# ---- block 1 ----
### Sequential cells coloured by netlist name, block 1

Other sequential cells in the stronger grey, the rest of the logic in the fainter grey.
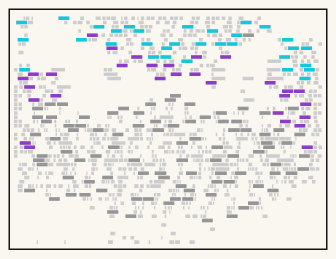

### config.mk
export PLATFORM = sky130hd
export DESIGN_NAME = fetch_unit
export DESIGN_NICKNAME = d
export VERILOG_FILES = /design/src/rtl/fetch_unit_pkg.sv /design/src/rtl/fetch_pc_next.sv /design/src/rtl/fetch_unit.sv
export SDC_FILE = /design/constraint.sdc
export NUM_CORES = 1
export LEC_CHECK = 0
export CAP_MARGIN = 10
export CORE_ASPECT_RATIO = 0.75
export CORE_MARGIN = 2
export CORE_UTILIZATION = 25
export DETAILED_ROUTE_END_ITERATION = 10
export PLACE_DENSITY = 0.55
export SLEW_MARGIN = 0
export SYNTH_ARGS = -nofsm -noshare
export SYNTH_HDL_FRONTEND = slang
export SYNTH_SLANG_ARGS = --single-unit
### constraint.sdc
create_clock -name clk -period 2.3 [get_ports clk]
set_clock_uncertainty 0.05 [all_clocks]
set_input_delay 0.345 -clock clk [delete_from_list [all_inputs] [get_ports clk]]
set_output_delay 0.345 -clock clk [all_outputs]
set_load 0.1 [all_outputs]
### src/rtl/fetch_unit_pkg.sv
// ----------------------------------------------------------------------------
// fetch_unit_pkg
// Shared definitions for the instruction fetch stage: instruction width, the
// encoding used for a bubble in IF/ID, and the fetch FSM state type.
// ----------------------------------------------------------------------------
package fetch_unit_pkg;

    localparam int INSTR_W = 32;

    // All-zero word is treated as a NOP by decode, so bubbles carry this value.
    localparam logic [INSTR_W-1:0] NOP_INSTR = 32'h0000_0000;

    // RUN  : request issued, first cycle of the fetch
    // WAIT : request still outstanding because memory has not accepted it
    typedef enum logic {
        RUN  = 1'b0,
        WAIT = 1'b1
    } fetch_state_t;

endpackage

### src/rtl/fetch_pc_next.sv
// ----------------------------------------------------------------------------
// fetch_pc_next
// Combinational selection of the nPC value to load on an accepted fetch.
// A redirect arriving this cycle takes priority over one parked in the
// pending register; with neither present the nPC simply advances by 4.
//
// Ports
//   npc             in   current architectural nPC
//   redirect        in   fresh redirect from decode this cycle
//   redirect_target in   destination of the fresh redirect (byte address)
//   annul           in   fresh annul qualifier for the fresh redirect
//   pend_v          in   a redirect is parked in the pending register
//   pend_an         in   parked annul qualifier
//   pend_tgt        in   parked redirect destination
//   npc_next        out  value for nPC on the accepting edge
//   eff_annul       out  annul is in force (only ever with a redirect)
// ----------------------------------------------------------------------------
module fetch_pc_next
    import fetch_unit_pkg::*;
(
    input  logic [31:0] npc,
    input  logic        redirect,
    input  logic [31:0] redirect_target,
    input  logic        annul,
    input  logic        pend_v,
    input  logic        pend_an,
    input  logic [31:0] pend_tgt,
    output logic [31:0] npc_next,
    output logic        eff_annul
);

    logic        eff_redirect;
    logic [31:0] sel_tgt;
    logic        sel_an;

    // Pick the redirect source (fresh wins over pending), then force word
    // alignment on the target. Annul without any redirect is meaningless and
    // is dropped here so the register logic never has to think about it.
    always_comb begin
        eff_redirect = 1'b0;
        sel_tgt      = 32'h0000_0000;
        sel_an       = 1'b0;
        if (redirect) begin
            eff_redirect = 1'b1;
            sel_tgt      = redirect_target;
            sel_an       = annul;
        end else if (pend_v) begin
            eff_redirect = 1'b1;
            sel_tgt      = pend_tgt;
            sel_an       = pend_an;
        end
        npc_next  = eff_redirect ? (sel_tgt & 32'hFFFF_FFFC) : (npc + 32'd4);
        eff_annul = eff_redirect & sel_an;
    end

endmodule

### src/rtl/fetch_unit.sv
// ----------------------------------------------------------------------------
// fetch_unit
// Instruction fetch stage with a SPARC-style PC/nPC pair and one delay slot.
// Issues one request per cycle to instruction memory, waits while memory is
// not ready, and registers the fetched word into the IF/ID pipeline register.
//
// Ports
//   clk             in   clock, all state changes on the rising edge
//   rst_n           in   synchronous active-low reset
//   stall           in   load-use hold: freezes PC, nPC, IF/ID and the FSM
//   redirect        in   branch taken / call / jmpl from decode
//   redirect_target in   redirect destination byte address
//   annul           in   squash the delay-slot instruction (with redirect)
//   imem_req        out  instruction memory request
//   imem_addr       out  fetch address (always the current PC)
//   imem_ready      in   memory accepts the request, imem_data valid now
//   imem_data       in   fetched instruction word
//   if_id_instr     out  registered instruction for decode (0 = NOP)
//   if_id_pc        out  address of if_id_instr
//   if_id_valid     out  if_id_instr is a real, non-squashed instruction
//   pc, npc         out  architectural PC/nPC for link values
// ----------------------------------------------------------------------------
module fetch_unit
    import fetch_unit_pkg::*;
#(
    parameter logic [31:0] RESET_PC = 32'h0000_0000
) (
    input  logic               clk,
    input  logic               rst_n,
    input  logic               stall,
    input  logic               redirect,
    input  logic [31:0]        redirect_target,
    input  logic               annul,
    output logic               imem_req,
    output logic [31:0]        imem_addr,
    input  logic               imem_ready,
    input  logic [INSTR_W-1:0] imem_data,
    output logic [INSTR_W-1:0] if_id_instr,
    output logic [31:0]        if_id_pc,
    output logic               if_id_valid,
    output logic [31:0]        pc,
    output logic [31:0]        npc
);

    fetch_state_t state_q;
    fetch_state_t state_d;

    logic [31:0] pc_q;
    logic [31:0] npc_q;
    logic        pend_v;
    logic        pend_an;
    logic [31:0] pend_tgt;
    logic        squash_q;
    logic        accept;
    logic [31:0] npc_next;
    logic        eff_annul;

    fetch_pc_next u_pc_next (
        .npc             (npc_q),
        .redirect        (redirect),
        .redirect_target (redirect_target),
        .annul           (annul),
        .pend_v          (pend_v),
        .pend_an         (pend_an),
        .pend_tgt        (pend_tgt),
        .npc_next        (npc_next),
        .eff_annul       (eff_annul)
    );

    assign imem_addr = pc_q;
    assign pc        = pc_q;
    assign npc       = npc_q;
    assign accept    = imem_req & imem_ready;

    // State register.
    always_ff @(posedge clk) begin
        if (!rst_n) begin
            state_q <= RUN;
        end else begin
            state_q <= state_d;
        end
    end

    // Next state and request. The request is gated by rst_n directly so a
    // reset arriving mid-WAIT withdraws the request in that same cycle.
    // Stall freezes the FSM and withdraws the request.
    always_comb begin
        state_d  = state_q;
        imem_req = 1'b0;
        case (state_q)
            RUN, WAIT: begin
                imem_req = rst_n & ~stall;
                if (!stall) begin
                    state_d = accept ? RUN : WAIT;
                end
            end
            default: state_d = RUN;
        endcase
    end

    // PC/nPC, IF/ID, pending redirect and delay-slot squash flag.
    // A redirect seen on a non-accept cycle is parked so it is not lost while
    // memory is busy. When an annulling redirect is taken, the squash flag
    // marks the following accepted word (the delay slot) to enter IF/ID as a
    // bubble, while PC/nPC continue to advance normally.
    always_ff @(posedge clk) begin
        if (!rst_n) begin
            pc_q        <= RESET_PC;
            npc_q       <= RESET_PC + 32'd4;
            if_id_instr <= NOP_INSTR;
            if_id_pc    <= 32'h0000_0000;
            if_id_valid <= 1'b0;
            pend_v      <= 1'b0;
            pend_an     <= 1'b0;
            pend_tgt    <= 32'h0000_0000;
            squash_q    <= 1'b0;
        end else if (!stall) begin
            if (accept) begin
                pc_q     <= npc_q;
                npc_q    <= npc_next;
                if_id_pc <= pc_q;
                if (squash_q) begin
                    if_id_instr <= NOP_INSTR;
                    if_id_valid <= 1'b0;
                end else begin
                    if_id_instr <= imem_data;
                    if_id_valid <= 1'b1;
                end
                squash_q <= eff_annul;
                pend_v   <= 1'b0;
            end else begin
                if_id_instr <= NOP_INSTR;
                if_id_pc    <= pc_q;
                if_id_valid <= 1'b0;
                if (redirect) begin
                    pend_v   <= 1'b1;
                    pend_an  <= annul;
                    pend_tgt <= redirect_target;
                end
            end
        end
    end

endmodule

# ---- block 2 ----
File: config.mk
export PLATFORM = sky130hd
export DESIGN_NAME = quire_to_posit_4_0
export DESIGN_NICKNAME = d
export VERILOG_FILES = /design/src/rtl/posit_defines.sv /design/src/rtl/posit4_round_encode.sv /design/src/rtl/quire_to_posit_4_0.sv
export SDC_FILE = /design/constraint.sdc
export NUM_CORES = 1
export LEC_CHECK = 0
export CORE_ASPECT_RATIO = 0.8
export CORE_MARGIN = 2
export CORE_UTILIZATION = 50
export CTS_BUF_LIST = sky130_fd_sc_hd__clkbuf_8 sky130_fd_sc_hd__clkbuf_16
export CTS_CLUSTER_SIZE = 20
export DETAILED_ROUTE_END_ITERATION = 10
export GPL_TIMING_DRIVEN = 0
export PLACE_DENSITY = 0.76
export SLEW_MARGIN = 20
export SYNTH_ARGS = -nofsm -noshare
export SYNTH_HDL_FRONTEND = slang
export SYNTH_HIERARCHICAL = 1
export SYNTH_SLANG_ARGS = --single-unit
File: constraint.sdc
create_clock -name clk -period 2 [get_ports clk]
set_input_delay 0.4 -clock clk [delete_from_list [all_inputs] [get_ports clk]]
set_output_delay 0.4 -clock clk [all_outputs]
set_load 0.1 [all_outputs]
File: src/rtl/posit_defines.sv
// Shared constants and bundle types for the posit<4,0> quire output stage.
// Rounding thresholds are quire magnitudes in units of 2^-4.
package posit_defines;

  localparam int QUIRE_4_0_WIDTH = 19;

  localparam logic [3:0] POSIT4_NAR    = 4'b1000;
  localparam logic [3:0] POSIT4_MAXPOS = 4'b0111;
  localparam logic [3:0] POSIT4_MINPOS = 4'b0001;
  localparam logic [3:0] POSIT4_ZERO   = 4'b0000;

  localparam logic [18:0] RND_T0 = 19'd6;
  localparam logic [18:0] RND_T1 = 19'd10;
  localparam logic [18:0] RND_T2 = 19'd14;
  localparam logic [18:0] RND_T3 = 19'd20;
  localparam logic [18:0] RND_T4 = 19'd28;
  localparam logic [18:0] RND_T5 = 19'd48;

  typedef struct packed {
    logic [QUIRE_4_0_WIDTH-1:0] data;
    logic                       zero;
    logic                       nar;
    logic                       sow;
    logic                       eow;
  } quire_item_t;

  typedef struct packed {
    logic [QUIRE_4_0_WIDTH-1:0] mag;
    logic                       neg;
    logic                       zero;
    logic                       nar;
    logic                       sow;
    logic                       eow;
  } s1_t;

endpackage

File: src/rtl/posit4_round_encode.sv
// Rounds a quire magnitude to posit<4,0>, ties to the even pattern,
// saturating at maxpos and never rounding a nonzero value to zero.
module posit4_round_encode
  import posit_defines::*;
(
  input  logic [QUIRE_4_0_WIDTH-1:0] a,
  input  logic                       neg,
  input  logic                       zero,
  input  logic                       nar,
  output logic [3:0]                 posit
);

  logic [3:0] p;

  // Magnitude ladder; the >= / > choice at each step encodes the tie
  always_comb begin
    p = POSIT4_MINPOS;
    if (a > RND_T5)       p = POSIT4_MAXPOS;
    else if (a >= RND_T4) p = 4'b0110;
    else if (a > RND_T3)  p = 4'b0101;
    else if (a >= RND_T2) p = 4'b0100;
    else if (a > RND_T1)  p = 4'b0011;
    else if (a >= RND_T0) p = 4'b0010;
    else                  p = POSIT4_MINPOS;
  end

  // Special values first, then sign applied as two's complement
  always_comb begin
    posit = p;
    if (nar)
      posit = POSIT4_NAR;
    else if (zero || a == '0)
      posit = POSIT4_ZERO;
    else if (neg)
      posit = 4'(~p + 4'd1);
  end

endmodule

File: src/rtl/quire_to_posit_4_0.sv
// Quire-to-posit<4,0> output stage: skid latch, abs stage, round stage.
// Optionally forwards only end-of-window results.
module quire_to_posit_4_0
  import posit_defines::*;
#(
  parameter logic ONLY_EOW = 1'b1
) (
  input  logic        clk,
  input  logic        rst,
  output logic        rtr_o,
  input  logic        rts_i,
  input  logic        sow_i,
  input  logic        eow_i,
  input  logic [18:0] data_i,
  input  logic        sign_i,
  input  logic        zero_i,
  input  logic        NaR_i,
  input  logic        rtr_i,
  output logic        rts_o,
  output logic        sow_o,
  output logic        eow_o,
  output logic [3:0]  posit_o,
  output logic        NaR_o
);

  logic        process_en;
  logic        receive_en;
  logic        sign_unused;

  quire_item_t live;
  quire_item_t skid;
  quire_item_t pick;
  logic        skid_vld;
  logic        pick_vld;
  logic [18:0] pick_mag;

  s1_t         s1;
  logic        s1_vld;
  logic [3:0]  enc;

  assign sign_unused = sign_i;

  assign process_en = rtr_i | ~rts_o;
  assign receive_en = rts_i & rtr_o;

  assign live = '{data_i, zero_i, NaR_i, sow_i, eow_i};

  assign pick     = skid_vld ? skid : live;
  assign pick_vld = skid_vld | receive_en;
  assign pick_mag = pick.data[18] ? 19'(~pick.data + 19'd1)
                                  : pick.data;

  // Ready is registered, so one item may still land during a stall
  always_ff @(posedge clk) begin
    if (rst) rtr_o <= 1'b0;
    else     rtr_o <= process_en;
  end

  // Skid latch holds that one late item until the pipe moves again
  always_ff @(posedge clk) begin
    if (rst) begin
      skid_vld <= 1'b0;
      skid     <= '0;
    end else if (process_en) begin
      skid_vld <= 1'b0;
    end else if (receive_en) begin
      skid_vld <= 1'b1;
      skid     <= live;
    end
  end

  // S1: absolute value and flags; filtered items are consumed silently
  always_ff @(posedge clk) begin
    if (rst) begin
      s1_vld <= 1'b0;
      s1     <= '0;
    end else if (process_en) begin
      s1_vld <= pick_vld & (~ONLY_EOW | pick.eow);
      s1     <= '{pick_mag, pick.data[18], pick.zero,
                  pick.nar, pick.sow, pick.eow};
    end
  end

  posit4_round_encode u_enc (
    .a     (s1.mag),
    .neg   (s1.neg),
    .zero  (s1.zero),
    .nar   (s1.nar),
    .posit (enc)
  );

  // S2: registered result; held while downstream stalls
  always_ff @(posedge clk) begin
    if (rst) begin
      rts_o   <= 1'b0;
      posit_o <= POSIT4_ZERO;
      NaR_o   <= 1'b0;
      sow_o   <= 1'b0;
      eow_o   <= 1'b0;
    end else if (process_en) begin
      rts_o   <= s1_vld;
      posit_o <= enc;
      NaR_o   <= s1.nar;
      sow_o   <= ONLY_EOW ? s1_vld : s1.sow;
      eow_o   <= ONLY_EOW ? s1_vld : s1.eow;
    end
  end

endmodule

# ---- block 3 ----
[src/rtl/secant_search.sv]
// secant_search: secant-method search for the plant reference i_ref that drives
// the measured plant output to within TOL of desired_q. Each update computes
// c = b - e_b*(b-a)/(e_b-e_a) using a full-precision product and a restoring
// signed divider (one quotient bit per cycle, fixed CALC latency 2*WIDTH+4).
// Optional feature macro: SECANT_WARM_START_EN (seed a from i_ref_setup and b
// from the last converged point).
module secant_search #(
    parameter int WIDTH    = 10,
    parameter int TOL      = 30,
    parameter int MAX_ITER = 16
) (
    input  logic                            clk,
    input  logic                            rst,
    input  logic                            start,
    input  logic [WIDTH-1:0]                desired_q,
    input  logic [WIDTH-1:0]                i_ref_setup,
    input  logic [WIDTH-1:0]                measured_q,
    input  logic                            meas_valid,
    output logic                            meas_req,
    output logic [WIDTH-1:0]                i_ref,
    output logic                            busy,
    output logic                            done,
    output logic                            fail,
    output logic [$clog2(MAX_ITER+1)-1:0]   iter
);
    localparam int S  = WIDTH + 1;          // signed point / error width
    localparam int P  = 2 * S;              // product and quotient width
    localparam int DW = S + 1;              // denominator magnitude width
    localparam int IW = $clog2(MAX_ITER + 1);
    localparam int CW = $clog2(2 * WIDTH + 4);
    localparam logic [CW-1:0] CNT_LOAD = '0;
    localparam logic [CW-1:0] CNT_LAST = CW'(2 * WIDTH + 3);
    localparam logic [S-1:0]  TOL_S    = S'(TOL);
    localparam logic [IW-1:0] ITER_MAX = IW'(MAX_ITER);

    typedef enum logic [2:0] {
        IDLE    = 3'd0,
        PROBE_A = 3'd1,
        PROBE_B = 3'd2,
        CALC    = 3'd3,
        PROBE_C = 3'd4,
        CHECK   = 3'd5
    } state_t;

    state_t                 state_q;
    logic signed [S-1:0]    a_q, b_q, ea_q, eb_q, ec_q;
    logic [WIDTH-1:0]       des_q;
    logic [P-1:0]           div_n_q;        // dividend in, quotient out
    logic [DW-1:0]          div_r_q;        // partial remainder
    logic [DW-1:0]          div_d_q;        // divisor magnitude
    logic                   neg_q;          // quotient sign
    logic                   zero_q;         // denominator was zero
    logic [CW-1:0]          cnt_q;
    logic                   meas_req_q, busy_q, done_q, fail_q;
    logic [WIDTH-1:0]       i_ref_q;
    logic [IW-1:0]          iter_q;
`ifdef SECANT_WARM_START_EN
    logic [WIDTH-1:0]       last_c_q;
`endif

    logic signed [S-1:0]    e_meas_d;
    logic [S-1:0]           ec_abs_d;
    logic signed [S-1:0]    diff_ba_d;
    logic signed [P-1:0]    eb_x_d, diff_x_d, prod_d;
    logic [P-1:0]           num_mag_d;
    logic signed [S:0]      den_d;
    logic [DW-1:0]          den_mag_d;
    logic [DW:0]            rem_shift_d;
    logic                   rem_ge_d;
    logic [DW-1:0]          rem_next_d;
    logic signed [P+1:0]    quot_x_d, quot_d, b_x_d, eb_x2_d, c_full_d;
    logic [WIDTH-1:0]       c_sat_d;
    logic [WIDTH-1:0]       init_a_d, init_b_d;

`ifndef SECANT_WARM_START_EN
    logic unused_setup_s;
    assign unused_setup_s = ^i_ref_setup;
`endif

    // Error capture, secant numerator/denominator, divider step and saturation of c
    always_comb begin
        e_meas_d    = $signed({1'b0, measured_q}) - $signed({1'b0, des_q});
        ec_abs_d    = ec_q[S-1] ? -ec_q : ec_q;
        diff_ba_d   = b_q - a_q;
        eb_x_d      = {{(P-S){eb_q[S-1]}}, eb_q};
        diff_x_d    = {{(P-S){diff_ba_d[S-1]}}, diff_ba_d};
        prod_d      = eb_x_d * diff_x_d;
        num_mag_d   = prod_d[P-1] ? -prod_d : prod_d;
        den_d       = {eb_q[S-1], eb_q} - {ea_q[S-1], ea_q};
        den_mag_d   = den_d[S] ? -den_d : den_d;
        rem_shift_d = {div_r_q, div_n_q[P-1]};
        rem_ge_d    = (rem_shift_d >= {1'b0, div_d_q});
        rem_next_d  = rem_ge_d ? DW'(rem_shift_d - {1'b0, div_d_q}) : rem_shift_d[DW-1:0];
        quot_x_d    = {2'b00, div_n_q};
        quot_d      = neg_q ? -quot_x_d : quot_x_d;
        b_x_d       = {{(P+2-S){b_q[S-1]}}, b_q};
        eb_x2_d     = {{(P+2-S){eb_q[S-1]}}, eb_q};
        c_full_d    = zero_q ? (b_x_d - eb_x2_d) : (b_x_d - quot_d);
        if (c_full_d[P+1]) begin
            c_sat_d = '0;
        end else if (|c_full_d[P:WIDTH]) begin
            c_sat_d = '1;
        end else begin
            c_sat_d = c_full_d[WIDTH-1:0];
        end
`ifdef SECANT_WARM_START_EN
        init_a_d = i_ref_setup;
        init_b_d = (i_ref_setup == last_c_q) ? ~i_ref_setup : last_c_q;
`else
        init_a_d = '0;
        init_b_d = '1;
`endif
    end

    // Search FSM, sequential divider and registered outputs
    always_ff @(posedge clk or negedge rst) begin
        if (!rst) begin
            state_q    <= IDLE;
            a_q        <= '0;
            b_q        <= '0;
            ea_q       <= '0;
            eb_q       <= '0;
            ec_q       <= '0;
            des_q      <= '0;
            div_n_q    <= '0;
            div_r_q    <= '0;
            div_d_q    <= '0;
            neg_q      <= 1'b0;
            zero_q     <= 1'b0;
            cnt_q      <= '0;
            meas_req_q <= 1'b0;
            busy_q     <= 1'b0;
            done_q     <= 1'b0;
            fail_q     <= 1'b0;
            i_ref_q    <= '0;
            iter_q     <= '0;
`ifdef SECANT_WARM_START_EN
            last_c_q   <= '1;
`endif
        end else begin
            done_q <= 1'b0;
            case (state_q)
                IDLE: begin
                    // a start coinciding with the done pulse is dropped
                    if (start && !done_q) begin
                        a_q        <= {1'b0, init_a_d};
                        b_q        <= {1'b0, init_b_d};
                        i_ref_q    <= init_a_d;
                        des_q      <= desired_q;
                        meas_req_q <= 1'b1;
                        busy_q     <= 1'b1;
                        fail_q     <= 1'b0;
                        iter_q     <= '0;
                        state_q    <= PROBE_A;
                    end
                end
                PROBE_A: begin
                    if (meas_valid) begin
                        ea_q    <= e_meas_d;
                        i_ref_q <= b_q[WIDTH-1:0];
                        state_q <= PROBE_B;
                    end
                end
                PROBE_B: begin
                    if (meas_valid) begin
                        eb_q       <= e_meas_d;
                        meas_req_q <= 1'b0;
                        cnt_q      <= '0;
                        state_q    <= CALC;
                    end
                end
                CALC: begin
                    cnt_q <= cnt_q + CW'(1);
                    if (cnt_q == CNT_LOAD) begin
                        div_n_q <= num_mag_d;
                        div_r_q <= '0;
                        div_d_q <= den_mag_d;
                        neg_q   <= prod_d[P-1] ^ den_d[S];
                        zero_q  <= (den_d == '0);
                    end else if (cnt_q == CNT_LAST) begin
                        i_ref_q    <= c_sat_d;
                        iter_q     <= iter_q + IW'(1);
                        meas_req_q <= 1'b1;
                        state_q    <= PROBE_C;
                    end else begin
                        div_r_q <= rem_next_d;
                        div_n_q <= {div_n_q[P-2:0], rem_ge_d};
                    end
                end
                PROBE_C: begin
                    if (meas_valid) begin
                        ec_q       <= e_meas_d;
                        meas_req_q <= 1'b0;
                        state_q    <= CHECK;
                    end
                end
                CHECK: begin
                    if (ec_abs_d < TOL_S) begin
                        busy_q  <= 1'b0;
                        done_q  <= 1'b1;
                        fail_q  <= 1'b0;
                        state_q <= IDLE;
`ifdef SECANT_WARM_START_EN
                        last_c_q <= i_ref_q;
`endif
                    end else if (iter_q == ITER_MAX) begin
                        busy_q  <= 1'b0;
                        done_q  <= 1'b1;
                        fail_q  <= 1'b1;
                        state_q <= IDLE;
`ifdef SECANT_WARM_START_EN
                        last_c_q <= '1;
`endif
                    end else begin
                        a_q     <= b_q;
                        ea_q    <= eb_q;
                        b_q     <= {1'b0, i_ref_q};
                        eb_q    <= ec_q;
                        cnt_q   <= '0;
                        state_q <= CALC;
                    end
                end
                default: begin
                    state_q <= IDLE;
                end
            endcase
        end
    end

    assign meas_req = meas_req_q;
    assign i_ref    = i_ref_q;
    assign busy     = busy_q;
    assign done     = done_q;
    assign fail     = fail_q;
    assign iter     = iter_q;

endmodule

[config.mk]
export PLATFORM = sky130hd
export DESIGN_NAME = secant_search
export DESIGN_NICKNAME = d
export VERILOG_FILES = /design/src/rtl/secant_search.sv
export SDC_FILE = /design/constraint.sdc
export NUM_CORES = 1
export LEC_CHECK = 0
export ABC_AREA = 1
export CAP_MARGIN = 40
export CORE_ASPECT_RATIO = 1.25
export CORE_UTILIZATION = 25
export CTS_CLUSTER_SIZE = 25
export DETAILED_ROUTE_END_ITERATION = 10
export PLACE_DENSITY = 0.36
export SETUP_SLACK_MARGIN = 0.4
export SLEW_MARGIN = 40
export SYNTH_ARGS = -nofsm -noshare
export SYNTH_HDL_FRONTEND = slang
export SYNTH_SLANG_ARGS = --single-unit
[constraint.sdc]
create_clock -name clk -period 9.76 [get_ports clk]
set_clock_uncertainty 0.2 [all_clocks]
set_input_delay 1.464 -clock clk [delete_from_list [all_inputs] [get_ports clk]]
set_output_delay 1.464 -clock clk [all_outputs]
set_load 0.005 [all_outputs]
### Wires at chosen ports, followed through buffers, block 3

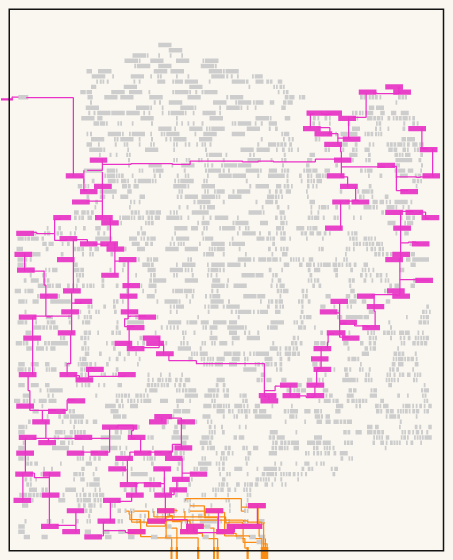
- magenta: `rst` (bits 1; direction input; end cells 138; buffers 3; wire 1700 um)
- orange: `i_ref` (bits 10; direction output; end cells 10; buffers 10; wire 529 um)
IO buf count: 42
IO Pins: 53

### Wiring heat map, block 3

The die is cut into 22 by 28 equal tiles; black is low, pale yellow is high, scaled to the fullest tile. Values are wire area over tile area, all layers added.
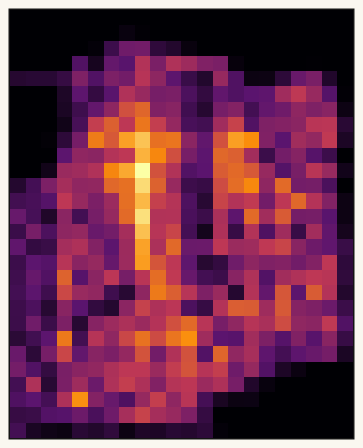
- tiles over half the peak: 15%
- fullest tile: 0.43
- emptiest ninth of the die: north-west
- mean over tiles: 0.12
- densest ninth of the die: centre

==> flow_summary.json, block 3 <==
{
  "inv_count": 440,
  "async_reset_ff_share_pct": 100,
  "slew_headroom_pct": 47.0,
  "setup_slack_ns": 1.25,
  "layout-drive-gt1-share_pct": 6.85,
  "antenna_found_initial": 0,
  "clockBufferDepth": 2,
  "die-height_um": 281,
  "comb_cells": 1493,
  "dieArea_um2": 63100,
  "via_per_inst": 4.47,
  "fin_nets": 2423,
  "grt_max_degree": 84,
  "startpoint": "b_q[0]$_DFFE_PN0P_",
  "coreArea_um2": 61000,
  "mux_area_share_pct": 0,
  "aoi_share_pct": 12.7,
  "clock_sinks": 138,
  "status": "finished clean",
  "rsz0062_at_grt": "no",
  "detail-route-antenna-nets": 0,
  "holdPathStages": 2,
  "drv_slew": 0,
  "yosysSeqAreaShare_pct": 22.2,
  "yosysMostFrequentCell": "nand2_1",
  "largest_cell_class": "logic gates",
  "hp-class": "register to register",
  "top_cells_by_area": "dfrtp_1 22%, fa_1 16%, nand2_1 11%, inv_1 10%, ha_1 9.4%",
  "fill_cells": 6752,
  "cp-endpoint": "div_n_q[17]$_DFFE_PN0P_"
}
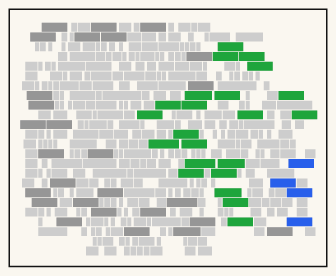
*Sequential cells coloured by netlist name, block 2*
Other sequential cells in the stronger grey, the rest of the logic in the fainter grey.
- blue: `posit_o` (flops 4)
- green: `s1` (flops 22)
flop share of the area: 27.3%
final design utilization: 72.2%
register area: 1080 um^2

==> flow_summary.json, block 2 <==
{
  "antenna_cells": 0,
  "yosys.area.top_type_share_pct": 37.3,
  "setup_slack_ns": -0.0835,
  "grt_max_degree": 18,
  "rsz0062_at_grt": "yes",
  "setup_tns_ns": -0.159,
  "cp-start-kind": "register",
  "place_area_um2": 3310,
  "cp_num_cells": 8,
  "stdcell_count": 473,
  "htreeDepth": 2,
  "xor_share_pct": 5.23,
  "slew_headroom_pct": 36.9,
  "finalSetupViolCount": 3,
  "cp_top_family": "simple AND/OR/NAND/NOR gates",
  "highest_layer": "met4",
  "port_buffers": 33,
  "antenna_found_initial": 0,
  "violations": "setup timing",
  "inv_count": 5,
  "fill_cells": 381,
  "aoi_share_pct": 22.3,
  "vias": 2806,
  "mux_area_share_pct": 8.09,
  "hold_buffers": 0,
  "syn_area_per_cell_um2": 8.55,
  "status": "finished, violations left",
  "holdPathStages": 2,
  "largest_cell_class": "logic gates",
  "drtIter0Drc": 187,
  "cts_tree": "built",
  "numCtsBuffers": 5,
  "wl_met1_um": 3780,
  "row_count": 24,
  "clock_skew_ns": 0.00952,
  "cts_resized": 48,
  "r2r_end": "posit_o[1]$_SDFFE_PP0N_",
  "synth_simple_gate_area_share_pct": 21.5,
  "dr_wl_met2_um": 4140,
  "grt_pass1_wl_um": 12000,
  "drt-total-wl_um": 8650,
  "ioPinCount": 37,
  "worstSkewPairLatency_ns": 0.31,
  "final_area_um2": 3950,
  "gp_congestion": 0.857,
  "yosys-top-cells-count": "66 x nand2_1, 53 x dfxtp_1, 31 x a21oi_1",
  "first_global_vias": 2478,
  "hold_slack_ns": 0.458,
  "detail-route-antenna-nets": 0,
  "worstMarginPinSlew_ns": 0.951,
  "critPathKind": "register to register",
  "logic_area_um2": 1960,
  "yosysCellCount": 333,
  "warnings": 31,
  "comb_cells": 255,
  "fin_crit_sh_pct": 104,
  "die-width_um": 88.4,
  "post_cts_buffers": 15,
  "dp.cells": 444,
  "drc": 0,
  "grtUsageMet1_pct": 34.0,
  "firstDrtPassIters": 5
}
### Wires at chosen ports, followed through buffers, block 1

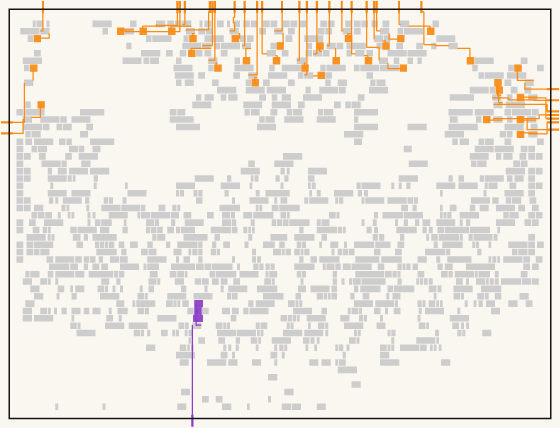
- purple: `imem_ready` (bits 1; direction input; end cells 3; buffers 1; wire 46.1 um)
- orange: `imem_data` (bits 32; direction input; end cells 32; buffers 32; wire 685 um)
IO buf count: 221
IO Pins: 232

## Picture notes: 'Sequential cells coloured by netlist name' of block 1
- purple: `if_id_pc` (flops 30)
- cyan: `if_id_instr` (flops 32; where a band across the top)
- not coloured: 94
register area: 3150 um^2
final design utilization: 35.0%

==> flow_summary.json, block 1 <==
{
  "cp_top_family": "simple AND/OR/NAND/NOR gates",
  "ys_sh_adder_pct": 0.175,
  "dp_slack_ns": 0.266,
  "rsz0062_at_grt": "no",
  "via_per_inst": 4.60,
  "finalSetupViolCount": 0,
  "xor_share_pct": 0.366,
  "antenna_cells": 0,
  "seq_cells": 156,
  "dr_wl_met2_um": 10500,
  "largest_reg_flops": 32,
  "clockBufferDepth": 2,
  "cp_num_buf_inv": 1,
  "fill_cells": 3026,
  "tapCellCount": 385,
  "critPathKind": "register to register",
  "status": "finished clean",
  "synth_flops": 156,
  "hold_buffers": 0,
  "clock-root-buffer": "clkbuf_16",
  "synth_simple_gate_area_share_pct": 25.1,
  "top_cells_by_area": "dfxtp_1 44%, nand2_1 7.6%, nor2b_1 5.7%, mux2i_1 4.6%, buf_4 4.3%",
  "final_cell_mix": "175 x buf_4, 145 x nand2_1, 133 x dfxtp_1, 64 x nor2b_1, 64 x clkdlybuf4s50_1",
  "drtIter0Drc": 318,
  "grt.met2_usage_pct": 24.0,
  "first_global_vias": 6133,
  "syn-cell-area_um2": 7170,
  "clock_cell_area_share_pct": 6.23,
  "finalHoldViolations": 0,
  "n_all_buffers": 246,
  "layout-drive-gt1-share_pct": 26.1,
  "wire_per_inst_um": 16.4,
  "r2r_end": "npc[28]$_SDFFE_PN0P_",
  "grt_max_degree": 80
}

# ---- block 4 ----
### Metal 3, block 4

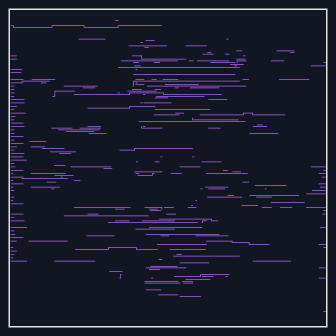

<file path="src/rtl/binary_aggregator_pipe_if.sv">
// Round-level handshake bundle for binary_aggregator_pipe: candidate set in, winner out.
// slave is the aggregator's view, master is the producer/consumer side.
interface binary_aggregator_pipe_if #(
  parameter int CANDIDATE_CNT = 5,
  parameter int KEY_WIDTH     = 6,
  parameter int DATA_WIDTH    = 16
);
  localparam int LEVEL_CNT = $clog2(CANDIDATE_CNT);
  localparam int IDX_W     = (LEVEL_CNT > 1) ? LEVEL_CNT : 1;

  logic                     in_vld;
  logic                     in_ready;
  logic [CANDIDATE_CNT-1:0] candidate_vld;
  logic [KEY_WIDTH-1:0]     candidate_key  [CANDIDATE_CNT];
  logic [DATA_WIDTH-1:0]    candidate_data [CANDIDATE_CNT];
  logic                     out_vld;
  logic                     out_ready;
  logic                     winner_hit;
  logic [IDX_W-1:0]         winner_idx;
  logic [KEY_WIDTH-1:0]     winner_key;
  logic [DATA_WIDTH-1:0]    winner_data;

  modport slave (
    input  in_vld, candidate_vld, candidate_key, candidate_data, out_ready,
    output in_ready, out_vld, winner_hit, winner_idx, winner_key, winner_data
  );

  modport master (
    output in_vld, candidate_vld, candidate_key, candidate_data, out_ready,
    input  in_ready, out_vld, winner_hit, winner_idx, winner_key, winner_data
  );
endinterface

</file>
<file path="src/rtl/binary_aggregator_pipe.sv">
// Pipelined min/max winner selection over CANDIDATE_CNT candidates with round handshake.
// Optional BINARY_AGG_SKID_EN adds a 2-entry skid after the tree that cuts out_ready from in_ready.
module binary_aggregator_pipe #(
  parameter int CANDIDATE_CNT = 5,
  parameter int KEY_WIDTH     = 6,
  parameter int DATA_WIDTH    = 16,
  parameter int LV_PER_STAGE  = 1,
  parameter int MODE          = 0
) (
  input  logic                     clk,
  input  logic                     rst_n,
  binary_aggregator_pipe_if.slave  bus
);
  localparam int LEVEL_CNT = $clog2(CANDIDATE_CNT);
  localparam int IDX_W     = (LEVEL_CNT > 1) ? LEVEL_CNT : 1;
  localparam int LEAVES    = 1 << LEVEL_CNT;
  localparam int LV_DIV    = (LV_PER_STAGE > 0) ? LV_PER_STAGE : 1;

  typedef struct packed {
    logic                  vld;
    logic [IDX_W-1:0]      idx;
    logic [KEY_WIDTH-1:0]  key;
    logic [DATA_WIDTH-1:0] data;
  } node_t;

  localparam node_t NODE_NONE = '0;

  // Right input wins only when strictly better, so equal keys keep the lower index.
  function automatic node_t node_pick(input node_t l, input node_t r);
    node_t w;
    if (l.vld && r.vld) begin
      if (MODE != 0) w = (r.key > l.key) ? r : l;
      else           w = (r.key < l.key) ? r : l;
    end else if (l.vld) begin
      w = l;
    end else if (r.vld) begin
      w = r;
    end else begin
      w = NODE_NONE;
    end
    return w;
  endfunction

  node_t leaf_s [LEAVES];
  logic  pipe_rdy_s;
  logic  out_vld_s;
  node_t win_s;

  for (genvar i = 0; i < LEAVES; i++) begin : g_leaf
    if (i < CANDIDATE_CNT) begin : g_real
      assign leaf_s[i] = '{vld:  bus.candidate_vld[i],
                           idx:  IDX_W'(i),
                           key:  bus.candidate_key[i],
                           data: bus.candidate_data[i]};
    end else begin : g_pad
      assign leaf_s[i] = NODE_NONE;
    end
  end

  for (genvar c = 0; c < LEVEL_CNT; c++) begin : g_lvl
    localparam int N   = LEAVES >> (c + 1);
    localparam bit REG = (LV_PER_STAGE > 0) && (((LEVEL_CNT - 1 - c) % LV_DIV) == 0);

    node_t src_s [2*N];
    node_t cmp_s [N];
    node_t nd_s  [N];
    logic  src_rv_s;
    logic  rv_s;
    logic  down_rdy_s;
    logic  rdy_s;

    if (c == 0) begin : g_src
      assign src_s    = leaf_s;
      assign src_rv_s = bus.in_vld;
    end else begin : g_src
      assign src_s    = g_lvl[c-1].nd_s;
      assign src_rv_s = g_lvl[c-1].rv_s;
    end

    if (c == LEVEL_CNT - 1) begin : g_dn
      assign down_rdy_s = pipe_rdy_s;
    end else begin : g_dn
      assign down_rdy_s = g_lvl[c+1].rdy_s;
    end

    // One comparator level: pairwise winners of the level below.
    always_comb begin
      for (int j = 0; j < N; j++) begin
        cmp_s[j] = node_pick(src_s[2*j], src_s[2*j+1]);
      end
    end

    if (REG) begin : g_reg
      node_t nd_r [N];
      logic  rv_r;

      assign rdy_s = !rv_r || down_rdy_s;
      assign nd_s  = nd_r;
      assign rv_s  = rv_r;

      // Stage register: loads when empty or draining, so bubbles collapse.
      always_ff @(posedge clk or negedge rst_n) begin
        if (!rst_n) begin
          rv_r <= 1'b0;
          for (int j = 0; j < N; j++) nd_r[j] <= NODE_NONE;
        end else begin
          if (rdy_s) rv_r <= src_rv_s;
          if (rdy_s && src_rv_s) nd_r <= cmp_s;
        end
      end
    end else begin : g_comb
      assign rdy_s = down_rdy_s;
      assign nd_s  = cmp_s;
      assign rv_s  = src_rv_s;
    end
  end

  node_t pipe_s;
  logic  pipe_vld_s;

  assign pipe_s       = g_lvl[LEVEL_CNT-1].nd_s[0];
  assign pipe_vld_s   = g_lvl[LEVEL_CNT-1].rv_s;
  assign bus.in_ready = g_lvl[0].rdy_s;

`ifdef BINARY_AGG_SKID_EN
  node_t      skid_r [2];
  logic [1:0] skid_cnt_r;
  logic       skid_rd_r;
  logic       skid_wr_r;
  logic       push_s;
  logic       pop_s;

  assign pipe_rdy_s = (skid_cnt_r != 2'd2);

  // An empty skid passes the tree output straight through; otherwise it serves in order.
  always_comb begin
    push_s = 1'b0;
    pop_s  = 1'b0;
    if (skid_cnt_r == 2'd0) begin
      push_s = pipe_vld_s && !bus.out_ready;
      pop_s  = 1'b0;
    end else begin
      push_s = pipe_vld_s && pipe_rdy_s;
      pop_s  = bus.out_ready;
    end
  end

  // Skid storage and occupancy.
  always_ff @(posedge clk or negedge rst_n) begin
    if (!rst_n) begin
      skid_cnt_r <= 2'd0;
      skid_rd_r  <= 1'b0;
      skid_wr_r  <= 1'b0;
      skid_r[0]  <= NODE_NONE;
      skid_r[1]  <= NODE_NONE;
    end else begin
      if (push_s) begin
        skid_r[skid_wr_r] <= pipe_s;
        skid_wr_r         <= ~skid_wr_r;
      end
      if (pop_s) skid_rd_r <= ~skid_rd_r;
      skid_cnt_r <= skid_cnt_r + {1'b0, push_s} - {1'b0, pop_s};
    end
  end

  // Output select between skid head and tree output.
  always_comb begin
    out_vld_s = pipe_vld_s;
    win_s     = pipe_s;
    if (skid_cnt_r != 2'd0) begin
      out_vld_s = 1'b1;
      win_s     = skid_r[skid_rd_r];
    end else begin
      out_vld_s = pipe_vld_s;
      win_s     = pipe_s;
    end
  end
`else
  assign pipe_rdy_s = bus.out_ready;
  assign out_vld_s  = pipe_vld_s;
  assign win_s      = pipe_s;
`endif

  assign bus.out_vld     = out_vld_s;
  assign bus.winner_hit  = win_s.vld;
  assign bus.winner_idx  = win_s.idx;
  assign bus.winner_key  = win_s.key;
  assign bus.winner_data = win_s.data;
endmodule
</file>
<file path="src/flat_wrapper.sv">
// flat-port wrapper written by rule: the top's interface ports become plain ports
module binary_aggregator_pipe_flat 
#(
  parameter int CANDIDATE_CNT = 5,
  parameter int KEY_WIDTH     = 6,
  parameter int DATA_WIDTH    = 16,
  parameter int LV_PER_STAGE  = 1,
  parameter int MODE          = 0
)
  (clk, rst_n, bus_in_vld, bus_candidate_vld, bus_candidate_key, bus_candidate_data, bus_out_ready, bus_in_ready, bus_out_vld, bus_winner_hit, bus_winner_idx, bus_winner_key, bus_winner_data);
  binary_aggregator_pipe_if #(.CANDIDATE_CNT(CANDIDATE_CNT), .KEY_WIDTH(KEY_WIDTH), .DATA_WIDTH(DATA_WIDTH)) bus_i ();
  input  logic clk;
  input  logic rst_n;
  input wire logic [$bits(bus_i.in_vld)-1:0] bus_in_vld;
  input wire logic [$bits(bus_i.candidate_vld)-1:0] bus_candidate_vld;
  input wire logic [$bits(bus_i.candidate_key)-1:0] bus_candidate_key;
  input wire logic [$bits(bus_i.candidate_data)-1:0] bus_candidate_data;
  input wire logic [$bits(bus_i.out_ready)-1:0] bus_out_ready;
  output wire logic [$bits(bus_i.in_ready)-1:0] bus_in_ready;
  output wire logic [$bits(bus_i.out_vld)-1:0] bus_out_vld;
  output wire logic [$bits(bus_i.winner_hit)-1:0] bus_winner_hit;
  output wire logic [$bits(bus_i.winner_idx)-1:0] bus_winner_idx;
  output wire logic [$bits(bus_i.winner_key)-1:0] bus_winner_key;
  output wire logic [$bits(bus_i.winner_data)-1:0] bus_winner_data;
  assign bus_i.in_vld = bus_in_vld;
  assign bus_i.candidate_vld = bus_candidate_vld;
  assign bus_i.candidate_key = {>>{bus_candidate_key}};
  assign bus_i.candidate_data = {>>{bus_candidate_data}};
  assign bus_i.out_ready = bus_out_ready;
  assign bus_in_ready = bus_i.in_ready;
  assign bus_out_vld = bus_i.out_vld;
  assign bus_winner_hit = bus_i.winner_hit;
  assign bus_winner_idx = bus_i.winner_idx;
  assign bus_winner_key = bus_i.winner_key;
  assign bus_winner_data = bus_i.winner_data;
  binary_aggregator_pipe #(.CANDIDATE_CNT(CANDIDATE_CNT), .KEY_WIDTH(KEY_WIDTH), .DATA_WIDTH(DATA_WIDTH), .LV_PER_STAGE(LV_PER_STAGE), .MODE(MODE)) u_core (.clk(clk), .rst_n(rst_n), .bus(bus_i));
endmodule
</file>
<file path="config.mk">
export PLATFORM = sky130hd
export DESIGN_NAME = binary_aggregator_pipe_flat
export DESIGN_NICKNAME = d
export VERILOG_FILES = /design/src/rtl/binary_aggregator_pipe_if.sv /design/src/rtl/binary_aggregator_pipe.sv /design/src/flat_wrapper.sv
export SDC_FILE = /design/constraint.sdc
export NUM_CORES = 1
export LEC_CHECK = 0
export CAP_MARGIN = 20
export CORE_UTILIZATION = 54
export CTS_CLUSTER_DIAMETER = 200
export DETAILED_ROUTE_END_ITERATION = 7
export MAX_ROUTING_LAYER = met4
export PLACE_DENSITY_LB_ADDON = 0.2
export SYNTH_ARGS = -nofsm -noshare
export SYNTH_HDL_FRONTEND = slang
export SYNTH_SLANG_ARGS = --single-unit
</file>
<file path="constraint.sdc">
create_clock -name clk -period 2.4 [get_ports clk]
set_input_delay 0.48 -clock clk [delete_from_list [all_inputs] [get_ports clk]]
set_output_delay 0.48 -clock clk [all_outputs]
set_load 0.02 [all_outputs]
</file>
# ---- block 5 ----
$ cat config.mk
export PLATFORM = sky130hd
export DESIGN_NAME = fft_frame_ctrl
export DESIGN_NICKNAME = d
export VERILOG_FILES = /design/src/rtl/fft_pkg.sv /design/src/rtl/bit_rev_addr.sv /design/src/rtl/fft_frame_ctrl.sv
export SDC_FILE = /design/constraint.sdc
export NUM_CORES = 1
export LEC_CHECK = 0
export CAP_MARGIN = 10
export CORE_MARGIN = 1.5
export CORE_UTILIZATION = 47
export DETAILED_ROUTE_END_ITERATION = 7
export PLACE_DENSITY_LB_ADDON = 0.12
export SLEW_MARGIN = 5
export SYNTH_ARGS = -nofsm -noshare
export SYNTH_HDL_FRONTEND = slang
export SYNTH_HIERARCHICAL = 1
export SYNTH_SLANG_ARGS = --single-unit
$ cat constraint.sdc
create_clock -name clk -period 3.8 [get_ports clk]
set_input_delay 0.76 -clock clk [delete_from_list [all_inputs] [get_ports clk]]
set_output_delay 0.76 -clock clk [all_outputs]
set_load 0.02 [all_outputs]
$ cat src/rtl/fft_pkg.sv
// Shared definitions for the FFT input path: controller state encoding and
// the byte-to-word scaling used by every block that feeds the FFT input RAM.
package fft_pkg;

   typedef enum logic [4:0] {
      S_IDLE   = 5'b00001,
      S_GET_IM = 5'b00010,
      S_WRITE  = 5'b00100,
      S_START  = 5'b01000,
      S_BUSY   = 5'b10000
   } state_t;

   // Widest word any consumer may request; callers size-cast down to their width.
   localparam int EXT_W = 64;

   // Sign-extended byte scaled by 256: {sign copies, byte, 8'h00}.
   function automatic logic [EXT_W-1:0] scale_byte(input logic [7:0] b);
      return {{(EXT_W-16){b[7]}}, b, 8'h00};
   endfunction

endpackage

$ cat src/rtl/bit_rev_addr.sv
// Purely combinational SIZE-bit address reversal, shared with the FFT read side.
module bit_rev_addr #(
   parameter int SIZE = 4
) (
   input  logic [SIZE-1:0] addr,
   output logic [SIZE-1:0] rev
);

   genvar gi;
   generate
      for (gi = 0; gi < SIZE; gi++) begin : g_rev
         assign rev[gi] = addr[SIZE-1-gi];
      end
   endgenerate

endmodule

$ cat src/rtl/fft_frame_ctrl.sv
// Assembles real/imag byte pairs into FFT input words, writes them at
// bit-reversed addresses, and hands each complete frame to the FFT core.
module fft_frame_ctrl
   import fft_pkg::*;
#(
   parameter int bit_width = 32,   // 16..64
   parameter int N         = 16,
   parameter int SIZE      = 4
) (
   input  logic                 clk,
   input  logic                 rst,
   input  logic [7:0]           byte_i,
   input  logic                 byte_valid,
   input  logic                 abort,
   input  logic                 fft_done,
   output logic                 wr_en,
   output logic [SIZE-1:0]      wr_addr,
   output logic [bit_width-1:0] wr_re,
   output logic [bit_width-1:0] wr_im,
   output logic                 fft_start,
   output logic                 busy,
   output logic [7:0]           drop_cnt
);

   state_t          state_reg;
   state_t          state_next;
   logic [SIZE-1:0] sample_cnt_reg;
   logic [7:0]      re_reg;
   logic [SIZE-1:0] rev_addr;
   logic            drop;

   bit_rev_addr #(.SIZE(SIZE)) u_bit_rev (
      .addr (sample_cnt_reg),
      .rev  (rev_addr)
   );

   always_comb begin
      state_next = state_reg;
      unique case (state_reg)
         S_IDLE:   if (byte_valid) state_next = S_GET_IM;
         S_GET_IM: if (byte_valid) state_next = S_WRITE;
         S_WRITE:  state_next = (sample_cnt_reg == SIZE'(N-1)) ? S_START : S_IDLE;
         S_START:  state_next = S_BUSY;
         S_BUSY:   if (fft_done) state_next = S_IDLE;
         default:  state_next = S_IDLE;
      endcase
      if (abort) state_next = S_IDLE;
   end

   // A byte arriving alongside abort is discarded silently, not counted as dropped.
   assign drop = byte_valid && !abort &&
                 (state_reg inside {S_WRITE, S_START, S_BUSY});

   always_ff @(posedge clk) begin
      if (rst) begin
         state_reg      <= S_IDLE;
         sample_cnt_reg <= '0;
         re_reg         <= '0;
         wr_en          <= 1'b0;
         wr_addr        <= '0;
         wr_re          <= '0;
         wr_im          <= '0;
         fft_start      <= 1'b0;
         busy           <= 1'b0;
         drop_cnt       <= '0;
      end else begin
         state_reg <= state_next;

         // Outputs are registered from the next state so they line up with it.
         wr_en     <= (state_next == S_WRITE);
         fft_start <= (state_next == S_START);
         busy      <= (state_next == S_BUSY);

         if (state_reg == S_IDLE && byte_valid && !abort)
            re_reg <= byte_i;

         if (state_next == S_WRITE) begin
            wr_addr <= rev_addr;
            wr_re   <= bit_width'(scale_byte(re_reg));
            wr_im   <= bit_width'(scale_byte(byte_i));
         end

         // N is a power of two, so the counter wraps to 0 after N-1 on its own.
         if (abort)
            sample_cnt_reg <= '0;
         else if (state_reg == S_WRITE)
            sample_cnt_reg <= sample_cnt_reg + 1'b1;

         if (drop && drop_cnt != 8'hFF)
            drop_cnt <= drop_cnt + 8'd1;
      end
   end

endmodule
# ---- block 6 ----
**config.mk**
```make
export PLATFORM = sky130hd
export DESIGN_NAME = alu_32b_arbiter
export DESIGN_NICKNAME = d
export VERILOG_FILES = /design/src/rtl/alu_32b_arbiter.sv
export SDC_FILE = /design/constraint.sdc
export NUM_CORES = 1
export LEC_CHECK = 0
export ABC_AREA = 1
export CELL_PAD_IN_SITES_DETAIL_PLACEMENT = 1
export CELL_PAD_IN_SITES_GLOBAL_PLACEMENT = 1
export CORE_UTILIZATION = 29
export DETAILED_ROUTE_END_ITERATION = 10
export PLACE_DENSITY_LB_ADDON = 0.1
export SETUP_SLACK_MARGIN = 0.1
export SYNTH_ARGS = -nofsm -noshare
export SYNTH_HDL_FRONTEND = slang
export SYNTH_SLANG_ARGS = --single-unit
```
**constraint.sdc**
```tcl
create_clock -name clk -period 3.4 [get_ports clk]
set_clock_uncertainty 0.05 [all_clocks]
set_input_delay 1.02 -clock clk [delete_from_list [all_inputs] [get_ports clk]]
set_output_delay 1.02 -clock clk [all_outputs]
set_load 0.05 [all_outputs]
```
**src/rtl/alu_32b_arbiter.sv**
```systemverilog
// Two-port round-robin front end for a single alu_32b: accepts one operation at a time,
// holds operands on the ALU for ALU_LATENCY cycles, then returns the result to the winner.
module alu_32b_arbiter #(
  parameter int DATA_W      = 32,
  parameter int OP_W        = 6,
  parameter int ALU_LATENCY = 1
) (
  input  logic              clk,
  input  logic              rst_n,
  input  logic [1:0]        req_valid,
  output logic [1:0]        req_ready,
  input  logic [DATA_W-1:0] req_a0,
  input  logic [DATA_W-1:0] req_b0,
  input  logic [OP_W-1:0]   req_op0,
  input  logic [DATA_W-1:0] req_a1,
  input  logic [DATA_W-1:0] req_b1,
  input  logic [OP_W-1:0]   req_op1,
  output logic [1:0]        rsp_valid,
  input  logic [1:0]        rsp_ready,
  output logic [DATA_W-1:0] rsp_result,
  output logic [DATA_W-1:0] alu_operandA,
  output logic [DATA_W-1:0] alu_operandB,
  output logic [OP_W-1:0]   alu_operation,
  input  logic [DATA_W-1:0] alu_result,
  output logic              busy
);

  // state | meaning
  // IDLE  | waiting for a request; req_ready offered to the round-robin winner
  // EXEC  | operands held on the ALU, counter runs down to the capture cycle
  // RESP  | result held on rsp_result until the granted port takes it

  if (ALU_LATENCY < 1 || ALU_LATENCY > 15) begin : g_bad_latency
    $error("alu_32b_arbiter: ALU_LATENCY must be in 1..15");
  end

  localparam logic [3:0] LAT = 4'(ALU_LATENCY);

  typedef enum logic [1:0] {IDLE, EXEC, RESP} state_t;

  state_t     state;
  logic [3:0] counter;
  logic       grant;
  logic       last_grant;
  logic       sel;
  logic       any_valid;

  // On contention the port that did not win last time is chosen.
  always_comb begin
    any_valid = |req_valid;
    sel       = (&req_valid) ? ~last_grant : req_valid[1];
    req_ready = 2'b00;
    if (state == IDLE && any_valid) req_ready[sel] = 1'b1;
  end

  assign busy = (state != IDLE);

  always_ff @(posedge clk or negedge rst_n) begin
    if (!rst_n) begin
      state         <= IDLE;
      counter       <= 4'd0;
      grant         <= 1'b0;
      last_grant    <= 1'b1;
      rsp_valid     <= 2'b00;
      rsp_result    <= '0;
      alu_operandA  <= '0;
      alu_operandB  <= '0;
      alu_operation <= '0;
    end else begin
      case (state)
        IDLE: begin
          if (any_valid) begin
            grant         <= sel;
            alu_operandA  <= sel ? req_a1 : req_a0;
            alu_operandB  <= sel ? req_b1 : req_b0;
            alu_operation <= sel ? req_op1 : req_op0;
            counter       <= LAT;
            state         <= EXEC;
          end
        end
        EXEC: begin
          counter <= counter - 4'd1;
          if (counter == 4'd1) begin
            rsp_result <= alu_result;
            rsp_valid  <= grant ? 2'b10 : 2'b01;
            state      <= RESP;
          end
        end
        RESP: begin
          if (rsp_ready[grant]) begin
            last_grant <= grant;
            rsp_valid  <= 2'b00;
            state      <= IDLE;
          end
        end
        default: state <= IDLE;
      endcase
    end
  end

endmodule
```
### Wiring heat map, block 6

The die is cut into 28 by 28 equal tiles; black is low, pale yellow is high, scaled to the fullest tile. Values are wire area over tile area, all layers added.
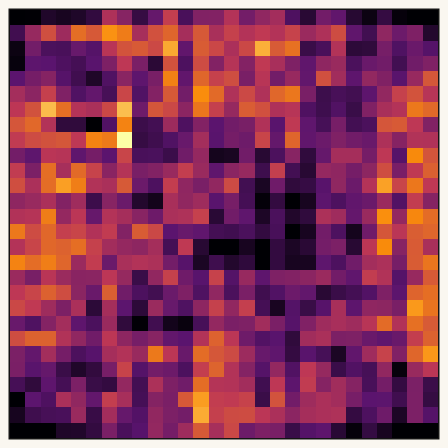
- mean over tiles: 0.16
- tiles over half the peak: 23%
- emptiest ninth of the die: centre
- nearly empty tiles: 2.9%
- fullest tile: 0.43

==> flow_summary.json, block 6 <==
{
  "maxPowerGroup": "combinational logic",
  "slew_headroom_pct": 46.3,
  "syn2layout_area_growth_pct": 62.4,
  "firstDrtPassIters": 4,
  "netlist_instances": 730,
  "seq_share_pct": 32.2,
  "antenna_found_initial": 0,
  "fin_util_pct": 48.4,
  "detail-route-antenna-nets": 0,
  "clk_pin_slew_ns": 0.07,
  "use_met3_pct": 6.55,
  "logic_area_um2": 2190,
  "largest_cell_class": "non-clock buffers",
  "top_cells_by_area": "dfrtp_1 52%, nand2_1 28%, nand3_1 7.0%, inv_1 2.8%, o21ai_1 2.0%",
  "p_clk_mw": 1.12,
  "final_cell_mix": "403 x nand2_1, 280 x clkdlybuf4s50_1, 111 x dfrtp_1, 75 x nand3_1, 40 x inv_1",
  "die-width_um": 138,
  "tapCellCount": 229,
  "holdPathStages": 2,
  "switching_power_mw": 4.47,
  "post_cts_buffers": 0,
  "vias": 5514,
  "seqPwrFrac_pct": 26.4,
  "aoi_share_pct": 3.71,
  "grtUsageMet1_pct": 24.0,
  "yosys.area.top_type_share_pct": 51.7,
  "drv_cap": 0,
  "clock_sinks": 112,
  "seq_cells": 112,
  "hold_slack_ns": 0.431,
  "gp_congestion": 0.732,
  "end_kind": "output pin",
  "antenna_cells": 0,
  "clock_cell_area_share_pct": 3.60,
  "dieArea_um2": 19100,
  "period_needed_ns": 3.13,
  "p_int_mw": 4.31,
  "initial_core_util_pct": 29.8,
  "cp_top_family": "buffers and inverters",
  "ir_drop_mv": 0.531,
  "synth_simple_gate_area_share_pct": 36.2,
  "gr-usage-all-layers_pct": 19.9,
  "synth_top_cell_by_area": "dfrtp_1",
  "coreArea_um2": 18000,
  "r2r_cells": 6,
  "p_comb_mw": 5.34,
  "ys_types": 19,
  "seq_area_um2": 2800,
  "nClkBuffers": 10,
  "drv_slew": 0,
  "p_sw_share_pct": 50.9,
  "dp_slack_ns": 0.252,
  "fill_cells": 2202,
  "htreeDepth": 3,
  "critPathKind": "primary input to output pin",
  "synth_chip_area_um2": 5370,
  "grt.met2_usage_pct": 33.7,
  "cp_slowest_stage_delay_ns": 0.54,
  "ys_sh_adder_pct": 0.466,
  "status": "finished clean",
  "worstSkewPairLatency_ns": 0.35,
  "warnings": 27,
  "powerDensity_nw_per_um2": 1010,
  "cts_resized": 0,
  "overflow": 0,
  "setup_slack_ns": 0.268,
  "crit_chain": "clkdlybuf4s50_1 -> nand2_2 -> nand2_2 -> inv_1 -> nor2_2 -> buf_12",
  "synth_flops": 112,
  "ioPinCount": 285,
  "dpl.hpwl_um": 12900
}
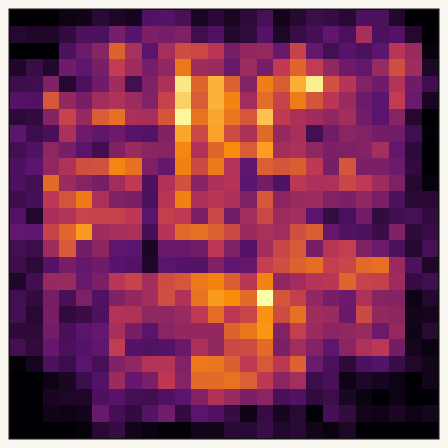
*Wiring heat map, block 4*
The die is cut into 26 by 26 equal tiles; black is low, pale yellow is high, scaled to the fullest tile. Values are wire area over tile area, all layers added.
- mean over tiles: 0.25
- fullest tile: 0.74
- tiles over half the peak: 21%
- nearly empty tiles: 5.5%
All-Layer GR Usage: 31.7%
total number of vias: 8211
drt wl/cell: 18.8 um

Notes on 'Metal 3' of block 4 above:
- longest straight run: 48.8 um
- nets with wire on the layer: 186
- main direction: horizontal

==> flow_summary.json, block 4 <==
{
  "status": "finished clean",
  "worstSkewPairLatency_ns": 0.43,
  "async_reset_ff_share_pct": 100,
  "tapCellCount": 211,
  "rsz0062_at_grt": "no",
  "fmax_mhz": 455,
  "yosysCellCount": 929,
  "syn-num-nets": 1068,
  "p_clk_share_pct": 28.8,
  "ioPinCount": 147,
  "inv_count": 21,
  "synth_chip_area_um2": 8530,
  "logic_family": "AND-OR/OR-AND gates",
  "buf_share_pct": 17.8,
  "yosysMostFrequentCell": "dfrtp_1",
  "largest_register": "u_core.g_lvl.g_reg.nd_r",
  "syn_area_per_cell_um2": 9.18,
  "cp_max_fo": 3
}
### Wires at chosen ports, followed through buffers, block 5

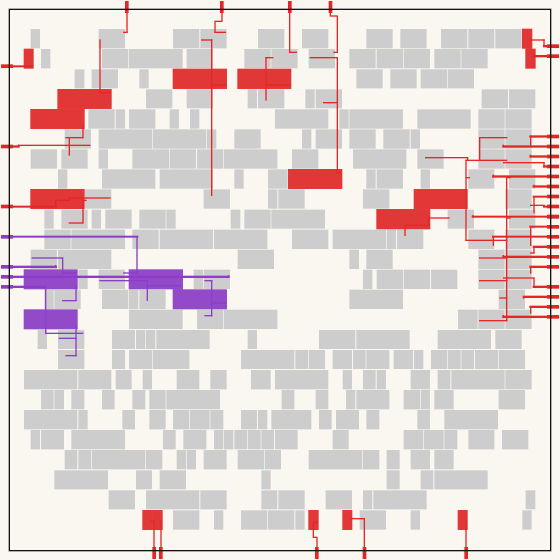
- purple: `wr_addr` (bits 4; direction output; end cells 4; buffers 4; wire 116 um)
- red: `wr_im` (bits 32; direction output; end cells 16; buffers 24; wire 318 um)

==> flow_summary.json, block 5 <==
{
  "cp_slowest_stage_delay_ns": 0.61,
  "cts_tree": "built",
  "ys_sh_adder_pct": 1.08,
  "grt.met2_usage_pct": 23.6,
  "antenna_cells": 0,
  "drc": 0,
  "worstPathArrival_ns": 2.65,
  "p_clk_mw": 0.277,
  "grt-busiest-layer": "met2",
  "status": "finished clean",
  "synth_flops": 48,
  "aoi_share_pct": 7.12,
  "fin_util_pct": 60.4,
  "synth_simple_gate_area_share_pct": 16.0,
  "overflow": 0
}

==> screenshots <==
Cell outlines without signal wires.
panel A
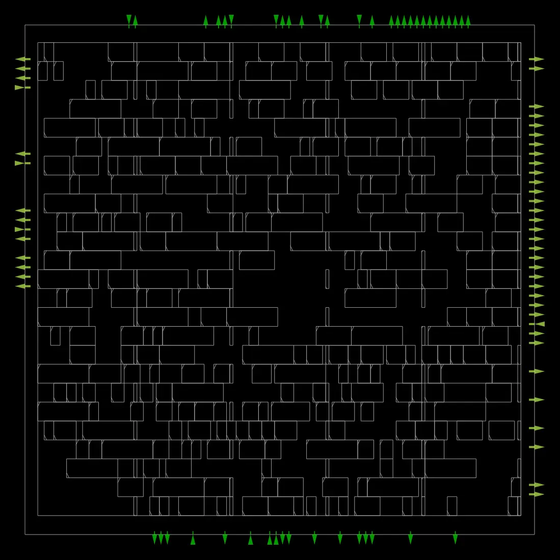
panel B
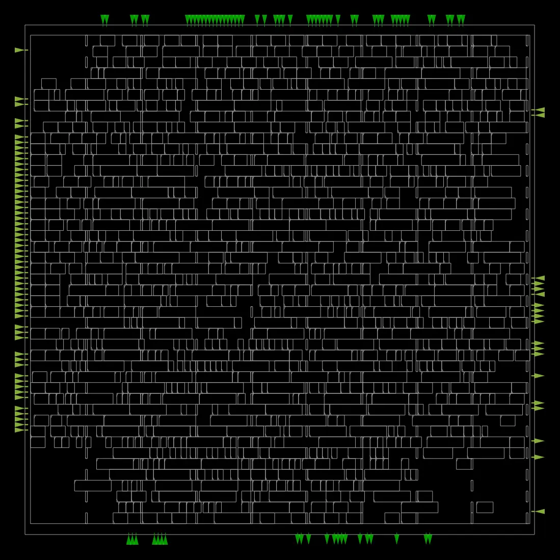
panel C
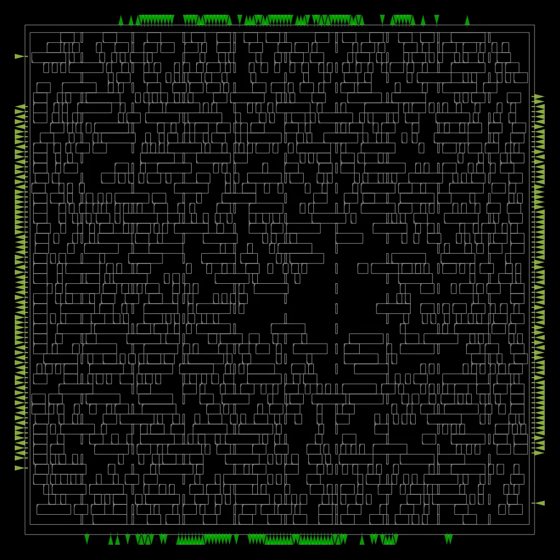
Of these, lowest utilization: panel C
| from | picture |
|---|---|
| block 6 | panel C |
| block 5 | panel A |
| block 4 | panel B |


# ---- block 7 ----
### Cell outlines without signal wires, block 7

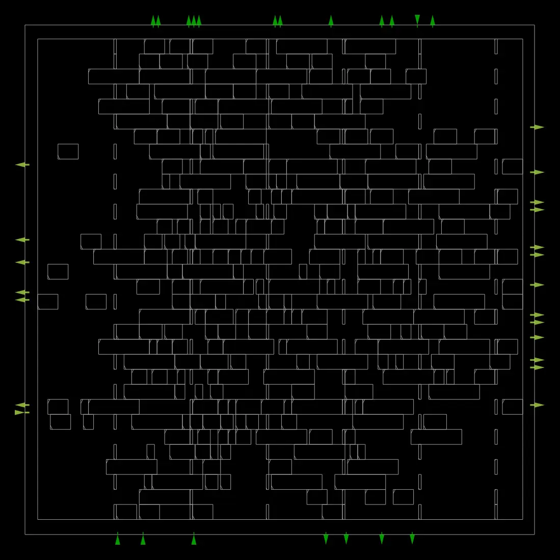

===== src/rtl/pwm_capture_pkg.sv =====
// Shared types and constants for the PWM capture block: FSM state encoding,
// default parameter values and the counter saturation value.
package pwm_capture_pkg;

    localparam int CNT_W_DEF       = 16;
    localparam int SYNC_STAGES_DEF = 2;
    localparam int FILT_LEN_DEF    = 4;

    typedef logic [1:0] state_t;

    localparam state_t ST_ARM  = 2'd0;
    localparam state_t ST_HIGH = 2'd1;
    localparam state_t ST_LOW  = 2'd2;

    // All-ones value of a counter of the given width
    function automatic logic [31:0] cnt_max(input int unsigned w);
        return (32'd1 << w) - 32'd1;
    endfunction

endpackage


===== src/rtl/pwm_capture_if.sv =====
// Capture-side bus of pwm_capture: PWM input, enable/clear controls and the
// measurement results. The master drives the inputs, the slave is the capture block.
interface pwm_capture_if
    import pwm_capture_pkg::*;
#(
    parameter int CNT_W = CNT_W_DEF
);

    logic             PWM_IN;
    logic             EN;
    logic             OVF_CLR;
    logic [CNT_W-1:0] PERIOD;
    logic [CNT_W-1:0] HIGH_TIME;
    logic             VALID;
    logic             OVERFLOW;

    modport master (
        output PWM_IN, EN, OVF_CLR,
        input  PERIOD, HIGH_TIME, VALID, OVERFLOW
    );

    modport slave (
        input  PWM_IN, EN, OVF_CLR,
        output PERIOD, HIGH_TIME, VALID, OVERFLOW
    );

endinterface


===== src/rtl/pwm_in_sync.sv =====
// Input conditioning for pwm_capture: synchronizer, optional glitch filter
// (enabled by PWM_CAPTURE_FILTER_EN) and rise/fall edge detection.
module pwm_in_sync
    import pwm_capture_pkg::*;
#(
    parameter int SYNC_STAGES = SYNC_STAGES_DEF,
    parameter int FILT_LEN    = FILT_LEN_DEF
) (
    input  logic CLK,
    input  logic RST,
    input  logic pwm_in,
    output logic level,
    output logic rise,
    output logic fall
);

    logic [SYNC_STAGES-1:0] sync_r;
    logic                   sync_s;
    logic                   lvl_s;
    logic                   lvl_d_r;

    // Metastability chain for the asynchronous PWM input
    always_ff @(posedge CLK or posedge RST) begin
        if (RST) begin
            sync_r <= {SYNC_STAGES{1'b0}};
        end else begin
            sync_r <= {sync_r[SYNC_STAGES-2:0], pwm_in};
        end
    end

    assign sync_s = sync_r[SYNC_STAGES-1];

    // FILT_LEN values below 1 are not meaningful; no hardware either way
    if (FILT_LEN < 1) begin : g_filt_len_invalid
    end

`ifdef PWM_CAPTURE_FILTER_EN
    localparam int             FW        = (FILT_LEN > 1) ? $clog2(FILT_LEN) : 1;
    localparam logic [FW-1:0]  FILT_LAST = FW'(FILT_LEN - 1);
    localparam logic [FW-1:0]  FILT_ONE  = FW'(1);

    logic          filt_r;
    logic [FW-1:0] stab_r;

    // Accept a new level only after it has held for FILT_LEN cycles
    always_ff @(posedge CLK or posedge RST) begin
        if (RST) begin
            filt_r <= 1'b0;
            stab_r <= {FW{1'b0}};
        end else if (sync_s == filt_r) begin
            stab_r <= {FW{1'b0}};
        end else if (stab_r == FILT_LAST) begin
            filt_r <= sync_s;
            stab_r <= {FW{1'b0}};
        end else begin
            stab_r <= stab_r + FILT_ONE;
        end
    end

    assign lvl_s = filt_r;
`else
    assign lvl_s = sync_s;
`endif

    // Previous conditioned level for edge detection
    always_ff @(posedge CLK or posedge RST) begin
        if (RST) begin
            lvl_d_r <= 1'b0;
        end else begin
            lvl_d_r <= lvl_s;
        end
    end

    assign level = lvl_s;
    assign rise  = lvl_s & ~lvl_d_r;
    assign fall  = ~lvl_s & lvl_d_r;

endmodule


===== src/rtl/pwm_capture.sv =====
// PWM period / high-time measurement in CLK cycles. Build with
// PWM_CAPTURE_FILTER_EN defined to insert the input glitch filter.
module pwm_capture
    import pwm_capture_pkg::*;
#(
    parameter int CNT_W       = CNT_W_DEF,
    parameter int SYNC_STAGES = SYNC_STAGES_DEF,
    parameter int FILT_LEN    = FILT_LEN_DEF
) (
    input logic          CLK,
    input logic          RST,
    pwm_capture_if.slave bus
);

    localparam logic [CNT_W-1:0] CNT_MAX  = CNT_W'(cnt_max(CNT_W));
    localparam logic [CNT_W-1:0] CNT_ZERO = {CNT_W{1'b0}};
    localparam logic [CNT_W-1:0] CNT_ONE  = {{(CNT_W-1){1'b0}}, 1'b1};

    logic             level_s;
    logic             rise_s;
    logic             fall_s;

    state_t           state_r,     state_s;
    logic [CNT_W-1:0] cnt_r,       cnt_s;
    logic [CNT_W-1:0] high_cap_r,  high_cap_s;
    logic [CNT_W-1:0] period_r,    period_s;
    logic [CNT_W-1:0] high_time_r, high_time_s;
    logic             valid_r,     valid_s;
    logic             ovf_r,       ovf_s;
    logic             ovf_set_s;
    logic             cnt_sat_s;
    logic [CNT_W-1:0] cnt_inc_s;

    pwm_in_sync #(
        .SYNC_STAGES (SYNC_STAGES),
        .FILT_LEN    (FILT_LEN)
    ) u_sync (
        .CLK    (CLK),
        .RST    (RST),
        .pwm_in (bus.PWM_IN),
        .level  (level_s),
        .rise   (rise_s),
        .fall   (fall_s)
    );

    assign cnt_sat_s = (cnt_r == CNT_MAX);
    assign cnt_inc_s = cnt_sat_s ? cnt_r : (cnt_r + CNT_ONE);

    // Next-state, counter and capture decisions
    always_comb begin
        state_s     = state_r;
        cnt_s       = cnt_r;
        high_cap_s  = high_cap_r;
        period_s    = period_r;
        high_time_s = high_time_r;
        valid_s     = 1'b0;
        ovf_set_s   = 1'b0;
        if (!bus.EN) begin
            state_s = ST_ARM;
            cnt_s   = CNT_ZERO;
        end else begin
            case (state_r)
                ST_ARM: begin
                    if (rise_s && level_s) begin
                        cnt_s   = CNT_ONE;
                        state_s = ST_HIGH;
                    end else begin
                        cnt_s   = CNT_ZERO;
                        state_s = ST_ARM;
                    end
                end
                ST_HIGH: begin
                    if (fall_s) begin
                        high_cap_s = cnt_r;
                        cnt_s      = cnt_inc_s;
                        state_s    = ST_LOW;
                    end else if (cnt_sat_s) begin
                        ovf_set_s = 1'b1;
                        cnt_s     = CNT_ZERO;
                        state_s   = ST_ARM;
                    end else begin
                        cnt_s = cnt_inc_s;
                    end
                end
                ST_LOW: begin
                    // A rise closes a complete period: publish it
                    if (rise_s) begin
                        period_s    = cnt_r;
                        high_time_s = high_cap_r;
                        valid_s     = 1'b1;
                        cnt_s       = CNT_ONE;
                        state_s     = ST_HIGH;
                    end else if (cnt_sat_s) begin
                        ovf_set_s = 1'b1;
                        cnt_s     = CNT_ZERO;
                        state_s   = ST_ARM;
                    end else begin
                        cnt_s = cnt_inc_s;
                    end
                end
                default: begin
                    cnt_s   = CNT_ZERO;
                    state_s = ST_ARM;
                end
            endcase
        end
    end

    // Sticky overflow: a new saturation beats a simultaneous clear
    always_comb begin
        if (ovf_set_s) begin
            ovf_s = 1'b1;
        end else if (bus.OVF_CLR) begin
            ovf_s = 1'b0;
        end else begin
            ovf_s = ovf_r;
        end
    end

    // State and result registers
    always_ff @(posedge CLK or posedge RST) begin
        if (RST) begin
            state_r     <= ST_ARM;
            cnt_r       <= CNT_ZERO;
            high_cap_r  <= CNT_ZERO;
            period_r    <= CNT_ZERO;
            high_time_r <= CNT_ZERO;
            valid_r     <= 1'b0;
            ovf_r       <= 1'b0;
        end else begin
            state_r     <= state_s;
            cnt_r       <= cnt_s;
            high_cap_r  <= high_cap_s;
            period_r    <= period_s;
            high_time_r <= high_time_s;
            valid_r     <= valid_s;
            ovf_r       <= ovf_s;
        end
    end

    assign bus.PERIOD    = period_r;
    assign bus.HIGH_TIME = high_time_r;
    assign bus.VALID     = valid_r;
    assign bus.OVERFLOW  = ovf_r;

endmodule

===== src/flat_wrapper.sv =====
// flat-port wrapper written by rule: the top's interface ports become plain ports
module pwm_capture_flat import pwm_capture_pkg::*;
#(
    parameter int CNT_W       = CNT_W_DEF,
    parameter int SYNC_STAGES = SYNC_STAGES_DEF,
    parameter int FILT_LEN    = FILT_LEN_DEF
)
  (CLK, RST, bus_PWM_IN, bus_EN, bus_OVF_CLR, bus_PERIOD, bus_HIGH_TIME, bus_VALID, bus_OVERFLOW);
  pwm_capture_if #(.CNT_W(CNT_W)) bus_i ();
  input logic CLK;
  input logic RST;
  input wire logic [$bits(bus_i.PWM_IN)-1:0] bus_PWM_IN;
  input wire logic [$bits(bus_i.EN)-1:0] bus_EN;
  input wire logic [$bits(bus_i.OVF_CLR)-1:0] bus_OVF_CLR;
  output wire logic [$bits(bus_i.PERIOD)-1:0] bus_PERIOD;
  output wire logic [$bits(bus_i.HIGH_TIME)-1:0] bus_HIGH_TIME;
  output wire logic [$bits(bus_i.VALID)-1:0] bus_VALID;
  output wire logic [$bits(bus_i.OVERFLOW)-1:0] bus_OVERFLOW;
  assign bus_i.PWM_IN = bus_PWM_IN;
  assign bus_i.EN = bus_EN;
  assign bus_i.OVF_CLR = bus_OVF_CLR;
  assign bus_PERIOD = bus_i.PERIOD;
  assign bus_HIGH_TIME = bus_i.HIGH_TIME;
  assign bus_VALID = bus_i.VALID;
  assign bus_OVERFLOW = bus_i.OVERFLOW;
  pwm_capture #(.CNT_W(CNT_W), .SYNC_STAGES(SYNC_STAGES), .FILT_LEN(FILT_LEN)) u_core (.CLK(CLK), .RST(RST), .bus(bus_i));
endmodule

===== config.mk =====
export PLATFORM = sky130hd
export DESIGN_NAME = pwm_capture_flat
export DESIGN_NICKNAME = d
export VERILOG_FILES = /design/src/rtl/pwm_capture_pkg.sv /design/src/rtl/pwm_capture_if.sv /design/src/rtl/pwm_in_sync.sv /design/src/rtl/pwm_capture.sv /design/src/flat_wrapper.sv
export SDC_FILE = /design/constraint.sdc
export NUM_CORES = 1
export LEC_CHECK = 0
export CORE_MARGIN = 2
export CORE_UTILIZATION = 40
export DETAILED_ROUTE_END_ITERATION = 8
export PLACE_DENSITY = 0.71
export SETUP_SLACK_MARGIN = 0.15
export SKIP_CTS_REPAIR_TIMING = 1
export SYNTH_ARGS = -nofsm -noshare
export SYNTH_HDL_FRONTEND = slang
export SYNTH_HIERARCHICAL = 1
export SYNTH_SLANG_ARGS = --single-unit

===== constraint.sdc =====
create_clock -name CLK -period 3.71 [get_ports CLK]
set_input_delay 0.5565 -clock CLK [delete_from_list [all_inputs] [get_ports CLK]]
set_output_delay 0.5565 -clock CLK [all_outputs]
set_load 0.05 [all_outputs]

# ---- block 8 ----
`config.mk`:
```
export PLATFORM = sky130hd
export DESIGN_NAME = echo_depth_capture
export DESIGN_NICKNAME = d
export VERILOG_FILES = /design/src/rtl/echo_depth_capture.sv
export SDC_FILE = /design/constraint.sdc
export NUM_CORES = 1
export LEC_CHECK = 0
export CAP_MARGIN = 20
export CORE_MARGIN = 1
export CORE_UTILIZATION = 58
export DETAILED_ROUTE_END_ITERATION = 8
export HOLD_SLACK_MARGIN = 0.06
export PLACE_DENSITY = 0.8
export RECOVER_POWER = 100
export SYNTH_ARGS = -nofsm -noshare
export SYNTH_HDL_FRONTEND = slang
export SYNTH_SLANG_ARGS = --single-unit
```
`constraint.sdc`:
```
create_clock -name clock -period 2.8 [get_ports clock]
set_input_delay 0.56 -clock clock [delete_from_list [all_inputs] [get_ports clock]]
set_output_delay 0.56 -clock clock [all_outputs]
set_load 0.03 [all_outputs]
```
`src/rtl/echo_depth_capture.sv`:
```
// Per-scan-line first-echo depth and peak capture with a small valid/ready result queue.
// Optional build macro ECHO_AVG_EN: detection and peak run on a 4-sample moving average.
module echo_depth_capture #(
  parameter int ADC_W      = 10,
  parameter int DEPTH_W    = 8,
  parameter int LINE_W     = 7,
  parameter int NUM_LINES  = 128,
  parameter int BLANK_CM   = 2,
  parameter int FIFO_DEPTH = 4
) (
  input  logic               clock,
  input  logic               reset,
  input  logic               increment,
  input  logic               transmit,
  input  logic               receive,
  input  logic               markers,
  input  logic [ADC_W-1:0]   echo_sample,
  input  logic [ADC_W-1:0]   threshold,
  output logic               out_valid,
  input  logic               out_ready,
  output logic [DEPTH_W-1:0] out_depth,
  output logic [ADC_W-1:0]   out_peak,
  output logic [LINE_W-1:0]  out_line,
  output logic               overflow
);

  localparam int AW = $clog2(FIFO_DEPTH);
  localparam logic [DEPTH_W-1:0] NO_ECHO   = '1;
  localparam logic [DEPTH_W-1:0] DEPTH_MAX = NO_ECHO - DEPTH_W'(1);

  typedef enum logic [1:0] {IDLE, ARMED, LISTEN, REPORT} state_t;

  state_t             state;
  logic [LINE_W-1:0]  line_idx;
  logic [LINE_W-1:0]  cap_line;
  logic [ADC_W-1:0]   thr_lat;
  logic [ADC_W-1:0]   peak;
  logic [ADC_W-1:0]   det_sample;
  logic [DEPTH_W-1:0] depth_cnt;
  logic [DEPTH_W-1:0] depth_lat;
  logic               found;
  logic               tx_accept;
  logic               eligible;

  logic               push;
  logic               pop;
  logic               push_ok;
  logic               full;
  logic               empty;
  logic [DEPTH_W-1:0] push_depth;
  logic [AW:0]        wr_ptr;
  logic [AW:0]        rd_ptr;
  logic [DEPTH_W-1:0] mem_depth [FIFO_DEPTH];
  logic [ADC_W-1:0]   mem_peak  [FIFO_DEPTH];
  logic [LINE_W-1:0]  mem_line  [FIFO_DEPTH];

  function automatic logic [DEPTH_W-1:0] sat_inc(input logic [DEPTH_W-1:0] v);
    return (v >= DEPTH_MAX) ? DEPTH_MAX : v + DEPTH_W'(1);
  endfunction

  function automatic logic [LINE_W-1:0] wrap_inc(input logic [LINE_W-1:0] v);
    return (v == LINE_W'(NUM_LINES - 1)) ? '0 : v + LINE_W'(1);
  endfunction

  // Transmit is ignored while listening; everywhere else it (re)arms a capture.
  assign tx_accept = transmit && (state != LISTEN);
  assign eligible  = (state == LISTEN) && receive && (depth_cnt >= DEPTH_W'(BLANK_CM));

`ifdef ECHO_AVG_EN
  logic [ADC_W-1:0] hist_p0 [4];
  logic [ADC_W+1:0] avg_sum;

  assign avg_sum    = (ADC_W+2)'(hist_p0[0]) + (ADC_W+2)'(hist_p0[1])
                    + (ADC_W+2)'(hist_p0[2]) + (ADC_W+2)'(hist_p0[3]);
  assign det_sample = avg_sum[ADC_W+1:2];

  // Stage p0: sample history; the comparator sees the average one clock late.
  always_ff @(posedge clock) begin
    if (reset || tx_accept) begin
      for (int i = 0; i < 4; i++) hist_p0[i] <= '0;
    end else begin
      hist_p0[0] <= echo_sample;
      for (int i = 1; i < 4; i++) hist_p0[i] <= hist_p0[i-1];
    end
  end
`else
  assign det_sample = echo_sample;
`endif

  always_ff @(posedge clock) begin
    if (reset) begin
      state     <= IDLE;
      line_idx  <= '0;
      cap_line  <= '0;
      thr_lat   <= '0;
      depth_cnt <= '0;
      depth_lat <= '0;
      peak      <= '0;
      found     <= 1'b0;
    end else begin
      if (increment) line_idx <= wrap_inc(line_idx);
      if (tx_accept) begin
        cap_line  <= line_idx;
        thr_lat   <= threshold;
        depth_cnt <= '0;
        depth_lat <= '0;
        peak      <= '0;
        found     <= 1'b0;
      end
      case (state)
        IDLE:   if (transmit) state <= ARMED;
        ARMED:  if (!transmit && receive) state <= LISTEN;
        LISTEN: begin
          if (!receive) begin
            state <= REPORT;
          end else begin
            if (markers) depth_cnt <= sat_inc(depth_cnt);
            // Crossing depth uses the count before any same-cycle marker.
            if (eligible) begin
              if (det_sample > peak) peak <= det_sample;
              if (!found && (det_sample >= thr_lat)) begin
                found     <= 1'b1;
                depth_lat <= depth_cnt;
              end
            end
          end
        end
        REPORT: state <= transmit ? ARMED : IDLE;
        default: state <= IDLE;
      endcase
    end
  end

  assign push       = (state == REPORT);
  assign push_depth = found ? depth_lat : NO_ECHO;

  assign empty     = (wr_ptr == rd_ptr);
  assign full      = (wr_ptr[AW] != rd_ptr[AW]) && (wr_ptr[AW-1:0] == rd_ptr[AW-1:0]);
  assign out_valid = !empty;
  assign pop       = out_valid && out_ready;
  assign push_ok   = push && (!full || pop);

  always_ff @(posedge clock) begin
    if (reset) begin
      wr_ptr   <= '0;
      rd_ptr   <= '0;
      overflow <= 1'b0;
    end else begin
      if (push_ok) wr_ptr <= wr_ptr + 1'b1;
      if (pop) rd_ptr <= rd_ptr + 1'b1;
      if (push && !push_ok) overflow <= 1'b1;
    end
  end

  always_ff @(posedge clock) begin
    if (push_ok) begin
      mem_depth[wr_ptr[AW-1:0]] <= push_depth;
      mem_peak[wr_ptr[AW-1:0]]  <= peak;
      mem_line[wr_ptr[AW-1:0]]  <= cap_line;
    end
  end

  // Storage is not reset, so the head is masked to zero while the queue is empty.
  assign out_depth = out_valid ? mem_depth[rd_ptr[AW-1:0]] : '0;
  assign out_peak  = out_valid ? mem_peak[rd_ptr[AW-1:0]]  : '0;
  assign out_line  = out_valid ? mem_line[rd_ptr[AW-1:0]]  : '0;

endmodule

```
# ---- block 9 ----
$ cat config.mk
export PLATFORM = sky130hd
export DESIGN_NAME = multiplier_pipe
export DESIGN_NICKNAME = d
export VERILOG_FILES = /design/src/rtl/multiplier_pkg.sv /design/src/rtl/multiplierslice.sv /design/src/rtl/multiplier_pipe.sv
export SDC_FILE = /design/constraint.sdc
export NUM_CORES = 1
export LEC_CHECK = 0
export CORE_MARGIN = 3
export CORE_UTILIZATION = 58
export DETAILED_ROUTE_END_ITERATION = 7
export GPL_TIMING_DRIVEN = 0
export HOLD_SLACK_MARGIN = 0.05
export PLACE_DENSITY = 0.83
export SLEW_MARGIN = 20
export SYNTH_ARGS = -nofsm -noshare
export SYNTH_HDL_FRONTEND = slang
export SYNTH_SLANG_ARGS = --single-unit
$ cat constraint.sdc
create_clock -name clk -period 2.35 [get_ports clk]
set_input_delay 0.235 -clock clk [delete_from_list [all_inputs] [get_ports clk]]
set_output_delay 0.235 -clock clk [all_outputs]
set_load 0.005 [all_outputs]
$ cat src/rtl/multiplier_pkg.sv
// Shared types for the shift-add multiplier pipeline (widths mirror the divider package).
package multiplier_pkg;

    localparam int Q_W = 4;
    localparam int D_W = 2;
    localparam int P_W = Q_W + D_W;

    function automatic int prod_len(input int qw, input int dw);
        return qw + dw;
    endfunction

    typedef struct packed {
        logic             valid;
`ifdef MULTIPLIER_REMCHK_EN
        logic             rem_bad;
`endif
        logic [Q_W-1:0]   q;
        logic [D_W-1:0]   d;
        logic [P_W-1:0]   acc;
    } stage_t;

    // Debug split of the accumulator into upper and lower halves.
    typedef union packed {
        logic [P_W-1:0] flat;
        struct packed {
            logic [P_W-P_W/2-1:0] hi;
            logic [P_W/2-1:0]     lo;
        } half;
    } acc_view_t;

endpackage

$ cat src/rtl/multiplierslice.sv
// One combinational shift-add step: adds d<<SHIFT when quotient bit SHIFT is set.
module multiplierslice
    import multiplier_pkg::*;
#(
    parameter int SHIFT = 0
) (
    input  stage_t cur,
    output stage_t nxt
);

    always_comb begin
        nxt = cur;
        if (cur.q[SHIFT]) begin
            nxt.acc = cur.acc + (P_W'(cur.d) << SHIFT);
        end
    end

endmodule

$ cat src/rtl/multiplier_pipe.sv
// Pipelined shift-add multiplier: dividend = quotient*divisor + remainder.
// Optional MULTIPLIER_REMCHK_EN adds rem_err (remainder >= divisor) travelling with data.
module multiplier_pipe
    import multiplier_pkg::*;
#(
    parameter  int DIVIDENDLEN = Q_W,
    parameter  int DIVISORLEN  = D_W,
    localparam int PRODLEN     = prod_len(DIVIDENDLEN, DIVISORLEN)
) (
    input  logic                   clk,
    input  logic                   rst_n,
    input  logic                   in_valid,
    output logic                   in_ready,
    input  logic [DIVIDENDLEN-1:0] quotient,
    input  logic [DIVISORLEN-1:0]  divisor,
    input  logic [DIVISORLEN-1:0]  remainder,
    output logic                   out_valid,
    input  logic                   out_ready,
    output logic [PRODLEN-1:0]     dividend
`ifdef MULTIPLIER_REMCHK_EN
    ,
    output logic                   rem_err
`endif
);

    localparam int LAST = DIVIDENDLEN - 1;

    stage_t entry;
    stage_t cur [DIVIDENDLEN];
    stage_t nxt [DIVIDENDLEN];
    stage_t stg [DIVIDENDLEN];
    logic   stall;

    always_comb begin
        entry       = '0;
        entry.valid = in_valid;
        entry.q     = quotient;
        entry.d     = divisor;
        entry.acc   = PRODLEN'(remainder);
`ifdef MULTIPLIER_REMCHK_EN
        entry.rem_bad = (remainder >= divisor);
`endif
    end

    for (genvar k = 0; k < DIVIDENDLEN; k++) begin : g_stage
        if (k == 0) begin : g_head
            assign cur[k] = entry;
        end else begin : g_body
            assign cur[k] = stg[k-1];
        end
        multiplierslice #(.SHIFT(k)) u_slice (
            .cur (cur[k]),
            .nxt (nxt[k])
        );
    end

    // Global stall freezes every stage; bubbles travel through unchanged.
    always_ff @(posedge clk or negedge rst_n) begin
        if (!rst_n) begin
            for (int k = 0; k < DIVIDENDLEN; k++) begin
                stg[k] <= '0;
            end
        end else if (!stall) begin
            for (int k = 1; k < DIVIDENDLEN; k++) begin
                stg[k] <= nxt[k];
            end
            if (in_valid) begin
                stg[0] <= nxt[0];
            end else begin
                stg[0].valid <= 1'b0;
            end
        end
    end

    assign out_valid = stg[LAST].valid;
    assign stall     = out_valid && !out_ready;
    assign in_ready  = !stall;
    assign dividend  = out_valid ? stg[LAST].acc : '0;

`ifdef MULTIPLIER_REMCHK_EN
    assign rem_err = out_valid && stg[LAST].rem_bad;
`endif

endmodule
# ---- block 10 ----
### src/rtl/bcd_updown_counter.sv
// Modulo-MAX_COUNT up/down counter with parallel load and registered BCD view.
// Ticks update count and bcd together using digit-wise BCD ripple; a load
// starts a W-cycle shift-add-3 conversion, during which ticks are dropped.
module bcd_updown_counter #(
  parameter int unsigned MAX_COUNT = 60,
  parameter int unsigned DIGITS    = 2
) (
  input  logic                         clk,
  input  logic                         rst,
  input  logic                         tick_up,
  input  logic                         tick_dn,
  input  logic                         hold,
  input  logic                         load,
  input  logic [$clog2(MAX_COUNT)-1:0] load_val,
  output logic [$clog2(MAX_COUNT)-1:0] count,
  output logic [4*DIGITS-1:0]          bcd,
  output logic                         busy,
  output logic                         carry,
  output logic                         borrow,
  output logic                         load_err,
  output logic                         tick_lost
);

  localparam int unsigned W  = $clog2(MAX_COUNT);
  localparam int unsigned BW = 4 * DIGITS;
  localparam int unsigned CW = $clog2(W + 1);

  // Elaboration-time BCD of a constant; no divider is built from this.
  function automatic logic [BW-1:0] to_bcd(input int unsigned v);
    logic [BW-1:0] r;
    int unsigned   t;
    r = '0;
    t = v;
    for (int unsigned i = 0; i < DIGITS; i++) begin
      r[4*i +: 4] = 4'(t % 10);
      t = t / 10;
    end
    return r;
  endfunction

  localparam logic [W-1:0]  LAST     = W'(MAX_COUNT - 1);
  localparam logic [BW-1:0] BCD_LAST = to_bcd(MAX_COUNT - 1);

  // Digit-wise BCD increment with 9->0 ripple.
  function automatic logic [BW-1:0] bcd_inc(input logic [BW-1:0] v);
    logic [BW-1:0] r;
    logic          c;
    r = v;
    c = 1'b1;
    for (int unsigned i = 0; i < DIGITS; i++) begin
      if (c) begin
        if (v[4*i +: 4] == 4'd9) begin
          r[4*i +: 4] = 4'd0;
        end else begin
          r[4*i +: 4] = v[4*i +: 4] + 4'd1;
          c = 1'b0;
        end
      end
    end
    return r;
  endfunction

  // Digit-wise BCD decrement with 0->9 ripple.
  function automatic logic [BW-1:0] bcd_dec(input logic [BW-1:0] v);
    logic [BW-1:0] r;
    logic          b;
    r = v;
    b = 1'b1;
    for (int unsigned i = 0; i < DIGITS; i++) begin
      if (b) begin
        if (v[4*i +: 4] == 4'd0) begin
          r[4*i +: 4] = 4'd9;
        end else begin
          r[4*i +: 4] = v[4*i +: 4] - 4'd1;
          b = 1'b0;
        end
      end
    end
    return r;
  endfunction

  // Double-dabble correction: every digit >= 5 gets +3 before the shift.
  function automatic logic [BW-1:0] add3(input logic [BW-1:0] v);
    logic [BW-1:0] r;
    r = v;
    for (int unsigned i = 0; i < DIGITS; i++) begin
      if (v[4*i +: 4] >= 4'd5) r[4*i +: 4] = v[4*i +: 4] + 4'd3;
    end
    return r;
  endfunction

  typedef enum logic {RUN, CONV} state_t;

  state_t        state, state_n;
  logic [W-1:0]  count_n;
  logic [BW-1:0] bcd_n;
  logic [W-1:0]  conv_bin, conv_bin_n;
  logic [BW-1:0] conv_acc, conv_acc_n;
  logic [CW-1:0] conv_cnt, conv_cnt_n;
  logic          load_err_n, tick_lost_n;
  logic [BW-1:0] adj, step_acc;
  logic [W-1:0]  load_clamped;

  assign busy         = (state == CONV);
  assign adj          = add3(conv_acc);
  assign step_acc     = {adj[BW-2:0], conv_bin[W-1]};
  assign load_clamped = (load_val > LAST) ? LAST : load_val;

  // State register.
  always_ff @(posedge clk) begin
    if (!rst) state <= RUN;
    else      state <= state_n;
  end

  // Next-state, datapath next values and the combinational carry/borrow.
  always_comb begin
    state_n     = state;
    count_n     = count;
    bcd_n       = bcd;
    conv_bin_n  = conv_bin;
    conv_acc_n  = conv_acc;
    conv_cnt_n  = conv_cnt;
    load_err_n  = 1'b0;
    tick_lost_n = 1'b0;
    carry       = 1'b0;
    borrow      = 1'b0;
    unique case (state)
      RUN: begin
        if (load) begin
          count_n    = load_clamped;
          load_err_n = (load_val > LAST);
          conv_bin_n = load_clamped;
          conv_acc_n = '0;
          conv_cnt_n = '0;
          state_n    = CONV;
        end else if (!hold && tick_up && !tick_dn) begin
          if (count == LAST) begin
            count_n = '0;
            bcd_n   = '0;
            carry   = 1'b1;
          end else begin
            count_n = count + 1'b1;
            bcd_n   = bcd_inc(bcd);
          end
        end else if (!hold && tick_dn && !tick_up) begin
          if (count == '0) begin
            count_n = LAST;
            bcd_n   = BCD_LAST;
            borrow  = 1'b1;
          end else begin
            count_n = count - 1'b1;
            bcd_n   = bcd_dec(bcd);
          end
        end
      end
      CONV: begin
        tick_lost_n = !hold && (tick_up || tick_dn);
        conv_bin_n  = conv_bin << 1;
        conv_acc_n  = step_acc;
        conv_cnt_n  = conv_cnt + 1'b1;
        // bcd is only written on the last shift so it switches atomically.
        if (conv_cnt == CW'(W - 1)) begin
          bcd_n   = step_acc;
          state_n = RUN;
        end
      end
    endcase
  end

  // Datapath registers.
  always_ff @(posedge clk) begin
    if (!rst) begin
      count     <= '0;
      bcd       <= '0;
      conv_bin  <= '0;
      conv_acc  <= '0;
      conv_cnt  <= '0;
      load_err  <= 1'b0;
      tick_lost <= 1'b0;
    end else begin
      count     <= count_n;
      bcd       <= bcd_n;
      conv_bin  <= conv_bin_n;
      conv_acc  <= conv_acc_n;
      conv_cnt  <= conv_cnt_n;
      load_err  <= load_err_n;
      tick_lost <= tick_lost_n;
    end
  end

endmodule

### config.mk
export PLATFORM = sky130hd
export DESIGN_NAME = bcd_updown_counter
export DESIGN_NICKNAME = d
export VERILOG_FILES = /design/src/rtl/bcd_updown_counter.sv
export SDC_FILE = /design/constraint.sdc
export NUM_CORES = 1
export LEC_CHECK = 0
export ABC_AREA = 1
export CORE_MARGIN = 5
export CORE_UTILIZATION = 50
export CTS_CLUSTER_SIZE = 28
export DETAILED_ROUTE_END_ITERATION = 6
export GPL_TIMING_DRIVEN = 0
export HOLD_SLACK_MARGIN = 0.15
export PLACE_DENSITY = 0.72
export REMOVE_ABC_BUFFERS = 1
export SETUP_SLACK_MARGIN = 0.02
export SLEW_MARGIN = 20
export SYNTH_ARGS = -nofsm -noshare
export SYNTH_HDL_FRONTEND = slang
export SYNTH_SLANG_ARGS = --single-unit
export TNS_END_PERCENT = 20
### constraint.sdc
create_clock -name clk -period 1.86 [get_ports clk]
set_input_delay 0.186 -clock clk [delete_from_list [all_inputs] [get_ports clk]]
set_output_delay 0.186 -clock clk [all_outputs]
set_load 0.05 [all_outputs]
### Sequential cells coloured by netlist name, block 9

Other sequential cells in the stronger grey, the rest of the logic in the fainter grey.
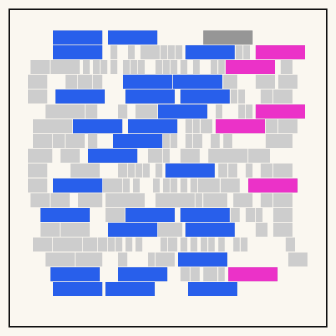
- blue: `cur` (flops 27)
- magenta: `stg` (flops 6)
- not coloured: 1
final design utilization: 74.0%
P_seq: 1.00 mW
flop share of the area: 45.6%
register area: 851 um^2

==> flow_summary.json, block 9 <==
{
  "status": "finished clean",
  "finalHoldViolations": 0,
  "post_cts_buffers": 0,
  "cp_slowest_stage_delay_ns": 0.53,
  "antenna_cells": 0,
  "largest_reg_flops": 27,
  "overflow": 0,
  "dp_slack_ns": 0.358,
  "drc": 0,
  "detail-route-antenna-nets": 0,
  "synth-main-ff-cell": "dfrtp_1",
  "powerDensity_nw_per_um2": 1100,
  "seqPwrFrac_pct": 48.5,
  "die-height_um": 58.1,
  "yosys.area.top_type_share_pct": 54.1,
  "finalSetupViolCount": 0,
  "inv_count": 1,
  "drtIter0Drc": 41,
  "fin_crit_sh_pct": 90.6,
  "grt_max_degree": 35,
  "setup_slack_ns": 0.220,
  "dr_wl_met2_um": 1360,
  "clockBufferDepth": 2,
  "tapCellCount": 30,
  "row_count": 18,
  "layout_top_cell": "nand2_1",
  "hold_path_startpoint": "stg[1]$_DFFE_PN0N_",
  "vias": 1073,
  "seq_cells": 34,
  "clock_skew_ns": 0.00571,
  "cts_tree": "built",
  "r2r_end": "cur[3]$_DFFE_PN0N_",
  "antenna_found_initial": 0,
  "via_per_inst": 5.29,
  "hp-class": "register to register",
  "critPathKind": "register to output pin",
  "clk_pin_slew_ns": 0.10,
  "cp_slowest_cell": "clkdlybuf4s50_1",
  "grt_pass1_wl_um": 4860,
  "hold_slack_ns": 0.472
}
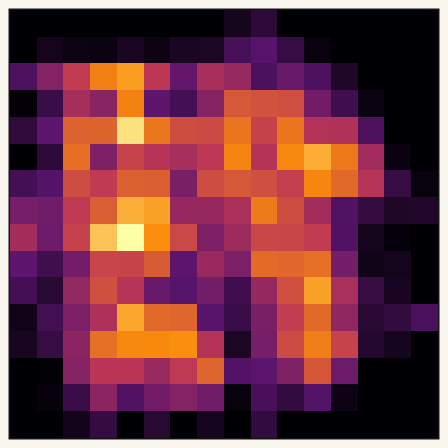
*Wiring heat map, block 10*
The die is cut into 16 by 16 equal tiles; black is low, pale yellow is high, scaled to the fullest tile. Values are wire area over tile area, all layers added.
- emptiest ninth of the die: north-east
- tiles over half the peak: 28%
- nearly empty tiles: 22%
- mean over tiles: 0.15
- fullest tile: 0.49

==> flow_summary.json, block 10 <==
{
  "worstPathArrival_ns": 1.57,
  "nClkBuffers": 6,
  "cp_slowest_stage_delay_ns": 0.38,
  "synth_chip_area_um2": 2490,
  "cp-start-kind": "register",
  "final_cell_mix": "81 x nand2_1, 34 x a21oi_1, 32 x nand3_1, 31 x inv_1",
  "r2r_end": "bcd[7]$_SDFFE_PN0P_",
  "crit_required_ns": 1.67,
  "worstMarginPinSlew_ns": 0.686,
  "edf_count": 0,
  "fin_util_pct": 62.4,
  "via_per_inst": 5.37,
  "clock_cell_area_share_pct": 4.78,
  "p_clk_mw": 0.860,
  "drc": 0,
  "yosysWarnings": 0,
  "die-height_um": 80.6,
  "r2r_slack_ns": 0.24,
  "cp_num_buf_inv": 2,
  "clk_pin_slew_ns": 0.08,
  "wl_met3_um": 293,
  "syn-cell-area_um2": 2490,
  "p_int_mw": 1.55,
  "hold-path-endpoint": "conv_bin[4]$_SDFFE_PN0P_",
  "grt_pass1_wl_um": 10500,
  "drv_slew": 0,
  "rsz0062_at_grt": "yes",
  "setup_slack_ns": 0.102,
  "top_cells_by_area": "dfxtp_1 27%, nand2_1 12%, ha_1 8.0%, a21oi_1 6.8%, nand3_1 6.4%",
  "end_kind": "output pin",
  "status": "finished clean",
  "cp-endpoint": "borrow",
  "comb_power_share_pct": 25.5,
  "n_all_buffers": 32,
  "first_global_vias": 2263,
  "antenna_cells": 0,
  "clock_sinks": 34,
  "netlist_instances": 362,
  "largest_cell_class": "logic gates",
  "syn_area_per_cell_um2": 6.87,
  "mux_area_share_pct": 0,
  "fin_crit_sh_pct": 94.5,
  "yosys-top-cells-count": "81 x nand2_1, 34 x a21oi_1, 34 x dfxtp_1"
}
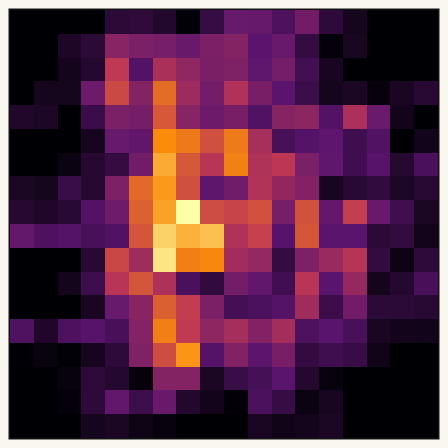
*Wiring heat map, block 7*
The die is cut into 18 by 18 equal tiles; black is low, pale yellow is high, scaled to the fullest tile. Values are wire area over tile area, all layers added.
- fullest tile: 0.46
- densest ninth of the die: centre
- mean over tiles: 0.10
- emptiest ninth of the die: south-east
- tiles over half the peak: 12%

About 'Cell outlines without signal wires' of block 7:
final design utilization: 49.3%
Fill cells: 682
tap cells: 102
Non-Filler Instances: 394

==> flow_summary.json, block 7 <==
{
  "die-height_um": 92.3,
  "holdPathStages": 0,
  "antenna_cells": 0,
  "power_mw": 1.33,
  "overflow": 0,
  "layout-drive-gt1-share_pct": 26.0,
  "syn2layout_area_growth_pct": 20.9,
  "gr-usage-all-layers_pct": 14.7,
  "wire_per_inst_um": 14.5,
  "port_buffers": 38,
  "status": "finished clean",
  "comb_share_pct": 33.2,
  "grt_max_degree": 43,
  "startpoint": "u_core/cnt_r[1]$_DFF_PP0_",
  "fin_nets": 299,
  "synth-main-ff-cell": "dfrtp_1",
  "drtIter0Drc": 81,
  "p_sw_share_pct": 21.4,
  "fin_crit_sh_pct": 55.9,
  "inv_count": 10,
  "first_global_vias": 1998,
  "place_area_um2": 3610,
  "die-width_um": 92.3,
  "yosys.area.top_type_share_pct": 57.0,
  "end_kind": "register",
  "comb_power_share_pct": 2.4,
  "ys_sh_adder_pct": 2.41,
  "finalSetupViolCount": 0,
  "dr_wl_met2_um": 2680,
  "warnings": 29,
  "hold_path_startpoint": "u_core/u_sync/sync_r[0]$_DFF_PP0_",
  "wl_met3_um": 178,
  "via_per_inst": 5.14,
  "powerDensity_nw_per_um2": 352,
  "comb_cells": 153,
  "seqPwrFrac_pct": 58.7,
  "grt.met2_usage_pct": 21.9,
  "clock-root-buffer": "clkbuf_8",
  "critPathKind": "register to register",
  "worstSkewPairLatency_ns": 0.33,
  "path_common_cell": "ha_1",
  "clock_cell_area_share_pct": 4.18,
  "initial_core_util_pct": 40.8,
  "reg2reg_from": "u_core/cnt_r[1]$_DFF_PP0_",
  "cp-start-kind": "register",
  "highest_layer": "met4",
  "cp_slowest_cell": "dfrtp_1",
  "final_area_um2": 3770,
  "seq_area_um2": 1780,
  "cp_num_buf_inv": 1,
  "drv_slew": 0,
  "grt-busiest-layer": "met2"
}
### Metal 3, block 8

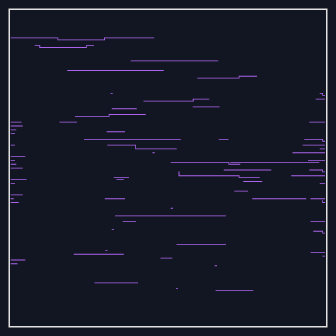
- longest straight run: 39.1 um
- share of all routed wire: 5.2%

### Sequential cells coloured by netlist name, block 8

Other sequential cells in the stronger grey, the rest of the logic in the fainter grey.
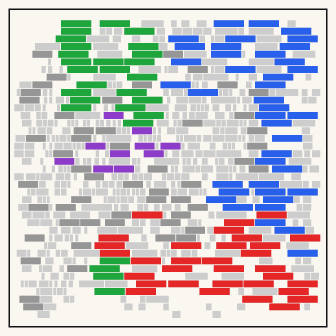
- purple: `thr_lat` (flops 10)
- red: `mem_depth` (flops 32)
- green: `mem_line` (flops 28)
- blue: `mem_peak` (flops 40)
- not coloured: 52

==> flow_summary.json, block 8 <==
{
  "status": "finished, violations left",
  "violations": "DRC",
  "critPathKind": "register to output pin",
  "dp.cells": 737,
  "fill_cells": 783,
  "finalSetupViolCount": 0,
  "setup_tns_ns": 0,
  "comb_cells": 335,
  "fin_nets": 673,
  "inv_count": 31,
  "hp-class": "register to register",
  "dr_wl_met2_um": 6780,
  "cp-start-kind": "register",
  "coreArea_um2": 11600,
  "clock_skew_ns": 0.00684,
  "initial_core_util_pct": 60.7,
  "firstDrtPassIters": 7,
  "warnings": 34,
  "overflow": 0,
  "die-height_um": 112,
  "syn-cell-area_um2": 7050,
  "p_sw_share_pct": 23.4,
  "port_buffers": 53,
  "largest_cell_class": "registers",
  "wire_per_inst_um": 17.4,
  "comb_power_share_pct": 12.8,
  "rsz0062_at_grt": "no",
  "grt.met2_usage_pct": 38.6,
  "drc": 5
}

# ---- block 11 ----
### Metal 3, block 11

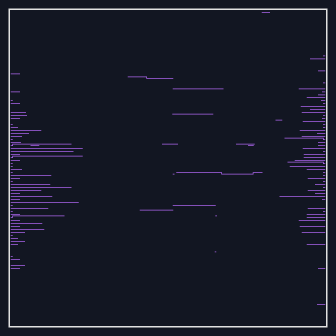

File: src/rtl/mem_access_unit.sv
// rtl/mem_access_unit.sv - load/store unit between pipeline and data memory manager
module mem_access_unit #(
  parameter int ADDR_W       = 20,
  parameter int READ_LATENCY = 1
) (
  input  logic        CLK,
  input  logic        RST,
  input  logic        req_valid_i,
  output logic        req_ready_o,
  input  logic        req_we_i,
  input  logic [1:0]  req_size_i,
  input  logic        req_unsigned_i,
  input  logic [31:0] req_addr_i,
  input  logic [31:0] req_wdata_i,
  output logic        rsp_valid_o,
  input  logic        rsp_ready_i,
  output logic [31:0] rsp_rdata_o,
  output logic        rsp_err_o,
  output logic [31:0] mem_address_o,
  output logic [31:0] mem_data_o,
  output logic        mem_wren_o,
  output logic [31:0] mem_byte_mode_o,
  input  logic [31:0] mem_data_i
);

  typedef enum logic [1:0] {IDLE, WRITE, READ, RESP} state_t;

  localparam logic [1:0] LAT = 2'(READ_LATENCY);

  state_t      r_state;
  state_t      w_next;
  logic [1:0]  r_cnt;
  logic [1:0]  r_size;
  logic        r_uns;
  logic        r_err;
  logic [31:0] r_addr;
  logic [31:0] r_wdata;
  logic [31:0] r_rdata;

  logic        w_accept;
  logic        w_err;
  logic        w_oor;
  logic [4:0]  w_shamt;
  logic [31:0] w_shifted;
  logic [15:0] w_half;
  logic [31:0] w_load;

  assign w_shamt  = {req_addr_i[1:0], 3'b000};
  assign w_oor    = |(req_addr_i >> ADDR_W);
  assign w_err    = (req_size_i == 2'b11) ||
                    (req_size_i == 2'b01 && req_addr_i[0]) ||
                    (req_size_i == 2'b10 && req_addr_i[1:0] != 2'b00) ||
                    w_oor;

  // Ready is gated by reset so the pipeline sees a busy unit while reset is held.
  assign req_ready_o = (r_state == IDLE) && RST;
  assign w_accept    = req_valid_i && req_ready_o;

  assign rsp_valid_o     = (r_state == RESP);
  assign mem_wren_o      = (r_state == WRITE);
  assign rsp_rdata_o     = r_rdata;
  assign rsp_err_o       = r_err;
  assign mem_address_o   = r_addr;
  assign mem_data_o      = r_wdata;
  assign mem_byte_mode_o = {30'b0, r_size};

  always_ff @(posedge CLK or negedge RST) begin
    if (!RST) r_state <= IDLE;
    else      r_state <= w_next;
  end

  always_comb begin
    w_next = r_state;
    case (r_state)
      IDLE:    if (w_accept) w_next = w_err ? RESP : (req_we_i ? WRITE : READ);
      WRITE:   w_next = RESP;
      READ:    if (r_cnt == 2'd0) w_next = RESP;
      RESP:    if (rsp_ready_i) w_next = IDLE;
      default: w_next = IDLE;
    endcase
  end

  // Little-endian lane selection from the aligned memory word.
  always_comb begin
    w_shifted = mem_data_i >> {r_addr[1:0], 3'b000};
    w_half    = r_addr[1] ? mem_data_i[31:16] : mem_data_i[15:0];
    case (r_size)
      2'b00:   w_load = {{24{~r_uns & w_shifted[7]}}, w_shifted[7:0]};
      2'b01:   w_load = {{16{~r_uns & w_half[15]}}, w_half};
      default: w_load = mem_data_i;
    endcase
  end

  always_ff @(posedge CLK or negedge RST) begin
    if (!RST) begin
      r_cnt   <= 2'd0;
      r_size  <= 2'd0;
      r_uns   <= 1'b0;
      r_err   <= 1'b0;
      r_addr  <= 32'd0;
      r_wdata <= 32'd0;
      r_rdata <= 32'd0;
    end else if (w_accept) begin
      r_cnt   <= LAT;
      r_size  <= req_size_i;
      r_uns   <= req_unsigned_i;
      r_err   <= w_err;
      r_addr  <= req_addr_i;
      r_wdata <= req_wdata_i << w_shamt;
      r_rdata <= 32'd0;
    end else if (r_state == READ) begin
      if (r_cnt == 2'd0) r_rdata <= w_load;
      else               r_cnt   <= r_cnt - 2'd1;
    end else if (r_state == RESP && rsp_ready_i) begin
      r_rdata <= 32'd0;
      r_err   <= 1'b0;
    end
  end

endmodule
File: config.mk
export PLATFORM = sky130hd
export DESIGN_NAME = mem_access_unit
export DESIGN_NICKNAME = d
export VERILOG_FILES = /design/src/rtl/mem_access_unit.sv
export SDC_FILE = /design/constraint.sdc
export NUM_CORES = 1
export LEC_CHECK = 0
export ABC_CLOCK_PERIOD_IN_PS = 2000
export CORE_MARGIN = 3
export CORE_UTILIZATION = 28
export CTS_BUF_LIST = sky130_fd_sc_hd__clkbuf_4 sky130_fd_sc_hd__clkbuf_8
export DETAILED_ROUTE_END_ITERATION = 12
export PLACE_DENSITY = 0.61
export SLEW_MARGIN = 40
export SYNTH_ARGS = -nofsm -noshare
export SYNTH_HDL_FRONTEND = slang
export SYNTH_SLANG_ARGS = --single-unit
File: constraint.sdc
create_clock -name CLK -period 2 [get_ports CLK]
set_input_delay 0.4 -clock CLK [delete_from_list [all_inputs] [get_ports CLK]]
set_output_delay 0.4 -clock CLK [all_outputs]
set_load 0.005 [all_outputs]
# ---- block 12 ----
### src/rtl/laser_host.sv
// Host-side driver and scorer for the LASER two-circle coverage engine.
// Buffers 40 targets, restarts and feeds the engine, then rescores its two centres.
module laser_host #(
  parameter int N_PTS   = 40,
  parameter int R2      = 16,
  parameter int TIMEOUT = 4095
) (
  input  logic       CLK,
  input  logic       RST,
  input  logic       LD_VALID,
  input  logic [3:0] LD_X,
  input  logic [3:0] LD_Y,
  output logic       LD_READY,
  output logic       L_RST,
  output logic [3:0] X,
  output logic [3:0] Y,
  input  logic [3:0] C1X,
  input  logic [3:0] C1Y,
  input  logic [3:0] C2X,
  input  logic [3:0] C2Y,
  input  logic       DONE,
  output logic       RES_VALID,
  output logic [3:0] RES_C1X,
  output logic [3:0] RES_C1Y,
  output logic [3:0] RES_C2X,
  output logic [3:0] RES_C2Y,
  output logic [5:0] RES_SCORE,
  output logic       RES_ERR,
  output logic [2:0] DBG_STATE
);

  localparam logic [2:0] S_IDLE   = 3'd0;
  localparam logic [2:0] S_LOAD   = 3'd1;
  localparam logic [2:0] S_KICK   = 3'd2;
  localparam logic [2:0] S_GAP    = 3'd3;
  localparam logic [2:0] S_SEND   = 3'd4;
  localparam logic [2:0] S_WAIT   = 3'd5;
  localparam logic [2:0] S_SCORE  = 3'd6;
  localparam logic [2:0] S_REPORT = 3'd7;

  localparam logic [5:0]  LAST_IDX  = 6'(N_PTS - 1);
  localparam logic [5:0]  SEND_END  = 6'(N_PTS);
  localparam logic [8:0]  R2_L      = 9'(R2);
  localparam logic [11:0] TIMEOUT_L = 12'(TIMEOUT);

  // Handshake: a point is consumed on any rising edge where LD_VALID and
  // LD_READY are both high; LD_READY depends only on the state register.

  logic [2:0]  state;
  logic [7:0]  pbuf [N_PTS];
  logic [5:0]  wr_idx;
  logic [5:0]  idx;
  logic [11:0] wait_cnt;
  logic [3:0]  cap_c1x, cap_c1y, cap_c2x, cap_c2y;
  logic [5:0]  acc;
  logic [7:0]  cur_pt;
  logic [8:0]  d1, d2;
  logic        hit;

  function automatic logic [8:0] dist2(input logic [3:0] px, input logic [3:0] py,
                                       input logic [3:0] cx, input logic [3:0] cy);
    logic [3:0] dx, dy;
    logic [7:0] dx2, dy2;
    dx  = (px >= cx) ? (px - cx) : (cx - px);
    dy  = (py >= cy) ? (py - cy) : (cy - py);
    dx2 = {4'b0, dx} * {4'b0, dx};
    dy2 = {4'b0, dy} * {4'b0, dy};
    return {1'b0, dx2} + {1'b0, dy2};
  endfunction

  // idx runs one past the last point during SEND so the trailing cycle reads zero
  assign cur_pt = (idx <= LAST_IDX) ? pbuf[idx] : 8'h00;
  assign d1     = dist2(cur_pt[7:4], cur_pt[3:0], cap_c1x, cap_c1y);
  assign d2     = dist2(cur_pt[7:4], cur_pt[3:0], cap_c2x, cap_c2y);
  assign hit    = (d1 <= R2_L) || (d2 <= R2_L);

  assign LD_READY  = (state == S_LOAD);
  assign L_RST     = (state == S_KICK);
  assign RES_VALID = (state == S_REPORT);
  assign X         = (state == S_SEND) ? cur_pt[7:4] : 4'h0;
  assign Y         = (state == S_SEND) ? cur_pt[3:0] : 4'h0;
  assign DBG_STATE = state;

  always_ff @(posedge CLK or negedge RST) begin
    if (!RST) begin
      state     <= S_IDLE;
      wr_idx    <= '0;
      idx       <= '0;
      wait_cnt  <= '0;
      acc       <= '0;
      cap_c1x   <= '0;
      cap_c1y   <= '0;
      cap_c2x   <= '0;
      cap_c2y   <= '0;
      RES_C1X   <= '0;
      RES_C1Y   <= '0;
      RES_C2X   <= '0;
      RES_C2Y   <= '0;
      RES_SCORE <= '0;
      RES_ERR   <= 1'b0;
      for (int i = 0; i < N_PTS; i++) pbuf[i] <= '0;
    end else begin
      case (state)
        S_IDLE: state <= S_LOAD;
        S_LOAD: begin
          if (LD_VALID) begin
            pbuf[wr_idx] <= {LD_X, LD_Y};
            if (wr_idx == LAST_IDX) begin
              wr_idx <= '0;
              state  <= S_KICK;
            end else begin
              wr_idx <= wr_idx + 6'd1;
            end
          end
        end
        S_KICK: state <= S_GAP;
        S_GAP: begin
          idx   <= '0;
          state <= S_SEND;
        end
        S_SEND: begin
          if (idx == SEND_END) begin
            wait_cnt <= '0;
            state    <= S_WAIT;
          end else begin
            idx <= idx + 6'd1;
          end
        end
        S_WAIT: begin
          // DONE takes priority over a coincident timeout
          if (DONE) begin
            cap_c1x <= C1X;
            cap_c1y <= C1Y;
            cap_c2x <= C2X;
            cap_c2y <= C2Y;
            acc     <= '0;
            idx     <= '0;
            state   <= S_SCORE;
          end else if (wait_cnt == TIMEOUT_L) begin
            RES_C1X   <= '0;
            RES_C1Y   <= '0;
            RES_C2X   <= '0;
            RES_C2Y   <= '0;
            RES_SCORE <= '0;
            RES_ERR   <= 1'b1;
            state     <= S_REPORT;
          end else begin
            wait_cnt <= wait_cnt + 12'd1;
          end
        end
        S_SCORE: begin
          // Result registers change only as REPORT is entered, so they stay stable between reports
          if (idx == LAST_IDX) begin
            RES_SCORE <= acc + {5'b0, hit};
            RES_C1X   <= cap_c1x;
            RES_C1Y   <= cap_c1y;
            RES_C2X   <= cap_c2x;
            RES_C2Y   <= cap_c2y;
            RES_ERR   <= 1'b0;
            state     <= S_REPORT;
          end else begin
            acc <= acc + {5'b0, hit};
            idx <= idx + 6'd1;
          end
        end
        S_REPORT: state <= S_LOAD;
        default:  state <= S_IDLE;
      endcase
    end
  end

endmodule

### config.mk
export PLATFORM = sky130hd
export DESIGN_NAME = laser_host
export DESIGN_NICKNAME = d
export VERILOG_FILES = /design/src/rtl/laser_host.sv
export SDC_FILE = /design/constraint.sdc
export NUM_CORES = 1
export LEC_CHECK = 0
export CORE_ASPECT_RATIO = 0.8
export CORE_UTILIZATION = 33
export DETAILED_ROUTE_END_ITERATION = 8
export HOLD_SLACK_MARGIN = 0.03
export PLACE_DENSITY = 0.5
export SLEW_MARGIN = 15
export SYNTH_ARGS = -nofsm -noshare
export SYNTH_HDL_FRONTEND = slang
export SYNTH_SLANG_ARGS = --single-unit
### constraint.sdc
create_clock -name CLK -period 8 [get_ports CLK]
set_input_delay 1.6 -clock CLK [delete_from_list [all_inputs] [get_ports CLK]]
set_output_delay 1.6 -clock CLK [all_outputs]
set_load 0.02 [all_outputs]
### Wires at chosen ports, followed through buffers, block 11

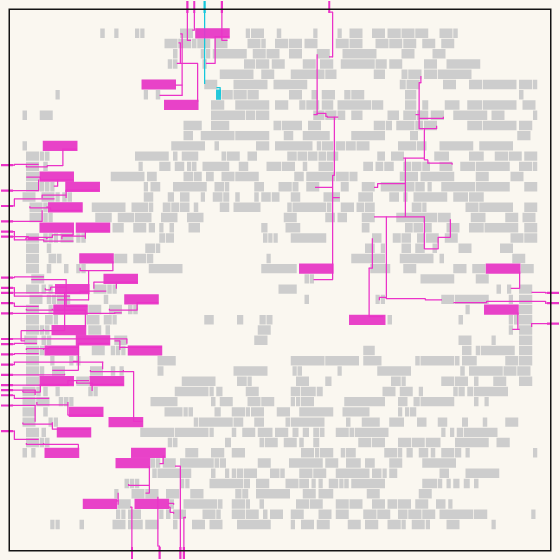
- magenta: `mem_address_o` (bits 32; direction output; end cells 32; buffers 33; wire 1190 um)
- cyan: `req_unsigned_i` (bits 1; direction input; end cells 1; buffers 1; wire 22.2 um)
IO buf count: 205
IO Pins: 236

Notes on 'Metal 3' of block 11 above:
- longest straight run: 32.4 um
- share of all routed wire: 5.7%

==> flow_summary.json, block 11 <==
{
  "seq_area_um2": 2610,
  "drc": 0,
  "layout_top_cell": "clkdlybuf4s50_1",
  "clock-root-buffer": "clkbuf_8",
  "row_count": 49,
  "grt-busiest-layer": "met2",
  "setup_slack_ns": 0.107,
  "nClkBuffers": 10,
  "layout-drive-gt1-share_pct": 11.3,
  "drv_cap": 0,
  "clk_pin_slew_ns": 0.11,
  "reg2reg_from": "r_state[0]$_DFFE_PN0P_",
  "highest_layer": "met4",
  "via_per_inst": 4.60,
  "wl_met1_um": 7630,
  "setup_tns_ns": 0,
  "fill_cells": 1774,
  "edf_count": 0,
  "status": "finished clean",
  "cp_max_fo": 8,
  "grtUsageMet1_pct": 21.8,
  "inv_count": 14,
  "logic_family": "simple AND/OR/NAND/NOR gates",
  "period_needed_ns": 1.89,
  "initial_core_util_pct": 29.0,
  "gp_congestion": 0.811,
  "cp_top_family": "buffers and inverters",
  "grt_pass1_wl_um": 26000,
  "hold_buffers": 1,
  "clockBufferDepth": 2,
  "finalHoldViolations": 0,
  "cp_num_buf_inv": 3,
  "fin_util_pct": 43.7,
  "dp_slack_ns": -0.113,
  "wire_per_inst_um": 16.6,
  "cts_resized": 12,
  "logic_area_um2": 2410,
  "cp_slowest_cell": "dlygate4sd3_1",
  "clock_skew_ns": 0.0144,
  "tapCellCount": 229,
  "yosysSeqAreaShare_pct": 49.1,
  "wl_met3_um": 955,
  "synth_flops": 104,
  "drt-total-wl_um": 16700
}
### Wiring heat map, block 12

The die is cut into 28 by 23 equal tiles; black is low, pale yellow is high, scaled to the fullest tile. Values are wire area over tile area, all layers added.
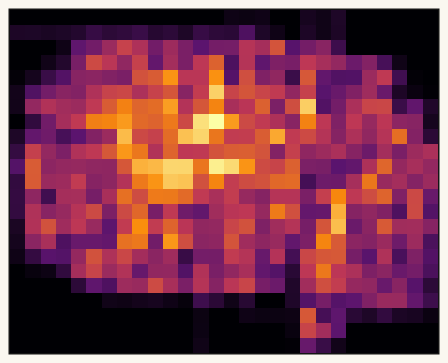
- densest ninth of the die: centre
- tiles over half the peak: 25%
- mean over tiles: 0.14
- nearly empty tiles: 19%

### Metal 3, block 12

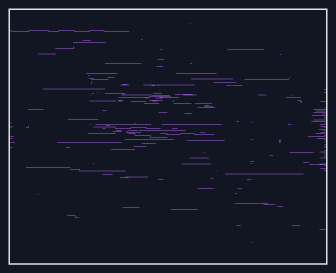
- longest straight run: 70.2 um
- main direction: horizontal

==> flow_summary.json, block 12 <==
{
  "fill_cells": 5709,
  "drv_slew": 0,
  "reg.largest.list": "pbuf x320, wait_cnt x12",
  "syn_area_per_cell_um2": 12.7,
  "async_reset_ff_share_pct": 100,
  "row_count": 81,
  "yosysCellCount": 1644,
  "finalSetupViolCount": 1,
  "fin_crit_sh_pct": 100,
  "final_cell_mix": "390 x dfrtp_1, 336 x mux2_2, 159 x buf_4, 91 x mux2i_1, 70 x inv_1",
  "initial_core_util_pct": 33.7,
  "holdPathStages": 1,
  "comb_cells": 1086,
  "ioPinCount": 65,
  "drc": 0,
  "grt_max_degree": 147,
  "dpl.hpwl_um": 37500,
  "dieArea_um2": 64100,
  "violations": "setup timing",
  "period_needed_ns": 8.00,
  "syn2layout_area_growth_pct": 24.3,
  "port_buffers": 64,
  "final_area_um2": 25900,
  "coreArea_um2": 61700,
  "hp-class": "register to register",
  "reg2reg_from": "idx[0]$_DFFE_PN0P_",
  "worstSkewPairLatency_ns": 0.58,
  "r2r_cells": 34,
  "hold_slack_ns": 0.499,
  "yosys-top-cells-count": "392 x dfrtp_1, 341 x mux2_2, 96 x mux2i_1",
  "status": "finished, violations left",
  "fin_nets": 1976,
  "clock_skew_ns": 0.0145,
  "vias": 13800,
  "antenna_cells": 0,
  "cp-endpoint": "RES_SCORE[4]$_DFFE_PN0P_",
  "grt_pass1_wl_um": 87600,
  "numCtsBuffers": 44,
  "setup_slack_ns": -0.00393,
  "fmax_mhz": 125
}

==> notes/layouts.md <==
Pictures saved along the way, in no particular order.

Sequential cells coloured by netlist name.
Other sequential cells in the stronger grey, the rest of the logic in the fainter grey.
picture 1
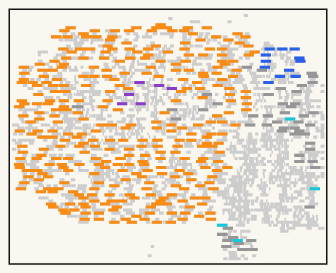
picture 2
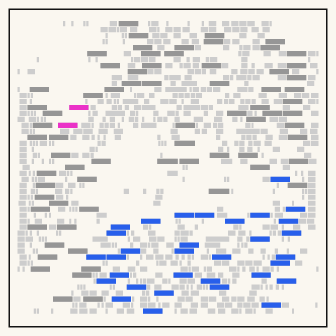
Picture 1 is block 12.
Picture 2 is block 11.
- most sequential cells: picture 1
- most cells: picture 1

Key to picture 1:
- orange: `pbuf` (flops 320)
- purple: `wr_idx` (flops 6)
- cyan: `RES_C2X` (flops 4)
- blue: `wait_cnt` (flops 12; where north-east)
- not coloured: 50


# ---- block 13 ----
### Cell outlines without signal wires, block 13

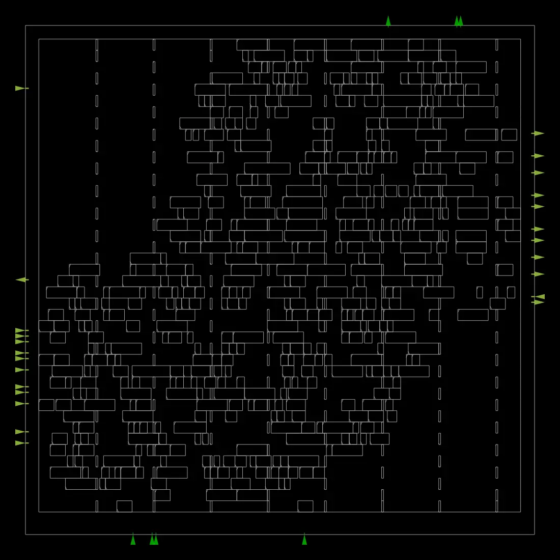

<file path="src/rtl/seg7_mux_display_pkg.sv">
// Shared definitions for the multiplexed 7-segment display driver.
// Segment patterns are active-high {g,f,e,d,c,b,a}. Polarity is applied only at
// the output registers of the top. Also holds the converter FSM state type and
// the helpers used to size the BCD scratch register and to decode a digit.
package seg7_mux_display_pkg;

    localparam int unsigned MAX_DIGITS = 8;

    localparam logic [6:0] SEG_0    = 7'h3F;
    localparam logic [6:0] SEG_1    = 7'h06;
    localparam logic [6:0] SEG_2    = 7'h5B;
    localparam logic [6:0] SEG_3    = 7'h4F;
    localparam logic [6:0] SEG_4    = 7'h66;
    localparam logic [6:0] SEG_5    = 7'h6D;
    localparam logic [6:0] SEG_6    = 7'h7D;
    localparam logic [6:0] SEG_7    = 7'h07;
    localparam logic [6:0] SEG_8    = 7'h7F;
    localparam logic [6:0] SEG_9    = 7'h6F;
    localparam logic [6:0] SEG_DASH = 7'h40;
    localparam logic [6:0] SEG_OFF  = 7'h00;

    typedef enum logic [0:0] {StIdle, StShift} conv_state_e;

    // Number of decimal digits needed for 2^w - 1, i.e. ceil(log10(2^w)).
    function automatic int unsigned dec_digits(input int unsigned w);
        longint unsigned v;
        int unsigned     n;
        v = (w >= 64) ? '1 : ((64'd1 << w) - 64'd1);
        n = 0;
        do begin
            n++;
            v = v / 64'd10;
        end while (v != 64'd0);
        return n;
    endfunction

    // BCD digit to active-high segments. Codes above 9 never reach the decoder.
    function automatic logic [6:0] seg_decode(input logic [3:0] d);
        case (d)
            4'd0:    return SEG_0;
            4'd1:    return SEG_1;
            4'd2:    return SEG_2;
            4'd3:    return SEG_3;
            4'd4:    return SEG_4;
            4'd5:    return SEG_5;
            4'd6:    return SEG_6;
            4'd7:    return SEG_7;
            4'd8:    return SEG_8;
            4'd9:    return SEG_9;
            default: return SEG_OFF;
        endcase
    endfunction

endpackage

</file>
<file path="src/rtl/bin_to_bcd_seq.sv">
// Sequential binary-to-BCD converter (shift-add-3 / double dabble).
// Ports:
//   clk, reset        clock, synchronous active-high reset
//   start_i, bin_i    start a conversion of bin_i (accepted only when idle)
//   busy_o            conversion in progress
//   done_o            1-cycle pulse, bcd_o holds the result from this cycle on
//   bcd_o             packed BCD result, digit 0 in bits [3:0]
// A conversion takes DATA_W shift cycles after the start edge.
module bin_to_bcd_seq
    import seg7_mux_display_pkg::*;
#(
    parameter int unsigned DATA_W     = 14,
    parameter int unsigned BCD_DIGITS = 5
) (
    input  logic                    clk,
    input  logic                    reset,
    input  logic                    start_i,
    input  logic [DATA_W-1:0]       bin_i,
    output logic                    busy_o,
    output logic                    done_o,
    output logic [4*BCD_DIGITS-1:0] bcd_o
);

    localparam int unsigned BcdW = 4 * BCD_DIGITS;
    localparam int unsigned CntW = (DATA_W > 1) ? $clog2(DATA_W) : 1;

    conv_state_e       state_q, state_d;
    logic [DATA_W-1:0] bin_q, bin_d;
    logic [BcdW-1:0]   bcd_q, bcd_d;
    logic [BcdW-1:0]   bcd_adj;
    logic [CntW-1:0]   cnt_q, cnt_d;
    logic              done_q, done_d;

    always_comb begin
        // Add 3 to every digit >= 5 so the following left shift carries correctly.
        bcd_adj = bcd_q;
        for (int i = 0; i < int'(BCD_DIGITS); i++) begin
            if (bcd_q[4*i +: 4] >= 4'd5) begin
                bcd_adj[4*i +: 4] = bcd_q[4*i +: 4] + 4'd3;
            end
        end

        state_d = state_q;
        bin_d   = bin_q;
        bcd_d   = bcd_q;
        cnt_d   = cnt_q;
        done_d  = 1'b0;

        case (state_q)
            StIdle: begin
                if (start_i) begin
                    bin_d   = bin_i;
                    bcd_d   = '0;
                    cnt_d   = CntW'(DATA_W - 1);
                    state_d = StShift;
                end
            end
            StShift: begin
                {bcd_d, bin_d} = {bcd_adj, bin_q} << 1;
                if (cnt_q == '0) begin
                    state_d = StIdle;
                    done_d  = 1'b1;
                end else begin
                    cnt_d = cnt_q - CntW'(1);
                end
            end
            default: state_d = StIdle;
        endcase
    end

    always_ff @(posedge clk) begin
        if (reset) begin
            state_q <= StIdle;
            bin_q   <= '0;
            bcd_q   <= '0;
            cnt_q   <= '0;
            done_q  <= 1'b0;
        end else begin
            state_q <= state_d;
            bin_q   <= bin_d;
            bcd_q   <= bcd_d;
            cnt_q   <= cnt_d;
            done_q  <= done_d;
        end
    end

    assign busy_o = (state_q == StShift);
    assign done_o = done_q;
    assign bcd_o  = bcd_q;

endmodule

</file>
<file path="src/rtl/seg7_mux_display.sv">
// Multi-digit time-multiplexed 7-segment display driver.
// Ports:
//   clk, reset   clock, synchronous active-high reset
//   load, bin_in capture bin_in when ready=1
//   ready        converter idle, a load is accepted
//   done         1-cycle pulse when the display registers take a new value
//   overflow     latched: last value did not fit in NUM_DIGITS digits
//   seg          segments {g,f,e,d,c,b,a}
//   an           one-hot digit enables, an[0] is the least significant digit
// The display is double-buffered: the old value keeps scanning while converting.
module seg7_mux_display
    import seg7_mux_display_pkg::*;
#(
    parameter int unsigned NUM_DIGITS  = 4,
    parameter int unsigned DATA_W      = 14,
    parameter int unsigned REFRESH_DIV = 100000,
    parameter bit          ACTIVE_LOW  = 1'b1,
    parameter bit          BLANK_LZ    = 1'b1
) (
    input  logic                  clk,
    input  logic                  reset,
    input  logic                  load,
    input  logic [DATA_W-1:0]     bin_in,
    output logic                  ready,
    output logic                  done,
    output logic                  overflow,
    output logic [6:0]            seg,
    output logic [NUM_DIGITS-1:0] an
);

    localparam int unsigned BcdDigits = dec_digits(DATA_W);
    localparam int unsigned PadDigits = (BcdDigits > NUM_DIGITS) ? BcdDigits : NUM_DIGITS;
    localparam int unsigned PadW      = 4 * PadDigits;
    localparam int unsigned IdxW      = (NUM_DIGITS > 1) ? $clog2(NUM_DIGITS) : 1;
    localparam int unsigned RefW      = $clog2(REFRESH_DIV);

    localparam logic [6:0]            SegIdle = ACTIVE_LOW ? 7'h7F : 7'h00;
    localparam logic [NUM_DIGITS-1:0] AnIdle  = {NUM_DIGITS{ACTIVE_LOW}};

    logic                   conv_busy;
    logic                   conv_done;
    logic [4*BcdDigits-1:0] conv_bcd;
    logic [PadW-1:0]        bcd_pad;

    logic [NUM_DIGITS-1:0][3:0] digits_q, digits_d;
    logic                       ovf_q, ovf_d;
    logic                       done_q;
    logic [RefW-1:0]            ref_q, ref_d;
    logic [IdxW-1:0]            idx_q, idx_d;
    logic [6:0]                 seg_q, seg_d;
    logic [NUM_DIGITS-1:0]      an_q, an_d;

    logic                  ovf_new;
    logic                  seen_nz;
    logic [NUM_DIGITS-1:0] lit;
    logic [6:0]            pat;

    // ready stays low through the cycle in which the result is copied over.
    assign ready = !conv_busy && !conv_done;

    bin_to_bcd_seq #(
        .DATA_W     (DATA_W),
        .BCD_DIGITS (BcdDigits)
    ) u_bcd (
        .clk     (clk),
        .reset   (reset),
        .start_i (load && ready),
        .bin_i   (bin_in),
        .busy_o  (conv_busy),
        .done_o  (conv_done),
        .bcd_o   (conv_bcd)
    );

    assign bcd_pad = PadW'(conv_bcd);

    // Display buffer update and overflow detection.
    always_comb begin
        ovf_new = 1'b0;
        for (int i = 0; i < int'(PadDigits); i++) begin
            if (i >= int'(NUM_DIGITS) && bcd_pad[4*i +: 4] != 4'd0) begin
                ovf_new = 1'b1;
            end
        end

        digits_d = digits_q;
        ovf_d    = ovf_q;
        if (conv_done) begin
            ovf_d = ovf_new;
            for (int i = 0; i < int'(NUM_DIGITS); i++) begin
                digits_d[i] = bcd_pad[4*i +: 4];
            end
        end
    end

    // Leading-zero blanking: a digit is lit if it or any higher digit is nonzero.
    always_comb begin
        seen_nz = 1'b0;
        lit     = '0;
        for (int i = int'(NUM_DIGITS) - 1; i >= 0; i--) begin
            if (digits_q[i] != 4'd0) begin
                seen_nz = 1'b1;
            end
            lit[i] = seen_nz || (i == 0) || !BLANK_LZ || ovf_q;
        end
    end

    // Refresh/scan counters and registered segment/anode outputs.
    always_comb begin
        ref_d = ref_q + RefW'(1);
        idx_d = idx_q;
        if (ref_q == RefW'(REFRESH_DIV - 1)) begin
            ref_d = '0;
            idx_d = (idx_q == IdxW'(NUM_DIGITS - 1)) ? '0 : idx_q + IdxW'(1);
        end

        pat  = ovf_q ? SEG_DASH : seg_decode(digits_q[idx_q]);
        seg_d = SEG_OFF;
        an_d  = '0;
        if (lit[idx_q]) begin
            seg_d = pat;
            an_d  = NUM_DIGITS'(1) << idx_q;
        end
        if (ACTIVE_LOW) begin
            seg_d = ~seg_d;
            an_d  = ~an_d;
        end
    end

    always_ff @(posedge clk) begin
        if (reset) begin
            digits_q <= '0;
            ovf_q    <= 1'b0;
            done_q   <= 1'b0;
            ref_q    <= '0;
            idx_q    <= '0;
            seg_q    <= SegIdle;
            an_q     <= AnIdle;
        end else begin
            digits_q <= digits_d;
            ovf_q    <= ovf_d;
            done_q   <= conv_done;
            ref_q    <= ref_d;
            idx_q    <= idx_d;
            seg_q    <= seg_d;
            an_q     <= an_d;
        end
    end

    assign done     = done_q;
    assign overflow = ovf_q;
    assign seg      = seg_q;
    assign an       = an_q;

endmodule

</file>
<file path="config.mk">
export PLATFORM = sky130hd
export DESIGN_NAME = seg7_mux_display
export DESIGN_NICKNAME = d
export VERILOG_FILES = /design/src/rtl/seg7_mux_display_pkg.sv /design/src/rtl/bin_to_bcd_seq.sv /design/src/rtl/seg7_mux_display.sv
export SDC_FILE = /design/constraint.sdc
export NUM_CORES = 1
export LEC_CHECK = 0
export CAP_MARGIN = 20
export CORE_MARGIN = 3
export CORE_UTILIZATION = 30
export DETAILED_ROUTE_END_ITERATION = 12
export PLACE_DENSITY = 0.5
export RECOVER_POWER = 25
export SYNTH_ARGS = -nofsm -noshare
export SYNTH_HDL_FRONTEND = slang
export SYNTH_SLANG_ARGS = --single-unit
</file>
<file path="constraint.sdc">
create_clock -name clk -period 6.2 [get_ports clk]
set_clock_uncertainty 0.2 [all_clocks]
set_input_delay 1.24 -clock clk [delete_from_list [all_inputs] [get_ports clk]]
set_output_delay 1.24 -clock clk [all_outputs]
set_load 0.005 [all_outputs]
</file>
# ---- block 14 ----
==> src/rtl/ast_width_downsizer_pkg.sv <==
// Shared widths, derived ratios, typedefs and beat-count helper for the
// Avalon-ST wide-to-narrow width downsizer.
package ast_width_downsizer_pkg;

  localparam int DATA_IN_W   = 128;
  localparam int DATA_OUT_W  = 64;
  localparam int CHANNEL_W   = 10;
  localparam int EMPTY_IN_W  = ($clog2(DATA_IN_W / 8) > 1) ? $clog2(DATA_IN_W / 8) : 1;
  localparam int EMPTY_OUT_W = ($clog2(DATA_OUT_W / 8) > 1) ? $clog2(DATA_OUT_W / 8) : 1;

  localparam int RATIO = DATA_IN_W / DATA_OUT_W;
  localparam int OB    = DATA_OUT_W / 8;

  typedef logic [CHANNEL_W-1:0]   channel_t;
  typedef logic [EMPTY_IN_W-1:0]  empty_in_t;
  typedef logic [EMPTY_OUT_W-1:0] empty_out_t;

  typedef enum logic {
    ST_EMPTY = 1'b0,
    ST_SEND  = 1'b1
  } state_e;

  // Number of narrow beats needed to carry vb valid bytes, ob bytes per beat.
  function automatic int beat_count(input int vb, input int ob);
    return (vb + ob - 1) / ob;
  endfunction

endpackage

==> src/rtl/ast_width_downsizer.sv <==
// Splits each wide Avalon-ST word into narrow beats; beat 0 is visible the cycle after accept.
// Holds outputs stable under backpressure; ready_o rises on the last beat handshake so words stream without bubbles.
module ast_width_downsizer #(
  parameter int DATA_IN_W   = ast_width_downsizer_pkg::DATA_IN_W,
  parameter int DATA_OUT_W  = ast_width_downsizer_pkg::DATA_OUT_W,
  parameter int CHANNEL_W   = ast_width_downsizer_pkg::CHANNEL_W,
  parameter int EMPTY_IN_W  = ast_width_downsizer_pkg::EMPTY_IN_W,
  parameter int EMPTY_OUT_W = ast_width_downsizer_pkg::EMPTY_OUT_W
) (
  input  logic                   clk_i,
  input  logic                   srst_n_i,
  input  logic [DATA_IN_W-1:0]   ast_data_i,
  input  logic                   ast_startofpacket_i,
  input  logic                   ast_endofpacket_i,
  input  logic                   ast_valid_i,
  input  logic [EMPTY_IN_W-1:0]  ast_empty_i,
  input  logic [CHANNEL_W-1:0]   ast_channel_i,
  output logic                   ast_ready_o,
  output logic [DATA_OUT_W-1:0]  ast_data_o,
  output logic                   ast_startofpacket_o,
  output logic                   ast_endofpacket_o,
  output logic                   ast_valid_o,
  output logic [EMPTY_OUT_W-1:0] ast_empty_o,
  output logic [CHANNEL_W-1:0]   ast_channel_o,
  input  logic                   ast_ready_i
);
  import ast_width_downsizer_pkg::*;

  localparam int RATIO_L = DATA_IN_W / DATA_OUT_W;
  localparam int OB_L    = DATA_OUT_W / 8;
  localparam int IB_L    = DATA_IN_W / 8;
  localparam int IDX_W   = (RATIO_L > 1) ? $clog2(RATIO_L) : 1;

  state_e                               r_state;
  state_e                               w_state_nxt;
  logic [RATIO_L-1:0][DATA_OUT_W-1:0]   r_data;
  logic                                 r_sop;
  logic                                 r_eop;
  logic [CHANNEL_W-1:0]                 r_channel;
  logic [EMPTY_OUT_W-1:0]               r_empty_last;
  logic [IDX_W-1:0]                     r_idx;
  logic [IDX_W-1:0]                     r_last_idx;

  logic w_last;
  logic w_accept;
  logic w_beat_hs;
  logic w_valid;
  int   w_vb;
  int   w_nb;

  assign w_last      = (r_idx == r_last_idx);
  assign ast_ready_o = srst_n_i && ((r_state == ST_EMPTY) || (w_last && ast_ready_i));
  assign w_accept    = ast_valid_i && ast_ready_o;
  assign w_beat_hs   = w_valid && ast_ready_i;

  // Empty only counts on the eop word; it decides how many beats to emit.
  always_comb begin
    w_vb = IB_L;
    if (ast_endofpacket_i) begin
      w_vb = IB_L - int'(ast_empty_i);
    end
    w_nb = beat_count(w_vb, OB_L);
  end

  always_ff @(posedge clk_i) begin
    if (!srst_n_i) begin
      r_state <= ST_EMPTY;
    end else begin
      r_state <= w_state_nxt;
    end
  end

  always_comb begin
    w_state_nxt = r_state;
    w_valid     = 1'b0;
    case (r_state)
      ST_EMPTY: begin
        if (w_accept) begin
          w_state_nxt = ST_SEND;
        end
      end
      ST_SEND: begin
        w_valid = 1'b1;
        if (w_beat_hs && w_last && !w_accept) begin
          w_state_nxt = ST_EMPTY;
        end
      end
      default: w_state_nxt = ST_EMPTY;
    endcase
  end

  always_ff @(posedge clk_i) begin
    if (!srst_n_i) begin
      r_data       <= '0;
      r_sop        <= 1'b0;
      r_eop        <= 1'b0;
      r_channel    <= '0;
      r_empty_last <= '0;
      r_idx        <= '0;
      r_last_idx   <= '0;
    end else if (w_accept) begin
      r_data       <= ast_data_i;
      r_sop        <= ast_startofpacket_i;
      r_eop        <= ast_endofpacket_i;
      r_channel    <= ast_channel_i;
      r_empty_last <= EMPTY_OUT_W'(w_nb * OB_L - w_vb);
      r_idx        <= '0;
      r_last_idx   <= IDX_W'(w_nb - 1);
    end else if (w_beat_hs) begin
      r_idx <= w_last ? '0 : r_idx + IDX_W'(1);
    end
  end

  assign ast_valid_o         = w_valid;
  assign ast_data_o          = r_data[r_idx];
  assign ast_startofpacket_o = w_valid && r_sop && (r_idx == '0);
  assign ast_endofpacket_o   = w_valid && r_eop && w_last;
  assign ast_empty_o         = ast_endofpacket_o ? r_empty_last : '0;
  assign ast_channel_o       = r_channel;

endmodule

==> config.mk <==
export PLATFORM = sky130hd
export DESIGN_NAME = ast_width_downsizer
export DESIGN_NICKNAME = d
export VERILOG_FILES = /design/src/rtl/ast_width_downsizer_pkg.sv /design/src/rtl/ast_width_downsizer.sv
export SDC_FILE = /design/constraint.sdc
export NUM_CORES = 1
export LEC_CHECK = 0
export ABC_AREA = 1
export CAP_MARGIN = 20
export CORE_MARGIN = 5
export CORE_UTILIZATION = 44
export CTS_CLUSTER_DIAMETER = 120
export CTS_CLUSTER_SIZE = 20
export DETAILED_ROUTE_END_ITERATION = 10
export PLACE_DENSITY = 0.8
export SETUP_SLACK_MARGIN = 0.02
export SYNTH_ARGS = -nofsm -noshare
export SYNTH_HDL_FRONTEND = slang
export SYNTH_SLANG_ARGS = --single-unit
==> constraint.sdc <==
create_clock -name clk_i -period 2.7 [get_ports clk_i]
set_clock_uncertainty 0.1 [all_clocks]
set_input_delay 0.27 -clock clk_i [delete_from_list [all_inputs] [get_ports clk_i]]
set_output_delay 0.27 -clock clk_i [all_outputs]
set_load 0.05 [all_outputs]
# ---- block 15 ----
--- src/rtl/hs32_mem_arb.sv ---
// hs32_mem_arb: N-channel arbiter onto a single external memory port with
// fixed-priority or round-robin grant and a timeout abort that returns an error ack.
module hs32_mem_arb #(
   parameter int NCH = 4,
   parameter int AW  = 32,
   parameter int DW  = 32,
   parameter int RR  = 1,
   parameter int TMO = 255
) (
   input  logic              clk,
   input  logic              reset,
   output logic [AW-1:0]     addr,
   output logic              rw,
   input  logic [DW-1:0]     din,
   output logic [DW-1:0]     dout,
   output logic              wvalid,
   input  logic              done,
   output logic              busy,
   input  logic [NCH-1:0]    req,
   input  logic [NCH-1:0]    rw_ch,
   input  logic [NCH*AW-1:0] addr_ch,
   input  logic [NCH*DW-1:0] dtw_ch,
   output logic [DW-1:0]     dtr,
   output logic [NCH-1:0]    ack,
   output logic              err,
   output logic [NCH-1:0]    gnt
);

   localparam int IW = $clog2(NCH);
   localparam int CW = (TMO < 2) ? 1 : $clog2(TMO);
   localparam logic [IW-1:0] LAST_CH  = IW'(NCH - 1);
   localparam logic [IW:0]   NCH_W    = (IW + 1)'(NCH);
   localparam logic [CW-1:0] TMO_LAST = CW'((TMO == 0) ? 0 : TMO - 1);

   typedef enum logic [1:0] {S_IDLE, S_BUSY, S_RESP} state_t;

   state_t           state_q;
   logic [AW-1:0]    addr_q;
   logic             rw_q;
   logic [DW-1:0]    dout_q;
   logic             wvalid_q;
   logic             busy_q;
   logic [DW-1:0]    dtr_q;
   logic [NCH-1:0]   ack_q;
   logic             err_q;
   logic [NCH-1:0]   gnt_q;
   logic [IW-1:0]    gidx_q;
   logic [IW-1:0]    ptr_q;
   logic [IW-1:0]    ptr_d;
   logic [CW-1:0]    cnt_q;

   logic             sel_vld;
   logic [IW-1:0]    sel_idx;
   logic [IW:0]      cand;

   logic [AW-1:0]    ch_addr [NCH];
   logic [DW-1:0]    ch_wdat [NCH];

   for (genvar i = 0; i < NCH; i++) begin : g_unpack
      assign ch_addr[i] = addr_ch[i*AW +: AW];
      assign ch_wdat[i] = dtw_ch[i*DW +: DW];
   end

   // Scan channels starting at ptr (RR) or at 0 (fixed); first requester wins.
   always_comb begin
      // NOTE: every always_comb output gets a default first, so no latch can be inferred.
      sel_vld = 1'b0;
      sel_idx = '0;
      cand    = '0;
      for (int k = 0; k < NCH; k++) begin
         cand = (RR != 0) ? ({1'b0, ptr_q} + (IW + 1)'(k)) : (IW + 1)'(k);
         if (cand >= NCH_W) cand = cand - NCH_W;
         if (!sel_vld && req[cand[IW-1:0]]) begin
            sel_vld = 1'b1;
            sel_idx = cand[IW-1:0];
         end
      end
   end

   assign ptr_d = (gidx_q == LAST_CH) ? '0 : gidx_q + IW'(1);

   // NOTE: all state is updated with non-blocking assignments so every register samples pre-edge values.
   always_ff @(posedge clk) begin
      if (reset) begin
         state_q  <= S_IDLE;
         addr_q   <= '0;
         rw_q     <= 1'b0;
         dout_q   <= '0;
         wvalid_q <= 1'b0;
         busy_q   <= 1'b0;
         dtr_q    <= '0;
         ack_q    <= '0;
         err_q    <= 1'b0;
         gnt_q    <= '0;
         gidx_q   <= '0;
         ptr_q    <= '0;
         cnt_q    <= '0;
      end else begin
         case (state_q)
            S_IDLE: begin
               if (sel_vld) begin
                  addr_q   <= ch_addr[sel_idx];
                  rw_q     <= rw_ch[sel_idx];
                  dout_q   <= ch_wdat[sel_idx];
                  wvalid_q <= rw_ch[sel_idx];
                  gnt_q    <= NCH'(1) << sel_idx;
                  gidx_q   <= sel_idx;
                  busy_q   <= 1'b1;
                  cnt_q    <= '0;
                  state_q  <= S_BUSY;
               end
            end
            S_BUSY: begin
               if (done) begin
                  if (!rw_q) dtr_q <= din;
                  ack_q    <= gnt_q;
                  err_q    <= 1'b0;
                  wvalid_q <= 1'b0;
                  if (RR != 0) ptr_q <= ptr_d;
                  state_q  <= S_RESP;
               end else if (TMO != 0 && cnt_q == TMO_LAST) begin
                  // Hung transaction: abort with an error ack and zeroed read data.
                  dtr_q    <= '0;
                  ack_q    <= gnt_q;
                  err_q    <= 1'b1;
                  wvalid_q <= 1'b0;
                  if (RR != 0) ptr_q <= ptr_d;
                  state_q  <= S_RESP;
               end else begin
                  cnt_q <= cnt_q + CW'(1);
               end
            end
            S_RESP: begin
               ack_q   <= '0;
               err_q   <= 1'b0;
               gnt_q   <= '0;
               busy_q  <= 1'b0;
               state_q <= S_IDLE;
            end
            default: state_q <= S_IDLE;
         endcase
      end
   end

   assign addr   = addr_q;
   assign rw     = rw_q;
   assign dout   = dout_q;
   assign wvalid = wvalid_q;
   assign busy   = busy_q;
   assign dtr    = dtr_q;
   assign ack    = ack_q;
   assign err    = err_q;
   assign gnt    = gnt_q;

endmodule

--- config.mk ---
export PLATFORM = sky130hd
export DESIGN_NAME = hs32_mem_arb
export DESIGN_NICKNAME = d
export VERILOG_FILES = /design/src/rtl/hs32_mem_arb.sv
export SDC_FILE = /design/constraint.sdc
export NUM_CORES = 1
export LEC_CHECK = 0
export ABC_AREA = 1
export CORE_AREA = 5 5 155 157
export CTS_CLUSTER_SIZE = 14
export DETAILED_ROUTE_END_ITERATION = 7
export DIE_AREA = 0 0 160 162
export GPL_TIMING_DRIVEN = 0
export HOLD_SLACK_MARGIN = 0.1
export PLACE_DENSITY = 0.72
export SLEW_MARGIN = 10
export SYNTH_ARGS = -nofsm -noshare
export SYNTH_HDL_FRONTEND = slang
export SYNTH_SLANG_ARGS = --single-unit
--- constraint.sdc ---
create_clock -name clk -period 3.19 [get_ports clk]
set_input_delay 0.638 -clock clk [delete_from_list [all_inputs] [get_ports clk]]
set_output_delay 0.638 -clock clk [all_outputs]
set_load 0.05 [all_outputs]
### Metal 3, block 13

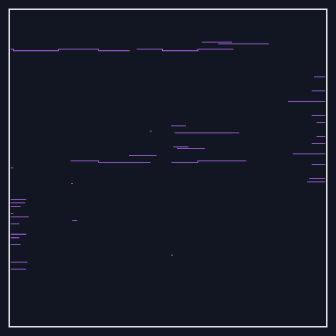
- share of all routed wire: 4.4%
- wire length on this layer: 357 um
- nets with wire on the layer: 31
- main direction: horizontal

Notes on 'Cell outlines without signal wires' of block 13 above:
Std-Cell Rows: 42
Fill cells: 1342
CORE AREA: 13300 um^2

==> flow_summary.json, block 13 <==
{
  "hold_path_startpoint": "ref_q[0]$_SDFF_PP0_",
  "yosys-top-cells-count": "88 x dfxtp_1, 86 x nor2_1, 35 x a21oi_1",
  "crit_chain": "buf_2 -> clkbuf_1 -> nand2b_1 -> nor2_1",
  "dpl.hpwl_um": 5520,
  "grt_pass1_wl_um": 14000,
  "p_comb_mw": 0.103,
  "p_sw_share_pct": 23.8,
  "worstSkewPairLatency_ns": 0.34,
  "r2r_slack_ns": 3.82,
  "dieArea_um2": 15100,
  "ys_types": 43,
  "comb_share_pct": 44.6,
  "layout_top_cell": "dfxtp_1",
  "grt-busiest-layer": "met2",
  "drv_cap": 1,
  "r2r_cells": 6,
  "ioPinCount": 31,
  "logic_family": "simple AND/OR/NAND/NOR gates",
  "cp_max_fo": 63,
  "numCtsBuffers": 9,
  "clock_cell_area_share_pct": 6.31,
  "p_clk_mw": 0.559,
  "period_needed_ns": 4.11,
  "cp_num_buf_inv": 2,
  "cp_num_cells": 4,
  "p_int_mw": 0.956,
  "hold_buffers": 0,
  "fin_crit_sh_pct": 66.3,
  "htreeDepth": 3,
  "seq_cells": 88,
  "yosysMostFrequentCell": "dfxtp_1",
  "grtUsageMet1_pct": 16.0,
  "seq_share_pct": 36.3,
  "antenna_cells": 0,
  "largest_cell_class": "logic gates",
  "reg2reg_from": "ref_q[0]$_SDFF_PP0_",
  "firstDrtPassIters": 4,
  "drv_slew": 64,
  "initial_core_util_pct": 30.9,
  "clock_sinks": 88,
  "via_per_inst": 4.69,
  "switching_power_mw": 0.299,
  "clock-root-buffer": "clkbuf_16",
  "dr_wl_met2_um": 3520,
  "drc": 0,
  "gr-usage-all-layers_pct": 11.7,
  "ys_sh_adder_pct": 7.01,
  "die-height_um": 123,
  "final_area_um2": 4860,
  "hold_slack_ns": 0.263,
  "yosysCellCount": 463,
  "grt_max_degree": 72,
  "syn_area_per_cell_um2": 8.86,
  "violations": "capacitance limit, slew limit",
  "p_clk_share_pct": 44.5,
  "end_kind": "register",
  "comb_cells": 331,
  "vias": 3125,
  "first_global_vias": 2923,
  "post_cts_buffers": 0,
  "status": "finished, violations left",
  "stdcell_count": 666,
  "gp_congestion": 0.779,
  "powerDensity_nw_per_um2": 259,
  "edf_count": 0,
  "synth_top_cell_by_area": "dfxtp_1",
  "worstMarginPinSlew_ns": 2.75
}
### Cell outlines without signal wires, block 15

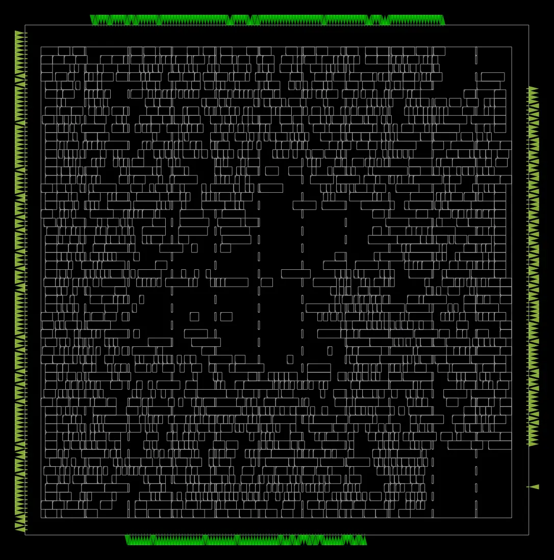
final design utilization: 55.9%
Fill cells: 2223
Std-Cell Rows: 55

==> flow_summary.json, block 15 <==
{
  "clk_pin_slew_ns": 0.06,
  "synth_flops": 122,
  "first_global_vias": 9145,
  "status": "finished clean",
  "drc": 0,
  "mux_area_share_pct": 0,
  "ir_drop_mv": 0.306,
  "drtIter0Drc": 608,
  "initial_core_util_pct": 33.6,
  "setup_slack_ns": 0.290,
  "comb_share_pct": 33.8,
  "startpoint": "req[2]",
  "logic_area_um2": 4230,
  "powerSeq_mw": 2.00,
  "yosys.area.top_type_share_pct": 32.5,
  "crit_chain": "clkdlybuf4s50_1 -> inv_1 -> nand2_1 -> nand3_1 -> nand2_2 -> nor2_2 -> nand3_1 -> nand2_2 -> buf_4 -> buf_2 -> nand3_1 -> nand3_1 -> nand3_1 -> nand2_1 -> inv_1",
  "clock_skew_ns": 0.00942,
  "switching_power_mw": 3.76,
  "seqPwrFrac_pct": 24.2,
  "fin_crit_sh_pct": 90.9,
  "aoi_share_pct": 3.35,
  "layout_top_cell": "nand2_1",
  "htreeDepth": 4,
  "cp_slowest_stage_delay_ns": 0.42,
  "synth-main-ff-cell": "dfxtp_1",
  "cts_resized": 0,
  "crit_required_ns": 3.49,
  "cp_slowest_cell": "clkdlybuf4s50_1",
  "worstMarginPinSlew_ns": 0.888,
  "hold_buffers": 0,
  "numCtsBuffers": 17,
  "p_comb_mw": 4.39,
  "syn-cell-area_um2": 7510,
  "syn-num-nets": 1573,
  "ys_types": 32,
  "die-width_um": 160,
  "powerDensity_nw_per_um2": 661,
  "finalSetupViolCount": 0,
  "use_met3_pct": 6.42,
  "cp-endpoint": "addr[26]$_SDFFE_PP0P_",
  "yosysSeqAreaShare_pct": 32.5,
  "dr_wl_met2_um": 16300,
  "dp.cells": 1961,
  "setup_tns_ns": 0,
  "reg2reg_from": "ptr_q[0]$_SDFFE_PP0P_",
  "cp_num_buf_inv": 5,
  "tapCellCount": 285,
  "buf_share_pct": 35.8,
  "antenna_cells": 0,
  "end_kind": "register",
  "power_mw": 8.26,
  "grt_pass1_wl_um": 50200,
  "gp_congestion": 0.947,
  "critPathKind": "primary input to register",
  "synth_simple_gate_area_share_pct": 51.8
}
### Cell outlines without signal wires, block 14

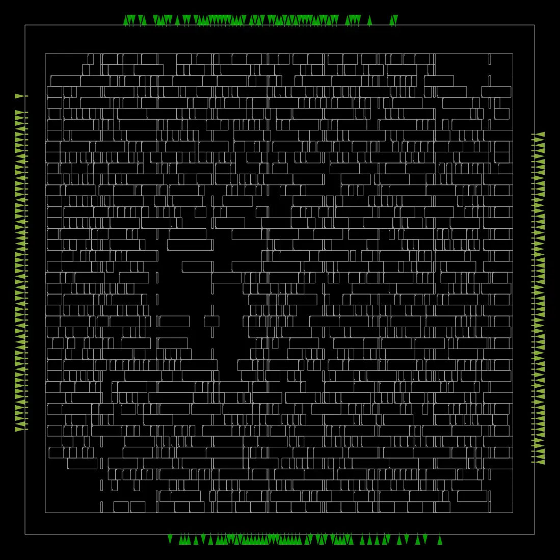
Fill cells: 1088
Non-Filler Instances: 1260
tap cells: 176
Std-Cell Rows: 42
final design utilization: 69.1%

==> flow_summary.json, block 14 <==
{
  "seqPwrFrac_pct": 40.6,
  "end_kind": "output pin",
  "ys_types": 19,
  "yosysMostFrequentCell": "nand2_1",
  "drv_cap": 0,
  "switching_power_mw": 1.60,
  "layout-drive-gt1-share_pct": 10.1,
  "final_area_um2": 9190,
  "dp_slack_ns": 0.656,
  "die-width_um": 127,
  "logic_family": "simple AND/OR/NAND/NOR gates",
  "hold_buffers": 0,
  "status": "finished clean",
  "largest_reg_flops": 128,
  "cts_tree": "built",
  "top_cells_by_area": "dfxtp_1 49%, nand2_1 30%, o21ai_0 11%, buf_4 2.3%, buf_2 1.8%",
  "hold_slack_ns": 0.176,
  "powerSeq_mw": 2.41,
  "slew_headroom_pct": 49.1,
  "seq_cells": 146,
  "period_needed_ns": 2.40,
  "via_per_inst": 4.76,
  "synth-main-ff-cell": "dfxtp_1",
  "wl_met3_um": 1530,
  "detail-route-antenna-nets": 0,
  "worstSkewPairLatency_ns": 0.41,
  "grt-busiest-layer": "met2"
}

==> gallery <==
Sequential cells coloured by netlist name.
Other sequential cells in the stronger grey, the rest of the logic in the fainter grey.
shot_01.png
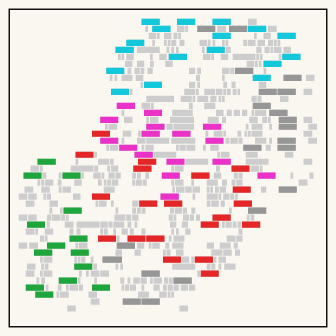
shot_02.png
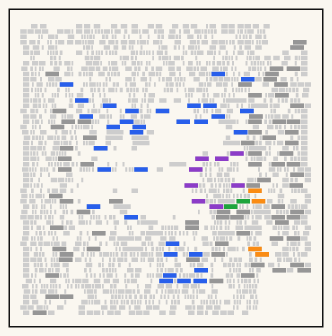
shot_03.png
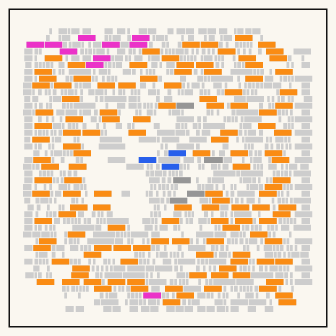
| picture | from |
|---|---|
| shot_02.png | block 15 |
| shot_03.png | block 14 |
| shot_01.png | block 13 |
Of these, most sequential cells: shot_03.png
Of these, fewest cells: shot_01.png


# ---- block 16 ----
### Wiring heat map, block 16

The die is cut into 31 by 31 equal tiles; black is low, pale yellow is high, scaled to the fullest tile. Values are wire area over tile area, all layers added.
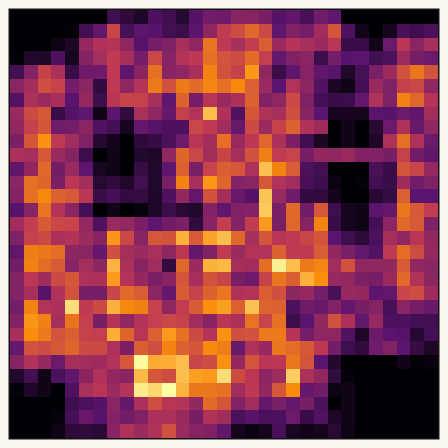

`src/rtl/frame_sequencer_if.sv`:
```
// Bundle between the frame sequencer and its surroundings: control requests,
// descriptor fetch, eval stack / LVA / call stack handshakes and frame state.
`timescale 1ns/1ps
interface frame_sequencer_if;
  logic        invoke;
  logic        ret;
  logic [15:0] method_ref;
  logic [15:0] pc_in;
  logic [15:0] desc_index;
  logic [31:0] desc_data;
  logic        ev_trigger;
  logic        ev_push;
  logic [31:0] ev_read;
  logic        ev_done;
  logic        lva_trigger;
  logic        lva_write;
  logic [15:0] lva_addr;
  logic [31:0] lva_wdata;
  logic        lva_done;
  logic        cs_trigger;
  logic        cs_push;
  logic [39:0] cs_wdata;
  logic [39:0] cs_rdata;
  logic        cs_done;
  logic        pc_load;
  logic [15:0] pc_next;
  logic [15:0] lva_base;
  logic [7:0]  lva_size;
  logic        busy;
  logic        done;
  logic        error;

  modport master (
    input  invoke, ret, method_ref, pc_in, desc_data, ev_read, ev_done,
           lva_done, cs_rdata, cs_done,
    output desc_index, ev_trigger, ev_push, lva_trigger, lva_write, lva_addr,
           lva_wdata, cs_trigger, cs_push, cs_wdata, pc_load, pc_next,
           lva_base, lva_size, busy, done, error
  );

  modport slave (
    output invoke, ret, method_ref, pc_in, desc_data, ev_read, ev_done,
           lva_done, cs_rdata, cs_done,
    input  desc_index, ev_trigger, ev_push, lva_trigger, lva_write, lva_addr,
           lva_wdata, cs_trigger, cs_push, cs_wdata, pc_load, pc_next,
           lva_base, lva_size, busy, done, error
  );
endinterface

```
`src/rtl/frame_sequencer.sv`:
```
// Invoke/return sequencer owning the current frame (base, size, depth).
// Triggers are one-cycle pulses; every wait state holds until its done input.
`timescale 1ns/1ps
module frame_sequencer #(
  parameter int LVA_SIZE = 2048,
  parameter int CS_DEPTH = 256,
  parameter int DESC_LAT = 2
) (
  input logic             clk,
  input logic             rst,
  frame_sequencer_if.master bus
);

  localparam int DW = $clog2(CS_DEPTH + 1);

  localparam logic [3:0] S_IDLE      = 4'd0;
  localparam logic [3:0] S_DESC_WAIT = 4'd1;
  localparam logic [3:0] S_DESC_CAP  = 4'd2;
  localparam logic [3:0] S_CHECK     = 4'd3;
  localparam logic [3:0] S_POP       = 4'd4;
  localparam logic [3:0] S_POP_WAIT  = 4'd5;
  localparam logic [3:0] S_WR        = 4'd6;
  localparam logic [3:0] S_WR_WAIT   = 4'd7;
  localparam logic [3:0] S_CS_PUSH   = 4'd8;
  localparam logic [3:0] S_CS_WAIT   = 4'd9;
  localparam logic [3:0] S_JUMP      = 4'd10;
  localparam logic [3:0] S_RET_POP   = 4'd11;
  localparam logic [3:0] S_RET_WAIT  = 4'd12;

  localparam logic [DW-1:0] DEPTH_MAX  = DW'(CS_DEPTH);
  localparam logic [16:0]   LVA_LIMIT  = 17'(LVA_SIZE);
  localparam logic [7:0]    DESC_WAITS = 8'(DESC_LAT - 1);

  logic [3:0]    state_q, state_d;
  logic [7:0]    cnt_q;
  logic [15:0]   desc_index_q;
  logic [15:0]   pc_q;
  logic [15:0]   code_q;
  logic [7:0]    argc_q;
  logic [7:0]    lvamax_q;
  logic [15:0]   new_base_q;
  logic [7:0]    k_q;
  logic [15:0]   lva_addr_q;
  logic [31:0]   lva_wdata_q;
  logic [39:0]   cs_wdata_q;
  logic [15:0]   pc_next_q;
  logic [15:0]   lva_base_q;
  logic [7:0]    lva_size_q;
  logic [DW-1:0] depth_q;
  logic          ret_err_q;

  logic          chk_fail;
  logic          ret_accept;
  logic          ret_reject;

  // Frame end is compared in 17 bits so a base near the top cannot wrap past the limit.
  assign chk_fail = (depth_q == DEPTH_MAX) ||
                    (argc_q > lvamax_q) ||
                    (({1'b0, new_base_q} + {9'd0, lvamax_q}) > LVA_LIMIT);

  assign ret_accept = !bus.invoke && bus.ret && (depth_q != '0);
  assign ret_reject = !bus.invoke && bus.ret && (depth_q == '0);

  always_comb begin
    state_d = state_q;
    case (state_q)
      S_IDLE: begin
        if (bus.invoke)      state_d = S_DESC_WAIT;
        else if (ret_accept) state_d = S_RET_POP;
      end
      S_DESC_WAIT: if (cnt_q == 8'd0) state_d = S_DESC_CAP;
      S_DESC_CAP:  state_d = S_CHECK;
      S_CHECK: begin
        if (chk_fail)            state_d = S_IDLE;
        else if (argc_q == 8'd0) state_d = S_CS_PUSH;
        else                     state_d = S_POP;
      end
      S_POP:      state_d = S_POP_WAIT;
      S_POP_WAIT: if (bus.ev_done) state_d = S_WR;
      S_WR:       state_d = S_WR_WAIT;
      S_WR_WAIT: begin
        if (bus.lva_done) state_d = (k_q == 8'd1) ? S_CS_PUSH : S_POP;
      end
      S_CS_PUSH:  state_d = S_CS_WAIT;
      S_CS_WAIT:  if (bus.cs_done) state_d = S_JUMP;
      S_JUMP:     state_d = S_IDLE;
      S_RET_POP:  state_d = S_RET_WAIT;
      S_RET_WAIT: if (bus.cs_done) state_d = S_JUMP;
      default:    state_d = S_IDLE;
    endcase
  end

  always_ff @(posedge clk) begin
    if (rst) begin
      state_q      <= S_IDLE;
      cnt_q        <= '0;
      desc_index_q <= '0;
      pc_q         <= '0;
      code_q       <= '0;
      argc_q       <= '0;
      lvamax_q     <= '0;
      new_base_q   <= '0;
      k_q          <= '0;
      lva_addr_q   <= '0;
      lva_wdata_q  <= '0;
      cs_wdata_q   <= '0;
      pc_next_q    <= '0;
      lva_base_q   <= '0;
      lva_size_q   <= '0;
      depth_q      <= '0;
      ret_err_q    <= 1'b0;
    end else begin
      state_q   <= state_d;
      ret_err_q <= (state_q == S_IDLE) && ret_reject;
      case (state_q)
        S_IDLE: begin
          if (bus.invoke) begin
            desc_index_q <= bus.method_ref;
            pc_q         <= bus.pc_in;
            cnt_q        <= DESC_WAITS;
          end
        end
        S_DESC_WAIT: if (cnt_q != 8'd0) cnt_q <= cnt_q - 8'd1;
        S_DESC_CAP: begin
          code_q     <= bus.desc_data[31:16];
          argc_q     <= bus.desc_data[15:8];
          lvamax_q   <= bus.desc_data[7:0];
          new_base_q <= lva_base_q + {8'd0, lva_size_q};
        end
        S_CHECK: begin
          if (!chk_fail) begin
            k_q        <= argc_q;
            cs_wdata_q <= {pc_q + 16'd3, lva_size_q, lva_base_q};
          end
        end
        // Arguments are filled from the highest slot down: the top of stack is the last one.
        S_POP_WAIT: begin
          if (bus.ev_done) begin
            lva_addr_q  <= new_base_q + {8'd0, k_q} - 16'd1;
            lva_wdata_q <= bus.ev_read;
          end
        end
        S_WR_WAIT: if (bus.lva_done) k_q <= k_q - 8'd1;
        S_CS_WAIT: begin
          if (bus.cs_done) begin
            lva_base_q <= new_base_q;
            lva_size_q <= lvamax_q;
            depth_q    <= depth_q + 1'b1;
            pc_next_q  <= code_q;
          end
        end
        S_RET_WAIT: begin
          if (bus.cs_done) begin
            pc_next_q  <= bus.cs_rdata[39:24];
            lva_size_q <= bus.cs_rdata[23:16];
            lva_base_q <= bus.cs_rdata[15:0];
            depth_q    <= depth_q - 1'b1;
          end
        end
        default: ;
      endcase
    end
  end

  assign bus.desc_index  = desc_index_q;
  assign bus.ev_trigger  = (state_q == S_POP);
  assign bus.ev_push     = 1'b0;
  assign bus.lva_trigger = (state_q == S_WR);
  assign bus.lva_write   = (state_q == S_WR);
  assign bus.lva_addr    = lva_addr_q;
  assign bus.lva_wdata   = lva_wdata_q;
  assign bus.cs_trigger  = (state_q == S_CS_PUSH) || (state_q == S_RET_POP);
  assign bus.cs_push     = (state_q == S_CS_PUSH) || (state_q == S_CS_WAIT);
  assign bus.cs_wdata    = cs_wdata_q;
  assign bus.pc_load     = (state_q == S_JUMP);
  assign bus.done        = (state_q == S_JUMP);
  assign bus.pc_next     = pc_next_q;
  assign bus.lva_base    = lva_base_q;
  assign bus.lva_size    = lva_size_q;
  assign bus.busy        = (state_q != S_IDLE);
  assign bus.error       = ((state_q == S_CHECK) && chk_fail) || ret_err_q;

endmodule

```
`src/flat_wrapper.sv`:
```
// flat-port wrapper written by rule: the top's interface ports become plain ports
module frame_sequencer_flat 
#(
  parameter int LVA_SIZE = 2048,
  parameter int CS_DEPTH = 256,
  parameter int DESC_LAT = 2
)
  (clk, rst, bus_invoke, bus_ret, bus_method_ref, bus_pc_in, bus_desc_data, bus_ev_read, bus_ev_done, bus_lva_done, bus_cs_rdata, bus_cs_done, bus_desc_index, bus_ev_trigger, bus_ev_push, bus_lva_trigger, bus_lva_write, bus_lva_addr, bus_lva_wdata, bus_cs_trigger, bus_cs_push, bus_cs_wdata, bus_pc_load, bus_pc_next, bus_lva_base, bus_lva_size, bus_busy, bus_done, bus_error);
  frame_sequencer_if bus_i ();
  input logic clk;
  input logic rst;
  input wire logic [$bits(bus_i.invoke)-1:0] bus_invoke;
  input wire logic [$bits(bus_i.ret)-1:0] bus_ret;
  input wire logic [$bits(bus_i.method_ref)-1:0] bus_method_ref;
  input wire logic [$bits(bus_i.pc_in)-1:0] bus_pc_in;
  input wire logic [$bits(bus_i.desc_data)-1:0] bus_desc_data;
  input wire logic [$bits(bus_i.ev_read)-1:0] bus_ev_read;
  input wire logic [$bits(bus_i.ev_done)-1:0] bus_ev_done;
  input wire logic [$bits(bus_i.lva_done)-1:0] bus_lva_done;
  input wire logic [$bits(bus_i.cs_rdata)-1:0] bus_cs_rdata;
  input wire logic [$bits(bus_i.cs_done)-1:0] bus_cs_done;
  output wire logic [$bits(bus_i.desc_index)-1:0] bus_desc_index;
  output wire logic [$bits(bus_i.ev_trigger)-1:0] bus_ev_trigger;
  output wire logic [$bits(bus_i.ev_push)-1:0] bus_ev_push;
  output wire logic [$bits(bus_i.lva_trigger)-1:0] bus_lva_trigger;
  output wire logic [$bits(bus_i.lva_write)-1:0] bus_lva_write;
  output wire logic [$bits(bus_i.lva_addr)-1:0] bus_lva_addr;
  output wire logic [$bits(bus_i.lva_wdata)-1:0] bus_lva_wdata;
  output wire logic [$bits(bus_i.cs_trigger)-1:0] bus_cs_trigger;
  output wire logic [$bits(bus_i.cs_push)-1:0] bus_cs_push;
  output wire logic [$bits(bus_i.cs_wdata)-1:0] bus_cs_wdata;
  output wire logic [$bits(bus_i.pc_load)-1:0] bus_pc_load;
  output wire logic [$bits(bus_i.pc_next)-1:0] bus_pc_next;
  output wire logic [$bits(bus_i.lva_base)-1:0] bus_lva_base;
  output wire logic [$bits(bus_i.lva_size)-1:0] bus_lva_size;
  output wire logic [$bits(bus_i.busy)-1:0] bus_busy;
  output wire logic [$bits(bus_i.done)-1:0] bus_done;
  output wire logic [$bits(bus_i.error)-1:0] bus_error;
  assign bus_i.invoke = bus_invoke;
  assign bus_i.ret = bus_ret;
  assign bus_i.method_ref = bus_method_ref;
  assign bus_i.pc_in = bus_pc_in;
  assign bus_i.desc_data = bus_desc_data;
  assign bus_i.ev_read = bus_ev_read;
  assign bus_i.ev_done = bus_ev_done;
  assign bus_i.lva_done = bus_lva_done;
  assign bus_i.cs_rdata = bus_cs_rdata;
  assign bus_i.cs_done = bus_cs_done;
  assign bus_desc_index = bus_i.desc_index;
  assign bus_ev_trigger = bus_i.ev_trigger;
  assign bus_ev_push = bus_i.ev_push;
  assign bus_lva_trigger = bus_i.lva_trigger;
  assign bus_lva_write = bus_i.lva_write;
  assign bus_lva_addr = bus_i.lva_addr;
  assign bus_lva_wdata = bus_i.lva_wdata;
  assign bus_cs_trigger = bus_i.cs_trigger;
  assign bus_cs_push = bus_i.cs_push;
  assign bus_cs_wdata = bus_i.cs_wdata;
  assign bus_pc_load = bus_i.pc_load;
  assign bus_pc_next = bus_i.pc_next;
  assign bus_lva_base = bus_i.lva_base;
  assign bus_lva_size = bus_i.lva_size;
  assign bus_busy = bus_i.busy;
  assign bus_done = bus_i.done;
  assign bus_error = bus_i.error;
  frame_sequencer #(.LVA_SIZE(LVA_SIZE), .CS_DEPTH(CS_DEPTH), .DESC_LAT(DESC_LAT)) u_core (.clk(clk), .rst(rst), .bus(bus_i));
endmodule
```
`config.mk`:
```
export PLATFORM = sky130hd
export DESIGN_NAME = frame_sequencer_flat
export DESIGN_NICKNAME = d
export VERILOG_FILES = /design/src/rtl/frame_sequencer_if.sv /design/src/rtl/frame_sequencer.sv /design/src/flat_wrapper.sv
export SDC_FILE = /design/constraint.sdc
export NUM_CORES = 1
export LEC_CHECK = 0
export ABC_CLOCK_PERIOD_IN_PS = 4800
export CAP_MARGIN = 10
export CORE_MARGIN = 2
export CORE_UTILIZATION = 50
export DETAILED_ROUTE_END_ITERATION = 16
export PLACE_DENSITY = 0.91
export SYNTH_ARGS = -nofsm -noshare
export SYNTH_HDL_FRONTEND = slang
export SYNTH_SLANG_ARGS = --single-unit
```
`constraint.sdc`:
```
create_clock -name clk -period 4.8 [get_ports clk]
set_input_delay 0.96 -clock clk [delete_from_list [all_inputs] [get_ports clk]]
set_output_delay 0.96 -clock clk [all_outputs]
set_load 0.005 [all_outputs]
```
# ---- block 17 ----
**src/rtl/mux21_rr_arbiter.sv**
```systemverilog
// mux21_rr_arbiter
//   Round-robin arbiter/sequencer in front of a registered 2:1 multiplexer.
//   Two valid/ready sources compete for one registered output stage. A source
//   keeps the grant while it has data. It hands over early when it goes idle.
//   It also hands over once it has had MAX_BURST accepts while the other
//   source is waiting.
//
//   Ports
//     clk        clock, all state updates on posedge
//     reset      synchronous, active-high reset
//     valid0     source 0 offers data_in0
//     data_in0   source 0 word
//     ready0     source 0 word accepted this cycle if valid0
//     valid1     source 1 offers data_in1
//     data_in1   source 1 word
//     ready1     source 1 word accepted this cycle if valid1
//     data_out   registered muxed word
//     valid_out  data_out holds an unconsumed word
//     ready_out  downstream consumes data_out this cycle if valid_out
//     selector   current mux select (0 = source 0, 1 = source 1)
module mux21_rr_arbiter #(
  parameter int DATA_WIDTH = 2,
  parameter int MAX_BURST  = 4
) (
  input  logic                  clk,
  input  logic                  reset,
  input  logic                  valid0,
  input  logic [DATA_WIDTH-1:0] data_in0,
  output logic                  ready0,
  input  logic                  valid1,
  input  logic [DATA_WIDTH-1:0] data_in1,
  output logic                  ready1,
  output logic [DATA_WIDTH-1:0] data_out,
  output logic                  valid_out,
  input  logic                  ready_out,
  output logic                  selector
);

  localparam int CW = $clog2(MAX_BURST + 1);
  localparam logic [CW:0] MAX_CNT = (CW + 1)'(MAX_BURST);

  typedef enum logic [1:0] {
    IDLE = 2'd0,
    GNT0 = 2'd1,
    GNT1 = 2'd2
  } state_e;

  state_e                state_q, state_d;
  logic                  last_grant_q, last_grant_d;
  logic [CW-1:0]         burst_cnt_q, burst_cnt_d;
  logic [DATA_WIDTH-1:0] data_out_q, data_out_d;
  logic                  valid_out_q, valid_out_d;

  logic                  out_free;
  logic                  valid_sel;
  logic                  accept;
  logic [DATA_WIDTH-1:0] data_sel;
  // One bit wider than the counter so the increment cannot wrap before saturation.
  logic [CW:0]           cnt_nxt;
  logic                  burst_done;
  logic [CW-1:0]         cnt_sat;

  assign out_free  = !valid_out_q || ready_out;
  assign ready0    = (state_q == GNT0) && out_free;
  assign ready1    = (state_q == GNT1) && out_free;
  assign selector  = (state_q == GNT1);
  assign valid_sel = selector ? valid1 : valid0;
  assign data_sel  = selector ? data_in1 : data_in0;
  assign accept    = valid_sel && (ready0 || ready1);

  assign cnt_nxt    = {1'b0, burst_cnt_q} + {{CW{1'b0}}, accept};
  assign burst_done = (cnt_nxt >= MAX_CNT);
  assign cnt_sat    = burst_done ? MAX_CNT[CW-1:0] : cnt_nxt[CW-1:0];

  assign data_out  = data_out_q;
  assign valid_out = valid_out_q;

  // Output stage: a new word may be loaded in the same cycle the old one leaves.
  always_comb begin
    data_out_d  = data_out_q;
    valid_out_d = valid_out_q;
    if (accept) begin
      data_out_d  = data_sel;
      valid_out_d = 1'b1;
    end else if (ready_out) begin
      valid_out_d = 1'b0;
    end
  end

  // Grant sequencing. Decisions use the count including this cycle's accept,
  // so the switch happens in the same cycle as the capping accept.
  always_comb begin
    state_d      = state_q;
    last_grant_d = last_grant_q;
    burst_cnt_d  = burst_cnt_q;
    unique case (state_q)
      IDLE: begin
        burst_cnt_d = '0;
        if (valid0 && valid1) state_d = last_grant_q ? GNT0 : GNT1;
        else if (valid0)      state_d = GNT0;
        else if (valid1)      state_d = GNT1;
      end
      GNT0: begin
        if (valid1 && (!valid0 || burst_done)) begin
          state_d      = GNT1;
          last_grant_d = 1'b1;
          burst_cnt_d  = '0;
        end else if (!valid0 && !valid1) begin
          state_d     = IDLE;
          burst_cnt_d = '0;
        end else begin
          burst_cnt_d = cnt_sat;
        end
      end
      GNT1: begin
        if (valid0 && (!valid1 || burst_done)) begin
          state_d      = GNT0;
          last_grant_d = 1'b0;
          burst_cnt_d  = '0;
        end else if (!valid0 && !valid1) begin
          state_d     = IDLE;
          burst_cnt_d = '0;
        end else begin
          burst_cnt_d = cnt_sat;
        end
      end
      default: begin
        state_d     = IDLE;
        burst_cnt_d = '0;
      end
    endcase
  end

  always_ff @(posedge clk) begin
    if (reset) begin
      state_q      <= IDLE;
      last_grant_q <= 1'b1;
      burst_cnt_q  <= '0;
      data_out_q   <= '0;
      valid_out_q  <= 1'b0;
    end else begin
      state_q      <= state_d;
      last_grant_q <= last_grant_d;
      burst_cnt_q  <= burst_cnt_d;
      data_out_q   <= data_out_d;
      valid_out_q  <= valid_out_d;
    end
  end

endmodule

```
**config.mk**
```make
export PLATFORM = sky130hd
export DESIGN_NAME = mux21_rr_arbiter
export DESIGN_NICKNAME = d
export VERILOG_FILES = /design/src/rtl/mux21_rr_arbiter.sv
export SDC_FILE = /design/constraint.sdc
export NUM_CORES = 1
export LEC_CHECK = 0
export CORE_UTILIZATION = 44
export CTS_CLUSTER_SIZE = 30
export DETAILED_ROUTE_END_ITERATION = 10
export PLACE_DENSITY_LB_ADDON = 0.1
export SYNTH_ARGS = -nofsm -noshare
export SYNTH_HDL_FRONTEND = slang
export SYNTH_SLANG_ARGS = --single-unit
export TNS_END_PERCENT = 10
```
**constraint.sdc**
```tcl
create_clock -name clk -period 2.8 [get_ports clk]
set_clock_uncertainty 0.15 [all_clocks]
set_input_delay 0.28 -clock clk [delete_from_list [all_inputs] [get_ports clk]]
set_output_delay 0.28 -clock clk [all_outputs]
set_load 0.01 [all_outputs]
```
# ---- block 18 ----
`config.mk`:
```
export PLATFORM = sky130hd
export DESIGN_NAME = inst_fetch_unit
export DESIGN_NICKNAME = d
export VERILOG_FILES = /design/src/rtl/inst_fetch_unit.sv
export SDC_FILE = /design/constraint.sdc
export NUM_CORES = 1
export LEC_CHECK = 0
export ABC_AREA = 1
export CORE_MARGIN = 2
export CORE_UTILIZATION = 47
export DETAILED_ROUTE_END_ITERATION = 16
export PLACE_DENSITY_LB_ADDON = 0.3
export SLEW_MARGIN = 5
export SYNTH_ARGS = -nofsm -noshare
export SYNTH_HDL_FRONTEND = slang
export SYNTH_SLANG_ARGS = --single-unit
```
`constraint.sdc`:
```
create_clock -name clk -period 2.8 [get_ports clk]
set_clock_uncertainty 0.2 [all_clocks]
set_input_delay 0.56 -clock clk [delete_from_list [all_inputs] [get_ports clk]]
set_output_delay 0.56 -clock clk [all_outputs]
set_load 0.01 [all_outputs]
```
`src/rtl/inst_fetch_unit.sv`:
```
// Instruction fetch: owns the PC and fetches one aligned 64-bit block per request; the buffer fills one cycle after Imem_Rvalid.
// New requests wait until the buffer frees (Stall holds it); a flush clears the buffer and a response that a flush made stale is dropped.
module inst_fetch_unit #(
  parameter int                 ADDR_W   = 32,
  parameter logic [ADDR_W-1:0]  RESET_PC = '0
) (
  input  logic              clk,
  input  logic              rst,
  input  logic              Inst_Req,
  input  logic              Stall,
  input  logic              Branch_Flush,
  input  logic [2:0]        PCsrcSel,
  input  logic [ADDR_W-1:0] Branch_Target,
  output logic              Imem_Req,
  output logic [ADDR_W-1:0] Imem_Addr,
  input  logic              Imem_Gnt,
  input  logic              Imem_Rvalid,
  input  logic [63:0]       Imem_Rdata,
  output logic              Inst_Ready,
  output logic [31:0]       Inst0,
  output logic [31:0]       Inst1,
  output logic              Inst0_Valid,
  output logic              Inst1_Valid,
  output logic [ADDR_W-1:0] Inst_PC
);

  typedef enum logic [1:0] {
    S_REQ   = 2'd0,
    S_WAIT  = 2'd1,
    S_DRAIN = 2'd2
  } state_t;

  state_t            state;
  logic [ADDR_W-1:0] pc;
  logic [ADDR_W-4:0] blk_next;
  logic              buf_free;
  logic              load;

  assign buf_free  = !Inst_Ready || !Stall;
  assign Imem_Req  = !rst && (state == S_REQ) && Inst_Req && buf_free && !Branch_Flush;
  assign Imem_Addr = {pc[ADDR_W-1:3], 3'b000};
  assign blk_next  = pc[ADDR_W-1:3] + {{(ADDR_W-4){1'b0}}, 1'b1};
  assign load      = (state == S_WAIT) && Imem_Rvalid && !Branch_Flush;

  always_ff @(posedge clk) begin
    if (rst) begin
      state       <= S_REQ;
      pc          <= RESET_PC;
      Inst_Ready  <= 1'b0;
      Inst0       <= '0;
      Inst1       <= '0;
      Inst0_Valid <= 1'b0;
      Inst1_Valid <= 1'b0;
      Inst_PC     <= RESET_PC;
    end else if (Branch_Flush) begin
      Inst_Ready  <= 1'b0;
      Inst0_Valid <= 1'b0;
      Inst1_Valid <= 1'b0;
      if (PCsrcSel == 3'b001) pc <= Branch_Target;
      // An outstanding fetch that has not returned yet must be drained before re-issuing.
      state <= (state == S_REQ || Imem_Rvalid) ? S_REQ : S_DRAIN;
    end else begin
      case (state)
        S_REQ:   if (Imem_Req && Imem_Gnt) state <= S_WAIT;
        S_WAIT: begin
          if (Imem_Rvalid) begin
            pc    <= {blk_next, 3'b000};
            state <= S_REQ;
          end
        end
        S_DRAIN: if (Imem_Rvalid) state <= S_REQ;
        default: state <= S_REQ;
      endcase

      if (load) begin
        Inst_Ready  <= 1'b1;
        Inst0       <= Imem_Rdata[31:0];
        Inst1       <= Imem_Rdata[63:32];
        Inst0_Valid <= !pc[2];
        Inst1_Valid <= 1'b1;
        Inst_PC     <= pc;
      end else if (Inst_Ready && !Stall) begin
        Inst_Ready  <= 1'b0;
        Inst0_Valid <= 1'b0;
        Inst1_Valid <= 1'b0;
      end
    end
  end

endmodule

```
# ---- block 19 ----
===== config.mk =====
export PLATFORM = sky130hd
export DESIGN_NAME = mem_arbiter_flat
export DESIGN_NICKNAME = d
export VERILOG_FILES = /design/src/rtl/mem_arbiter_if.sv /design/src/rtl/mem_arbiter.sv /design/src/flat_wrapper.sv
export SDC_FILE = /design/constraint.sdc
export NUM_CORES = 1
export LEC_CHECK = 0
export CAP_MARGIN = 20
export CELL_PAD_IN_SITES_DETAIL_PLACEMENT = 1
export CELL_PAD_IN_SITES_GLOBAL_PLACEMENT = 2
export CORE_UTILIZATION = 24
export DETAILED_ROUTE_END_ITERATION = 7
export PLACE_DENSITY_LB_ADDON = 0.2
export SLEW_MARGIN = 20
export SYNTH_ARGS = -nofsm -noshare
export SYNTH_HDL_FRONTEND = slang
export SYNTH_SLANG_ARGS = --single-unit

===== constraint.sdc =====
create_clock -name clk -period 2.85 [get_ports clk]
set_clock_uncertainty 0.2 [all_clocks]
set_input_delay 0.57 -clock clk [delete_from_list [all_inputs] [get_ports clk]]
set_output_delay 0.57 -clock clk [all_outputs]
set_load 0.02 [all_outputs]

===== src/rtl/mem_arbiter_if.sv =====
// Bus bundle for the fetch/data/memory arbiter: two requester ports and one memory port.
// The arbiter uses the slave view; the requesters and memory use the master view.
interface mem_arbiter_if #(
  parameter int AW = 19,
  parameter int DW = 19
);
  logic          if_req;
  logic [AW-1:0] if_addr;
  logic          if_ack;
  logic [DW-1:0] if_rdata;

  logic          d_req;
  logic          d_we;
  logic [AW-1:0] d_addr;
  logic [DW-1:0] d_wdata;
  logic          d_ack;
  logic [DW-1:0] d_rdata;

  logic          err;

  logic          mem_req;
  logic          mem_we;
  logic [AW-1:0] mem_addr;
  logic [DW-1:0] mem_wdata;
  logic [DW-1:0] mem_rdata;
  logic          mem_ready;

  modport slave (
    input  if_req, if_addr, d_req, d_we, d_addr, d_wdata, mem_rdata, mem_ready,
    output if_ack, if_rdata, d_ack, d_rdata, err,
    output mem_req, mem_we, mem_addr, mem_wdata
  );

  modport master (
    output if_req, if_addr, d_req, d_we, d_addr, d_wdata, mem_rdata, mem_ready,
    input  if_ack, if_rdata, d_ack, d_rdata, err,
    input  mem_req, mem_we, mem_addr, mem_wdata
  );
endinterface


===== src/rtl/mem_arbiter.sv =====
// Round-robin arbiter sharing one single-port memory between instruction fetch and data
// accesses; one access in flight, with a BUSY timeout that completes the access with err.
module mem_arbiter #(
  parameter int AW      = 19,
  parameter int DW      = 19,
  parameter int TIMEOUT = 16
) (
  input logic          clk,
  input logic          reset,
  mem_arbiter_if.slave bus
);

  localparam int CW = $clog2(TIMEOUT + 1);

  typedef enum logic [1:0] {IDLE, BUSY, RESP} state_t;

  state_t        state;
  logic [CW-1:0] cnt;
  logic          grant;       // 0 = fetch, 1 = data
  logic          last_grant;  // 0 = fetch, 1 = data
  logic          pick_data;

  // A lone request wins outright; under contention the side not granted last time wins.
  assign pick_data = bus.d_req && (!bus.if_req || !last_grant);

  always_ff @(posedge clk) begin
    if (reset) begin
      state         <= IDLE;
      cnt           <= '0;
      grant         <= 1'b0;
      last_grant    <= 1'b0;
      bus.mem_req   <= 1'b0;
      bus.mem_we    <= 1'b0;
      bus.mem_addr  <= {AW{1'b0}};
      bus.mem_wdata <= {DW{1'b0}};
      bus.if_ack    <= 1'b0;
      bus.d_ack     <= 1'b0;
      bus.err       <= 1'b0;
      bus.if_rdata  <= {DW{1'b0}};
      bus.d_rdata   <= {DW{1'b0}};
    end else begin
      bus.if_ack <= 1'b0;
      bus.d_ack  <= 1'b0;
      bus.err    <= 1'b0;
      case (state)
        IDLE: begin
          if (bus.if_req || bus.d_req) begin
            grant         <= pick_data;
            last_grant    <= pick_data;
            bus.mem_req   <= 1'b1;
            bus.mem_we    <= pick_data && bus.d_we;
            bus.mem_addr  <= pick_data ? bus.d_addr : bus.if_addr;
            bus.mem_wdata <= pick_data ? bus.d_wdata : {DW{1'b0}};
            cnt           <= '0;
            state         <= BUSY;
          end
        end
        BUSY: begin
          if (bus.mem_ready) begin
            bus.mem_req <= 1'b0;
            if (!grant) begin
              bus.if_rdata <= bus.mem_rdata;
              bus.if_ack   <= 1'b1;
            end else begin
              if (!bus.mem_we) bus.d_rdata <= bus.mem_rdata;
              bus.d_ack <= 1'b1;
            end
            state <= RESP;
          end else if (cnt == CW'(TIMEOUT - 1)) begin
            // Abort: loads return zero, a store leaves the previous load data alone.
            bus.mem_req <= 1'b0;
            bus.err     <= 1'b1;
            if (!grant) begin
              bus.if_rdata <= {DW{1'b0}};
              bus.if_ack   <= 1'b1;
            end else begin
              if (!bus.mem_we) bus.d_rdata <= {DW{1'b0}};
              bus.d_ack <= 1'b1;
            end
            state <= RESP;
          end else begin
            cnt <= cnt + 1'b1;
          end
        end
        RESP: begin
          state <= IDLE;
        end
        default: begin
          state <= IDLE;
        end
      endcase
    end
  end

endmodule


===== src/flat_wrapper.sv =====
// flat-port wrapper written by rule: the top's interface ports become plain ports
module mem_arbiter_flat 
#(
  parameter int AW      = 19,
  parameter int DW      = 19,
  parameter int TIMEOUT = 16
)
  (clk, reset, bus_if_req, bus_if_addr, bus_d_req, bus_d_we, bus_d_addr, bus_d_wdata, bus_mem_rdata, bus_mem_ready, bus_if_ack, bus_if_rdata, bus_d_ack, bus_d_rdata, bus_err, bus_mem_req, bus_mem_we, bus_mem_addr, bus_mem_wdata);
  mem_arbiter_if #(.AW(AW), .DW(DW)) bus_i ();
  input logic clk;
  input logic reset;
  input wire logic [$bits(bus_i.if_req)-1:0] bus_if_req;
  input wire logic [$bits(bus_i.if_addr)-1:0] bus_if_addr;
  input wire logic [$bits(bus_i.d_req)-1:0] bus_d_req;
  input wire logic [$bits(bus_i.d_we)-1:0] bus_d_we;
  input wire logic [$bits(bus_i.d_addr)-1:0] bus_d_addr;
  input wire logic [$bits(bus_i.d_wdata)-1:0] bus_d_wdata;
  input wire logic [$bits(bus_i.mem_rdata)-1:0] bus_mem_rdata;
  input wire logic [$bits(bus_i.mem_ready)-1:0] bus_mem_ready;
  output wire logic [$bits(bus_i.if_ack)-1:0] bus_if_ack;
  output wire logic [$bits(bus_i.if_rdata)-1:0] bus_if_rdata;
  output wire logic [$bits(bus_i.d_ack)-1:0] bus_d_ack;
  output wire logic [$bits(bus_i.d_rdata)-1:0] bus_d_rdata;
  output wire logic [$bits(bus_i.err)-1:0] bus_err;
  output wire logic [$bits(bus_i.mem_req)-1:0] bus_mem_req;
  output wire logic [$bits(bus_i.mem_we)-1:0] bus_mem_we;
  output wire logic [$bits(bus_i.mem_addr)-1:0] bus_mem_addr;
  output wire logic [$bits(bus_i.mem_wdata)-1:0] bus_mem_wdata;
  assign bus_i.if_req = bus_if_req;
  assign bus_i.if_addr = bus_if_addr;
  assign bus_i.d_req = bus_d_req;
  assign bus_i.d_we = bus_d_we;
  assign bus_i.d_addr = bus_d_addr;
  assign bus_i.d_wdata = bus_d_wdata;
  assign bus_i.mem_rdata = bus_mem_rdata;
  assign bus_i.mem_ready = bus_mem_ready;
  assign bus_if_ack = bus_i.if_ack;
  assign bus_if_rdata = bus_i.if_rdata;
  assign bus_d_ack = bus_i.d_ack;
  assign bus_d_rdata = bus_i.d_rdata;
  assign bus_err = bus_i.err;
  assign bus_mem_req = bus_i.mem_req;
  assign bus_mem_we = bus_i.mem_we;
  assign bus_mem_addr = bus_i.mem_addr;
  assign bus_mem_wdata = bus_i.mem_wdata;
  mem_arbiter #(.AW(AW), .DW(DW), .TIMEOUT(TIMEOUT)) u_core (.clk(clk), .reset(reset), .bus(bus_i));
endmodule


## Gallery

Sequential cells coloured by netlist name.
Other sequential cells in the stronger grey, the rest of the logic in the fainter grey.
image #1
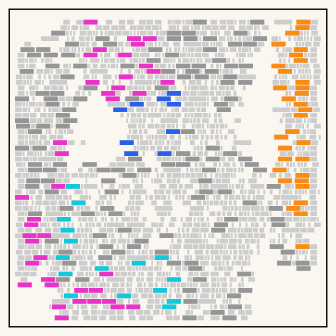
image #2
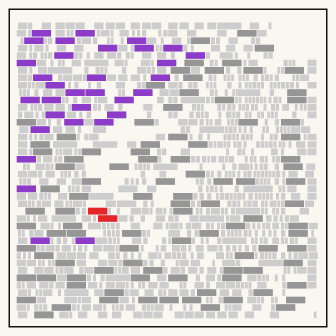
image #3
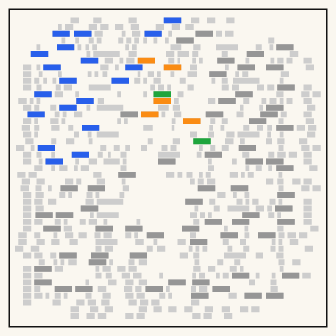
image #4
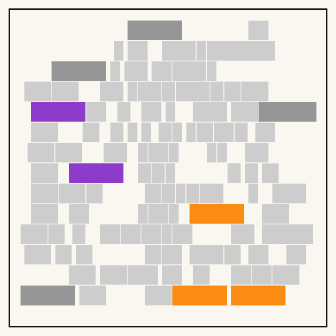
The one with the most cells is image #1.
The one with the most sequential cells is image #1.
block 19: image #3
block 17: image #4
block 18: image #2
block 16: image #1

### Wiring heat map, block 19

The die is cut into 26 by 26 equal tiles; black is low, pale yellow is high, scaled to the fullest tile. Values are wire area over tile area, all layers added.
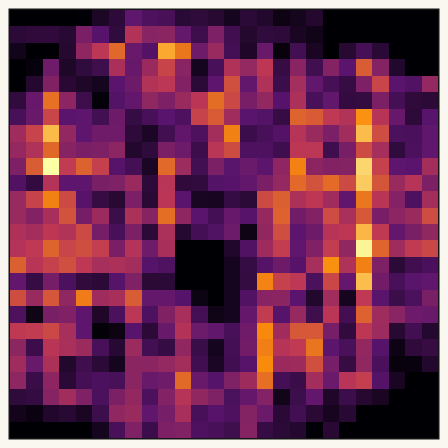
- nearly empty tiles: 9.5%
- tiles over half the peak: 15%
- mean over tiles: 0.14
- densest ninth of the die: east
- fullest tile: 0.47
Routed WL: 14000 um
All-Layer GR Usage: 17.1%
drt wl/cell: 18.1 um

### Cell outlines without signal wires, block 19

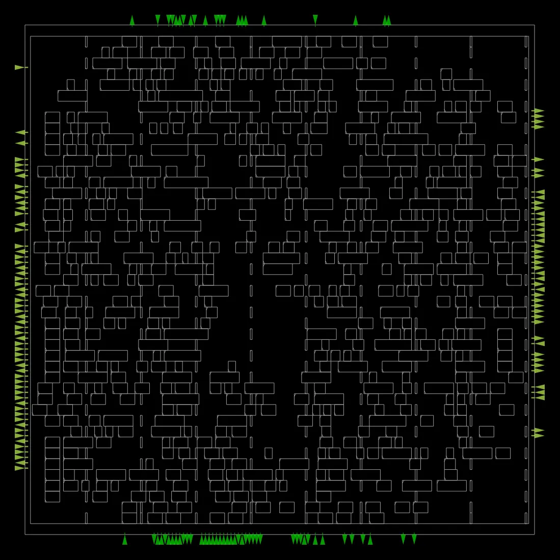
final design utilization: 39.2%
CORE AREA: 15300 um^2
FFs & Latches: 89

==> flow_summary.json, block 19 <==
{
  "status": "finished clean",
  "n_all_buffers": 179,
  "cp-start-kind": "register",
  "vias": 3948,
  "hold_slack_ns": 0.273,
  "aoi_share_pct": 26.9,
  "p_leak_nw": 2.00,
  "detail-route-antenna-nets": 0,
  "synth_simple_gate_area_share_pct": 14.8,
  "fin_nets": 639,
  "clock-root-buffer": "clkbuf_16",
  "grt_max_degree": 46,
  "rsz0062_at_grt": "no",
  "htreeDepth": 3,
  "ys_types": 33,
  "ioPinCount": 163,
  "layout_top_cell": "clkdlybuf4s50_1",
  "p_clk_mw": 1.47,
  "async_reset_ff_share_pct": 0,
  "wl_met1_um": 6120,
  "initial_core_util_pct": 24.9,
  "antenna_cells": 0,
  "seqPwrFrac_pct": 38.8,
  "crit_required_ns": 2.92,
  "cts_tree": "built",
  "die-width_um": 128,
  "gp_congestion": 0.729,
  "drc": 0,
  "hold-path-endpoint": "u_core.bus.if_rdata[12]$_SDFFE_PP0P_"
}
### Wiring heat map, block 18

The die is cut into 23 by 23 equal tiles; black is low, pale yellow is high, scaled to the fullest tile. Values are wire area over tile area, all layers added.
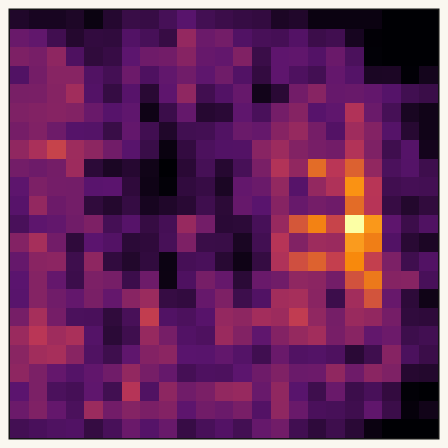
- mean over tiles: 0.23
- emptiest ninth of the die: north-east
- tiles over half the peak: 4.2%
- fullest tile: 0.88
total number of vias: 6126
Routed WL: 18100 um
drt wl/cell: 15.0 um
All-Layer GR Usage: 27.3%

### Wires at chosen ports, followed through buffers, block 18

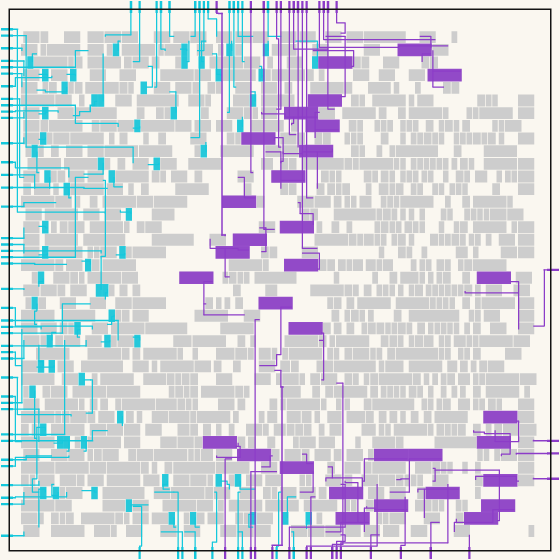
- purple: `Inst_PC` (bits 32; direction output; end cells 32; buffers 32; wire 1250 um)
- cyan: `Imem_Rdata` (bits 64; direction input; end cells 64; buffers 64; wire 1190 um)

==> flow_summary.json, block 18 <==
{
  "status": "finished clean",
  "p_int_mw": 3.52,
  "seq_area_um2": 2640,
  "tapCellCount": 168,
  "p_clk_share_pct": 46.0,
  "seqPwrFrac_pct": 43.4,
  "coreArea_um2": 12100,
  "yosysMostFrequentCell": "nor2_1",
  "netlist_instances": 849,
  "cp_slowest_cell": "clkdlybuf4s50_1",
  "syn_area_per_cell_um2": 6.94,
  "drv_slew": 0,
  "final_area_um2": 8640,
  "dpl.hpwl_um": 12300,
  "initial_core_util_pct": 48.7,
  "worstPathArrival_ns": 1.95,
  "path_common_cell": "clkdlybuf4s50_1",
  "stdcell_count": 1211,
  "hp-class": "register to register",
  "grt_pass1_wl_um": 28500,
  "grt_max_degree": 116,
  "powerSeq_mw": 1.97,
  "p_comb_mw": 0.479,
  "dp_slack_ns": 0.0843,
  "layout_top_cell": "clkdlybuf4s50_1",
  "fin_util_pct": 71.3,
  "p_sw_share_pct": 22.5,
  "synth_simple_gate_area_share_pct": 27.6,
  "comb_share_pct": 30.7,
  "grtUsageMet1_pct": 31.1,
  "aoi_share_pct": 16.5,
  "reg2reg_from": "pc[4]$_SDFFE_PP0P_",
  "drtIter0Drc": 534,
  "ys_types": 27,
  "synth_chip_area_um2": 5900,
  "edf_count": 0,
  "seq_share_pct": 30.6,
  "synth-main-ff-cell": "dfxtp_1",
  "crit_chain": "clkdlybuf4s50_1 -> inv_2 -> nand2_1 -> nor2_1 -> clkdlybuf4s50_1",
  "xor_share_pct": 0,
  "row_count": 40,
  "switching_power_mw": 1.02,
  "clockBufferDepth": 2
}
### Wires at chosen ports, followed through buffers, block 16

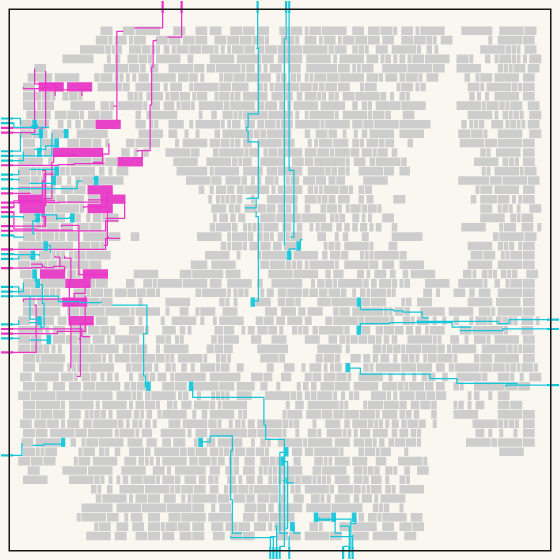
- cyan: `bus_desc_data` (bits 32; direction input; end cells 32; buffers 32; wire 996 um)
- magenta: `bus_pc_next` (bits 16; direction output; end cells 16; buffers 16; wire 693 um)

About 'Wiring heat map' of block 16:
- densest ninth of the die: south
- emptiest ninth of the die: south-east
- nearly empty tiles: 9.5%
- mean over tiles: 0.23

==> flow_summary.json, block 16 <==
{
  "clock_skew_ns": 0.0136,
  "rsz0062_at_grt": "no",
  "seqPwrFrac_pct": 36.8,
  "initial_core_util_pct": 51.4,
  "nClkBuffers": 36,
  "post_cts_buffers": 0,
  "dr_wl_met2_um": 16200,
  "worstSkewPairLatency_ns": 0.53,
  "hold_slack_ns": 0.452,
  "xor_share_pct": 3.82,
  "drtIter0Drc": 897,
  "firstDrtPassIters": 6,
  "syn-cell-area_um2": 11700,
  "cts_tree": "built",
  "first_global_vias": 10700,
  "critPathKind": "register to output pin",
  "final_area_um2": 15700,
  "async_reset_ff_share_pct": 0,
  "yosysMostFrequentCell": "nand2_1",
  "r2r_slack_ns": 1.03,
  "status": "finished clean",
  "p_clk_mw": 2.04,
  "dieArea_um2": 24700,
  "grt.met2_usage_pct": 46.1,
  "reg2reg_from": "u_core.state_q[2]$_SDFFE_PP0P_",
  "ir_drop_mv": 0.257,
  "seq_area_um2": 4760,
  "dp_slack_ns": 0.651,
  "hold-path-endpoint": "u_core.bus.lva_wdata[0]$_SDFFE_PP0P_",
  "yosysWarnings": 0,
  "stdcell_count": 2051,
  "logic_family": "simple AND/OR/NAND/NOR gates",
  "r2r_cells": 14,
  "p_sw_share_pct": 33.8,
  "wl_met3_um": 2790,
  "yosys-top-cells-count": "267 x nand2_1, 238 x dfxtp_1, 166 x nor2_1",
  "final_cell_mix": "294 x clkdlybuf4s50_1, 267 x nand2_1, 238 x dfxtp_1, 165 x nor2_1, 164 x a21oi_1",
  "dpl.hpwl_um": 24400,
  "clockBufferDepth": 3,
  "synth_top_cell_by_area": "dfxtp_1",
  "ys_sh_adder_pct": 7.63,
  "yosysSeqAreaShare_pct": 40.7,
  "edf_count": 0,
  "hold_path_startpoint": "u_core.bus.lva_wdata[0]$_SDFFE_PP0P_",
  "finalSetupViolCount": 0,
  "htreeDepth": 1,
  "fin_nets": 1929,
  "holdPathStages": 2,
  "synth_chip_area_um2": 11700,
  "seq_share_pct": 30.3,
  "largest_cell_class": "logic gates",
  "clk_pin_slew_ns": 0.06
}
### Wires at chosen ports, followed through buffers, block 17

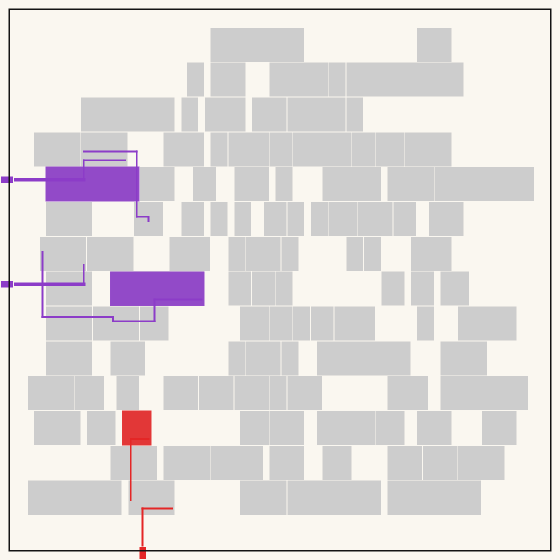
- red: `ready0` (bits 1; direction output; end cells 1; buffers 1; wire 11.3 um)
- purple: `data_out` (bits 2; direction output; end cells 2; buffers 2; wire 46.9 um)

### Metal 3, block 17

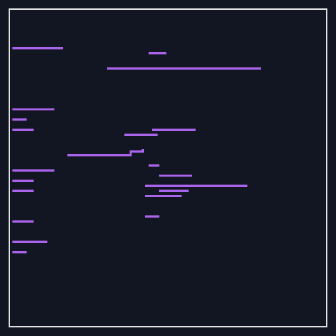
- wire length on this layer: 106 um
- nets with wire on the layer: 17

==> flow_summary.json, block 17 <==
{
  "status": "finished clean",
  "fmax_mhz": 379,
  "vias": 723,
  "wl_met1_um": 812,
  "yosys.area.top_type_share_pct": 25.4,
  "seq_cells": 9,
  "powerSeq_mw": 0.165,
  "via_per_inst": 5.78,
  "slew_headroom_pct": 79.8,
  "dp_slack_ns": 0.0453,
  "detail-route-antenna-nets": 0,
  "p_clk_mw": 0.109,
  "largest_cell_class": "logic gates",
  "cp_top_family": "AND-OR/OR-AND gates",
  "fin_nets": 125,
  "cp_num_cells": 11,
  "period_needed_ns": 2.64,
  "p_comb_mw": 0.313,
  "wire_per_inst_um": 14.2,
  "cp_slowest_stage_delay_ns": 0.35,
  "synth_top_cell_by_area": "dfxtp_1",
  "highest_layer": "met4",
  "xor_share_pct": 0,
  "cp_num_buf_inv": 2,
  "grt_pass1_wl_um": 2970,
  "logic_area_um2": 468
}


==> layout pictures side by side <==
Metal 3.
Plate I
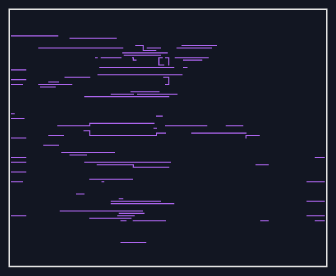
Plate II
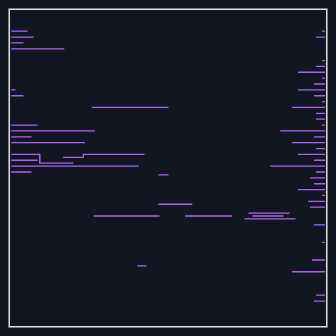
Plate III
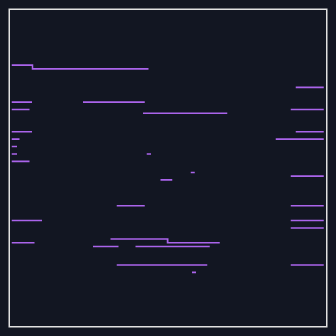
Plate IV
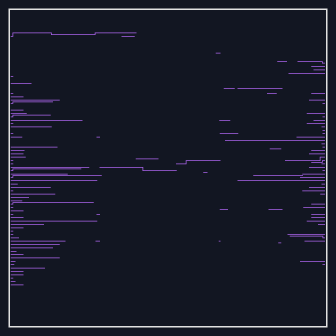
Plate V
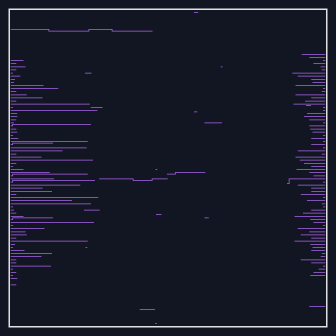
Plate VI
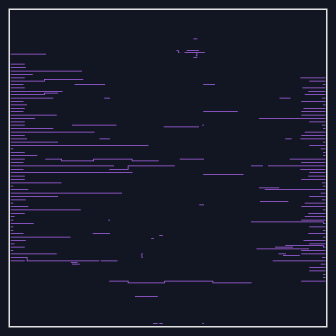
Plate III comes from block 9.
Plate I comes from block 2.
Plate VI comes from block 14.
Plate IV comes from block 19.
Plate V comes from block 6.
Plate II comes from block 5.


## Gallery

Wiring heat map.
(a)
The die is cut into 29 by 29 equal tiles; black is low, pale yellow is high, scaled to the fullest tile. Values are wire area over tile area, all layers added.
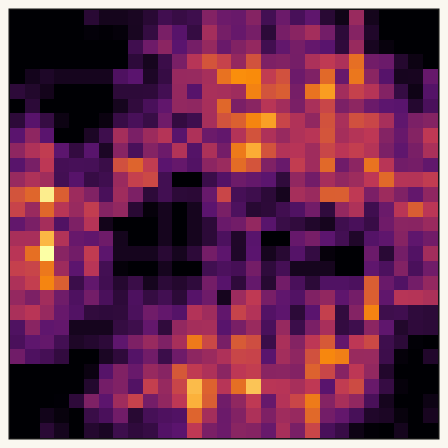
(b)
The die is cut into 22 by 22 equal tiles; black is low, pale yellow is high, scaled to the fullest tile. Values are wire area over tile area, all layers added.
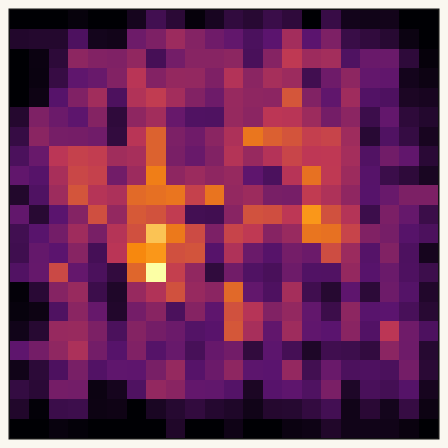
(c)
The die is cut into 25 by 25 equal tiles; black is low, pale yellow is high, scaled to the fullest tile. Values are wire area over tile area, all layers added.
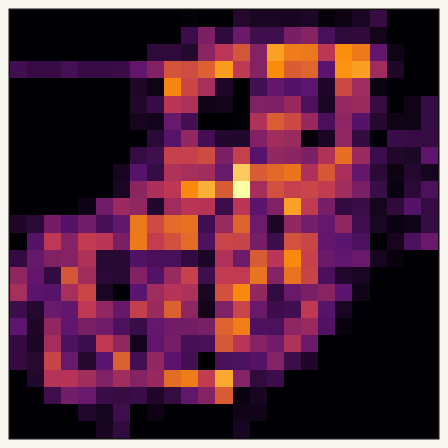
(d)
The die is cut into 8 by 8 equal tiles; black is low, pale yellow is high, scaled to the fullest tile. Values are wire area over tile area, all layers added.
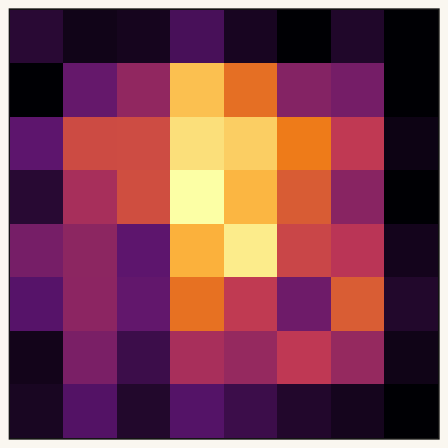
(e)
The die is cut into 15 by 15 equal tiles; black is low, pale yellow is high, scaled to the fullest tile. Values are wire area over tile area, all layers added.
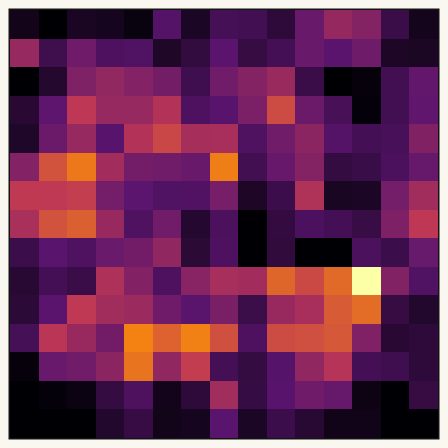
(f)
The die is cut into 18 by 14 equal tiles; black is low, pale yellow is high, scaled to the fullest tile. Values are wire area over tile area, all layers added.
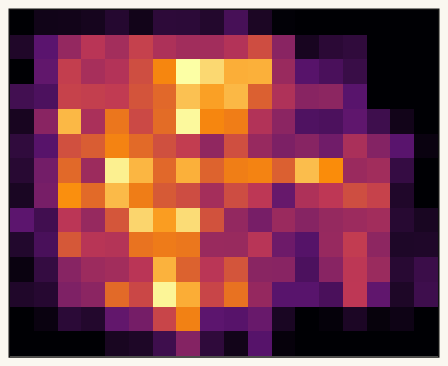
- block 11 = (a)
- block 13 = (c)
- block 17 = (d)
- block 8 = (b)
- block 5 = (e)
- block 2 = (f)

No activity file was given, so power comes from the tool's default toggle rates.
